==================== run_length_detector_flat
==> run_length_detector_flat/pins.png <==
(6 px per um) Pins as bars across the die edge, other pins in gray.
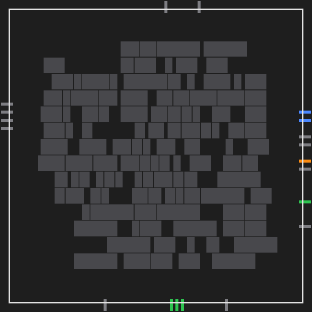

`config.mk`:
```
export PLATFORM = sky130hd
export DESIGN_NAME = run_length_detector_flat
export DESIGN_NICKNAME = d
export VERILOG_FILES = /design/src/rtl/run_length_detector_pkg.sv /design/src/rtl/run_length_detector_if.sv /design/src/rtl/run_length_detector_sat_counter.sv /design/src/rtl/run_length_detector.sv /design/src/flat_wrapper.sv
export SDC_FILE = /design/constraint.sdc
export NUM_CORES = 1
export LEC_CHECK = 0
export ABC_AREA = 0
export CORE_MARGIN = 4
export CORE_UTILIZATION = 52
export DETAILED_ROUTE_END_ITERATION = 7
export PLACE_DENSITY = 0.9
export SKIP_LAST_GASP = 1
export SLEW_MARGIN = 20
export SYNTH_ARGS = -nofsm -noshare
export SYNTH_HDL_FRONTEND = slang
export SYNTH_SLANG_ARGS = --single-unit
```
`constraint.sdc`:
```
create_clock -name clk -period 4.1 [get_ports clk]
set_input_delay 0.41 -clock clk [delete_from_list [all_inputs] [get_ports clk]]
set_output_delay 0.41 -clock clk [all_outputs]
set_load 0.02 [all_outputs]
```
`src/rtl/run_length_detector_pkg.sv`:
```
`default_nettype none
// ------------------------------------------------------------------
// run_length_detector_pkg : state and mode encodings   (rev 1.0)
// ------------------------------------------------------------------
package run_length_detector_pkg;

    localparam logic [1:0] ST_IDLE = 2'b00;
    localparam logic [1:0] ST_RUN  = 2'b01;
    localparam logic [1:0] ST_SAT  = 2'b10;
    localparam logic [1:0] ST_ILL  = 2'b11;

    localparam logic MODE_PULSE = 1'b0;
    localparam logic MODE_LEVEL = 1'b1;

    typedef enum logic [1:0] {
        S_IDLE = ST_IDLE,
        S_RUN  = ST_RUN,
        S_SAT  = ST_SAT,
        S_ILL  = ST_ILL
    } state_t;

endpackage
`default_nettype wire

```
`src/rtl/run_length_detector_if.sv`:
```
`default_nettype none
// ------------------------------------------------------------------
// run_length_detector_if : serial input and detector result bundle (rev 1.0)
// ------------------------------------------------------------------
interface run_length_detector_if #(
    parameter int CNT_W = 4
);
    logic             en;
    logic             x;
    logic             mode;
    logic [CNT_W-1:0] thr_i;
    logic             clr;
    logic             y;
    logic [CNT_W-1:0] run_len;
    logic             len_vld;
    logic             sat_flag;
    logic [1:0]       state;

    modport master (
        output en, x, mode, thr_i, clr,
        input  y, run_len, len_vld, sat_flag, state
    );

    modport slave (
        input  en, x, mode, thr_i, clr,
        output y, run_len, len_vld, sat_flag, state
    );
endinterface
`default_nettype wire

```
`src/rtl/run_length_detector_sat_counter.sv`:
```
`default_nettype none
// ------------------------------------------------------------------
// run_length_detector_sat_counter : saturating up-counter, sync clear (rev 1.0)
// ------------------------------------------------------------------
module run_length_detector_sat_counter #(
    parameter int CNT_W = 4
) (
    input  wire logic             clk,
    input  wire logic             rst,
    input  wire logic             clr,
    input  wire logic             inc,
    output logic      [CNT_W-1:0] count,
    output logic                  at_max
);
    localparam logic [CNT_W-1:0] C_MAX = '1;

    logic [CNT_W-1:0] r_count;

    always_ff @(posedge clk) begin
        if (rst || clr) begin
            r_count <= '0;
        end else if (inc && (r_count != C_MAX)) begin
            r_count <= r_count + 1'b1;
        end
    end

    assign count  = r_count;
    assign at_max = (r_count == C_MAX);
endmodule
`default_nettype wire

```
`src/rtl/run_length_detector.sv`:
```
`default_nettype none
// ------------------------------------------------------------------
// run_length_detector : run-of-ones length detector with threshold (rev 1.0)
// ------------------------------------------------------------------
module run_length_detector
    import run_length_detector_pkg::*;
#(
    parameter int CNT_W   = 4,
    parameter int RST_THR = 1
) (
    input  wire logic           clk,
    input  wire logic           rst,
    run_length_detector_if.slave bus
);
    localparam logic [CNT_W-1:0] C_MAX     = '1;
    localparam logic [CNT_W-1:0] C_RST_THR = CNT_W'(RST_THR);

    state_t           r_state;
    logic             r_y;
    logic [CNT_W-1:0] r_run_len;
    logic             r_len_vld;
    logic             r_sat_flag;

    logic [CNT_W-1:0] w_cnt;
    logic             w_at_max;
    logic [CNT_W-1:0] w_thr;
    logic [CNT_W-1:0] w_cnt_next;
    logic             w_inc;
    logic             w_clear;
    logic             w_end;

    assign w_thr      = (bus.thr_i == '0) ? C_RST_THR : bus.thr_i;
    // Count value after consuming a 1; held at MAX once saturated.
    assign w_cnt_next = w_at_max ? w_cnt : (w_cnt + 1'b1);
    assign w_inc      = bus.en & bus.x & (r_state != S_ILL);
    assign w_clear    = (bus.en & ~bus.x) | (r_state == S_ILL);
    assign w_end      = bus.en & ~bus.x & ((r_state == S_RUN) | (r_state == S_SAT));

    run_length_detector_sat_counter #(
        .CNT_W (CNT_W)
    ) u_cnt (
        .clk    (clk),
        .rst    (rst),
        .clr    (w_clear),
        .inc    (w_inc),
        .count  (w_cnt),
        .at_max (w_at_max)
    );

    always_ff @(posedge clk) begin
        if (rst) begin
            r_state    <= S_IDLE;
            r_y        <= 1'b0;
            r_run_len  <= '0;
            r_len_vld  <= 1'b0;
            r_sat_flag <= 1'b0;
        end else begin
            r_len_vld <= 1'b0;
            if (bus.clr) begin
                r_sat_flag <= 1'b0;
            end
            if (r_state == S_ILL) begin
                r_state <= S_IDLE;
                r_y     <= 1'b0;
            end else if (bus.en) begin
                if (bus.x) begin
                    r_state <= (w_cnt_next == C_MAX) ? S_SAT : S_RUN;
                    // A later assignment here takes priority over clr above.
                    if ((w_cnt_next == C_MAX) && (r_state != S_SAT)) begin
                        r_sat_flag <= 1'b1;
                    end
                    r_y <= (bus.mode == MODE_LEVEL) && (w_cnt_next >= w_thr);
                end else begin
                    r_state <= S_IDLE;
                    if (w_end) begin
                        r_run_len <= w_cnt;
                        r_len_vld <= 1'b1;
                    end
                    r_y <= (bus.mode == MODE_PULSE) && w_end && (w_cnt >= w_thr);
                end
            end else if (bus.mode == MODE_PULSE) begin
                r_y <= 1'b0;
            end
        end
    end

    assign bus.y        = r_y;
    assign bus.run_len  = r_run_len;
    assign bus.len_vld  = r_len_vld;
    assign bus.sat_flag = r_sat_flag;
    assign bus.state    = r_state;
endmodule
`default_nettype wire

```
`src/flat_wrapper.sv`:
```
// flat-port wrapper written by rule: the top's interface ports become plain ports
module run_length_detector_flat import run_length_detector_pkg::*;
#(
    parameter int CNT_W   = 4,
    parameter int RST_THR = 1
)
  (clk, rst, bus_en, bus_x, bus_mode, bus_thr_i, bus_clr, bus_y, bus_run_len, bus_len_vld, bus_sat_flag, bus_state);
  run_length_detector_if #(.CNT_W(CNT_W)) bus_i ();
  input  wire logic clk;
  input  wire logic rst;
  input wire logic [$bits(bus_i.en)-1:0] bus_en;
  input wire logic [$bits(bus_i.x)-1:0] bus_x;
  input wire logic [$bits(bus_i.mode)-1:0] bus_mode;
  input wire logic [$bits(bus_i.thr_i)-1:0] bus_thr_i;
  input wire logic [$bits(bus_i.clr)-1:0] bus_clr;
  output wire logic [$bits(bus_i.y)-1:0] bus_y;
  output wire logic [$bits(bus_i.run_len)-1:0] bus_run_len;
  output wire logic [$bits(bus_i.len_vld)-1:0] bus_len_vld;
  output wire logic [$bits(bus_i.sat_flag)-1:0] bus_sat_flag;
  output wire logic [$bits(bus_i.state)-1:0] bus_state;
  assign bus_i.en = bus_en;
  assign bus_i.x = bus_x;
  assign bus_i.mode = bus_mode;
  assign bus_i.thr_i = bus_thr_i;
  assign bus_i.clr = bus_clr;
  assign bus_y = bus_i.y;
  assign bus_run_len = bus_i.run_len;
  assign bus_len_vld = bus_i.len_vld;
  assign bus_sat_flag = bus_i.sat_flag;
  assign bus_state = bus_i.state;
  run_length_detector #(.CNT_W(CNT_W), .RST_THR(RST_THR)) u_core (.clk(clk), .rst(rst), .bus(bus_i));
endmodule
```
==================== sipo_deser
[config.mk]
export PLATFORM = sky130hd
export DESIGN_NAME = sipo_deser
export DESIGN_NICKNAME = d
export VERILOG_FILES = /design/src/rtl/sipo_pkg.sv /design/src/rtl/sipo_bit_counter.sv /design/src/rtl/sipo_deser.sv
export SDC_FILE = /design/constraint.sdc
export NUM_CORES = 1
export LEC_CHECK = 0
export ABC_AREA = 1
export CAP_MARGIN = 20
export CORE_UTILIZATION = 30
export DETAILED_ROUTE_END_ITERATION = 12
export GPL_ROUTABILITY_DRIVEN = 0
export SLEW_MARGIN = 0
export SYNTH_ARGS = -nofsm -noshare
export SYNTH_HDL_FRONTEND = slang
export SYNTH_SLANG_ARGS = --single-unit
[constraint.sdc]
create_clock -name clk -period 1.2 [get_ports clk]
set_input_delay 0.18 -clock clk [delete_from_list [all_inputs] [get_ports clk]]
set_output_delay 0.18 -clock clk [all_outputs]
set_load 0.02 [all_outputs]
[src/rtl/sipo_pkg.sv]
// Shared types and helpers for the sipo_deser serial-in/parallel-out deserialiser.
package sipo_pkg;

  typedef enum logic [0:0] {
    SIPO_COLLECT = 1'b0,
    SIPO_PARITY  = 1'b1
  } sipo_state_e;

  // Width of a counter able to hold the value w.
  function automatic int unsigned cnt_width(input int unsigned w);
    return $clog2(w + 1);
  endfunction

endpackage

[src/rtl/sipo_bit_counter.sv]
// Bit-position counter for sipo_deser: counts enabled cycles up to a terminal value,
// wraps to zero after it and strobes last_bit_c on the terminal cycle.
module sipo_bit_counter
  import sipo_pkg::*;
#(
  parameter int unsigned WIDTH       = 8,
  parameter bit          PARITY_SLOT = 1'b0,
  localparam int unsigned CNT_W      = cnt_width(WIDTH)
) (
  input  logic             clk,
  input  logic             rst_n,
  input  logic             en,
  input  logic             clear,
  output logic [CNT_W-1:0] count,
  output logic             last_bit_c
);

  // With a parity slot the counter parks at WIDTH for one extra bit.
  localparam int unsigned LAST = PARITY_SLOT ? WIDTH : WIDTH - 1;

  logic at_last;

  assign at_last    = (count == CNT_W'(LAST));
  assign last_bit_c = en && !clear && at_last;

  always_ff @(posedge clk or negedge rst_n) begin
    if (!rst_n) begin
      count <= '0;
    end else if (clear) begin
      count <= '0;
    end else if (en) begin
      count <= at_last ? '0 : count + CNT_W'(1);
    end
  end

endmodule

[src/rtl/sipo_deser.sv]
// Parametrised serial-in/parallel-out deserialiser with valid/ready holding register.
// Optional parity slot after each word when SIPO_PARITY_CHECK_EN is defined.
module sipo_deser
  import sipo_pkg::*;
#(
  parameter int unsigned WIDTH      = 8,
  parameter int unsigned LSB_FIRST  = 1,
  parameter int unsigned ODD_PARITY = 0,
  localparam int unsigned CNT_W     = cnt_width(WIDTH)
) (
  input  logic             clk,
  input  logic             rst_n,
  input  logic             serial_in,
  input  logic             shift_en,
  input  logic             clear,
  input  logic             out_ready,
  output logic [WIDTH-1:0] out_data,
  output logic             out_valid,
  output logic [CNT_W-1:0] bit_count,
  output logic             overrun,
  output logic             parity_err
);

  if (WIDTH < 2 || WIDTH > 32 || LSB_FIRST > 1 || ODD_PARITY > 1) begin : g_param_check
    $error("sipo_deser: illegal parameter value");
  end

`ifdef SIPO_PARITY_CHECK_EN
  localparam bit          HAS_PARITY = 1'b1;
  localparam int unsigned SR_W       = WIDTH;
`else
  // Without parity the last bit goes straight to the holding register, so it is never stored.
  localparam bit          HAS_PARITY = 1'b0;
  localparam int unsigned SR_W       = WIDTH - 1;
`endif

  logic [SR_W-1:0]  sr;
  logic [SR_W-1:0]  sr_shift_c;
  logic [WIDTH-1:0] word_c;
  logic             word_done_c;

  sipo_bit_counter #(
    .WIDTH       (WIDTH),
    .PARITY_SLOT (HAS_PARITY)
  ) u_bit_counter (
    .clk        (clk),
    .rst_n      (rst_n),
    .en         (shift_en),
    .clear      (clear),
    .count      (bit_count),
    .last_bit_c (word_done_c)
  );

  // Shift direction and the word assembled on the completing edge.
  if (LSB_FIRST != 0) begin : g_lsb
    if (SR_W == 1) begin : g_one
      assign sr_shift_c = serial_in;
    end else begin : g_many
      assign sr_shift_c = {serial_in, sr[SR_W-1:1]};
    end
`ifndef SIPO_PARITY_CHECK_EN
    assign word_c = {serial_in, sr};
`endif
  end else begin : g_msb
    if (SR_W == 1) begin : g_one
      assign sr_shift_c = serial_in;
    end else begin : g_many
      assign sr_shift_c = {sr[SR_W-2:0], serial_in};
    end
`ifndef SIPO_PARITY_CHECK_EN
    assign word_c = {sr, serial_in};
`endif
  end

`ifdef SIPO_PARITY_CHECK_EN
  sipo_state_e state;
  logic        perr_c;

  assign word_c = sr;
  assign perr_c = (^sr ^ serial_in) != 1'(ODD_PARITY);

  always_ff @(posedge clk or negedge rst_n) begin
    if (!rst_n) begin
      state      <= SIPO_COLLECT;
      sr         <= '0;
      out_data   <= '0;
      out_valid  <= 1'b0;
      overrun    <= 1'b0;
      parity_err <= 1'b0;
    end else begin
      if (clear) begin
        state   <= SIPO_COLLECT;
        sr      <= '0;
        overrun <= 1'b0;
      end else if (shift_en) begin
        if (state == SIPO_COLLECT) begin
          sr <= sr_shift_c;
          if (bit_count == CNT_W'(WIDTH - 1)) state <= SIPO_PARITY;
        end else begin
          state <= SIPO_COLLECT;
        end
      end
      // Holding register: load when empty or draining this edge, otherwise drop and flag.
      if (word_done_c) begin
        if (!out_valid || out_ready) begin
          out_data   <= word_c;
          parity_err <= perr_c;
          out_valid  <= 1'b1;
        end else begin
          overrun <= 1'b1;
        end
      end else if (out_valid && out_ready) begin
        out_valid <= 1'b0;
      end
    end
  end
`else
  assign parity_err = 1'b0;

  always_ff @(posedge clk or negedge rst_n) begin
    if (!rst_n) begin
      sr        <= '0;
      out_data  <= '0;
      out_valid <= 1'b0;
      overrun   <= 1'b0;
    end else begin
      if (clear) begin
        sr      <= '0;
        overrun <= 1'b0;
      end else if (shift_en) begin
        sr <= sr_shift_c;
      end
      // Holding register: load when empty or draining this edge, otherwise drop and flag.
      if (word_done_c) begin
        if (!out_valid || out_ready) begin
          out_data  <= word_c;
          out_valid <= 1'b1;
        end else begin
          overrun <= 1'b1;
        end
      end else if (out_valid && out_ready) begin
        out_valid <= 1'b0;
      end
    end
  end
`endif

endmodule
==> sipo_deser/metal_stack.png <==
(6 px per um)
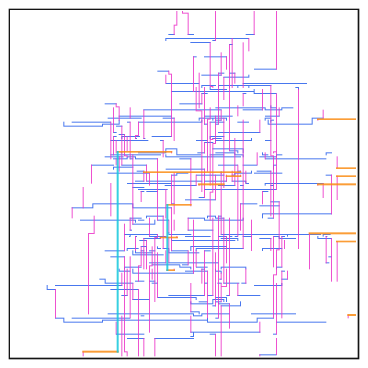
layer	color	wire length
met3	orange	75.2 um
met1	blue	887 um
met4	cyan	44.2 um
met2	magenta	892 um

==> GITHUB_STEP_SUMMARY, sipo_deser <==
## Implementation flow summary

| Metric | Value |
|---|---|
| Setup violations, final | `8` |
| Routed wl met3 | `75 um` |
| Hpwl dp | `1440 um` |
| Area leader, netlist | `dfrtp_1` |
| Clock skew | `3.24 ps` |
| Tapcell Cnt | `31` |
| Fillers | `290` |
| Insertion Delay late pin | `310 ps` |
| Basic Gates by Area | `26.8%` |
| Clk tree area frac | `2.20%` |
| Seq pwr | `0.728 mW` |
| Setup WS post-layout | `-12.3 ps` |
| Placed cells | `158` |
| Status | `finished with violations` |
| Crit path time final | `1210 ps` |
| Power Combinational | `0.119 mW` |
| FP Util | `32.9%` |
| Met1 wire length | `887 um` |
| Psw | `0.310 mW` |
| Violated checks | `negative setup slack` |
==> sipo_deser: timing repair <==
action / in CTS / in global routing
setup buffers: 2 / 1
pin swaps: 3 / 1
gates resized: 34 / 14
setup endpoints to repair: 23 / 25
==> sipo_deser: worst max-delay path, cell delays in order, from the launching register on <==
cell	delay (ps)
dfrtp_2	430
ha_4	160
nand2_4	50
nor2_4	200
nand3_4	150
nand2_1	80
nand2_1	50
==> sipo_deser: registers in the layout, summed over array words and instances, names as in the netlist <==
name	count
u_bit_counter.count	4
out_valid	1
out_data	8
overrun	1
sr	7
==> run_length_detector_flat/final_congestion.png <==
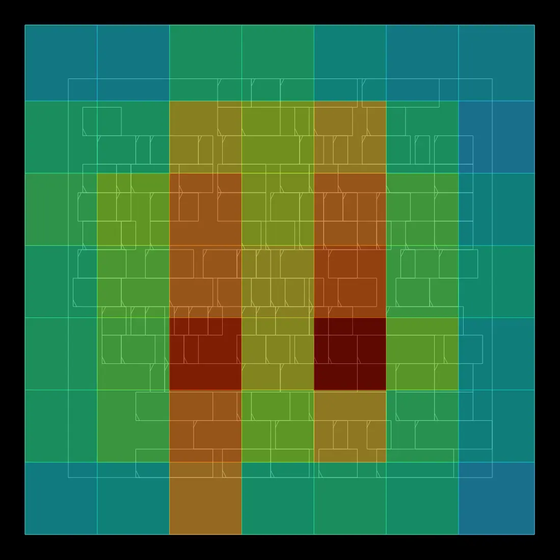
met1 usage: 18.5%
Finished Core Util: 68.9%
met2 usage in global routing: 27.2%
gr usage total: 15.8%
GRT busiest layer: met2

About run_length_detector_flat/pins.png:
port	color	pins	direction	edge
bus_state	blue	2	output	east
bus_run_len	green	4	output	3 south, 1 east
bus_clr	orange	1	input	east
all pins by edge	8 east, 5 south, 4 west, 2 north
die width: 48.7 um
die height: 48.7 um
port bufs: 18

==> GITHUB_STEP_SUMMARY, run_length_detector_flat <==
## Implementation flow summary

| Metric | Value |
|---|---|
| CP Launch Type | `register` |
| Cell area leaders | `dfxtp_1 30%, ha_1 16%, mux2i_1 4.7%` |
| Seq pwr | `0.131 mW` |
| Status | `completed` |
| Routing usage on met3 | `2.45%` |
| End point of the critical path | `u_core.bus.y` |
| RePlAce Congestion | `0.863` |
| Commonest flop | `dfxtp_1` |
| Max_cap viols | `0` |
| Grt total ovfl | `0` |
| Fillers | `129` |
| Largest net degree at the start of global routing | `11` |
| Met1 wire length | `766 um` |
| Count of library flops with an enable pin | `0` |
| Switch share | `26.1%` |
| Max power group | `registers` |
| Ys cells | `99` |
| Hold WC Path Type | `reg2reg` |
| FP Util | `55.8%` |
| Clock buffer depth | `2` |
| DRC | `0` |
| CTS tree | `done` |
==> run_length_detector_flat: critical path: cells and delay by family (launching register included) <==
kind	cells	cell delay, ps
AOI/OAI and AO/OA	4	620
adders and majority gates	2	610
DFF	1	460
muxes	1	330
and+or+nand+nor	1	220
==> run_length_detector_flat: area by class of cell <==
cell class / instances / share of cell area, %
flip-flops and latches: 13 / 24.5
well taps: 16 / 1.88
multi-input cells: 74 / 51.2
clock buffers: 3 / 2.12
repair buffers: 18 / 17.0
inverters: 8 / 2.83
clock inverters: 1 / 0.471

==================== alu_logic_arb_flat
==> alu_logic_arb_flat/met2.png <==
(2 px per um)
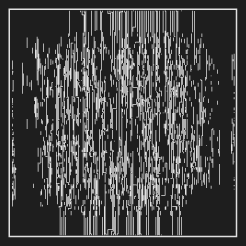

==> src/rtl/alu_logic_arb_pkg.sv <==
// Shared definitions for the Fusion-Core execute-stage logic unit and its
// two-requester arbiter.
//   XLEN         : datapath width of the logic unit
//   logic_op_e   : 2-bit opcode of the bitwise unit (all four codes defined)
//   slot_state_e : occupancy of the one-entry output register
package fc_alu_pkg;

  localparam int XLEN = 32;

  typedef enum logic [1:0] {
    OP_AND  = 2'b00,
    OP_OR   = 2'b01,
    OP_XOR  = 2'b10,
    OP_ANDN = 2'b11
  } logic_op_e;

  typedef enum logic {
    SLOT_EMPTY = 1'b0,
    SLOT_FULL  = 1'b1
  } slot_state_e;

endpackage

==> src/rtl/alu_logic_arb_if.sv <==
// Handshake bundle between the two requesters, the shared logic unit and the
// result consumer.
//   reqN_valid/op/a/b : requester N operation (driven by master)
//   reqN_ready        : requester N accepted this cycle (driven by slave)
//   rsp_valid/id/data/zero : output register contents (driven by slave)
//   rsp_ready         : consumer takes the result (driven by master)
interface alu_logic_arb_if;
  import fc_alu_pkg::*;

  logic            req0_valid;
  logic            req0_ready;
  logic [1:0]      req0_op;
  logic [XLEN-1:0] req0_a;
  logic [XLEN-1:0] req0_b;

  logic            req1_valid;
  logic            req1_ready;
  logic [1:0]      req1_op;
  logic [XLEN-1:0] req1_a;
  logic [XLEN-1:0] req1_b;

  logic            rsp_valid;
  logic            rsp_ready;
  logic            rsp_id;
  logic [XLEN-1:0] rsp_data;
  logic            rsp_zero;

  modport master (
    output req0_valid, req0_op, req0_a, req0_b,
    output req1_valid, req1_op, req1_a, req1_b,
    output rsp_ready,
    input  req0_ready, req1_ready,
    input  rsp_valid, rsp_id, rsp_data, rsp_zero
  );

  modport slave (
    input  req0_valid, req0_op, req0_a, req0_b,
    input  req1_valid, req1_op, req1_a, req1_b,
    input  rsp_ready,
    output req0_ready, req1_ready,
    output rsp_valid, rsp_id, rsp_data, rsp_zero
  );

endinterface

==> src/rtl/and_32.sv <==
// 32-bit bitwise AND, the AND path of the shared logic unit.
//   a_i, b_i : operands
//   y_o      : a_i & b_i
module and_32
  import fc_alu_pkg::*;
(
  input  logic [XLEN-1:0] a_i,
  input  logic [XLEN-1:0] b_i,
  output logic [XLEN-1:0] y_o
);

  assign y_o = a_i & b_i;

endmodule

==> src/rtl/logic_unit_32.sv <==
// Purely combinational 32-bit bitwise logic unit: AND, OR, XOR, ANDN.
//   op_i     : opcode (logic_op_e)
//   a_i, b_i : operands
//   result_o : op_i applied bitwise to a_i/b_i
module logic_unit_32
  import fc_alu_pkg::*;
(
  input  logic_op_e       op_i,
  input  logic [XLEN-1:0] a_i,
  input  logic [XLEN-1:0] b_i,
  output logic [XLEN-1:0] result_o
);

  logic [XLEN-1:0] and_res;

  and_32 u_and (
    .a_i (a_i),
    .b_i (b_i),
    .y_o (and_res)
  );

  always_comb begin
    result_o = and_res;
    case (op_i)
      OP_AND:  result_o = and_res;
      OP_OR:   result_o = a_i | b_i;
      OP_XOR:  result_o = a_i ^ b_i;
      OP_ANDN: result_o = a_i & ~b_i;  // only b is inverted
      default: result_o = and_res;
    endcase
  end

endmodule

==> src/rtl/alu_logic_arb.sv <==
// Round-robin arbiter sharing one logic_unit_32 between the integer execute
// pipe (requester 0) and the address/mask path (requester 1). The winning
// operation is computed in the accept cycle and captured in a one-entry
// output register, returned with a valid/ready handshake and requester tag.
//   PRIO_RESET : requester that wins the first contended cycle after reset
//   clk        : rising-edge clock
//   reset_n    : synchronous active-low reset
//   bus        : request/response handshake bundle (slave side)
module alu_logic_arb
  import fc_alu_pkg::*;
#(
  parameter bit PRIO_RESET = 1'b0
) (
  input logic             clk,
  input logic             reset_n,
  alu_logic_arb_if.slave  bus
);

  slot_state_e     state_q, state_d;
  logic            id_q, id_d;
  logic            zero_q, zero_d;
  logic [XLEN-1:0] data_q, data_d;
  logic            last_grant_q, last_grant_d;

  logic            grant0, grant1;
  logic            slot_free;
  logic            acc0, acc1, accept;
  logic_op_e       op_sel;
  logic [XLEN-1:0] a_sel, b_sel;
  logic [XLEN-1:0] result;

  // Contention goes to the requester that did not win last; a lone
  // requester always wins.
  assign grant0 = bus.req0_valid & (~bus.req1_valid | last_grant_q);
  assign grant1 = bus.req1_valid & (~bus.req0_valid | ~last_grant_q);

  // The slot can take a new result when empty or when it drains this cycle.
  // Gating with reset_n keeps both readys low during the reset cycle.
  assign slot_free = reset_n & ((state_q == SLOT_EMPTY) | bus.rsp_ready);

  assign bus.req0_ready = slot_free & grant0;
  assign bus.req1_ready = slot_free & grant1;

  assign acc0   = bus.req0_valid & bus.req0_ready;
  assign acc1   = bus.req1_valid & bus.req1_ready;
  assign accept = acc0 | acc1;

  // Operand mux into the single shared logic unit.
  assign op_sel = grant1 ? logic_op_e'(bus.req1_op) : logic_op_e'(bus.req0_op);
  assign a_sel  = grant1 ? bus.req1_a : bus.req0_a;
  assign b_sel  = grant1 ? bus.req1_b : bus.req0_b;

  logic_unit_32 u_lu (
    .op_i     (op_sel),
    .a_i      (a_sel),
    .b_i      (b_sel),
    .result_o (result)
  );

  always_comb begin
    state_d      = state_q;
    id_d         = id_q;
    data_d       = data_q;
    zero_d       = zero_q;
    last_grant_d = last_grant_q;
    if (accept) begin
      // Covers same-cycle drain+accept: the new result replaces the old one.
      state_d      = SLOT_FULL;
      id_d         = acc1;
      data_d       = result;
      zero_d       = (result == '0);
      last_grant_d = acc1;
    end else if ((state_q == SLOT_FULL) && bus.rsp_ready) begin
      // Drain only; data/id keep their last values.
      state_d = SLOT_EMPTY;
    end
  end

  always_ff @(posedge clk) begin
    if (!reset_n) begin
      state_q      <= SLOT_EMPTY;
      id_q         <= 1'b0;
      data_q       <= '0;
      zero_q       <= 1'b0;
      last_grant_q <= ~PRIO_RESET;
    end else begin
      state_q      <= state_d;
      id_q         <= id_d;
      data_q       <= data_d;
      zero_q       <= zero_d;
      last_grant_q <= last_grant_d;
    end
  end

  assign bus.rsp_valid = (state_q == SLOT_FULL);
  assign bus.rsp_id    = id_q;
  assign bus.rsp_data  = data_q;
  assign bus.rsp_zero  = zero_q;

endmodule

==> src/flat_wrapper.sv <==
// flat-port wrapper written by rule: the top's interface ports become plain ports
module alu_logic_arb_flat import fc_alu_pkg::*;
#(
  parameter bit PRIO_RESET = 1'b0
)
  (clk, reset_n, bus_req0_valid, bus_req0_op, bus_req0_a, bus_req0_b, bus_req1_valid, bus_req1_op, bus_req1_a, bus_req1_b, bus_rsp_ready, bus_req0_ready, bus_req1_ready, bus_rsp_valid, bus_rsp_id, bus_rsp_data, bus_rsp_zero);
  alu_logic_arb_if bus_i ();
  input logic clk;
  input logic reset_n;
  input wire logic [$bits(bus_i.req0_valid)-1:0] bus_req0_valid;
  input wire logic [$bits(bus_i.req0_op)-1:0] bus_req0_op;
  input wire logic [$bits(bus_i.req0_a)-1:0] bus_req0_a;
  input wire logic [$bits(bus_i.req0_b)-1:0] bus_req0_b;
  input wire logic [$bits(bus_i.req1_valid)-1:0] bus_req1_valid;
  input wire logic [$bits(bus_i.req1_op)-1:0] bus_req1_op;
  input wire logic [$bits(bus_i.req1_a)-1:0] bus_req1_a;
  input wire logic [$bits(bus_i.req1_b)-1:0] bus_req1_b;
  input wire logic [$bits(bus_i.rsp_ready)-1:0] bus_rsp_ready;
  output wire logic [$bits(bus_i.req0_ready)-1:0] bus_req0_ready;
  output wire logic [$bits(bus_i.req1_ready)-1:0] bus_req1_ready;
  output wire logic [$bits(bus_i.rsp_valid)-1:0] bus_rsp_valid;
  output wire logic [$bits(bus_i.rsp_id)-1:0] bus_rsp_id;
  output wire logic [$bits(bus_i.rsp_data)-1:0] bus_rsp_data;
  output wire logic [$bits(bus_i.rsp_zero)-1:0] bus_rsp_zero;
  assign bus_i.req0_valid = bus_req0_valid;
  assign bus_i.req0_op = bus_req0_op;
  assign bus_i.req0_a = bus_req0_a;
  assign bus_i.req0_b = bus_req0_b;
  assign bus_i.req1_valid = bus_req1_valid;
  assign bus_i.req1_op = bus_req1_op;
  assign bus_i.req1_a = bus_req1_a;
  assign bus_i.req1_b = bus_req1_b;
  assign bus_i.rsp_ready = bus_rsp_ready;
  assign bus_req0_ready = bus_i.req0_ready;
  assign bus_req1_ready = bus_i.req1_ready;
  assign bus_rsp_valid = bus_i.rsp_valid;
  assign bus_rsp_id = bus_i.rsp_id;
  assign bus_rsp_data = bus_i.rsp_data;
  assign bus_rsp_zero = bus_i.rsp_zero;
  alu_logic_arb #(.PRIO_RESET(PRIO_RESET)) u_core (.clk(clk), .reset_n(reset_n), .bus(bus_i));
endmodule
==> config.mk <==
export PLATFORM = sky130hd
export DESIGN_NAME = alu_logic_arb_flat
export DESIGN_NICKNAME = d
export VERILOG_FILES = /design/src/rtl/alu_logic_arb_pkg.sv /design/src/rtl/alu_logic_arb_if.sv /design/src/rtl/and_32.sv /design/src/rtl/logic_unit_32.sv /design/src/rtl/alu_logic_arb.sv /design/src/flat_wrapper.sv
export SDC_FILE = /design/constraint.sdc
export NUM_CORES = 1
export LEC_CHECK = 0
export ABC_AREA = 1
export CAP_MARGIN = 0
export CORE_MARGIN = 8
export CORE_UTILIZATION = 49
export CTS_CLUSTER_DIAMETER = 80
export CTS_CLUSTER_SIZE = 14
export DETAILED_ROUTE_END_ITERATION = 8
export MAX_ROUTING_LAYER = met4
export PLACE_DENSITY_LB_ADDON = 0.25
export SETUP_SLACK_MARGIN = 0.15
export SYNTH_ARGS = -nofsm -noshare
export SYNTH_HDL_FRONTEND = slang
export SYNTH_SLANG_ARGS = --single-unit
==> constraint.sdc <==
create_clock -name clk -period 5.7 [get_ports clk]
set_input_delay 1.14 -clock clk [delete_from_list [all_inputs] [get_ports clk]]
set_output_delay 1.14 -clock clk [all_outputs]
set_load 0.05 [all_outputs]
==================== seven_seg_capture
==> src/rtl/seven_seg_capture.sv <==
// Captures a multiplexed 8-digit seven-segment display into remainder/quotient words.
// Each digit must be stable for STABLE_CYCLES samples before it is accepted.
module seven_seg_capture #(
    parameter int unsigned STABLE_CYCLES = 4
) (
    input  logic        clk,
    input  logic        rst,
    input  logic [6:0]  seg,
    input  logic [7:0]  an,
    output logic [15:0] remainder,
    output logic [15:0] quotient,
    output logic        frame_valid,
    output logic        seg_err,
    output logic [7:0]  err_count
);

    localparam logic [7:0] CntMax = 8'(STABLE_CYCLES);

    typedef enum logic {StSettle, StHeld} state_e;

    state_e      state_q, state_d;
    logic [6:0]  s_seg_q;
    logic [7:0]  s_an_q;
    logic [7:0]  cnt_q, cnt_d;
    logic [31:0] shadow_q, shadow_d;
    logic [7:0]  mask_q, mask_d;
    logic [15:0] rem_q, rem_d;
    logic [15:0] quo_q, quo_d;
    logic        fv_q, fv_d;
    logic        err_q, err_d;
    logic [7:0]  errc_q, errc_d;

    logic        sample_diff;
    logic        accept;
    logic        seg_ok;
    logic [3:0]  nib;
    logic [7:0]  an_low;
    logic        an_onehot;
    logic [2:0]  idx;
    logic        frame_done;
    logic [7:0]  mask_base;

    always_comb begin
        seg_ok = 1'b1;
        nib    = 4'h0;
        unique case (s_seg_q)
            7'b1000000: nib = 4'h0;
            7'b1111001: nib = 4'h1;
            7'b0100100: nib = 4'h2;
            7'b0110000: nib = 4'h3;
            7'b0011001: nib = 4'h4;
            7'b0010010: nib = 4'h5;
            7'b0000010: nib = 4'h6;
            7'b1111000: nib = 4'h7;
            7'b0000000: nib = 4'h8;
            7'b0011000: nib = 4'h9;
            7'b0001000: nib = 4'hA;
            7'b0000011: nib = 4'hB;
            7'b1000110: nib = 4'hC;
            7'b0100001: nib = 4'hD;
            7'b0000110: nib = 4'hE;
            7'b0001110: nib = 4'hF;
            default:    seg_ok = 1'b0;
        endcase
    end

    always_comb begin
        sample_diff = ({an, seg} != {s_an_q, s_seg_q});
        if (sample_diff) begin
            cnt_d = 8'd1;
        end else if (cnt_q < CntMax) begin
            cnt_d = cnt_q + 8'd1;
        end else begin
            cnt_d = cnt_q;
        end

        // cnt_d can only reach CntMax (>= 2) when the sample is unchanged, so S is the dwell value
        accept = (state_q == StSettle) && (cnt_d == CntMax);

        if (sample_diff) begin
            state_d = StSettle;
        end else if (accept) begin
            state_d = StHeld;
        end else begin
            state_d = state_q;
        end

        an_low    = ~s_an_q;
        an_onehot = (an_low != 8'h00) && ((an_low & (an_low - 8'd1)) == 8'h00);
        idx       = 3'd0;
        for (int i = 0; i < 8; i++) begin
            if (an_low[i]) idx = 3'(i);
        end

        frame_done = (mask_q == 8'hFF);
        // A digit accepted on the clearing edge starts the next frame
        mask_base  = frame_done ? 8'h00 : mask_q;
        mask_d     = mask_base;
        shadow_d   = shadow_q;
        if (accept && an_onehot && seg_ok) begin
            shadow_d[{idx, 2'b00} +: 4] = nib;
            mask_d = mask_base | an_low;
        end

        err_d  = accept && an_onehot && !seg_ok;
        errc_d = (err_d && (errc_q != 8'hFF)) ? errc_q + 8'd1 : errc_q;

        rem_d = frame_done ? shadow_q[31:16] : rem_q;
        quo_d = frame_done ? shadow_q[15:0] : quo_q;
        fv_d  = frame_done;
    end

    always_ff @(posedge clk) begin
        if (!rst) begin
            s_an_q   <= 8'hFF;
            s_seg_q  <= 7'h7F;
            cnt_q    <= 8'd0;
            state_q  <= StSettle;
            shadow_q <= 32'h0;
            mask_q   <= 8'h00;
            rem_q    <= 16'h0;
            quo_q    <= 16'h0;
            fv_q     <= 1'b0;
            err_q    <= 1'b0;
            errc_q   <= 8'd0;
        end else begin
            s_an_q   <= an;
            s_seg_q  <= seg;
            cnt_q    <= cnt_d;
            state_q  <= state_d;
            shadow_q <= shadow_d;
            mask_q   <= mask_d;
            rem_q    <= rem_d;
            quo_q    <= quo_d;
            fv_q     <= fv_d;
            err_q    <= err_d;
            errc_q   <= errc_d;
        end
    end

    assign remainder   = rem_q;
    assign quotient    = quo_q;
    assign frame_valid = fv_q;
    assign seg_err     = err_q;
    assign err_count   = errc_q;

endmodule

==> config.mk <==
export PLATFORM = sky130hd
export DESIGN_NAME = seven_seg_capture
export DESIGN_NICKNAME = d
export VERILOG_FILES = /design/src/rtl/seven_seg_capture.sv
export SDC_FILE = /design/constraint.sdc
export NUM_CORES = 1
export LEC_CHECK = 0
export CORE_UTILIZATION = 25
export CTS_CLUSTER_DIAMETER = 100
export DETAILED_ROUTE_END_ITERATION = 8
export GPL_TIMING_DRIVEN = 0
export PLACE_DENSITY = 0.41
export SLEW_MARGIN = 20
export SYNTH_ARGS = -nofsm -noshare
export SYNTH_HDL_FRONTEND = slang
export SYNTH_SLANG_ARGS = --single-unit
==> constraint.sdc <==
create_clock -name clk -period 5.1 [get_ports clk]
set_clock_uncertainty 0.05 [all_clocks]
set_input_delay 1.53 -clock clk [delete_from_list [all_inputs] [get_ports clk]]
set_output_delay 1.53 -clock clk [all_outputs]
set_load 0.02 [all_outputs]
==================== ahb_bus_arbiter_flat
===== src/rtl/ahb_pkg.sv =====
// Shared AHB encodings, burst length helper and arbiter state type.
package ahb_pkg;

   typedef enum logic [1:0] {
      HTRANS_IDLE   = 2'd0,
      HTRANS_BUSY   = 2'd1,
      HTRANS_NONSEQ = 2'd2,
      HTRANS_SEQ    = 2'd3
   } htrans_e;

   typedef enum logic [2:0] {
      HBURST_SINGLE = 3'd0,
      HBURST_INCR   = 3'd1,
      HBURST_WRAP4  = 3'd2,
      HBURST_INCR4  = 3'd3,
      HBURST_WRAP8  = 3'd4,
      HBURST_INCR8  = 3'd5,
      HBURST_WRAP16 = 3'd6,
      HBURST_INCR16 = 3'd7
   } hburst_e;

   typedef enum logic [1:0] {
      ARB    = 2'd0,
      BURST  = 2'd1,
      LOCKED = 2'd2
   } arb_state_e;

   // SINGLE and undefined-length INCR both report 1: neither pins the grant.
   function automatic logic [4:0] burst_beats(input logic [2:0] hburst);
      case (hburst)
         HBURST_WRAP4, HBURST_INCR4:   burst_beats = 5'd4;
         HBURST_WRAP8, HBURST_INCR8:   burst_beats = 5'd8;
         HBURST_WRAP16, HBURST_INCR16: burst_beats = 5'd16;
         default:                      burst_beats = 5'd1;
      endcase
   endfunction

endpackage


===== src/rtl/ahb_bus_arbiter_if.sv =====
// Arbiter-facing AHB signals: requests and bus status in, grant/ownership out.
interface ahb_bus_arbiter_if #(
   parameter int NUM_MST = 4
);
   logic [NUM_MST-1:0] HBUSREQ;
   logic [NUM_MST-1:0] HLOCK;
   logic               HREADY;
   logic [1:0]         HTRANS;
   logic [2:0]         HBURST;
   logic [NUM_MST-1:0] HGRANT;
   logic [2:0]         HMASTER;
   logic               HMASTLOCK;
   logic               BRIDGE_GRANT;

   modport master (
      output HBUSREQ, HLOCK, HREADY, HTRANS, HBURST,
      input  HGRANT, HMASTER, HMASTLOCK, BRIDGE_GRANT
   );

   modport slave (
      input  HBUSREQ, HLOCK, HREADY, HTRANS, HBURST,
      output HGRANT, HMASTER, HMASTLOCK, BRIDGE_GRANT
   );
endinterface


===== src/rtl/ahb_arb_pick.sv =====
// Combinational winner select: round-robin after ptr_i, or lowest index when
// ARB_FIXED_PRIO_EN is defined (pointer then passes through unchanged).
module ahb_arb_pick #(
   parameter int NUM_MST = 4
) (
   input  logic [NUM_MST-1:0] req_i,
   input  logic [2:0]         ptr_i,
   output logic [NUM_MST-1:0] win_o,
   output logic [2:0]         ptr_o,
   output logic               vld_o
);

   logic found;

   always_comb begin
      win_o = '0;
      ptr_o = ptr_i;
      found = 1'b0;
`ifdef ARB_FIXED_PRIO_EN
      for (int j = 0; j < NUM_MST; j++) begin
         if (!found && req_i[j]) begin
            win_o[j] = 1'b1;
            found    = 1'b1;
         end
      end
`else
      // Offset k = NUM_MST lands back on ptr_i, so the last owner is tried last.
      for (int k = 1; k <= NUM_MST; k++) begin
         for (int j = 0; j < NUM_MST; j++) begin
            if (!found && req_i[j] && (j == ((int'(ptr_i) + k) % NUM_MST))) begin
               win_o[j] = 1'b1;
               ptr_o    = 3'(j);
               found    = 1'b1;
            end
         end
      end
`endif
   end

   assign vld_o = |req_i;

endmodule


===== src/rtl/ahb_bus_arbiter.sv =====
// AHB arbiter holding grant over fixed bursts and locked sequences; drives BRIDGE_GRANT.
// Define ARB_FIXED_PRIO_EN for lowest-index-wins instead of round-robin.
module ahb_bus_arbiter
   import ahb_pkg::*;
#(
   parameter int NUM_MST     = 4,
   parameter int DEFAULT_MST = 0,
   parameter int BRIDGE_IDX  = 1
) (
   input  logic                HCLK,
   input  logic                HRESETn,
   ahb_bus_arbiter_if.slave    bus
);

   localparam logic [NUM_MST-1:0] DEFAULT_OH  = NUM_MST'(1) << DEFAULT_MST;
   localparam logic [2:0]         DEFAULT_IDX = 3'(DEFAULT_MST);

   arb_state_e         state_q, state_d;
   logic [3:0]         cnt_q, cnt_d;
   logic [2:0]         ptr_q, ptr_d;
   logic [NUM_MST-1:0] grant_q, grant_d;
   logic [2:0]         hmaster_q, hmaster_d;
   logic               hmastlock_q, hmastlock_d;

   logic [NUM_MST-1:0] win_oh;
   logic [2:0]         win_ptr;
   logic               win_vld;
   logic [2:0]         gnt_idx;
   logic               owner_lock;
   logic               rearb;
   logic [NUM_MST-1:0] arb_grant;
   logic [2:0]         arb_ptr;

   ahb_arb_pick #(.NUM_MST(NUM_MST)) u_pick (
      .req_i (bus.HBUSREQ),
      .ptr_i (ptr_q),
      .win_o (win_oh),
      .ptr_o (win_ptr),
      .vld_o (win_vld)
   );

   always_comb begin
      gnt_idx = '0;
      for (int i = 0; i < NUM_MST; i++) begin
         if (grant_q[i]) gnt_idx = 3'(i);
      end
   end

   assign owner_lock = |(bus.HLOCK & grant_q);
   assign arb_grant  = win_vld ? win_oh : DEFAULT_OH;
   assign arb_ptr    = (win_vld && (win_oh != grant_q)) ? win_ptr : ptr_q;

   always_comb begin
      state_d     = state_q;
      cnt_d       = cnt_q;
      ptr_d       = ptr_q;
      grant_d     = grant_q;
      hmaster_d   = hmaster_q;
      hmastlock_d = hmastlock_q;
      rearb       = 1'b0;

      if (bus.HREADY) begin
         hmaster_d   = gnt_idx;
         hmastlock_d = owner_lock;

         case (state_q)
            ARB: begin
               // Lock is tested first so a locked fixed burst ignores the count.
               if (owner_lock) begin
                  state_d = LOCKED;
               end else if ((bus.HTRANS == HTRANS_NONSEQ) && (burst_beats(bus.HBURST) > 5'd1)) begin
                  state_d = BURST;
                  cnt_d   = 4'(burst_beats(bus.HBURST) - 5'd1);
               end else begin
                  rearb = 1'b1;
               end
            end
            BURST: begin
               case (bus.HTRANS)
                  HTRANS_SEQ: begin
                     if (cnt_q == 4'd1) begin
                        state_d = ARB;
                        cnt_d   = '0;
                        rearb   = 1'b1;
                     end else begin
                        cnt_d = cnt_q - 4'd1;
                     end
                  end
                  HTRANS_BUSY: ;
                  default: begin
                     state_d = ARB;
                     cnt_d   = '0;
                     rearb   = 1'b1;
                  end
               endcase
            end
            LOCKED: begin
               if (!owner_lock && ((bus.HTRANS == HTRANS_IDLE) || (bus.HTRANS == HTRANS_NONSEQ))) begin
                  state_d = ARB;
                  rearb   = 1'b1;
               end
            end
            default: state_d = ARB;
         endcase

         if (rearb) begin
            grant_d = arb_grant;
            ptr_d   = arb_ptr;
         end
      end
   end

   always_ff @(posedge HCLK) begin
      if (!HRESETn) begin
         state_q     <= ARB;
         cnt_q       <= '0;
         ptr_q       <= DEFAULT_IDX;
         grant_q     <= DEFAULT_OH;
         hmaster_q   <= DEFAULT_IDX;
         hmastlock_q <= 1'b0;
      end else begin
         state_q     <= state_d;
         cnt_q       <= cnt_d;
         ptr_q       <= ptr_d;
         grant_q     <= grant_d;
         hmaster_q   <= hmaster_d;
         hmastlock_q <= hmastlock_d;
      end
   end

   assign bus.HGRANT       = grant_q;
   assign bus.HMASTER      = hmaster_q;
   assign bus.HMASTLOCK    = hmastlock_q;
   assign bus.BRIDGE_GRANT = grant_q[BRIDGE_IDX];

endmodule


===== src/flat_wrapper.sv =====
// flat-port wrapper written by rule: the top's interface ports become plain ports
module ahb_bus_arbiter_flat import ahb_pkg::*;
#(
   parameter int NUM_MST     = 4,
   parameter int DEFAULT_MST = 0,
   parameter int BRIDGE_IDX  = 1
)
  (HCLK, HRESETn, bus_HBUSREQ, bus_HLOCK, bus_HREADY, bus_HTRANS, bus_HBURST, bus_HGRANT, bus_HMASTER, bus_HMASTLOCK, bus_BRIDGE_GRANT);
  ahb_bus_arbiter_if #(.NUM_MST(NUM_MST)) bus_i ();
  input  logic HCLK;
  input  logic HRESETn;
  input wire logic [$bits(bus_i.HBUSREQ)-1:0] bus_HBUSREQ;
  input wire logic [$bits(bus_i.HLOCK)-1:0] bus_HLOCK;
  input wire logic [$bits(bus_i.HREADY)-1:0] bus_HREADY;
  input wire logic [$bits(bus_i.HTRANS)-1:0] bus_HTRANS;
  input wire logic [$bits(bus_i.HBURST)-1:0] bus_HBURST;
  output wire logic [$bits(bus_i.HGRANT)-1:0] bus_HGRANT;
  output wire logic [$bits(bus_i.HMASTER)-1:0] bus_HMASTER;
  output wire logic [$bits(bus_i.HMASTLOCK)-1:0] bus_HMASTLOCK;
  output wire logic [$bits(bus_i.BRIDGE_GRANT)-1:0] bus_BRIDGE_GRANT;
  assign bus_i.HBUSREQ = bus_HBUSREQ;
  assign bus_i.HLOCK = bus_HLOCK;
  assign bus_i.HREADY = bus_HREADY;
  assign bus_i.HTRANS = bus_HTRANS;
  assign bus_i.HBURST = bus_HBURST;
  assign bus_HGRANT = bus_i.HGRANT;
  assign bus_HMASTER = bus_i.HMASTER;
  assign bus_HMASTLOCK = bus_i.HMASTLOCK;
  assign bus_BRIDGE_GRANT = bus_i.BRIDGE_GRANT;
  ahb_bus_arbiter #(.NUM_MST(NUM_MST), .DEFAULT_MST(DEFAULT_MST), .BRIDGE_IDX(BRIDGE_IDX)) u_core (.HCLK(HCLK), .HRESETn(HRESETn), .bus(bus_i));
endmodule

===== config.mk =====
export PLATFORM = sky130hd
export DESIGN_NAME = ahb_bus_arbiter_flat
export DESIGN_NICKNAME = d
export VERILOG_FILES = /design/src/rtl/ahb_pkg.sv /design/src/rtl/ahb_bus_arbiter_if.sv /design/src/rtl/ahb_arb_pick.sv /design/src/rtl/ahb_bus_arbiter.sv /design/src/flat_wrapper.sv
export SDC_FILE = /design/constraint.sdc
export NUM_CORES = 1
export LEC_CHECK = 0
export ABC_AREA = 1
export CORE_MARGIN = 4
export CORE_UTILIZATION = 50
export DETAILED_ROUTE_END_ITERATION = 8
export PLACE_DENSITY = 0.74
export REMOVE_ABC_BUFFERS = 1
export SLEW_MARGIN = 15
export SYNTH_ARGS = -nofsm -noshare
export SYNTH_HDL_FRONTEND = slang
export SYNTH_HIERARCHICAL = 1
export SYNTH_SLANG_ARGS = --single-unit

===== constraint.sdc =====
create_clock -name HCLK -period 4.27 [get_ports HCLK]
set_clock_uncertainty 0.05 [all_clocks]
set_input_delay 0.854 -clock HCLK [delete_from_list [all_inputs] [get_ports HCLK]]
set_output_delay 0.854 -clock HCLK [all_outputs]
set_load 0.1 [all_outputs]

==================== pc_fetch
### src/rtl/pc_fetch.sv
// Instruction fetch front end: holds the PC and issues one memory request at a time.
// It presents each fetched instruction to decode and squashes responses made stale by a redirect.
module pc_fetch #(
   parameter int unsigned                ADDRESS_WIDTH = 8,
   parameter int unsigned                DATA_WIDTH    = 32,
   parameter logic [ADDRESS_WIDTH-1:0]   RESET_PC      = '0
) (
   input  logic                     clk,
   input  logic                     rst_n,
   input  logic [ADDRESS_WIDTH-1:0] next_pc,
   input  logic                     redirect,
   output logic [ADDRESS_WIDTH-1:0] pc,
   output logic                     imem_req,
   output logic [ADDRESS_WIDTH-1:0] imem_addr,
   input  logic                     imem_gnt,
   input  logic                     imem_rvalid,
   input  logic [DATA_WIDTH-1:0]    imem_rdata,
   output logic                     instr_valid,
   output logic [DATA_WIDTH-1:0]    instr,
   output logic [ADDRESS_WIDTH-1:0] instr_pc,
   input  logic                     instr_ready
);

   typedef enum logic [1:0] {
      IDLE = 2'd0,
      REQ  = 2'd1,
      WAIT = 2'd2,
      OUT  = 2'd3
   } state_e;

   state_e                   state_q, state_d;
   logic [ADDRESS_WIDTH-1:0] pc_q, pc_d;
   logic                     squash_q, squash_d;
   logic                     instr_valid_q, instr_valid_d;
   logic [DATA_WIDTH-1:0]    instr_q, instr_d;
   logic [ADDRESS_WIDTH-1:0] instr_pc_q, instr_pc_d;

   always_ff @(posedge clk) begin
      if (!rst_n) begin
         state_q       <= IDLE;
         pc_q          <= RESET_PC;
         squash_q      <= 1'b0;
         instr_valid_q <= 1'b0;
         instr_q       <= '0;
         instr_pc_q    <= '0;
      end else begin
         state_q       <= state_d;
         pc_q          <= pc_d;
         squash_q      <= squash_d;
         instr_valid_q <= instr_valid_d;
         instr_q       <= instr_d;
         instr_pc_q    <= instr_pc_d;
      end
   end

   always_comb begin
      state_d       = state_q;
      pc_d          = pc_q;
      squash_d      = squash_q;
      instr_valid_d = instr_valid_q;
      instr_d       = instr_q;
      instr_pc_d    = instr_pc_q;

      unique case (state_q)
         IDLE: begin
            state_d = REQ;
         end

         REQ: begin
            if (redirect) begin
               pc_d          = next_pc;
               instr_valid_d = 1'b0;
            end
            // A granted request under redirect returns stale data; mark it for discard.
            if (imem_gnt) begin
               state_d  = WAIT;
               squash_d = redirect;
            end
         end

         WAIT: begin
            if (redirect) begin
               pc_d          = next_pc;
               instr_valid_d = 1'b0;
            end
            if (imem_rvalid) begin
               if (squash_q || redirect) begin
                  squash_d = 1'b0;
                  state_d  = REQ;
               end else begin
                  instr_d       = imem_rdata;
                  instr_pc_d    = pc_q;
                  instr_valid_d = 1'b1;
                  pc_d          = next_pc;
                  state_d       = OUT;
               end
            end else if (redirect) begin
               squash_d = 1'b1;
            end
         end

         OUT: begin
            if (redirect) begin
               pc_d          = next_pc;
               instr_valid_d = 1'b0;
               state_d       = REQ;
            end else if (instr_valid_q && instr_ready) begin
               instr_valid_d = 1'b0;
               state_d       = REQ;
            end
         end

         default: begin
            state_d = IDLE;
         end
      endcase
   end

   assign pc          = pc_q;
   assign imem_addr   = pc_q;
   assign imem_req    = (state_q == REQ);
   assign instr_valid = instr_valid_q;
   assign instr       = instr_q;
   assign instr_pc    = instr_pc_q;

endmodule
### config.mk
export PLATFORM = sky130hd
export DESIGN_NAME = pc_fetch
export DESIGN_NICKNAME = d
export VERILOG_FILES = /design/src/rtl/pc_fetch.sv
export SDC_FILE = /design/constraint.sdc
export NUM_CORES = 1
export LEC_CHECK = 0
export CAP_MARGIN = 20
export CORE_ASPECT_RATIO = 0.6
export CORE_MARGIN = 10
export CORE_UTILIZATION = 42
export CTS_BUF_LIST = sky130_fd_sc_hd__clkbuf_4
export DETAILED_ROUTE_END_ITERATION = 8
export HOLD_SLACK_MARGIN = 0.15
export PLACE_DENSITY = 0.82
export RECOVER_POWER = 25
export SLEW_MARGIN = 15
export SYNTH_ARGS = -nofsm -noshare
export SYNTH_HDL_FRONTEND = slang
export SYNTH_SLANG_ARGS = --single-unit
export TNS_END_PERCENT = 1
### constraint.sdc
create_clock -name clk -period 1.6 [get_ports clk]
set_input_delay 0.4 -clock clk [delete_from_list [all_inputs] [get_ports clk]]
set_output_delay 0.4 -clock clk [all_outputs]
set_load 0.02 [all_outputs]
==> pc_fetch/final_congestion.png <==
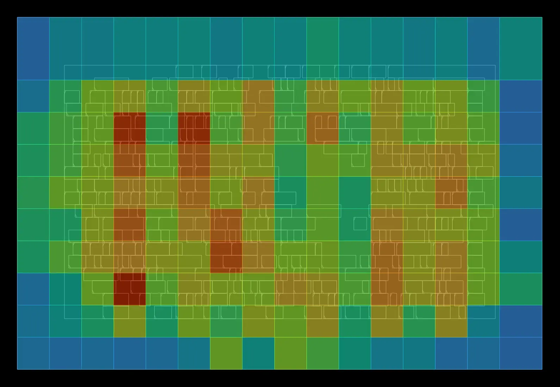
GRT busiest layer: met2
met2 usage in global routing: 23.7%

==> GITHUB_STEP_SUMMARY, pc_fetch <==
## Implementation flow summary

| Metric | Value |
|---|---|
| Status | `completed` |
| Post-synthesis async set-or-reset flop share | `0%` |
| Die width | `113 um` |
| Layout cells sized above 1 | `14.2%` |
| Comb power frac | `22.0%` |
| Crit-path cells | `inv_1, ha_2, buf_4, nor2b_4, a311oi_4, nand4b_1, o31ai_1` |
| Synth Cell Area | `2160 um^2` |
| Routed wl met3 | `682 um` |
| #FFs+latches synth | `52` |
| Sequential share of power | `50.9%` |
| R2r endpoint | `state_q[1]` |
| TritonCTS buffer count | `5` |
| Crit-path leading delay family | `AND-OR/OR-AND gates` |
| CP Max Fanout | `4` |
| Core area | `5030 um^2` |
| Clock buffer depth | `2` |
| Clock Pin Slew Worst Setup and Hold Paths | `150 ps` |
pc_fetch: cells by family after synthesis:
logic type               after synthesis  share of synthesized area, %
AND-OR/OR-AND                         59                          17.1
multiplexers                           1                         0.463
buffers and inverters                 30                          9.32
flip-flops                            52                          48.1
AND/OR/NAND/NOR                      108                          21.5
adder cells (fa/ha/maj)                6                          3.47
pc_fetch: sequential cells by signal (all words and copies together), names as in the netlist:
| register | flops |
|---|---|
| instr_pc | 8 |
| instr_valid | 1 |
| state_q | 2 |
| squash_q | 1 |
| imem_addr | 8 |
| instr | 32 |
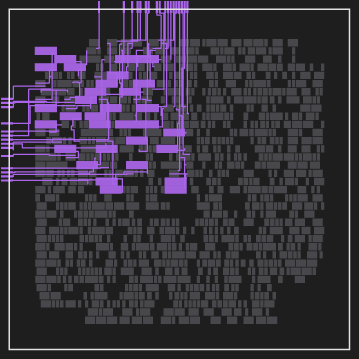
(alu_logic_arb_flat/port_nets.png)
(3 px per um)
port	color	bits	direction	edge	end cells	buffers	wire
bus_rsp_data	purple	32	output	18 north, 14 west	32	32	1280 um

Notes on alu_logic_arb_flat/met2.png above:
share of all routed wire	46%
longest straight run	47.1 um
main direction	vertical
wire length on this layer	7140 um

==> GITHUB_STEP_SUMMARY, alu_logic_arb_flat <==
## Implementation flow summary

| Metric | Value |
|---|---|
| Number of warnings in the stage logs | `28` |
| Synth Cell Area | `4600 um^2` |
| TritonCTS buffer count | `5` |
| 1st-iter DRT viols | `332` |
| Hold WC Path Type | `reg2reg` |
| # Post-CTS Setup Buffers | `0` |
| Logic area | `3140 um^2` |
| Max IR drop VDD | `0.250 mV` |
| Grt total ovfl | `0` |
| Placed cells | `1046` |
| Seq cells | `36` |
| Final std cells w/o fill | `1054` |
| Status | `completed` |
| Wirelength per Cell | `14.6 um` |
| Internal power | `0.711 mW` |
| Met2 WL post-DR | `7140 um` |
| Basic Gates by Area | `42.2%` |
| Logic Gate Count | `595` |
| Clock share of power | `19.5%` |
| Tapcell Cnt | `111` |
| Commonest flop | `dfxtp_1` |
==> alu_logic_arb_flat: metrics by stage <==
step,worst slack [ps],hold slack [ps]
floorplan,2240,500
global placement,1250,476
detailed placement,1130,476
CTS,1350,496
global route,1060,521
finish,1350,491
==> alu_logic_arb_flat: flip-flops by register name (all words and copies together), names as in the netlist <==
signal and cells:
u_core.bus.rsp_valid 1, u_core.bus.rsp_data 32, u_core.last_grant_q 1, u_core.bus.rsp_zero 1
u_core.bus.rsp_id 1
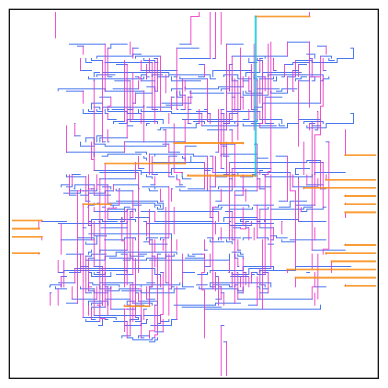
(ahb_bus_arbiter_flat/metal_stack.png)
(6 px per um)
layer	color	wire length
met1	blue	1470 um
met4	cyan	26.5 um
met2	magenta	1340 um
met3	orange	166 um
gr usage total: 16.9%
Wirelength per Cell: 10.4 um
WL final: 3010 um
total number of vias: 1415

==> ahb_bus_arbiter_flat/port_nets.png <==
(6 px per um)
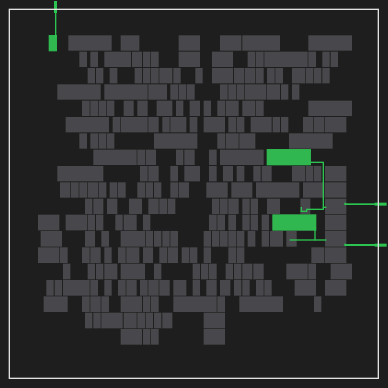
port	color	bits	direction	edge	end cells	buffers	wire
bus_HMASTER	green	3	output	2 east, 1 north	3	2	37.9 um
port bufs: 22
I/O pin count: 25

==> GITHUB_STEP_SUMMARY, ahb_bus_arbiter_flat <==
## Implementation flow summary

| Metric | Value |
|---|---|
| Die height | `61.3 um` |
| RSZ-0062 raised after global routing | `no` |
| Seq cells | `15` |
| Register area | `300 um^2` |
| Switch share | `54.5%` |
| Power density cells | `500 nW/um^2` |
| Comb power frac | `64.8%` |
| Status | `completed` |
| Largest net degree at the start of global routing | `16` |
| Vias per cell | `4.91` |
| First-pass GRT wire length | `4890 um` |
| Non-clock buffers | `22` |
| Setup CP Type | `in2reg` |
| Final hold violation count | `0` |
| Met2 WL post-DR | `1340 um` |
| Synth Warn # | `6` |
| Core area | `2730 um^2` |
| Max layer used | `met4` |
| R2r setup slk | `1570 ps` |
| Clock Power | `0.0852 mW` |
| CTS H-tree depth | `1` |
==> ahb_bus_arbiter_flat: worst max-delay path: stages <==
cell	delay (ps)
clkdlybuf4s50_1	500
nand3_1	200
nand3_2	120
nor3_2	170
nand4_2	140
nor2_4	170
nand3_1	90
nor2_1	110
inv_1	80
nand2_1	60
nor2_1	40
nand2_1	110
nand2_1	60
nand2_1	50
nor2_1	40
nand2_1	40
nand2_1	50
nor2_1	220
nand3_1	100
nand2_1	70
nor2_1	50
==> seven_seg_capture/port_nets.png <==
(3 px per um)
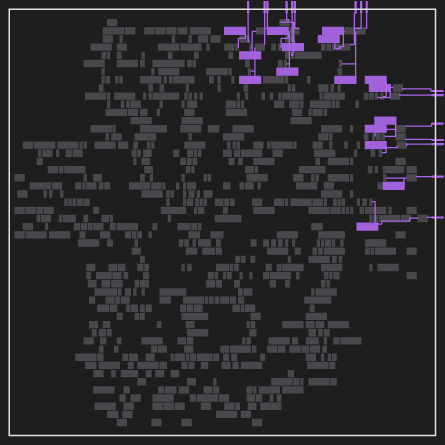
port	color	bits	direction	edge	end cells	buffers	wire
remainder	purple	16	output	9 north, 7 east	16	16	318 um
port bufs: 57
I/O pin count: 59

==> seven_seg_capture/final_congestion.png <==
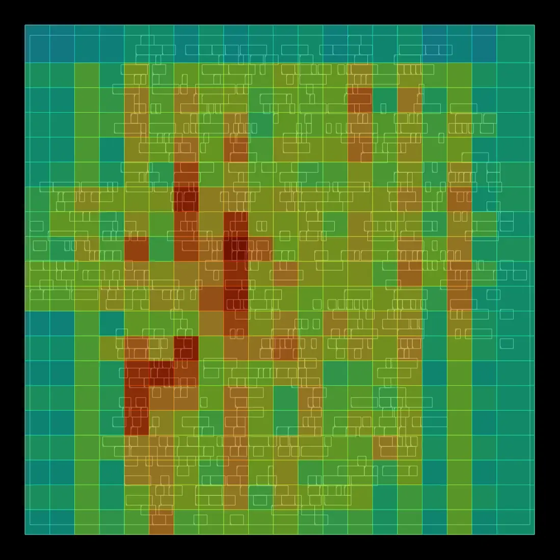
met2 usage in global routing: 21.8%
GRT busiest layer: met2
Wirelength per Cell: 14.7 um

==> GITHUB_STEP_SUMMARY, seven_seg_capture <==
## Implementation flow summary

| Metric | Value |
|---|---|
| Hpwl dp | `9860 um` |
| Met1 wire length | `6550 um` |
| Core area | `18900 um^2` |
| Final antenna-violating net count | `0` |
| Max incr delay on CP | `490 ps` |
| Status | `completed` |
| WHS Endpoint | `mask_q[7]` |
| Slowest CP cell | `nor4b_4` |
| Routed wl met3 | `472 um` |
| Logic Gate Count | `415` |
| Buffers & Inverters on Critical Path | `2` |
| CTS sink count | `106` |
| Power density cells | `279 nW/um^2` |
| Logic share of the area | `41.3%` |
| Seq pwr | `0.839 mW` |
| Clock Power | `0.718 mW` |
| Critical path depth | `8` |
| Synth Cell Area | `4870 um^2` |
| Tightest Pin Transition | `716 ps` |
| Nets | `661` |
| Switch share | `24.8%` |
| Post-cts sizing count | `0` |
| Post-Synth Adder-Cell Area | `1.28%` |
| Seq cells | `106` |
-- seven_seg_capture: metrics by stage --
| stage | area [um^2] | hold slack, ps | utilization, % | std cells | total power, mW |
|---|---|---|---|---|---|
| 6_report | 6070 | 401 | 32.1 | 904 | 1.69 |
| 5_1_grt | 6070 | 424 | 32.1 | 904 | 1.77 |
| 4_1_cts | 6070 | 406 | 32.1 | 904 | 1.72 |
| 3_5_place_dp | 5770 | 395 | 30.5 | 888 | 0.996 |
| 2_1_floorplan | 4870 | 381 | - | 571 | 0.951 |
| 3_3_place_gp | 5770 | 391 | 30.5 | 888 | 0.994 |

==================== period_frame_reader_flat
==> period_frame_reader_flat/metal_stack.png <==
(4 px per um)
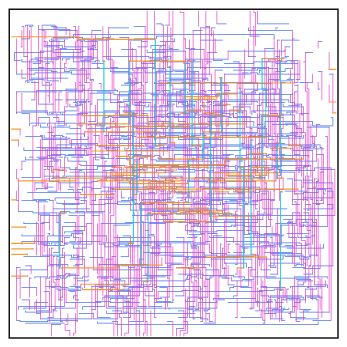

$ cat config.mk
export PLATFORM = sky130hd
export DESIGN_NAME = period_frame_reader_flat
export DESIGN_NICKNAME = d
export VERILOG_FILES = /design/src/rtl/period_link_pkg.sv /design/src/rtl/period_frame_reader_if.sv /design/src/rtl/period_frame_reader.sv /design/src/flat_wrapper.sv
export SDC_FILE = /design/constraint.sdc
export NUM_CORES = 1
export LEC_CHECK = 0
export CORE_UTILIZATION = 57
export CTS_CLUSTER_DIAMETER = 80
export CTS_CLUSTER_SIZE = 28
export DETAILED_ROUTE_END_ITERATION = 10
export GPL_TIMING_DRIVEN = 0
export HOLD_SLACK_MARGIN = 0.08
export PLACE_DENSITY = 0.8
export SETUP_SLACK_MARGIN = 0.2
export SYNTH_ARGS = -nofsm -noshare
export SYNTH_HDL_FRONTEND = slang
export SYNTH_SLANG_ARGS = --single-unit
$ cat constraint.sdc
create_clock -name CLOCK_50 -period 2.15 [get_ports CLOCK_50]
set_input_delay 0.645 -clock CLOCK_50 [delete_from_list [all_inputs] [get_ports CLOCK_50]]
set_output_delay 0.645 -clock CLOCK_50 [all_outputs]
set_load 0.05 [all_outputs]
$ cat src/rtl/period_link_pkg.sv
// Shared types and constants for the period-capture read/framing path.
package period_link_pkg;

  typedef enum logic [2:0] {IDLE, SYNC, SEQ, REQ, WAIT, HI, LO, CKSUM} state_t;

  localparam logic [7:0]  SYNC_BYTE_DEFAULT = 8'hA5;
  localparam logic [15:0] SAT_WORD          = 16'hFFFF;

  // Bytes on the wire per frame: sync + seq + 2 per word + checksum.
  function automatic int frame_len(input int words);
    return 2 + 2 * words + 1;
  endfunction

endpackage

$ cat src/rtl/period_frame_reader_if.sv
// FIFO read port plus framed byte stream between reader and host-link transmitter.
interface period_frame_reader_if;
  logic        fifo_empty;
  logic [15:0] fifo_q;
  logic        fifo_rdreq;
  logic [7:0]  byte_out;
  logic        byte_valid;
  logic        byte_ready;

  modport master (input fifo_empty, fifo_q, byte_ready,
                  output fifo_rdreq, byte_out, byte_valid);
  modport slave  (output fifo_empty, fifo_q, byte_ready,
                  input fifo_rdreq, byte_out, byte_valid);
endinterface

$ cat src/rtl/period_frame_reader.sv
// Pops 16-bit period words from the capture FIFO and emits framed bytes:
// sync, seq, data (MSB first), 8-bit checksum over seq and data.
module period_frame_reader
  import period_link_pkg::*;
#(
  parameter int         WORDS_PER_FRAME = 4,
  parameter logic [7:0] SYNC_BYTE       = SYNC_BYTE_DEFAULT
) (
  input  logic                   CLOCK_50,
  input  logic                   reset,
  period_frame_reader_if.master  bus,
  output logic                   frame_busy,
  output logic [7:0]             sat_count
);

  state_t      state, state_n;
  logic [7:0]  seq, checksum, cks_n, idx, byte_n;
  logic [15:0] word, word_n;
  logic        xfer, last_word;

  assign xfer       = bus.byte_valid && bus.byte_ready;
  assign last_word  = (idx == 8'(WORDS_PER_FRAME - 1));
  assign frame_busy = (state != IDLE);

  always_comb begin
    state_n        = state;
    cks_n          = checksum;
    word_n         = word;
    bus.fifo_rdreq = 1'b0;
    case (state)
      IDLE:  if (!bus.fifo_empty) state_n = SYNC;
      SYNC:  if (xfer) state_n = SEQ;
      SEQ: begin
        cks_n = seq;
        if (xfer) state_n = REQ;
      end
      REQ: if (!bus.fifo_empty) begin
        bus.fifo_rdreq = 1'b1;
        state_n        = WAIT;
      end
      WAIT: begin
        word_n  = bus.fifo_q;
        state_n = HI;
      end
      HI: if (xfer) begin
        cks_n   = checksum + word[15:8];
        state_n = LO;
      end
      LO: if (xfer) begin
        cks_n   = checksum + word[7:0];
        state_n = last_word ? CKSUM : REQ;
      end
      CKSUM: if (xfer) state_n = IDLE;
      default: state_n = IDLE;
    endcase
  end

  // Output byte is registered from the next state, so it is already stable
  // when valid rises and cannot change until the transfer moves the FSM.
  always_comb begin
    byte_n = 8'h00;
    case (state_n)
      SYNC:    byte_n = SYNC_BYTE;
      SEQ:     byte_n = seq;
      HI:      byte_n = word_n[15:8];
      LO:      byte_n = word_n[7:0];
      CKSUM:   byte_n = cks_n;
      default: byte_n = 8'h00;
    endcase
  end

  always_ff @(posedge CLOCK_50) begin
    if (reset) begin
      state          <= IDLE;
      seq            <= '0;
      checksum       <= '0;
      word           <= '0;
      idx            <= '0;
      sat_count      <= '0;
      bus.byte_out   <= '0;
      bus.byte_valid <= 1'b0;
    end else begin
      state          <= state_n;
      checksum       <= cks_n;
      word           <= word_n;
      bus.byte_out   <= byte_n;
      bus.byte_valid <= state_n inside {SYNC, SEQ, HI, LO, CKSUM};
      if (state == WAIT && bus.fifo_q == SAT_WORD && sat_count != 8'hFF)
        sat_count <= sat_count + 8'd1;
      if (state == LO && xfer)
        idx <= idx + 8'd1;
      if (state == CKSUM && xfer) begin
        seq <= seq + 8'd1;
        idx <= '0;
      end
    end
  end

endmodule

$ cat src/flat_wrapper.sv
// flat-port wrapper written by rule: the top's interface ports become plain ports
module period_frame_reader_flat import period_link_pkg::*;
#(
  parameter int         WORDS_PER_FRAME = 4,
  parameter logic [7:0] SYNC_BYTE       = SYNC_BYTE_DEFAULT
)
  (CLOCK_50, reset, frame_busy, sat_count, bus_fifo_empty, bus_fifo_q, bus_byte_ready, bus_fifo_rdreq, bus_byte_out, bus_byte_valid);
  period_frame_reader_if bus_i ();
  input  logic CLOCK_50;
  input  logic reset;
  output logic frame_busy;
  output logic [7:0] sat_count;
  input wire logic [$bits(bus_i.fifo_empty)-1:0] bus_fifo_empty;
  input wire logic [$bits(bus_i.fifo_q)-1:0] bus_fifo_q;
  input wire logic [$bits(bus_i.byte_ready)-1:0] bus_byte_ready;
  output wire logic [$bits(bus_i.fifo_rdreq)-1:0] bus_fifo_rdreq;
  output wire logic [$bits(bus_i.byte_out)-1:0] bus_byte_out;
  output wire logic [$bits(bus_i.byte_valid)-1:0] bus_byte_valid;
  assign bus_i.fifo_empty = bus_fifo_empty;
  assign bus_i.fifo_q = bus_fifo_q;
  assign bus_i.byte_ready = bus_byte_ready;
  assign bus_fifo_rdreq = bus_i.fifo_rdreq;
  assign bus_byte_out = bus_i.byte_out;
  assign bus_byte_valid = bus_i.byte_valid;
  period_frame_reader #(.WORDS_PER_FRAME(WORDS_PER_FRAME), .SYNC_BYTE(SYNC_BYTE)) u_core (.CLOCK_50(CLOCK_50), .reset(reset), .bus(bus_i), .frame_busy(frame_busy), .sat_count(sat_count));
endmodule
==================== ahb_apb_bridge_mc
[config.mk]
export PLATFORM = sky130hd
export DESIGN_NAME = ahb_apb_bridge_mc
export DESIGN_NICKNAME = d
export VERILOG_FILES = /design/src/rtl/ahb_apb_pkg.sv /design/src/rtl/ahb_apb_strb_gen.sv /design/src/rtl/ahb_apb_bridge_mc.sv
export SDC_FILE = /design/constraint.sdc
export NUM_CORES = 1
export LEC_CHECK = 0
export CAP_MARGIN = 0
export CORE_ASPECT_RATIO = 1.2
export CORE_MARGIN = 1
export CORE_UTILIZATION = 36
export DETAILED_ROUTE_END_ITERATION = 12
export GPL_TIMING_DRIVEN = 0
export MAX_ROUTING_LAYER = met4
export PLACE_DENSITY = 0.78
export SLEW_MARGIN = 20
export SYNTH_ARGS = -nofsm -noshare
export SYNTH_HDL_FRONTEND = slang
export SYNTH_SLANG_ARGS = --single-unit
[constraint.sdc]
create_clock -name HCLK -period 2.05 [get_ports HCLK]
set_input_delay 0.41 -clock HCLK [delete_from_list [all_inputs] [get_ports HCLK]]
set_output_delay 0.41 -clock HCLK [all_outputs]
set_load 0.02 [all_outputs]
[src/rtl/ahb_apb_pkg.sv]
// Shared encodings for the multi-slave AHB-Lite to APB4 bridge: transfer types,
// response codes, controller states and lane-width helper.
package ahb_apb_pkg;

    typedef enum logic [1:0] {
        TransIdle   = 2'b00,
        TransBusy   = 2'b01,
        TransNonseq = 2'b10,
        TransSeq    = 2'b11
    } htrans_e;

    localparam logic RespOkay  = 1'b0;
    localparam logic RespError = 1'b1;

    typedef enum logic [2:0] {
        StIdle,
        StLatch,
        StSetup,
        StAccess,
        StErr1,
        StErr2
    } bridge_state_e;

    // log2 of the number of bytes carried by one data beat
    function automatic int unsigned log2_bytes(int unsigned data_width);
        return $clog2(data_width / 8);
    endfunction

endpackage

[src/rtl/ahb_apb_strb_gen.sv]
// Byte-lane strobe generator: sets lanes addr_lo .. addr_lo + 2**hsize - 1 on
// writes, clipped to the bus width; all zero on reads.
module ahb_apb_strb_gen #(
    parameter int unsigned STRB_W = 4,
    parameter int unsigned LANE_W = 2
) (
    input  logic [2:0]        hsize,
    input  logic [LANE_W-1:0] addr_lo,
    input  logic              write,
    output logic [STRB_W-1:0] strb
);

    always_comb begin
        strb = '0;
        if (write) begin
            for (int unsigned i = 0; i < STRB_W; i++) begin
                if (i >= 32'(addr_lo) && i < 32'(addr_lo) + (32'd1 << hsize)) begin
                    strb[i] = 1'b1;
                end
            end
        end
    end

endmodule

[src/rtl/ahb_apb_bridge_mc.sv]
// AHB-Lite slave to APB4 master bridge with one-hot decode of NUM_SLAVES
// peripherals, PCLKEN-paced APB phases and two-cycle AHB ERROR responses.
module ahb_apb_bridge_mc
    import ahb_apb_pkg::*;
#(
    parameter int unsigned ADDR_WIDTH   = 32,
    parameter int unsigned DATA_WIDTH   = 32,
    parameter int unsigned NUM_SLAVES   = 5,
    parameter int unsigned SLV_IDX_W    = 3,
    parameter int unsigned SLV_ADDR_LSB = 12
) (
    input  logic                    HCLK,
    input  logic                    HRESET,
    input  logic                    HSEL,
    input  logic [ADDR_WIDTH-1:0]   HADDR,
    input  logic [1:0]              HTRANS,
    input  logic                    HWRITE,
    input  logic [2:0]              HSIZE,
    input  logic [3:0]              HPROT,
    input  logic [DATA_WIDTH-1:0]   HWDATA,
    input  logic                    HREADYIN,
    output logic                    HREADYOUT,
    output logic                    HRESP,
    output logic [DATA_WIDTH-1:0]   HRDATA,
    input  logic                    PCLKEN,
    output logic [NUM_SLAVES-1:0]   PSEL,
    output logic                    PENABLE,
    output logic [ADDR_WIDTH-1:0]   PADDR,
    output logic                    PWRITE,
    output logic [DATA_WIDTH-1:0]   PWDATA,
    output logic [DATA_WIDTH/8-1:0] PSTRB,
    output logic [2:0]              PPROT,
    input  logic [DATA_WIDTH-1:0]   PRDATA,
    input  logic                    PREADY,
    input  logic                    PSLVERR
);

    localparam int unsigned STRB_W = DATA_WIDTH / 8;
    localparam int unsigned LANE_W = log2_bytes(DATA_WIDTH);

    bridge_state_e state_q, state_d;

    logic [ADDR_WIDTH-1:0] paddr_q, paddr_d;
    logic                  pwrite_q, pwrite_d;
    logic [2:0]            hsize_q, hsize_d;
    logic [SLV_IDX_W-1:0]  idx_q, idx_d;
    logic [2:0]            pprot_q, pprot_d;
    logic [DATA_WIDTH-1:0] pwdata_q, pwdata_d;
    logic [STRB_W-1:0]     pstrb_q, pstrb_d;
    logic [NUM_SLAVES-1:0] psel_q, psel_d;
    logic                  penable_q, penable_d;
    logic [DATA_WIDTH-1:0] hrdata_q, hrdata_d;

    logic                  accept;
    logic                  accept_err;
    logic [SLV_IDX_W-1:0]  addr_idx;
    logic [STRB_W-1:0]     strb_calc;
    logic                  unused_bits;

    assign unused_bits = ^{HTRANS[0], HPROT[3:2]};

    assign addr_idx   = HADDR[SLV_ADDR_LSB +: SLV_IDX_W];
    assign accept     = HSEL & HREADYIN & HTRANS[1] & HREADYOUT;
    assign accept_err = (32'(addr_idx) >= NUM_SLAVES) || (32'(HSIZE) > LANE_W);

    ahb_apb_strb_gen #(
        .STRB_W (STRB_W),
        .LANE_W (LANE_W)
    ) u_strb_gen (
        .hsize   (hsize_q),
        .addr_lo (paddr_q[LANE_W-1:0]),
        .write   (pwrite_q),
        .strb    (strb_calc)
    );

    always_comb begin
        state_d   = state_q;
        paddr_d   = paddr_q;
        pwrite_d  = pwrite_q;
        hsize_d   = hsize_q;
        idx_d     = idx_q;
        pprot_d   = pprot_q;
        pwdata_d  = pwdata_q;
        pstrb_d   = pstrb_q;
        psel_d    = psel_q;
        penable_d = penable_q;
        hrdata_d  = hrdata_q;
        HREADYOUT = 1'b1;
        HRESP     = RespOkay;

        case (state_q)
            StIdle, StErr2: begin
                if (state_q == StErr2) begin
                    HRESP = RespError;
                end
                state_d = StIdle;
                if (accept) begin
                    if (accept_err) begin
                        state_d = StErr1;
                    end else begin
                        state_d  = StLatch;
                        paddr_d  = HADDR;
                        pwrite_d = HWRITE;
                        hsize_d  = HSIZE;
                        idx_d    = addr_idx;
                        pprot_d  = {~HPROT[0], 1'b0, HPROT[1]};
                    end
                end
            end
            StLatch: begin
                HREADYOUT = 1'b0;
                if (pwrite_q) begin
                    pwdata_d = HWDATA;
                end
                pstrb_d = strb_calc;
                // PSEL rises here so the APB setup phase spans the next PCLKEN edge
                for (int i = 0; i < NUM_SLAVES; i++) begin
                    psel_d[i] = (32'(idx_q) == 32'(i));
                end
                penable_d = 1'b0;
                state_d   = StSetup;
            end
            StSetup: begin
                HREADYOUT = 1'b0;
                if (PCLKEN) begin
                    penable_d = 1'b1;
                    state_d   = StAccess;
                end
            end
            StAccess: begin
                HREADYOUT = 1'b0;
                if (PCLKEN && PREADY) begin
                    psel_d    = '0;
                    penable_d = 1'b0;
                    if (PSLVERR) begin
                        state_d = StErr1;
                    end else begin
                        state_d = StIdle;
                        if (!pwrite_q) begin
                            hrdata_d = PRDATA;
                        end
                    end
                end
            end
            StErr1: begin
                HREADYOUT = 1'b0;
                HRESP     = RespError;
                state_d   = StErr2;
            end
            default: begin
                state_d = StIdle;
            end
        endcase
    end

    always_ff @(posedge HCLK) begin
        if (HRESET) begin
            state_q   <= StIdle;
            paddr_q   <= '0;
            pwrite_q  <= 1'b0;
            hsize_q   <= '0;
            idx_q     <= '0;
            pprot_q   <= '0;
            pwdata_q  <= '0;
            pstrb_q   <= '0;
            psel_q    <= '0;
            penable_q <= 1'b0;
            hrdata_q  <= '0;
        end else begin
            state_q   <= state_d;
            paddr_q   <= paddr_d;
            pwrite_q  <= pwrite_d;
            hsize_q   <= hsize_d;
            idx_q     <= idx_d;
            pprot_q   <= pprot_d;
            pwdata_q  <= pwdata_d;
            pstrb_q   <= pstrb_d;
            psel_q    <= psel_d;
            penable_q <= penable_d;
            hrdata_q  <= hrdata_d;
        end
    end

    assign PADDR   = paddr_q;
    assign PWRITE  = pwrite_q;
    assign PWDATA  = pwdata_q;
    assign PSTRB   = pstrb_q;
    assign PPROT   = pprot_q;
    assign PSEL    = psel_q;
    assign PENABLE = penable_q;
    assign HRDATA  = hrdata_q;

endmodule
==================== tlb
## src/rtl/defines.sv

```systemverilog
// defines: address-field widths shared by the MMU and the TLB
`ifndef VPN_WIDTH
`define VPN_WIDTH 20
`endif
`ifndef PPN_WIDTH
`define PPN_WIDTH 12
`endif

```

## src/rtl/vm_pkg.sv

```systemverilog
// vm_pkg: shared virtual-memory types for the TLB and its CAM matcher
`ifndef VPN_WIDTH
`define VPN_WIDTH 20
`endif
`ifndef PPN_WIDTH
`define PPN_WIDTH 12
`endif
package vm_pkg;
  localparam int VPN_WIDTH = `VPN_WIDTH;
  localparam int PPN_WIDTH = `PPN_WIDTH;
  localparam int KEY_WIDTH = VPN_WIDTH > PPN_WIDTH ? VPN_WIDTH : PPN_WIDTH;
  typedef enum logic [1:0] {IDLE, LOOKUP, RESP, WAIT_REL} tlb_state_t;
  typedef struct packed {
    logic                 valid;
    logic [VPN_WIDTH-1:0] vpn;
    logic [PPN_WIDTH-1:0] ppn;
  } tlb_entry_t;
endpackage

```

## src/rtl/tlb_cam_match.sv

```systemverilog
// tlb_cam_match: combinational associative search over the TLB entries by VPN tag or PPN
module tlb_cam_match
  import vm_pkg::*;
#(
  parameter int ENTRIES = 8,
  parameter int IW = $clog2(ENTRIES)
) (
  input  tlb_entry_t [ENTRIES-1:0] entries,
  input  logic [KEY_WIDTH-1:0]     key,
  input  logic                     ppn_sel,
  output logic [ENTRIES-1:0]       match,
  output logic                     hit,
  output logic [IW-1:0]            match_idx,
  output logic [IW-1:0]            free_idx
);
  // scan downward so the lowest matching and lowest invalid indices win
  always_comb begin
    match = '0;
    match_idx = '0;
    free_idx = '0;
    for (int i = ENTRIES - 1; i >= 0; i--) begin
      match[i] = entries[i].valid && (ppn_sel ? entries[i].ppn == key[PPN_WIDTH-1:0]
                                              : entries[i].vpn == key[VPN_WIDTH-1:0]);
      match_idx = match[i] ? IW'(i) : match_idx;
      free_idx = !entries[i].valid ? IW'(i) : free_idx;
    end
    hit = |match;
  end
endmodule

```

## src/rtl/tlb.sv

```systemverilog
// tlb: fully-associative VPN->PPN cache with fixed-latency lookup, edge-triggered fills and PPN invalidation
module tlb
  import vm_pkg::*;
#(
  parameter int ENTRIES = 8,
  parameter int CNT_WIDTH = 16
) (
  input  logic                 clk,
  input  logic                 reset,
  input  logic                 translation_request,
  input  logic                 new_entry_request,
  input  logic [VPN_WIDTH-1:0] VPN_in,
  input  logic [PPN_WIDTH-1:0] PPN_in,
  input  logic                 invalidate_request,
  input  logic [PPN_WIDTH-1:0] invalidate_PPN,
  input  logic                 flush,
  output logic                 tlb_ready,
  output logic                 tlb_miss,
  output logic [PPN_WIDTH-1:0] translated_PPN,
  output logic [CNT_WIDTH-1:0] hit_count,
  output logic [CNT_WIDTH-1:0] miss_count
);
  localparam int IW = $clog2(ENTRIES);
  tlb_state_t state;
  logic [ENTRIES-1:0] valid;
  logic [VPN_WIDTH-1:0] vpn_tag [ENTRIES];
  logic [PPN_WIDTH-1:0] ppn_tag [ENTRIES];
  tlb_entry_t [ENTRIES-1:0] entries;
  logic [VPN_WIDTH-1:0] vpn_q;
  logic hit_q;
  logic [PPN_WIDTH-1:0] ppn_q;
  logic [IW-1:0] victim_ptr;
  logic fill_prev;
  logic lk_hit, fl_hit;
  logic [IW-1:0] lk_idx, fl_idx, fl_free, fill_idx;
  logic [ENTRIES-1:0] iv_match, lk_match_unused, fl_match_unused;
  logic [IW-1:0] lk_free_unused, iv_idx_unused, iv_free_unused;
  logic iv_hit_unused;
  logic fill, full, victim_fill;
  logic [ENTRIES-1:0] set_vec, clr_vec;
  // flatten the storage into the struct view the matchers consume
  always_comb begin
    for (int i = 0; i < ENTRIES; i++) entries[i] = '{valid[i], vpn_tag[i], ppn_tag[i]};
  end
  // lookup searches the latched VPN against the pre-write array
  tlb_cam_match #(.ENTRIES(ENTRIES)) u_lookup (
    .entries(entries), .key(KEY_WIDTH'(vpn_q)), .ppn_sel(1'b0),
    .match(lk_match_unused), .hit(lk_hit), .match_idx(lk_idx), .free_idx(lk_free_unused)
  );
  // fill needs its own search because a fill edge may coincide with a LOOKUP cycle
  tlb_cam_match #(.ENTRIES(ENTRIES)) u_fill (
    .entries(entries), .key(KEY_WIDTH'(VPN_in)), .ppn_sel(1'b0),
    .match(fl_match_unused), .hit(fl_hit), .match_idx(fl_idx), .free_idx(fl_free)
  );
  tlb_cam_match #(.ENTRIES(ENTRIES)) u_inval (
    .entries(entries), .key(KEY_WIDTH'(invalidate_PPN)), .ppn_sel(1'b1),
    .match(iv_match), .hit(iv_hit_unused), .match_idx(iv_idx_unused), .free_idx(iv_free_unused)
  );
  // pick the fill slot: in-place update, else lowest free, else round-robin victim
  always_comb begin
    fill = new_entry_request && !fill_prev;
    full = &valid;
    fill_idx = fl_hit ? fl_idx : full ? victim_ptr : fl_free;
    victim_fill = fill && !fl_hit && full && !flush;
    set_vec = fill ? ENTRIES'(1) << fill_idx : '0;
    clr_vec = invalidate_request ? iv_match : '0;
  end
  // valid bits and replacement state; flush beats invalidate beats fill
  always_ff @(posedge clk or negedge reset) begin
    if (!reset) begin
      valid <= '0;
      victim_ptr <= '0;
      fill_prev <= 1'b0;
    end else begin
      fill_prev <= new_entry_request;
      valid <= flush ? '0 : (valid | set_vec) & ~clr_vec;
      victim_ptr <= flush ? '0 : victim_fill ? victim_ptr + IW'(1) : victim_ptr;
    end
  end
  // tag and PPN storage carries no reset; validity alone qualifies it
  always_ff @(posedge clk) begin
    if (fill && !flush) begin
      vpn_tag[fill_idx] <= VPN_in;
      ppn_tag[fill_idx] <= PPN_in;
    end
  end
  // request handshake FSM with registered response and saturating statistics
  always_ff @(posedge clk or negedge reset) begin
    if (!reset) begin
      state <= IDLE;
      vpn_q <= '0;
      hit_q <= 1'b0;
      ppn_q <= '0;
      tlb_ready <= 1'b0;
      tlb_miss <= 1'b0;
      translated_PPN <= '0;
      hit_count <= '0;
      miss_count <= '0;
    end else begin
      tlb_ready <= 1'b0;
      case (state)
        IDLE: begin
          if (translation_request) begin
            vpn_q <= VPN_in;
            state <= LOOKUP;
          end
        end
        LOOKUP: begin
          hit_q <= lk_hit;
          ppn_q <= lk_hit ? ppn_tag[lk_idx] : '0;
          state <= RESP;
        end
        RESP: begin
          tlb_ready <= 1'b1;
          tlb_miss <= !hit_q;
          translated_PPN <= ppn_q;
          hit_count <= hit_q && !(&hit_count) ? hit_count + CNT_WIDTH'(1) : hit_count;
          miss_count <= !hit_q && !(&miss_count) ? miss_count + CNT_WIDTH'(1) : miss_count;
          state <= WAIT_REL;
        end
        WAIT_REL: state <= !translation_request && !new_entry_request ? IDLE : WAIT_REL;
        default: state <= IDLE;
      endcase
    end
  end
endmodule

```

## config.mk

```make
export PLATFORM = sky130hd
export DESIGN_NAME = tlb
export DESIGN_NICKNAME = d
export VERILOG_FILES = /design/src/rtl/defines.sv /design/src/rtl/vm_pkg.sv /design/src/rtl/tlb_cam_match.sv /design/src/rtl/tlb.sv
export SDC_FILE = /design/constraint.sdc
export NUM_CORES = 1
export LEC_CHECK = 0
export CELL_PAD_IN_SITES_DETAIL_PLACEMENT = 0
export CELL_PAD_IN_SITES_GLOBAL_PLACEMENT = 1
export CORE_ASPECT_RATIO = 0.9
export CORE_MARGIN = 2
export CORE_UTILIZATION = 31
export DETAILED_ROUTE_END_ITERATION = 12
export GPL_TIMING_DRIVEN = 0
export PLACE_DENSITY = 0.57
export SYNTH_ARGS = -nofsm -noshare
export SYNTH_HDL_FRONTEND = slang
export SYNTH_SLANG_ARGS = --single-unit
export TNS_END_PERCENT = 1
```

## constraint.sdc

```tcl
create_clock -name clk -period 8.25 [get_ports clk]
set_input_delay 2.475 -clock clk [delete_from_list [all_inputs] [get_ports clk]]
set_output_delay 2.475 -clock clk [all_outputs]
set_load 0.02 [all_outputs]
```

==================== multicycle_control
**config.mk**
```make
export PLATFORM = sky130hd
export DESIGN_NAME = multicycle_control
export DESIGN_NICKNAME = d
export VERILOG_FILES = /design/src/rtl/multicycle_control.sv
export SDC_FILE = /design/constraint.sdc
export NUM_CORES = 1
export LEC_CHECK = 0
export CAP_MARGIN = 40
export CORE_UTILIZATION = 37
export CTS_BUF_LIST = sky130_fd_sc_hd__clkbuf_8
export DETAILED_ROUTE_END_ITERATION = 10
export MAX_ROUTING_LAYER = met4
export PLACE_DENSITY = 0.95
export SLEW_MARGIN = 20
export SYNTH_ARGS = -nofsm -noshare
export SYNTH_HDL_FRONTEND = slang
export SYNTH_SLANG_ARGS = --single-unit
```
**constraint.sdc**
```tcl
create_clock -name clk -period 2.62 [get_ports clk]
set_input_delay 0.524 -clock clk [delete_from_list [all_inputs] [get_ports clk]]
set_output_delay 0.524 -clock clk [all_outputs]
set_load 0.05 [all_outputs]
```
**src/rtl/multicycle_control.sv**
```systemverilog
// Multi-cycle instruction sequencer for the RISC-V core.
// Steps each instruction through BOOT/FETCH/DECODE/EXEC/MEM/WB. It drives the
// immediate-type select, ALU operand muxes, PC/IR enables, memory handshakes
// and register write-back, and halts with a sticky trap on an illegal opcode
// or a memory that never answers.
module multicycle_control #(
    parameter int TYPE_W      = 3,
    parameter int MEM_TIMEOUT = 15
) (
    input  logic              clk,
    input  logic              rst_n,
    input  logic [31:0]       ins,
    input  logic              ins_ready,
    input  logic              dmem_ready,
    input  logic              br_taken,
    output logic              ins_req,
    output logic              ir_write,
    output logic              dmem_req,
    output logic              dmem_we,
    output logic              pc_write,
    output logic              pc_src,
    output logic [TYPE_W-1:0] imm_type,
    output logic [1:0]        alu_src_a,
    output logic              alu_src_b,
    output logic [1:0]        alu_ctl,
    output logic              reg_write,
    output logic [1:0]        wb_sel,
    output logic              trap,
    output logic [1:0]        trap_cause,
    output logic [2:0]        state
);

    typedef enum logic [2:0] {
        S_BOOT   = 3'd0,
        S_FETCH  = 3'd1,
        S_DECODE = 3'd2,
        S_EXEC   = 3'd3,
        S_MEM    = 3'd4,
        S_WB     = 3'd5,
        S_HALT   = 3'd6
    } state_t;

    localparam logic [6:0] OPC_LUI    = 7'b0110111;
    localparam logic [6:0] OPC_AUIPC  = 7'b0010111;
    localparam logic [6:0] OPC_JAL    = 7'b1101111;
    localparam logic [6:0] OPC_JALR   = 7'b1100111;
    localparam logic [6:0] OPC_BRANCH = 7'b1100011;
    localparam logic [6:0] OPC_LOAD   = 7'b0000011;
    localparam logic [6:0] OPC_STORE  = 7'b0100011;
    localparam logic [6:0] OPC_OPIMM  = 7'b0010011;
    localparam logic [6:0] OPC_OP     = 7'b0110011;

    localparam logic [TYPE_W-1:0] IMM_I = TYPE_W'(0);
    localparam logic [TYPE_W-1:0] IMM_S = TYPE_W'(1);
    localparam logic [TYPE_W-1:0] IMM_B = TYPE_W'(2);
    localparam logic [TYPE_W-1:0] IMM_U = TYPE_W'(3);
    localparam logic [TYPE_W-1:0] IMM_J = TYPE_W'(4);

    // Wait counter only needs to count up to MEM_TIMEOUT-1.
    localparam int CNT_W = (MEM_TIMEOUT > 1) ? $clog2(MEM_TIMEOUT + 1) : 1;

    state_t             cur_state;
    state_t             next_state;
    logic [CNT_W-1:0]   wait_cnt;
    logic [1:0]         trap_cause_q;
    logic [1:0]         next_cause;
    logic               timeout_hit;
    logic               waiting;

    logic               is_lui, is_auipc, is_jal, is_jalr, is_branch;
    logic               is_load, is_store, is_opimm, is_op, is_legal;
    logic [TYPE_W-1:0]  dec_imm;

    // Only the opcode field matters for sequencing; the rest of INS is ignored.
    logic unused_ins_bits;
    assign unused_ins_bits = ^ins[31:7];

    // The count hitting the limit on a not-ready cycle is the last allowed wait.
    assign timeout_hit = (MEM_TIMEOUT != 0) && (wait_cnt == CNT_W'(MEM_TIMEOUT - 1));

    // A cycle spent waiting is one where FETCH or MEM holds its state.
    assign waiting = (next_state == cur_state) &&
                     ((cur_state == S_FETCH) || (cur_state == S_MEM));

    assign state      = cur_state;
    assign trap_cause = trap_cause_q;

    // Classify the opcode and pick the immediate format it uses.
    always_comb begin
        is_lui    = (ins[6:0] == OPC_LUI);
        is_auipc  = (ins[6:0] == OPC_AUIPC);
        is_jal    = (ins[6:0] == OPC_JAL);
        is_jalr   = (ins[6:0] == OPC_JALR);
        is_branch = (ins[6:0] == OPC_BRANCH);
        is_load   = (ins[6:0] == OPC_LOAD);
        is_store  = (ins[6:0] == OPC_STORE);
        is_opimm  = (ins[6:0] == OPC_OPIMM);
        is_op     = (ins[6:0] == OPC_OP);
        is_legal  = is_lui | is_auipc | is_jal | is_jalr | is_branch |
                    is_load | is_store | is_opimm | is_op;
        dec_imm   = IMM_I;
        if (is_lui || is_auipc) begin
            dec_imm = IMM_U;
        end else if (is_jal) begin
            dec_imm = IMM_J;
        end else if (is_branch) begin
            dec_imm = IMM_B;
        end else if (is_store) begin
            dec_imm = IMM_S;
        end
    end

    // State, wait counter and latched trap cause; reset abandons everything.
    always_ff @(posedge clk or negedge rst_n) begin
        if (!rst_n) begin
            cur_state    <= S_BOOT;
            wait_cnt     <= '0;
            trap_cause_q <= 2'd0;
        end else begin
            cur_state <= next_state;
            if (waiting) begin
                wait_cnt <= wait_cnt + CNT_W'(1);
            end else begin
                wait_cnt <= '0;
            end
            if ((next_state == S_HALT) && (cur_state != S_HALT)) begin
                trap_cause_q <= next_cause;
            end
        end
    end

    // Next-state selection, including the trap cause when heading to HALT.
    always_comb begin
        next_state = cur_state;
        next_cause = 2'd0;
        case (cur_state)
            S_BOOT: next_state = S_FETCH;
            S_FETCH: begin
                if (ins_ready) begin
                    next_state = S_DECODE;
                end else if (timeout_hit) begin
                    next_state = S_HALT;
                    next_cause = 2'd2;
                end
            end
            S_DECODE: begin
                if (is_legal) begin
                    next_state = S_EXEC;
                end else begin
                    next_state = S_HALT;
                    next_cause = 2'd1;
                end
            end
            S_EXEC: begin
                if (is_branch) begin
                    next_state = S_FETCH;
                end else if (is_load || is_store) begin
                    next_state = S_MEM;
                end else begin
                    next_state = S_WB;
                end
            end
            S_MEM: begin
                if (dmem_ready) begin
                    next_state = is_store ? S_FETCH : S_WB;
                end else if (timeout_hit) begin
                    next_state = S_HALT;
                    next_cause = 2'd3;
                end
            end
            S_WB:    next_state = S_FETCH;
            S_HALT:  next_state = S_HALT;
            default: next_state = S_BOOT;
        endcase
    end

    // Datapath controls decoded from the current state and instruction.
    always_comb begin
        ins_req   = 1'b0;
        ir_write  = 1'b0;
        dmem_req  = 1'b0;
        dmem_we   = 1'b0;
        pc_write  = 1'b0;
        pc_src    = 1'b0;
        imm_type  = IMM_I;
        alu_src_a = 2'd0;
        alu_src_b = 1'b0;
        alu_ctl   = 2'd0;
        reg_write = 1'b0;
        wb_sel    = 2'd0;
        trap      = 1'b0;
        case (cur_state)
            S_FETCH: begin
                ins_req  = 1'b1;
                ir_write = ins_ready;
            end
            S_DECODE: imm_type = dec_imm;
            S_EXEC: begin
                imm_type = dec_imm;
                if (is_lui) begin
                    alu_src_a = 2'd2;
                end else if (is_auipc || is_jal || is_branch) begin
                    alu_src_a = 2'd1;
                end
                alu_src_b = ~is_op;
                if (is_op) begin
                    alu_ctl = 2'd1;
                end else if (is_opimm) begin
                    alu_ctl = 2'd2;
                end
                if (is_branch) begin
                    pc_write = 1'b1;
                    pc_src   = br_taken;
                end else if (is_jal || is_jalr) begin
                    pc_write = 1'b1;
                    pc_src   = 1'b1;
                end
            end
            S_MEM: begin
                imm_type = dec_imm;
                dmem_req = 1'b1;
                dmem_we  = is_store;
                pc_write = is_store & dmem_ready;
            end
            S_WB: begin
                reg_write = 1'b1;
                if (is_load) begin
                    wb_sel = 2'd1;
                end else if (is_jal || is_jalr) begin
                    wb_sel = 2'd2;
                end
                pc_write = ~(is_jal | is_jalr);
            end
            S_HALT:  trap = 1'b1;
            default: trap = 1'b0;
        endcase
    end

endmodule

```

==> notes/layouts.md <==
Pictures saved along the way, in no particular order.

Congestion heat map.
panel A
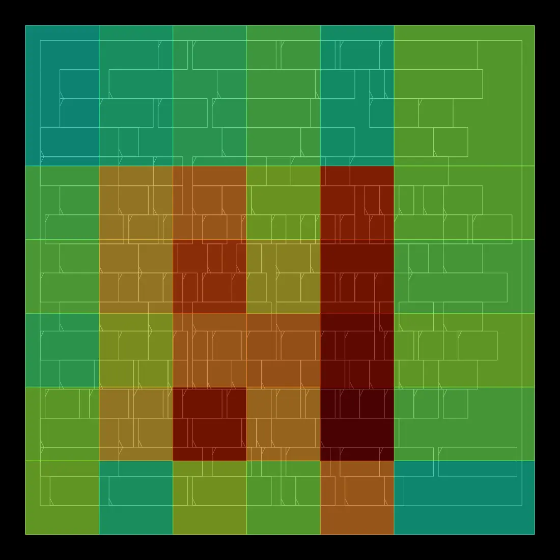
panel B
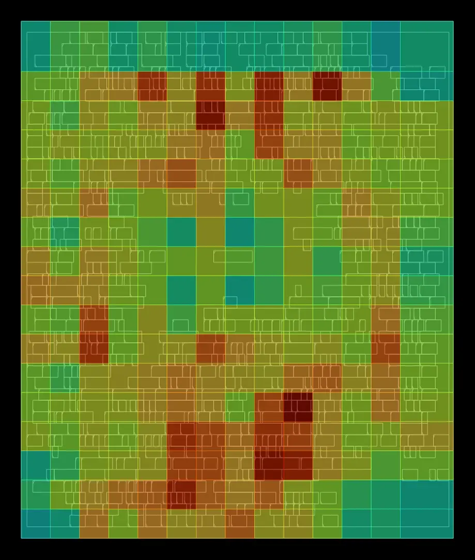
panel C
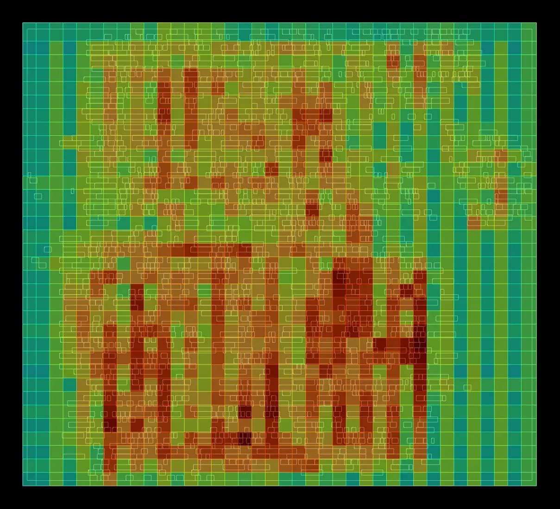
panel D
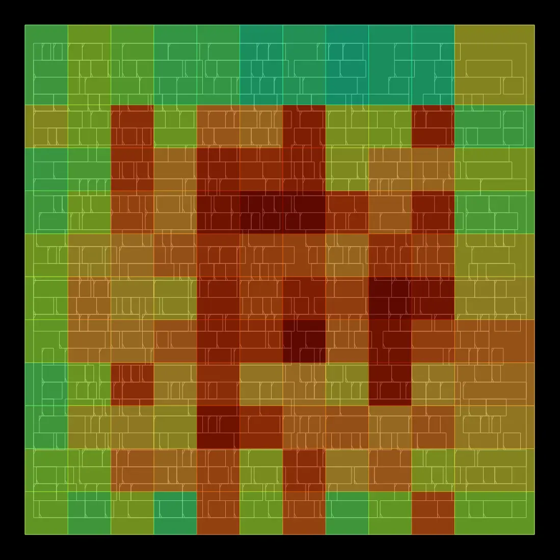
panel C -> tlb
panel D -> period_frame_reader_flat
panel A -> multicycle_control
panel B -> ahb_apb_bridge_mc
The one with the highest track usage is panel D.

==> tlb/metal_stack.png <==
(1.5 px per um)
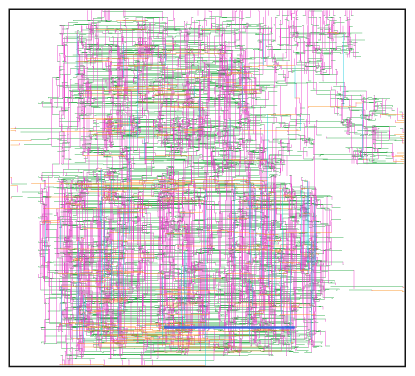
layer	color	wire length
met1	green	31.6 mm
met3	orange	4940 um
met2	magenta	30.7 mm
met5	blue	85.6 um
met4	cyan	2280 um
Wirelength per Cell: 27.6 um
total number of vias: 13600
gr usage total: 22.1%
WL final: 69600 um

==> tlb/registers.png <==
(1 px per um) Other sequential cells in the stronger gray, the rest of the logic in the fainter gray.
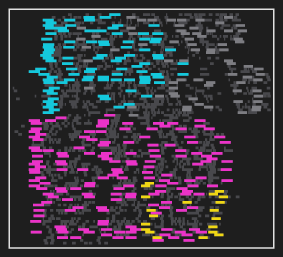
name in the netlist	color	placed flops
vpn_q	yellow	20
ppn_tag	cyan	96
vpn_tag	magenta	160
not colored	73

==> GITHUB_STEP_SUMMARY, tlb <==
## Implementation flow summary

| Metric | Value |
|---|---|
| Final instance area | `22200 um^2` |
| Vias per cell | `5.38` |
| Post-Synth Adder-Cell Area | `0.200%` |
| Xor+xnor area frac | `20.9%` |
| Status | `completed` |
| Clock buffer depth | `3` |
| Switch share | `34.0%` |
| Placed cells | `2440` |
| Basic Gates by Area | `14.2%` |
| Clock Power | `1.82 mW` |
| Count leader, synth | `xnor2_1` |
| Non-clk buf share | `7.02%` |
| Complex Gates by Area | `4.32%` |
| Core area | `59800 um^2` |
| Power density cells | `239 nW/um^2` |
| Post-DP Area | `20800 um^2` |
| Register share after synthesis | `53.5%` |
| Final hold violation count | `0` |
| Top class by area | `flip-flops and latches` |
| Synth Warn # | `0` |
| Grt total ovfl | `0` |
| Setup CP Type | `in2reg` |
| Met2 usage in global routing | `34.1%` |
| Mux share of post-synthesis cell area | `4.00%` |
| Fillers | `5870` |
| Die Size | `62400 um^2` |
tlb: final timing paths:
| path | slack, ps | start | cells past startpoint | to |
|---|---|---|---|---|
| worst max-delay path | 970 | VPN_in[7] | 12 | vpn_tag[4][11] |
| worst min-delay path | 480 | translated_PPN[6] | 2 | translated_PPN[6] |
| worst max register to register | 3320 | vpn_q[18] | 11 | ppn_q[11] |
| worst min register to register | 480 | translated_PPN[6] | 2 | translated_PPN[6] |
| max in group asynchronous | 5600 | reset | 2 | miss_count[4] |
| min in group asynchronous | 1870 | reset | 1 | vpn_q[4] |
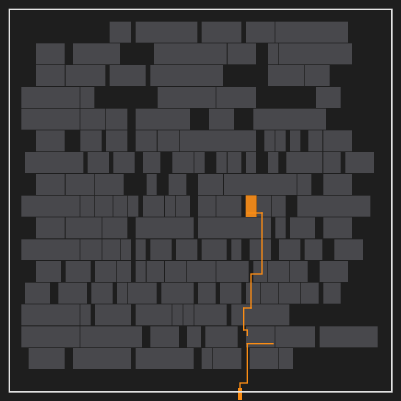
(multicycle_control/port_nets.png)
(8 px per um)
port	color	bits	direction	edge	end cells	buffers	wire
trap	orange	1	output	south	1	1	29.6 um

==> GITHUB_STEP_SUMMARY, multicycle_control <==
## Implementation flow summary

| Metric | Value |
|---|---|
| Die width | `47.6 um` |
| Seq pwr | `0.242 mW` |
| Complex Gates by Area | `18.2%` |
| Mux share of post-synthesis cell area | `1.79%` |
| Status | `completed` |
| Achievable frequency | `387 MHz` |
| Vias in the first global route | `971` |
| Area growth syn-to-layout | `95.0%` |
| Critical path depth | `6` |
| Max_cap viols | `0` |
| Top class by area | `logic gates` |
| Xor+xnor area frac | `2.27%` |
| Max incr delay on CP | `440 ps` |
| Die Size | `2270 um^2` |
| CLK BUF | `3` |
| 1st-iter DRT viols | `26` |
| Netlist cell types | `38` |
| Power density cells | `775 nW/um^2` |
| Hold buffers post-CTS | `0` |
| Clk tree area frac | `3.00%` |
| #FFs+latches synth | `9` |
-- multicycle_control: flip-flops by register name, indices dropped and copies added, names as in the netlist --
signal,cells
wait_cnt,4
state,3
trap_cause,2
-- multicycle_control: cell usage in the layout, fill, tap and decap left out, types with 4 or more instances in the layout --
| master | n |
|---|---|
| inv_1 | 5 |
| clkdlybuf4s50_1 | 18 |
| nand2b_1 | 4 |
| a21oi_1 | 7 |
| nor2_1 | 11 |
| buf_4 | 16 |
| nand3_1 | 5 |
| nand2_1 | 6 |
| dfrtp_1 | 8 |
| buf_12 | 13 |
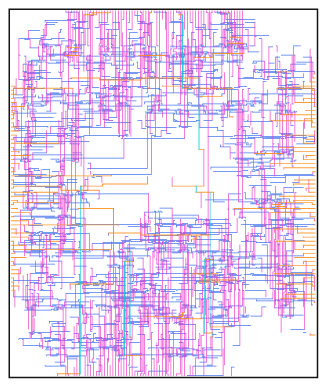
(ahb_apb_bridge_mc/metal_stack.png)
(3 px per um)
layer	color	wire length
met4	cyan	328 um
met1	blue	5420 um
met2	magenta	7070 um
met3	orange	1000 um
gr usage total: 23.0%
total number of vias: 4557
Wirelength per Cell: 14.6 um
WL final: 13800 um

==> ahb_apb_bridge_mc/registers.png <==
(2 px per um) Other sequential cells in the stronger gray, the rest of the logic in the fainter gray.
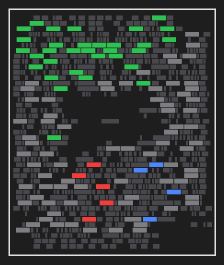
name in the netlist	color	placed flops
PSEL	red	5
PSTRB	blue	4
HRDATA	green	32
Seq/total area: 31.3%
register area: 2310 um^2
seq pwr: 2.28 mW

==> GITHUB_STEP_SUMMARY, ahb_apb_bridge_mc <==
## Implementation flow summary

| Metric | Value |
|---|---|
| Register share after synthesis | `53.0%` |
| Achievable frequency | `461 MHz` |
| Max_cap viols | `0` |
| Core area | `11700 um^2` |
| Setup violations, final | `3` |
| Die height | `122 um` |
| Largest net degree at the start of global routing | `17` |
| Power Combinational | `0.544 mW` |
| Setup WS post-layout | `-120 ps` |
| Logic share of the area | `25.2%` |
| Nets | `897` |
| TritonCTS buffer count | `17` |
| Post-synth top cells | `206 x nand2_1, 115 x dfxtp_1, 104 x a21oi_1, 22 x clkbuf_1, 11 x buf_2` |
| Ant diodes | `0` |
| Met1 usage | `24.8%` |
| # Post-CTS Setup Buffers | `0` |
| Power density cells | `772 nW/um^2` |
| Top cell excl fill/tap | `clkdlybuf4s50_1` |
| Clock buffer depth | `2` |
| Basic Gates by Area | `24.0%` |
| Comb power frac | `9.6%` |
| Antenna violations before repair | `0` |
| Status | `finished with violations` |
| WP data required | `2350 ps` |
| CP Launch Type | `register` |
| FP Util | `37.2%` |
| Vias in the first global route | `4441` |
| I/O pin count | `225` |
| Violated checks | `negative setup slack` |
| GRT busiest layer | `met2` |
ahb_apb_bridge_mc: metrics by stage:
stage          TNS [ps]  hold WS, ps  cells  setup slack, ps  instance area (um^2)
5_1_grt            -496          465    948             -225                  7360
2_1_floorplan         0          464    541             13.6                  4340
3_3_place_gp      -9170          437    917             -190                  6730
4_1_cts               0          453    946             2.69                  7320
3_5_place_dp     -13560          446    917             -269                  6730
6_report           -170          451    948             -120                  7360
==> period_frame_reader_flat/pins.png <==
(3 px per um) Pins as bars across the die edge, other pins in gray.
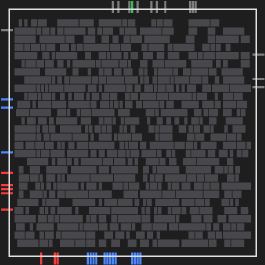
port	color	pins	direction	edge
bus_byte_ready	green	1	input	north
sat_count	red	8	output	5 west, 3 south
bus_fifo_q	blue	16	input	13 south, 3 west
all pins by edge	16 south, 11 north, 9 west, 3 east
port bufs: 38
die width: 81.8 um

## Picture notes: period_frame_reader_flat/metal_stack.png
layer	color	wire length
met3	orange	855 um
met4	cyan	430 um
met1	blue	4720 um
met2	magenta	5590 um

==> GITHUB_STEP_SUMMARY, period_frame_reader_flat <==
## Implementation flow summary

| Metric | Value |
|---|---|
| CLK BUF | `11` |
| Internal power | `1.73 mW` |
| Hold Startpoint | `u_core.sat_count[6]` |
| Max layer used | `met4` |
| Vias in the first global route | `3358` |
| Status | `completed` |
| TritonRoute pass-1 iters | `5` |
| Largest net degree at the start of global routing | `11` |
| Netlist cell types | `68` |
| R2r endpoint | `u_core.bus.byte_out[2]` |
| Clock Pin Slew Worst Setup and Hold Paths | `70 ps` |
| Buffers & Inverters on Critical Path | `2` |
| Gr usage total | `34.8%` |
| 1st-iter DRT viols | `268` |
| LEAKAGE | `2.02 nW` |
| Register area | `1240 um^2` |
| Wirelength per Cell | `19.9 um` |
| Synth Cell Area | `3630 um^2` |
| Sum of negative setup slack | `0 ps` |
| Top cell excl fill/tap | `nor2_1` |
| Final period utilization | `95.3%` |
| Critical R2R Launch | `u_core.checksum[0]` |
| Max IR drop VDD | `0.522 mV` |
| Max_cap viols | `0` |
| #FFs+latches synth | `60` |
| Post-synthesis async set-or-reset flop share | `0%` |
| Nets | `543` |
| Total number of vias | `3636` |
| Slew headroom | `62.6%` |
| Post-synth top cells | `64 x nor2_1, 60 x dfxtp_1, 26 x nand2_1, 21 x a21oi_1` |
[period_frame_reader_flat: through the flow]
stage               power [mW]  instances  area (um^2)  setup slack, ps
floorplan                 1.35        426         3640              131
global placement          1.47        539         4110             -789
detailed placement        1.47        539         4110             -788
CTS                       2.39        569         4650             72.7
global route              2.51        583         4930             36.9
finish                    2.43        583         4930              101
[period_frame_reader_flat: state kept, by name, summed over array words and instances (netlist names)]
signal	cells
u_core.bus.byte_valid	1
u_core.seq	8
u_core.word	16
u_core.checksum	8
u_core.idx	8
u_core.state	3
u_core.bus.byte_out	8
u_core.sat_count	8

==================== serial_subtractor_flat
==> serial_subtractor_flat/pins.png <==
(4 px per um) Pins as bars across the die edge, other pins in gray.
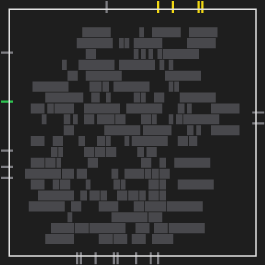

<file path="src/rtl/serial_subtractor_pkg.sv">
// Shared types for the bit-serial subtractor.
//   sub_state_t : FSM encoding (IDLE, BUSY, DONE)
//   cnt_width() : bit counter width, never narrower than one bit
package sub_pkg;

  typedef enum logic [1:0] {
    IDLE = 2'd0,
    BUSY = 2'd1,
    DONE = 2'd2
  } sub_state_t;

  function automatic int cnt_width(input int w);
    return (w > 1) ? $clog2(w) : 1;
  endfunction

endpackage

</file>
<file path="src/rtl/serial_subtractor_if.sv">
// Handshake bundle for the bit-serial subtractor.
//   in_valid/in_ready   : operand handshake carrying a (minuend) and b (subtrahend)
//   out_valid/out_ready : result handshake carrying diff, borrow_out, overflow
// master = producer/consumer side (testbench or datapath), slave = subtractor.
interface serial_subtractor_if #(
  parameter int WIDTH = 4
);
  logic             in_valid;
  logic             in_ready;
  logic [WIDTH-1:0] a;
  logic [WIDTH-1:0] b;
  logic             out_valid;
  logic             out_ready;
  logic [WIDTH-1:0] diff;
  logic             borrow_out;
  logic             overflow;

  modport master (
    output in_valid, a, b, out_ready,
    input  in_ready, out_valid, diff, borrow_out, overflow
  );

  modport slave (
    input  in_valid, a, b, out_ready,
    output in_ready, out_valid, diff, borrow_out, overflow
  );
endinterface

</file>
<file path="src/rtl/serial_subtractor_fullsubtractor.sv">
// One-bit full-subtractor cell: d = a - b - bin, bout set when a borrow is needed.
//   a, b : operand bits    bin : incoming borrow
//   d    : difference bit  bout: outgoing borrow
module fullsubtractor (
  input  logic a,
  input  logic b,
  input  logic bin,
  output logic d,
  output logic bout
);
  assign d    = a ^ b ^ bin;
  assign bout = (~a & b) | (~(a ^ b) & bin);
endmodule

</file>
<file path="src/rtl/serial_subtractor.sv">
// Bit-serial two's-complement subtractor: diff = a - b, one bit per clock, LSB first.
//   clk, rst : clock and asynchronous active-high reset
//   bus      : slave side of serial_subtractor_if (operand and result handshakes)
// One op takes WIDTH BUSY cycles; the result is held in DONE until out_ready.
module serial_subtractor
  import sub_pkg::*;
#(
  parameter int WIDTH = 4
) (
  input  logic                 clk,
  input  logic                 rst,
  serial_subtractor_if.slave   bus
);

  localparam int CW = cnt_width(WIDTH);

  sub_state_t       state_q, state_d;
  logic [WIDTH-1:0] a_sh_q, a_sh_d;
  logic [WIDTH-1:0] b_sh_q, b_sh_d;
  logic [WIDTH-1:0] diff_q, diff_d;
  logic [CW-1:0]    cnt_q, cnt_d;
  logic             brw_q, brw_d;
  logic             a_msb_q, a_msb_d;
  logic             b_msb_q, b_msb_d;
  logic             borrow_out_q, borrow_out_d;
  logic             overflow_q, overflow_d;

  logic             fs_d;
  logic             fs_bout;
  logic [WIDTH:0]   diff_ext;

  fullsubtractor u_fs (
    .a    (a_sh_q[0]),
    .b    (b_sh_q[0]),
    .bin  (brw_q),
    .d    (fs_d),
    .bout (fs_bout)
  );

  // New difference bit enters at the MSB; after WIDTH shifts the LSB lands at bit 0.
  // Built one bit wider so the slice also works for WIDTH == 1.
  assign diff_ext = {fs_d, diff_q};

  always_comb begin
    state_d      = state_q;
    a_sh_d       = a_sh_q;
    b_sh_d       = b_sh_q;
    diff_d       = diff_q;
    cnt_d        = cnt_q;
    brw_d        = brw_q;
    a_msb_d      = a_msb_q;
    b_msb_d      = b_msb_q;
    borrow_out_d = borrow_out_q;
    overflow_d   = overflow_q;
    case (state_q)
      IDLE: begin
        if (bus.in_valid) begin
          a_sh_d  = bus.a;
          b_sh_d  = bus.b;
          // Operand sign bits are shifted out during BUSY, so keep them for the overflow flag.
          a_msb_d = bus.a[WIDTH-1];
          b_msb_d = bus.b[WIDTH-1];
          brw_d   = 1'b0;
          cnt_d   = '0;
          state_d = BUSY;
        end
      end
      BUSY: begin
        a_sh_d = a_sh_q >> 1;
        b_sh_d = b_sh_q >> 1;
        brw_d  = fs_bout;
        diff_d = diff_ext[WIDTH:1];
        cnt_d  = cnt_q + CW'(1);
        if (cnt_q == CW'(WIDTH - 1)) begin
          // fs_d is the result's sign bit on the final step.
          borrow_out_d = fs_bout;
          overflow_d   = (a_msb_q ^ b_msb_q) & (fs_d ^ a_msb_q);
          state_d      = DONE;
        end
      end
      DONE: begin
        if (bus.out_ready) state_d = IDLE;
      end
      default: state_d = IDLE;
    endcase
  end

  always_ff @(posedge clk or posedge rst) begin
    if (rst) begin
      state_q      <= IDLE;
      a_sh_q       <= '0;
      b_sh_q       <= '0;
      diff_q       <= '0;
      cnt_q        <= '0;
      brw_q        <= 1'b0;
      a_msb_q      <= 1'b0;
      b_msb_q      <= 1'b0;
      borrow_out_q <= 1'b0;
      overflow_q   <= 1'b0;
    end else begin
      state_q      <= state_d;
      a_sh_q       <= a_sh_d;
      b_sh_q       <= b_sh_d;
      diff_q       <= diff_d;
      cnt_q        <= cnt_d;
      brw_q        <= brw_d;
      a_msb_q      <= a_msb_d;
      b_msb_q      <= b_msb_d;
      borrow_out_q <= borrow_out_d;
      overflow_q   <= overflow_d;
    end
  end

  // in_ready drops with rst immediately, not just at the next edge.
  assign bus.in_ready   = (state_q == IDLE) && !rst;
  assign bus.out_valid  = (state_q == DONE);
  assign bus.diff       = diff_q;
  assign bus.borrow_out = borrow_out_q;
  assign bus.overflow   = overflow_q;

endmodule
</file>
<file path="src/flat_wrapper.sv">
// flat-port wrapper written by rule: the top's interface ports become plain ports
module serial_subtractor_flat import sub_pkg::*;
#(
  parameter int WIDTH = 4
)
  (clk, rst, bus_in_valid, bus_a, bus_b, bus_out_ready, bus_in_ready, bus_out_valid, bus_diff, bus_borrow_out, bus_overflow);
  serial_subtractor_if #(.WIDTH(WIDTH)) bus_i ();
  input  logic clk;
  input  logic rst;
  input wire logic [$bits(bus_i.in_valid)-1:0] bus_in_valid;
  input wire logic [$bits(bus_i.a)-1:0] bus_a;
  input wire logic [$bits(bus_i.b)-1:0] bus_b;
  input wire logic [$bits(bus_i.out_ready)-1:0] bus_out_ready;
  output wire logic [$bits(bus_i.in_ready)-1:0] bus_in_ready;
  output wire logic [$bits(bus_i.out_valid)-1:0] bus_out_valid;
  output wire logic [$bits(bus_i.diff)-1:0] bus_diff;
  output wire logic [$bits(bus_i.borrow_out)-1:0] bus_borrow_out;
  output wire logic [$bits(bus_i.overflow)-1:0] bus_overflow;
  assign bus_i.in_valid = bus_in_valid;
  assign bus_i.a = bus_a;
  assign bus_i.b = bus_b;
  assign bus_i.out_ready = bus_out_ready;
  assign bus_in_ready = bus_i.in_ready;
  assign bus_out_valid = bus_i.out_valid;
  assign bus_diff = bus_i.diff;
  assign bus_borrow_out = bus_i.borrow_out;
  assign bus_overflow = bus_i.overflow;
  serial_subtractor #(.WIDTH(WIDTH)) u_core (.clk(clk), .rst(rst), .bus(bus_i));
endmodule
</file>
<file path="config.mk">
export PLATFORM = sky130hd
export DESIGN_NAME = serial_subtractor_flat
export DESIGN_NICKNAME = d
export VERILOG_FILES = /design/src/rtl/serial_subtractor_pkg.sv /design/src/rtl/serial_subtractor_if.sv /design/src/rtl/serial_subtractor_fullsubtractor.sv /design/src/rtl/serial_subtractor.sv /design/src/flat_wrapper.sv
export SDC_FILE = /design/constraint.sdc
export NUM_CORES = 1
export LEC_CHECK = 0
export CAP_MARGIN = 25
export CORE_MARGIN = 2
export CORE_UTILIZATION = 30
export CTS_BUF_LIST = sky130_fd_sc_hd__clkbuf_16
export CTS_CLUSTER_DIAMETER = 60
export DETAILED_ROUTE_END_ITERATION = 8
export PLACE_DENSITY = 0.54
export SLEW_MARGIN = 20
export SYNTH_ARGS = -nofsm -noshare
export SYNTH_HDL_FRONTEND = slang
export SYNTH_SLANG_ARGS = --single-unit
</file>
<file path="constraint.sdc">
create_clock -name clk -period 1.37 [get_ports clk]
set_input_delay 0.137 -clock clk [delete_from_list [all_inputs] [get_ports clk]]
set_output_delay 0.137 -clock clk [all_outputs]
set_load 0.05 [all_outputs]
</file>
==================== uart_tx_scheduler
==> src/rtl/uart_tx_scheduler.sv <==
// Round-robin, packet-locked sharing of one UART byte transmitter among NumReq sources.
// Accept at t, txValid at t+1, next accept after txDone; sources stall on reqReady, watchdog frees hangs.
module uart_tx_scheduler #(
  parameter int NumReq        = 4,
  parameter int TimeoutCycles = 65535
) (
  input  logic                      clk,
  input  logic                      reset,
  input  logic [NumReq-1:0]         reqValid,
  input  logic [8*NumReq-1:0]       reqData,
  input  logic [NumReq-1:0]         reqLast,
  output logic [NumReq-1:0]         reqReady,
  output logic [7:0]                txData,
  output logic                      txValid,
  input  logic                      txDone,
  output logic [$clog2(NumReq)-1:0] owner,
  output logic                      locked,
  output logic                      busy,
  output logic                      timeoutErr
);

  localparam int              OwnW     = $clog2(NumReq);
  localparam logic [OwnW:0]   NumReqW  = (OwnW+1)'(NumReq);
  localparam logic [15:0]     WdLimit  = 16'(TimeoutCycles - 1);
  localparam bit              WdEnable = (TimeoutCycles != 0);

  typedef enum logic [1:0] {IDLE, SEND, WAIT} stateT;

  stateT            state;
  stateT            stateNext;
  logic [OwnW-1:0]  rrPtr;
  logic [OwnW-1:0]  nextPtr;
  logic [OwnW-1:0]  pick;
  logic [OwnW-1:0]  acceptIdx;
  logic [OwnW:0]    sum;
  logic             found;
  logic             accept;
  logic             lastHeld;
  logic [15:0]      wdCount;
  logic             wdActive;
  logic             wdFire;

  // Rotating priority search; the wrap is an explicit subtract so non-power-of-two counts work.
  always_comb begin
    found = 1'b0;
    pick  = '0;
    sum   = '0;
    for (int k = 0; k < NumReq; k++) begin
      sum = {1'b0, rrPtr} + (OwnW+1)'(k);
      if (sum >= NumReqW) sum = sum - NumReqW;
      if (!found && reqValid[sum[OwnW-1:0]]) begin
        found = 1'b1;
        pick  = sum[OwnW-1:0];
      end
    end
  end

  // Held low during reset so a source never mistakes a reset cycle for an accept.
  always_comb begin
    reqReady = '0;
    if (!reset && state == IDLE) begin
      if (locked) begin
        if (reqValid[owner]) reqReady[owner] = 1'b1;
      end else if (found) begin
        reqReady[pick] = 1'b1;
      end
    end
  end

  assign accept    = |reqReady;
  assign acceptIdx = locked ? owner : pick;
  assign nextPtr   = (owner == OwnW'(NumReq - 1)) ? '0 : owner + OwnW'(1);

  assign wdActive = (state == WAIT && !txDone) ||
                    (state == IDLE && locked && !reqValid[owner]);
  assign wdFire   = WdEnable && wdActive && (wdCount == WdLimit);

  always_ff @(posedge clk or posedge reset) begin
    if (reset) state <= IDLE;
    else       state <= stateNext;
  end

  always_comb begin
    stateNext = state;
    case (state)
      IDLE:    if (accept) stateNext = SEND;
      SEND:    stateNext = WAIT;
      WAIT:    if (txDone || wdFire) stateNext = IDLE;
      default: stateNext = IDLE;
    endcase
  end

  always_comb begin
    txValid = (state == SEND);
    busy    = (state != IDLE);
  end

  always_ff @(posedge clk or posedge reset) begin
    if (reset) begin
      txData     <= '0;
      owner      <= '0;
      locked     <= 1'b0;
      lastHeld   <= 1'b0;
      rrPtr      <= '0;
      wdCount    <= '0;
      timeoutErr <= 1'b0;
    end else begin
      timeoutErr <= wdFire;
      if (accept) begin
        txData   <= reqData[{acceptIdx, 3'b000} +: 8];
        owner    <= acceptIdx;
        lastHeld <= reqLast[acceptIdx];
        locked   <= !reqLast[acceptIdx];
      end
      if (state == WAIT && txDone && lastHeld) begin
        rrPtr  <= nextPtr;
        locked <= 1'b0;
      end
      // Abandon the byte or the stalled packet; the owner loses its turn.
      if (wdFire) begin
        locked <= 1'b0;
        rrPtr  <= nextPtr;
      end
      if (stateNext != state || accept || !wdActive || wdFire) wdCount <= '0;
      else                                                     wdCount <= wdCount + 16'd1;
    end
  end

endmodule
==> config.mk <==
export PLATFORM = sky130hd
export DESIGN_NAME = uart_tx_scheduler
export DESIGN_NICKNAME = d
export VERILOG_FILES = /design/src/rtl/uart_tx_scheduler.sv
export SDC_FILE = /design/constraint.sdc
export NUM_CORES = 1
export LEC_CHECK = 0
export CORE_MARGIN = 4
export CORE_UTILIZATION = 44
export CTS_CLUSTER_DIAMETER = 40
export CTS_CLUSTER_SIZE = 12
export DETAILED_ROUTE_END_ITERATION = 10
export PLACE_DENSITY = 0.83
export SYNTH_ARGS = -nofsm -noshare
export SYNTH_HDL_FRONTEND = slang
export SYNTH_SLANG_ARGS = --single-unit
==> constraint.sdc <==
create_clock -name clk -period 2.8 [get_ports clk]
set_clock_uncertainty 0.05 [all_clocks]
set_input_delay 0.84 -clock clk [delete_from_list [all_inputs] [get_ports clk]]
set_output_delay 0.84 -clock clk [all_outputs]
set_load 0.02 [all_outputs]
==================== cmp_unit_pipe_flat
<file path="config.mk">
export PLATFORM = sky130hd
export DESIGN_NAME = cmp_unit_pipe_flat
export DESIGN_NICKNAME = d
export VERILOG_FILES = /design/src/rtl/cmp_unit_pipe_if.sv /design/src/rtl/cmp_unit_pipe.sv /design/src/flat_wrapper.sv
export SDC_FILE = /design/constraint.sdc
export NUM_CORES = 1
export LEC_CHECK = 0
export ABC_AREA = 1
export CAP_MARGIN = 20
export CORE_MARGIN = 4
export CORE_UTILIZATION = 30
export CTS_BUF_LIST = sky130_fd_sc_hd__clkbuf_16
export CTS_CLUSTER_SIZE = 24
export DETAILED_ROUTE_END_ITERATION = 6
export PLACE_DENSITY = 0.57
export SLEW_MARGIN = 20
export SYNTH_ARGS = -nofsm -noshare
export SYNTH_HDL_FRONTEND = slang
export SYNTH_SLANG_ARGS = --single-unit
</file>
<file path="constraint.sdc">
create_clock -name clk -period 2.1 [get_ports clk]
set_input_delay 0.42 -clock clk [delete_from_list [all_inputs] [get_ports clk]]
set_output_delay 0.42 -clock clk [all_outputs]
set_load 0.005 [all_outputs]
</file>
<file path="src/rtl/cmp_unit_pipe_if.sv">
// cmp_unit_pipe_if: operand/issue and result/accumulator-status bundle for cmp_unit_pipe.
interface cmp_unit_pipe_if #(
    parameter int WIDTH = 16,
    parameter int CNT_W = 8
);
    logic [WIDTH-1:0] A;
    logic [WIDTH-1:0] B;
    logic             CMP_EN;
    logic [3:0]       ALU_FUN;
    logic [WIDTH-1:0] CMP_OUT;
    logic             CMP_Flag;
    logic [CNT_W-1:0] ACC_CNT;
    logic             ACC_VLD;
    modport master (output A, B, CMP_EN, ALU_FUN, input CMP_OUT, CMP_Flag, ACC_CNT, ACC_VLD);
    modport slave (input A, B, CMP_EN, ALU_FUN, output CMP_OUT, CMP_Flag, ACC_CNT, ACC_VLD);
endinterface

</file>
<file path="src/rtl/cmp_unit_pipe.sv">
// cmp_unit_pipe: signed/unsigned compare plus MAX/MIN accumulator with a LAT-stage result pipeline.
module cmp_unit_pipe #(
    parameter int WIDTH = 16,
    parameter int LAT   = 1,
    parameter int CNT_W = 8
) (
    input logic         clk,
    input logic         RST,
    cmp_unit_pipe_if.slave bus
);
    localparam logic [2:0] OP_EQ  = 3'd1;
    localparam logic [2:0] OP_GT  = 3'd2;
    localparam logic [2:0] OP_LT  = 3'd3;
    localparam logic [2:0] OP_MAX = 3'd4;
    localparam logic [2:0] OP_MIN = 3'd5;
    localparam logic [2:0] OP_CLR = 3'd6;
    logic [WIDTH-1:0] acc, nxt_acc, res;
    logic [CNT_W-1:0] cnt;
    logic             vld, sgn, eq, gt, lt, a_gt_acc, a_lt_acc, acc_op;
    logic [2:0]       op;
    logic [WIDTH:0]   pipe [LAT];
    always_comb begin
        op       = bus.ALU_FUN[2:0];
        sgn      = bus.ALU_FUN[3];
        eq       = bus.A == bus.B;
        gt       = sgn ? $signed(bus.A) > $signed(bus.B) : bus.A > bus.B;
        lt       = sgn ? $signed(bus.A) < $signed(bus.B) : bus.A < bus.B;
        a_gt_acc = sgn ? $signed(bus.A) > $signed(acc) : bus.A > acc;
        a_lt_acc = sgn ? $signed(bus.A) < $signed(acc) : bus.A < acc;
        acc_op   = op == OP_MAX || op == OP_MIN;
        // An empty accumulator always takes the sample, whatever the compare says
        nxt_acc  = !vld ? bus.A
                 : (op == OP_MAX ? a_gt_acc : a_lt_acc) ? bus.A : acc;
        res      = op == OP_EQ  ? {{(WIDTH-1){1'b0}}, eq}
                 : op == OP_GT  ? {{(WIDTH-1){1'b0}}, gt}
                 : op == OP_LT  ? {{(WIDTH-1){1'b0}}, lt}
                 : acc_op       ? nxt_acc
                 : op == OP_CLR ? acc : '0;
    end
    always_ff @(posedge clk) begin
        if (!RST) begin
            acc <= '0;
            cnt <= '0;
            vld <= 1'b0;
            for (int i = 0; i < LAT; i++) pipe[i] <= '0;
        end else begin
            if (bus.CMP_EN && acc_op) begin
                acc <= nxt_acc;
                cnt <= &cnt ? cnt : cnt + 1'b1;
                vld <= 1'b1;
            end else if (bus.CMP_EN && op == OP_CLR) begin
                acc <= '0;
                cnt <= '0;
                vld <= 1'b0;
            end
            pipe[0] <= bus.CMP_EN ? {1'b1, res} : '0;
            for (int i = 1; i < LAT; i++) pipe[i] <= pipe[i-1];
        end
    end
    assign bus.CMP_OUT  = pipe[LAT-1][WIDTH-1:0];
    assign bus.CMP_Flag = pipe[LAT-1][WIDTH];
    assign bus.ACC_CNT  = cnt;
    assign bus.ACC_VLD  = vld;
endmodule

</file>
<file path="src/flat_wrapper.sv">
// flat-port wrapper written by rule: the top's interface ports become plain ports
module cmp_unit_pipe_flat 
#(
    parameter int WIDTH = 16,
    parameter int LAT   = 1,
    parameter int CNT_W = 8
)
  (clk, RST, bus_A, bus_B, bus_CMP_EN, bus_ALU_FUN, bus_CMP_OUT, bus_CMP_Flag, bus_ACC_CNT, bus_ACC_VLD);
  cmp_unit_pipe_if #(.WIDTH(WIDTH), .CNT_W(CNT_W)) bus_i ();
  input logic clk;
  input logic RST;
  input wire logic [$bits(bus_i.A)-1:0] bus_A;
  input wire logic [$bits(bus_i.B)-1:0] bus_B;
  input wire logic [$bits(bus_i.CMP_EN)-1:0] bus_CMP_EN;
  input wire logic [$bits(bus_i.ALU_FUN)-1:0] bus_ALU_FUN;
  output wire logic [$bits(bus_i.CMP_OUT)-1:0] bus_CMP_OUT;
  output wire logic [$bits(bus_i.CMP_Flag)-1:0] bus_CMP_Flag;
  output wire logic [$bits(bus_i.ACC_CNT)-1:0] bus_ACC_CNT;
  output wire logic [$bits(bus_i.ACC_VLD)-1:0] bus_ACC_VLD;
  assign bus_i.A = bus_A;
  assign bus_i.B = bus_B;
  assign bus_i.CMP_EN = bus_CMP_EN;
  assign bus_i.ALU_FUN = bus_ALU_FUN;
  assign bus_CMP_OUT = bus_i.CMP_OUT;
  assign bus_CMP_Flag = bus_i.CMP_Flag;
  assign bus_ACC_CNT = bus_i.ACC_CNT;
  assign bus_ACC_VLD = bus_i.ACC_VLD;
  cmp_unit_pipe #(.WIDTH(WIDTH), .LAT(LAT), .CNT_W(CNT_W)) u_core (.clk(clk), .RST(RST), .bus(bus_i));
endmodule
</file>
==================== mem_access_unit
<file path="src/rtl/mem_access_unit.sv">
// mem_access_unit: memory-stage load/store engine. Takes one request per
// instruction from execute, drives a req/ack data bus with byte enables and
// lane-replicated store data, and returns the formatted load word that
// writeback selects as mem_data. Faults (misaligned, illegal size, timeout)
// complete with a one-cycle done pulse carrying fault = 1.
module mem_access_unit #(
    parameter int TIMEOUT = 255
) (
    input  logic        clk,
    input  logic        rst,
    input  logic        start,
    input  logic [6:0]  opcode,
    input  logic [2:0]  funct3,
    input  logic [31:0] addr,
    input  logic [31:0] store_data,
    output logic        busy,
    output logic        done,
    output logic        fault,
    output logic [31:0] load_data,
    output logic        mem_req,
    output logic        mem_we,
    output logic [31:0] mem_addr,
    output logic [3:0]  mem_be,
    output logic [31:0] mem_wdata,
    input  logic [31:0] mem_rdata,
    input  logic        mem_ack
);

    localparam logic [6:0] OP_LOAD    = 7'b0000011;
    localparam logic [6:0] OP_STORE   = 7'b0100011;
    localparam logic [7:0] LAST_COUNT = 8'(TIMEOUT - 1);

    typedef enum logic [1:0] {IDLE, BUS, RESP} state_t;

    state_t      state;
    state_t      state_next;
    logic [7:0]  count;
    logic [2:0]  pend_funct3;
    logic [1:0]  pend_offset;
    logic        is_load;
    logic        is_store;
    logic        accept;
    logic        funct3_ok;
    logic        aligned;
    logic        legal;
    logic        timed_out;
    logic [3:0]  be_calc;
    logic [31:0] wdata_calc;
    logic [31:0] lane;
    logic [31:0] load_fmt;

    // Decode the incoming request: acceptance, legality and bus lane encoding.
    always_comb begin
        is_load  = (opcode == OP_LOAD);
        is_store = (opcode == OP_STORE);
        accept   = start && (is_load || is_store) && (state == IDLE || state == RESP);
        if (is_store)
            funct3_ok = (funct3 == 3'b000) || (funct3 == 3'b001) || (funct3 == 3'b010);
        else
            funct3_ok = (funct3 != 3'b011) && (funct3 != 3'b110) && (funct3 != 3'b111);
        case (funct3[1:0])
            2'b01:   aligned = ~addr[0];
            2'b10:   aligned = (addr[1:0] == 2'b00);
            default: aligned = 1'b1;
        endcase
        legal = funct3_ok && aligned;
        case (funct3[1:0])
            2'b00: begin
                be_calc    = 4'b0001 << addr[1:0];
                wdata_calc = {4{store_data[7:0]}};
            end
            2'b01: begin
                be_calc    = 4'b0011 << addr[1:0];
                wdata_calc = {2{store_data[15:0]}};
            end
            default: begin
                be_calc    = 4'b1111;
                wdata_calc = store_data;
            end
        endcase
    end

    // Shift the addressed lane down and sign/zero-extend it for writeback.
    always_comb begin
        lane = mem_rdata >> {pend_offset, 3'b000};
        case (pend_funct3)
            3'b000:  load_fmt = {{24{lane[7]}}, lane[7:0]};
            3'b100:  load_fmt = {24'h000000, lane[7:0]};
            3'b001:  load_fmt = {{16{lane[15]}}, lane[15:0]};
            3'b101:  load_fmt = {16'h0000, lane[15:0]};
            default: load_fmt = lane;
        endcase
    end

    // Next-state logic and state-decoded handshake outputs.
    always_comb begin
        state_next = state;
        timed_out  = (count == LAST_COUNT);
        busy       = (state == BUS);
        mem_req    = (state == BUS);
        done       = (state == RESP);
        case (state)
            IDLE: if (accept) state_next = legal ? BUS : RESP;
            BUS:  if (mem_ack || timed_out) state_next = RESP;
            RESP: begin
                if (accept) state_next = legal ? BUS : RESP;
                else        state_next = IDLE;
            end
            default: state_next = IDLE;
        endcase
    end

    // State register.
    always_ff @(posedge clk) begin
        if (rst) state <= IDLE;
        else     state <= state_next;
    end

    // Bus wait counter: zero outside BUS, counts cycles spent waiting for ack.
    always_ff @(posedge clk) begin
        if (rst)                count <= 8'd0;
        else if (state == BUS)  count <= count + 8'd1;
        else                    count <= 8'd0;
    end

    // Fault flag accompanying the done pulse.
    always_ff @(posedge clk) begin
        if (rst) begin
            fault <= 1'b0;
        end else begin
            fault <= 1'b0;
            if (state == BUS && !mem_ack && timed_out) fault <= 1'b1;
            if (accept && !legal)                      fault <= 1'b1;
        end
    end

    // Capture the bus request on acceptance and hold it for the whole access.
    always_ff @(posedge clk) begin
        if (rst) begin
            mem_we      <= 1'b0;
            mem_addr    <= 32'h0;
            mem_be      <= 4'h0;
            mem_wdata   <= 32'h0;
            pend_funct3 <= 3'b000;
            pend_offset <= 2'b00;
        end else if (accept && legal) begin
            mem_we      <= is_store;
            mem_addr    <= {addr[31:2], 2'b00};
            mem_be      <= be_calc;
            mem_wdata   <= is_store ? wdata_calc : 32'h0;
            pend_funct3 <= funct3;
            pend_offset <= addr[1:0];
        end
    end

    // Load result only changes on an acknowledged load.
    always_ff @(posedge clk) begin
        if (rst)                                   load_data <= 32'h0;
        else if (state == BUS && mem_ack && !mem_we) load_data <= load_fmt;
    end

endmodule
</file>
<file path="config.mk">
export PLATFORM = sky130hd
export DESIGN_NAME = mem_access_unit
export DESIGN_NICKNAME = d
export VERILOG_FILES = /design/src/rtl/mem_access_unit.sv
export SDC_FILE = /design/constraint.sdc
export NUM_CORES = 1
export LEC_CHECK = 0
export CORE_MARGIN = 2
export CORE_UTILIZATION = 44
export DETAILED_ROUTE_END_ITERATION = 7
export PLACE_DENSITY_LB_ADDON = 0.25
export REMOVE_ABC_BUFFERS = 1
export SKIP_LAST_GASP = 1
export SYNTH_ARGS = -nofsm -noshare
export SYNTH_HDL_FRONTEND = slang
export SYNTH_SLANG_ARGS = --single-unit
</file>
<file path="constraint.sdc">
create_clock -name clk -period 2.5 [get_ports clk]
set_clock_uncertainty 0.05 [all_clocks]
set_input_delay 0.25 -clock clk [delete_from_list [all_inputs] [get_ports clk]]
set_output_delay 0.25 -clock clk [all_outputs]
set_load 0.03 [all_outputs]
</file>
==> uart_tx_scheduler/registers.png <==
(4 px per um) Other sequential cells in the stronger gray, the rest of the logic in the fainter gray.
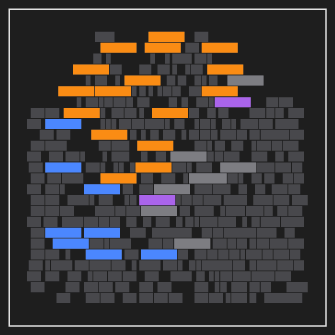
name in the netlist	color	placed flops
txData	blue	8
wdCount	orange	16
state	purple	2
not colored	7
Seq/total area: 24.1%
register area: 827 um^2

==> uart_tx_scheduler/metal_stack.png <==
(4 px per um)
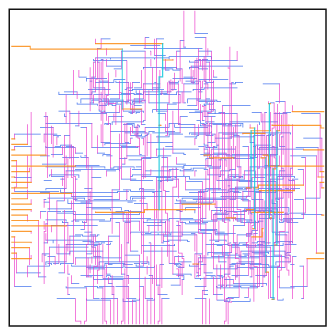
layer	color	wire length
met1	blue	2450 um
met4	cyan	215 um
met3	orange	323 um
met2	magenta	3180 um
total number of vias: 2104
gr usage total: 20.5%
Wirelength per Cell: 15.7 um
WL final: 6170 um

==> GITHUB_STEP_SUMMARY, uart_tx_scheduler <==
## Implementation flow summary

| Metric | Value |
|---|---|
| Routing usage on met3 | `4.65%` |
| Non-clk buf share | `28.7%` |
| Non-clock buffers | `107` |
| Setup violations, final | `4` |
| Post-synth top cells | `33 x dfrtp_1, 29 x nor2_1, 18 x mux2i_1, 18 x nand2_1, 9 x inv_1` |
| Largest net degree at the start of global routing | `34` |
| Mapped Nets | `271` |
| Dpl ws | `-1120 ps` |
| Seq cells | `33` |
| Pins Over Slew Limit | `0` |
| Status | `finished with violations` |
| Slew headroom | `71.3%` |
| #FFs+latches synth | `33` |
| Met1 wire length | `2450 um` |
| Hold WC Path Type | `reg2reg` |
| RePlAce Congestion | `0.910` |
| Met2 usage in global routing | `37.0%` |
| Setup WS post-layout | `-183 ps` |
| Mux share of post-synthesis cell area | `10.9%` |
| Basic Gates by Area | `22.5%` |
| Power density cells | `847 nW/um^2` |
| Placed cells | `369` |
| Count leader, synth | `dfrtp_1` |
| I/O pin count | `61` |
| Die height | `78.8 um` |
| Violated checks | `negative setup slack` |
==> uart_tx_scheduler: critical path, cell delays in order <==
cell,delay (ps)
buf_6,100
nand2b_4,130
and2_4,150
o221a_4,220
or3_4,400
a21oi_4,130
buf_6,130
==> uart_tx_scheduler: sequential cells by signal (all words and copies together) (netlist names) <==
signal,flops
locked,1
wdCount,16
rrPtr,2
owner,2
timeoutErr,1
state,2
txData,8
lastHeld,1
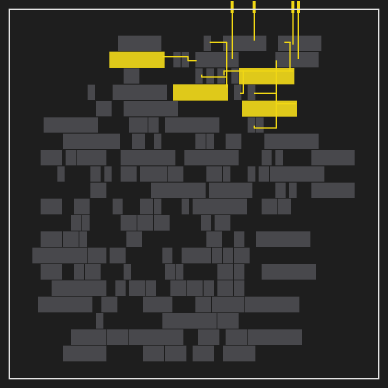
(serial_subtractor_flat/port_nets.png)
(6 px per um)
port	color	bits	direction	edge	end cells	buffers	wire
bus_diff	yellow	4	output	north	4	4	90.3 um
port bufs: 19
I/O pin count: 20

==> serial_subtractor_flat/registers.png <==
(4 px per um) Other sequential cells in the stronger gray, the rest of the logic in the fainter gray.
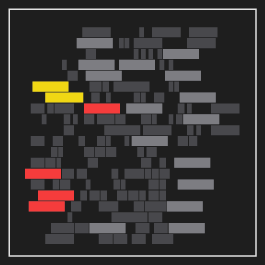
name in the netlist	color	placed flops
u_core.state_q	yellow	2
u_core.b_sh_q	red	4
not colored	15

Notes on serial_subtractor_flat/pins.png above:
port	color	pins	direction	edge
bus_out_ready	green	1	input	west
bus_diff	yellow	4	output	north

==> GITHUB_STEP_SUMMARY, serial_subtractor_flat <==
## Implementation flow summary

| Metric | Value |
|---|---|
| GRT busiest layer | `met2` |
| Inverter count | `5` |
| Top logic family | `simple AND/OR/NAND/NOR gates` |
| Mux share of post-synthesis cell area | `3.05%` |
| CTS H-tree depth | `1` |
| Antenna violations before repair | `0` |
| Gr usage total | `13.2%` |
| Clk tree area frac | `5.39%` |
| Tightest Pin Transition | `265 ps` |
| WP data required | `1510 ps` |
| Synth Cell Area | `986 um^2` |
| Die Size | `3760 um^2` |
| Max layer used | `met4` |
| Status | `completed` |
| Hold buffers post-CTS | `0` |
| Sequential share of power | `31.2%` |
| Worst hold slack | `294 ps` |
| Clock share of power | `17.4%` |
| Seq/total area | `35.5%` |
| Final period utilization | `99.2%` |
## serial_subtractor_flat: cell usage after synthesis (all sizes together)
master	count	share of area, %
fa	1	2.0
dfrtp	21	53
nor2	1	0.38
nand2b	2	1.3
mux2	2	3.0
buf	2	1.3
a22oi	6	4.6
a22o	1	0.89
a21oi	7	3.6
o21bai	1	0.76
clkbuf	1	0.38
inv	5	1.9
ha	1	1.3
o21ai	13	6.6
nor3	1	0.51
nor2b	5	4.9
and2b	5	3.8
nand2	21	8.0
nand3b	1	0.76
nor3b	1	0.76
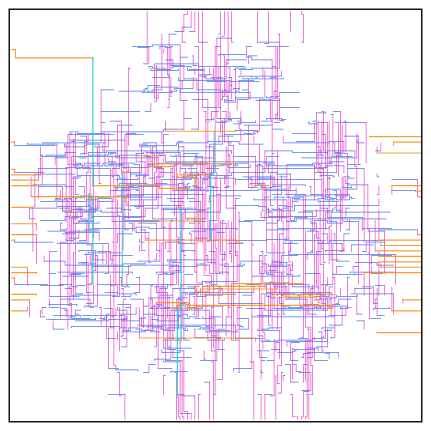
(cmp_unit_pipe_flat/metal_stack.png)
(4 px per um)
layer	color	wire length
met4	cyan	174 um
met1	blue	3560 um
met3	orange	573 um
met2	magenta	4400 um

==> GITHUB_STEP_SUMMARY, cmp_unit_pipe_flat <==
## Implementation flow summary

| Metric | Value |
|---|---|
| Status | `finished with violations` |
| Violated checks | `negative setup slack` |
| Clock Power | `0.763 mW` |
| Synth Cell Area | `2690 um^2` |
| Area leader, netlist | `dfxtp_1` |
| Nets | `584` |
| Buffers & Inverters on Critical Path | `3` |
| Max power group | `registers` |
| Mapped Nets | `452` |
| Post-synthesis async set-or-reset flop share | `0%` |
| Setup violations, final | `8` |
| Met1 usage | `19.6%` |
| Max_cap viols | `0` |
| Layout cells sized above 1 | `40.9%` |
| I/O pin count | `65` |
| Internal power | `1.57 mW` |
| Top cell area share | `31.2%` |
| End point of the critical path | `u_core.acc[15]` |
| Top logic family | `simple AND/OR/NAND/NOR gates` |
| Setup WS post-layout | `-105 ps` |
| Count of library flops with an enable pin | `0` |
| Post-Synth Adder-Cell Area | `15.3%` |
| Clock skew | `9.17 ps` |
| Non-clock buffers | `133` |
| Slew headroom | `80.7%` |
| Xor+xnor area frac | `0.325%` |
| Worst EP arrival | `2370 ps` |
| Total number of vias | `3015` |
-- cmp_unit_pipe_flat: layout by cell type, fill, tap and decap left out, drive strengths merged, types with 12 or more instances in the layout --
master | netlist | routed
inv | 70 | 71
nand2 | 89 | 89
nor2 | 24 | 24
o22ai | 13 | 13
clkdlybuf4s50 | 0 | 43
dfxtp | 42 | 42
clkbuf | 5 | 12
buf | 3 | 69
o211ai | 12 | 12
o21ai | 18 | 18
ha | 33 | 33
a21oi | 31 | 31
nand3 | 15 | 15
==> mem_access_unit/port_nets.png <==
(3 px per um)
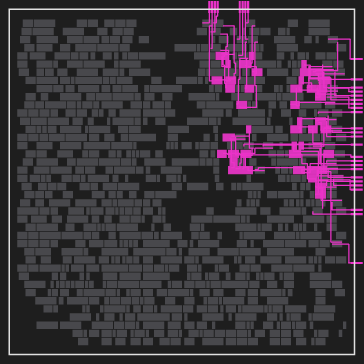
port	color	bits	direction	edge	end cells	buffers	wire
mem_rdata	magenta	32	input	24 east, 8 north	42	32	1090 um

==> GITHUB_STEP_SUMMARY, mem_access_unit <==
## Implementation flow summary

| Metric | Value |
|---|---|
| Status | `completed` |
| Post-synthesis async set-or-reset flop share | `0%` |
| Post-DP Area | `7740 um^2` |
| Post-cts sizing count | `0` |
| Psw | `1.02 mW` |
| Nets | `908` |
| Port bufs | `212` |
| LEAKAGE | `3.09 nW` |
| Pins Over Slew Limit | `0` |
| CTS tree | `done` |
| Max IR drop VDD | `0.324 mV` |
| Tightest Pin Transition | `1120 ps` |
| Final hold violation count | `0` |
| # Post-CTS Setup Buffers | `0` |
| Top class by area | `logic gates` |
| Final std cells w/o fill | `952` |
| CTS sink count | `115` |
| Total number of vias | `5151` |
| Dpl ws | `-60.4 ps` |
[mem_access_unit: cell families after synthesis]
family	Yosys count	synth area share [%]
AND/OR/NAND/NOR	179	15.2
AND-OR/OR-AND	150	21.6
flip-flops	115	42.8
multiplexers	69	13.3
buffers and inverters	56	4.93
adder cells (fa/ha/maj)	6	1.39
XOR/XNOR	4	0.651
other	1	0.0697
[mem_access_unit: per-layer routing]
metal / GRT usage (%) / vias up
met5: 0 / -
met4: 9.19 / 0
met3: 7.99 / 26
li1: - / 2500
met1: 27.0 / 2436
met2: 43.9 / 189


## Gallery

Ports around the boundary.
image #1
(2 px per um) Pins as bars across the die edge, other pins in gray.
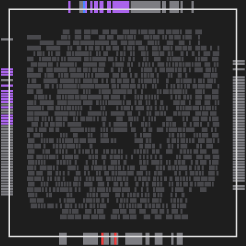
image #2
(4 px per um) Pins as bars across the die edge, other pins in gray.
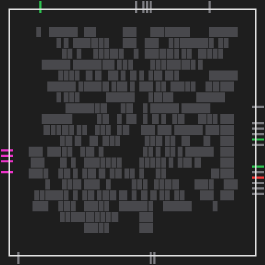
image #3
(3 px per um) Pins as bars across the die edge, other pins in gray.
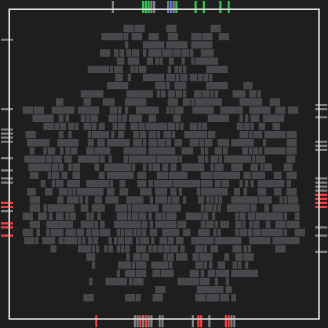
image #4
(2 px per um) Pins as bars across the die edge, other pins in gray.
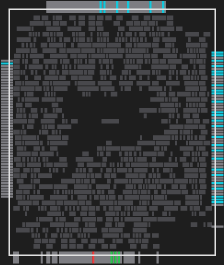
image #5
(2 px per um) Pins as bars across the die edge, other pins in gray.
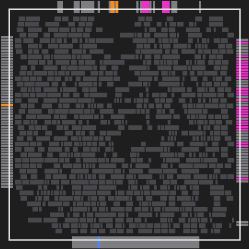
image #6
(6 px per um) Pins as bars across the die edge, other pins in gray.
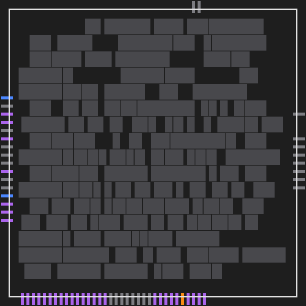
image #6 -> multicycle_control
image #5 -> mem_access_unit
image #1 -> alu_logic_arb_flat
image #2 -> ahb_bus_arbiter_flat
image #3 -> cmp_unit_pipe_flat
image #4 -> ahb_apb_bridge_mc
The one with the smallest die is image #6.

Key to image #2:
port	color	pins	direction	edge
bus_HBUSREQ	magenta	4	input	west
HRESETn	red	1	input	east
bus_HMASTER	green	3	output	2 east, 1 north
all pins by edge	12 east, 6 north, 4 west, 3 south


==> layout pictures side by side <==
Congestion heat map.
picture 1
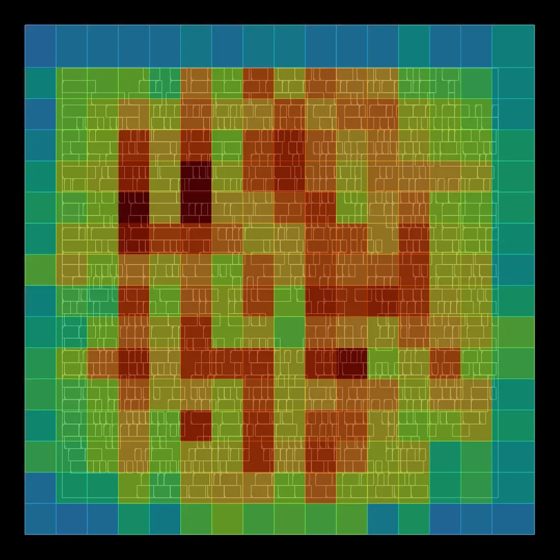
picture 2
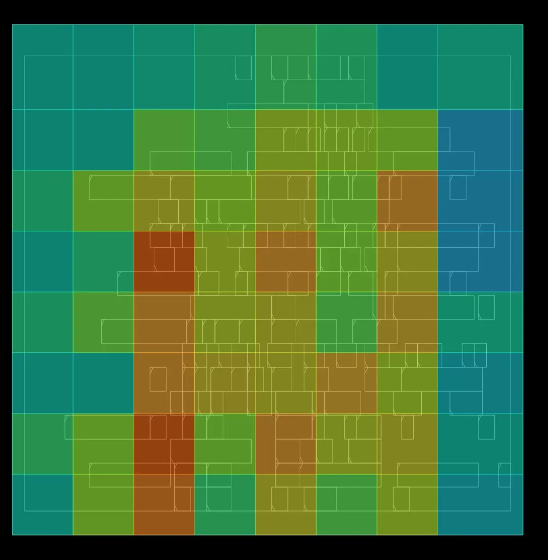
picture 3
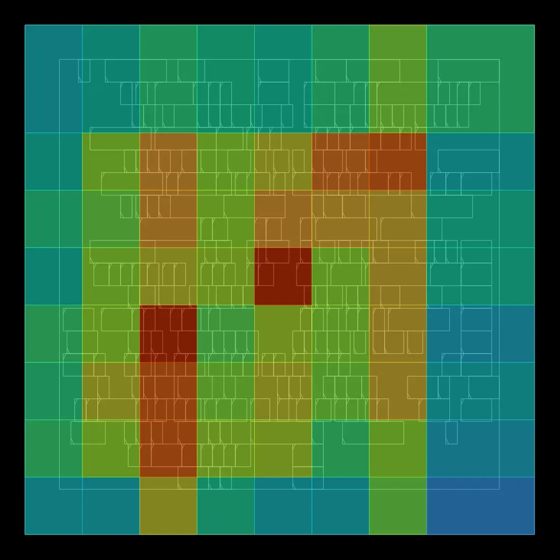
picture 4
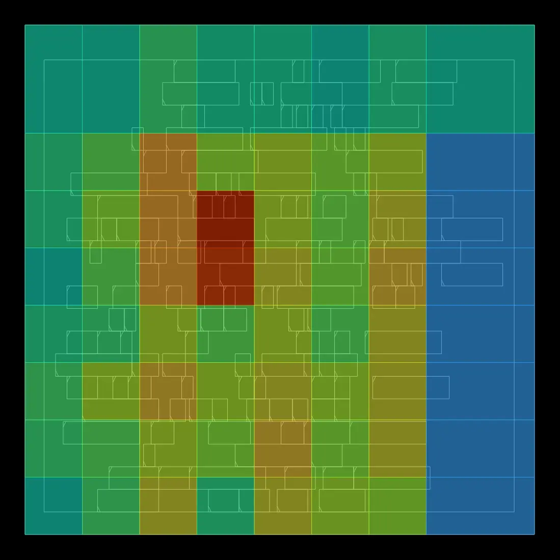
picture 5
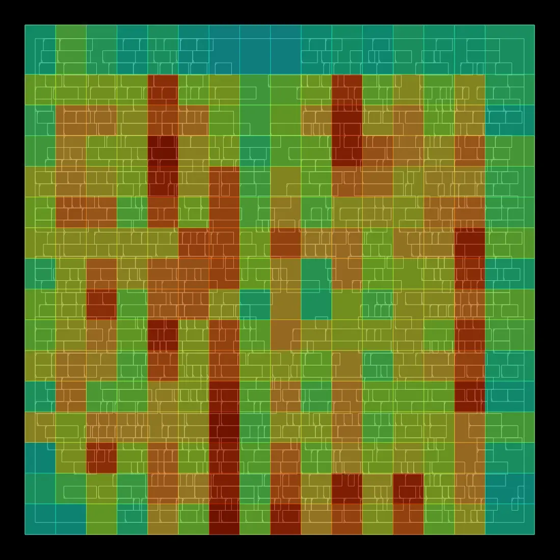
picture 6
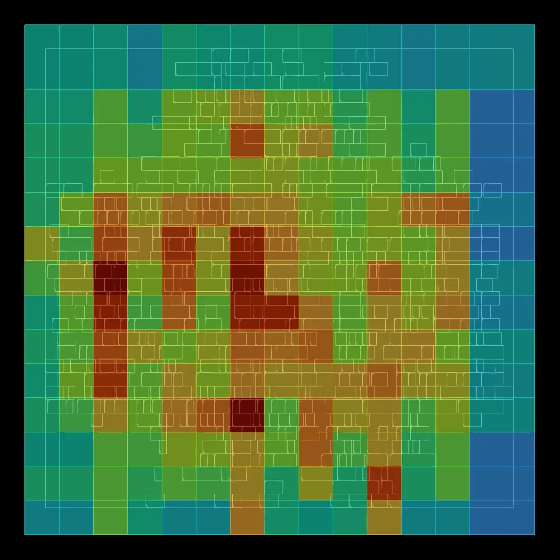
| from | picture |
|---|---|
| ahb_bus_arbiter_flat | picture 3 |
| alu_logic_arb_flat | picture 1 |
| cmp_unit_pipe_flat | picture 6 |
| sipo_deser | picture 2 |
| mem_access_unit | picture 5 |
| serial_subtractor_flat | picture 4 |

Power is estimated from default activity; no workload was simulated.
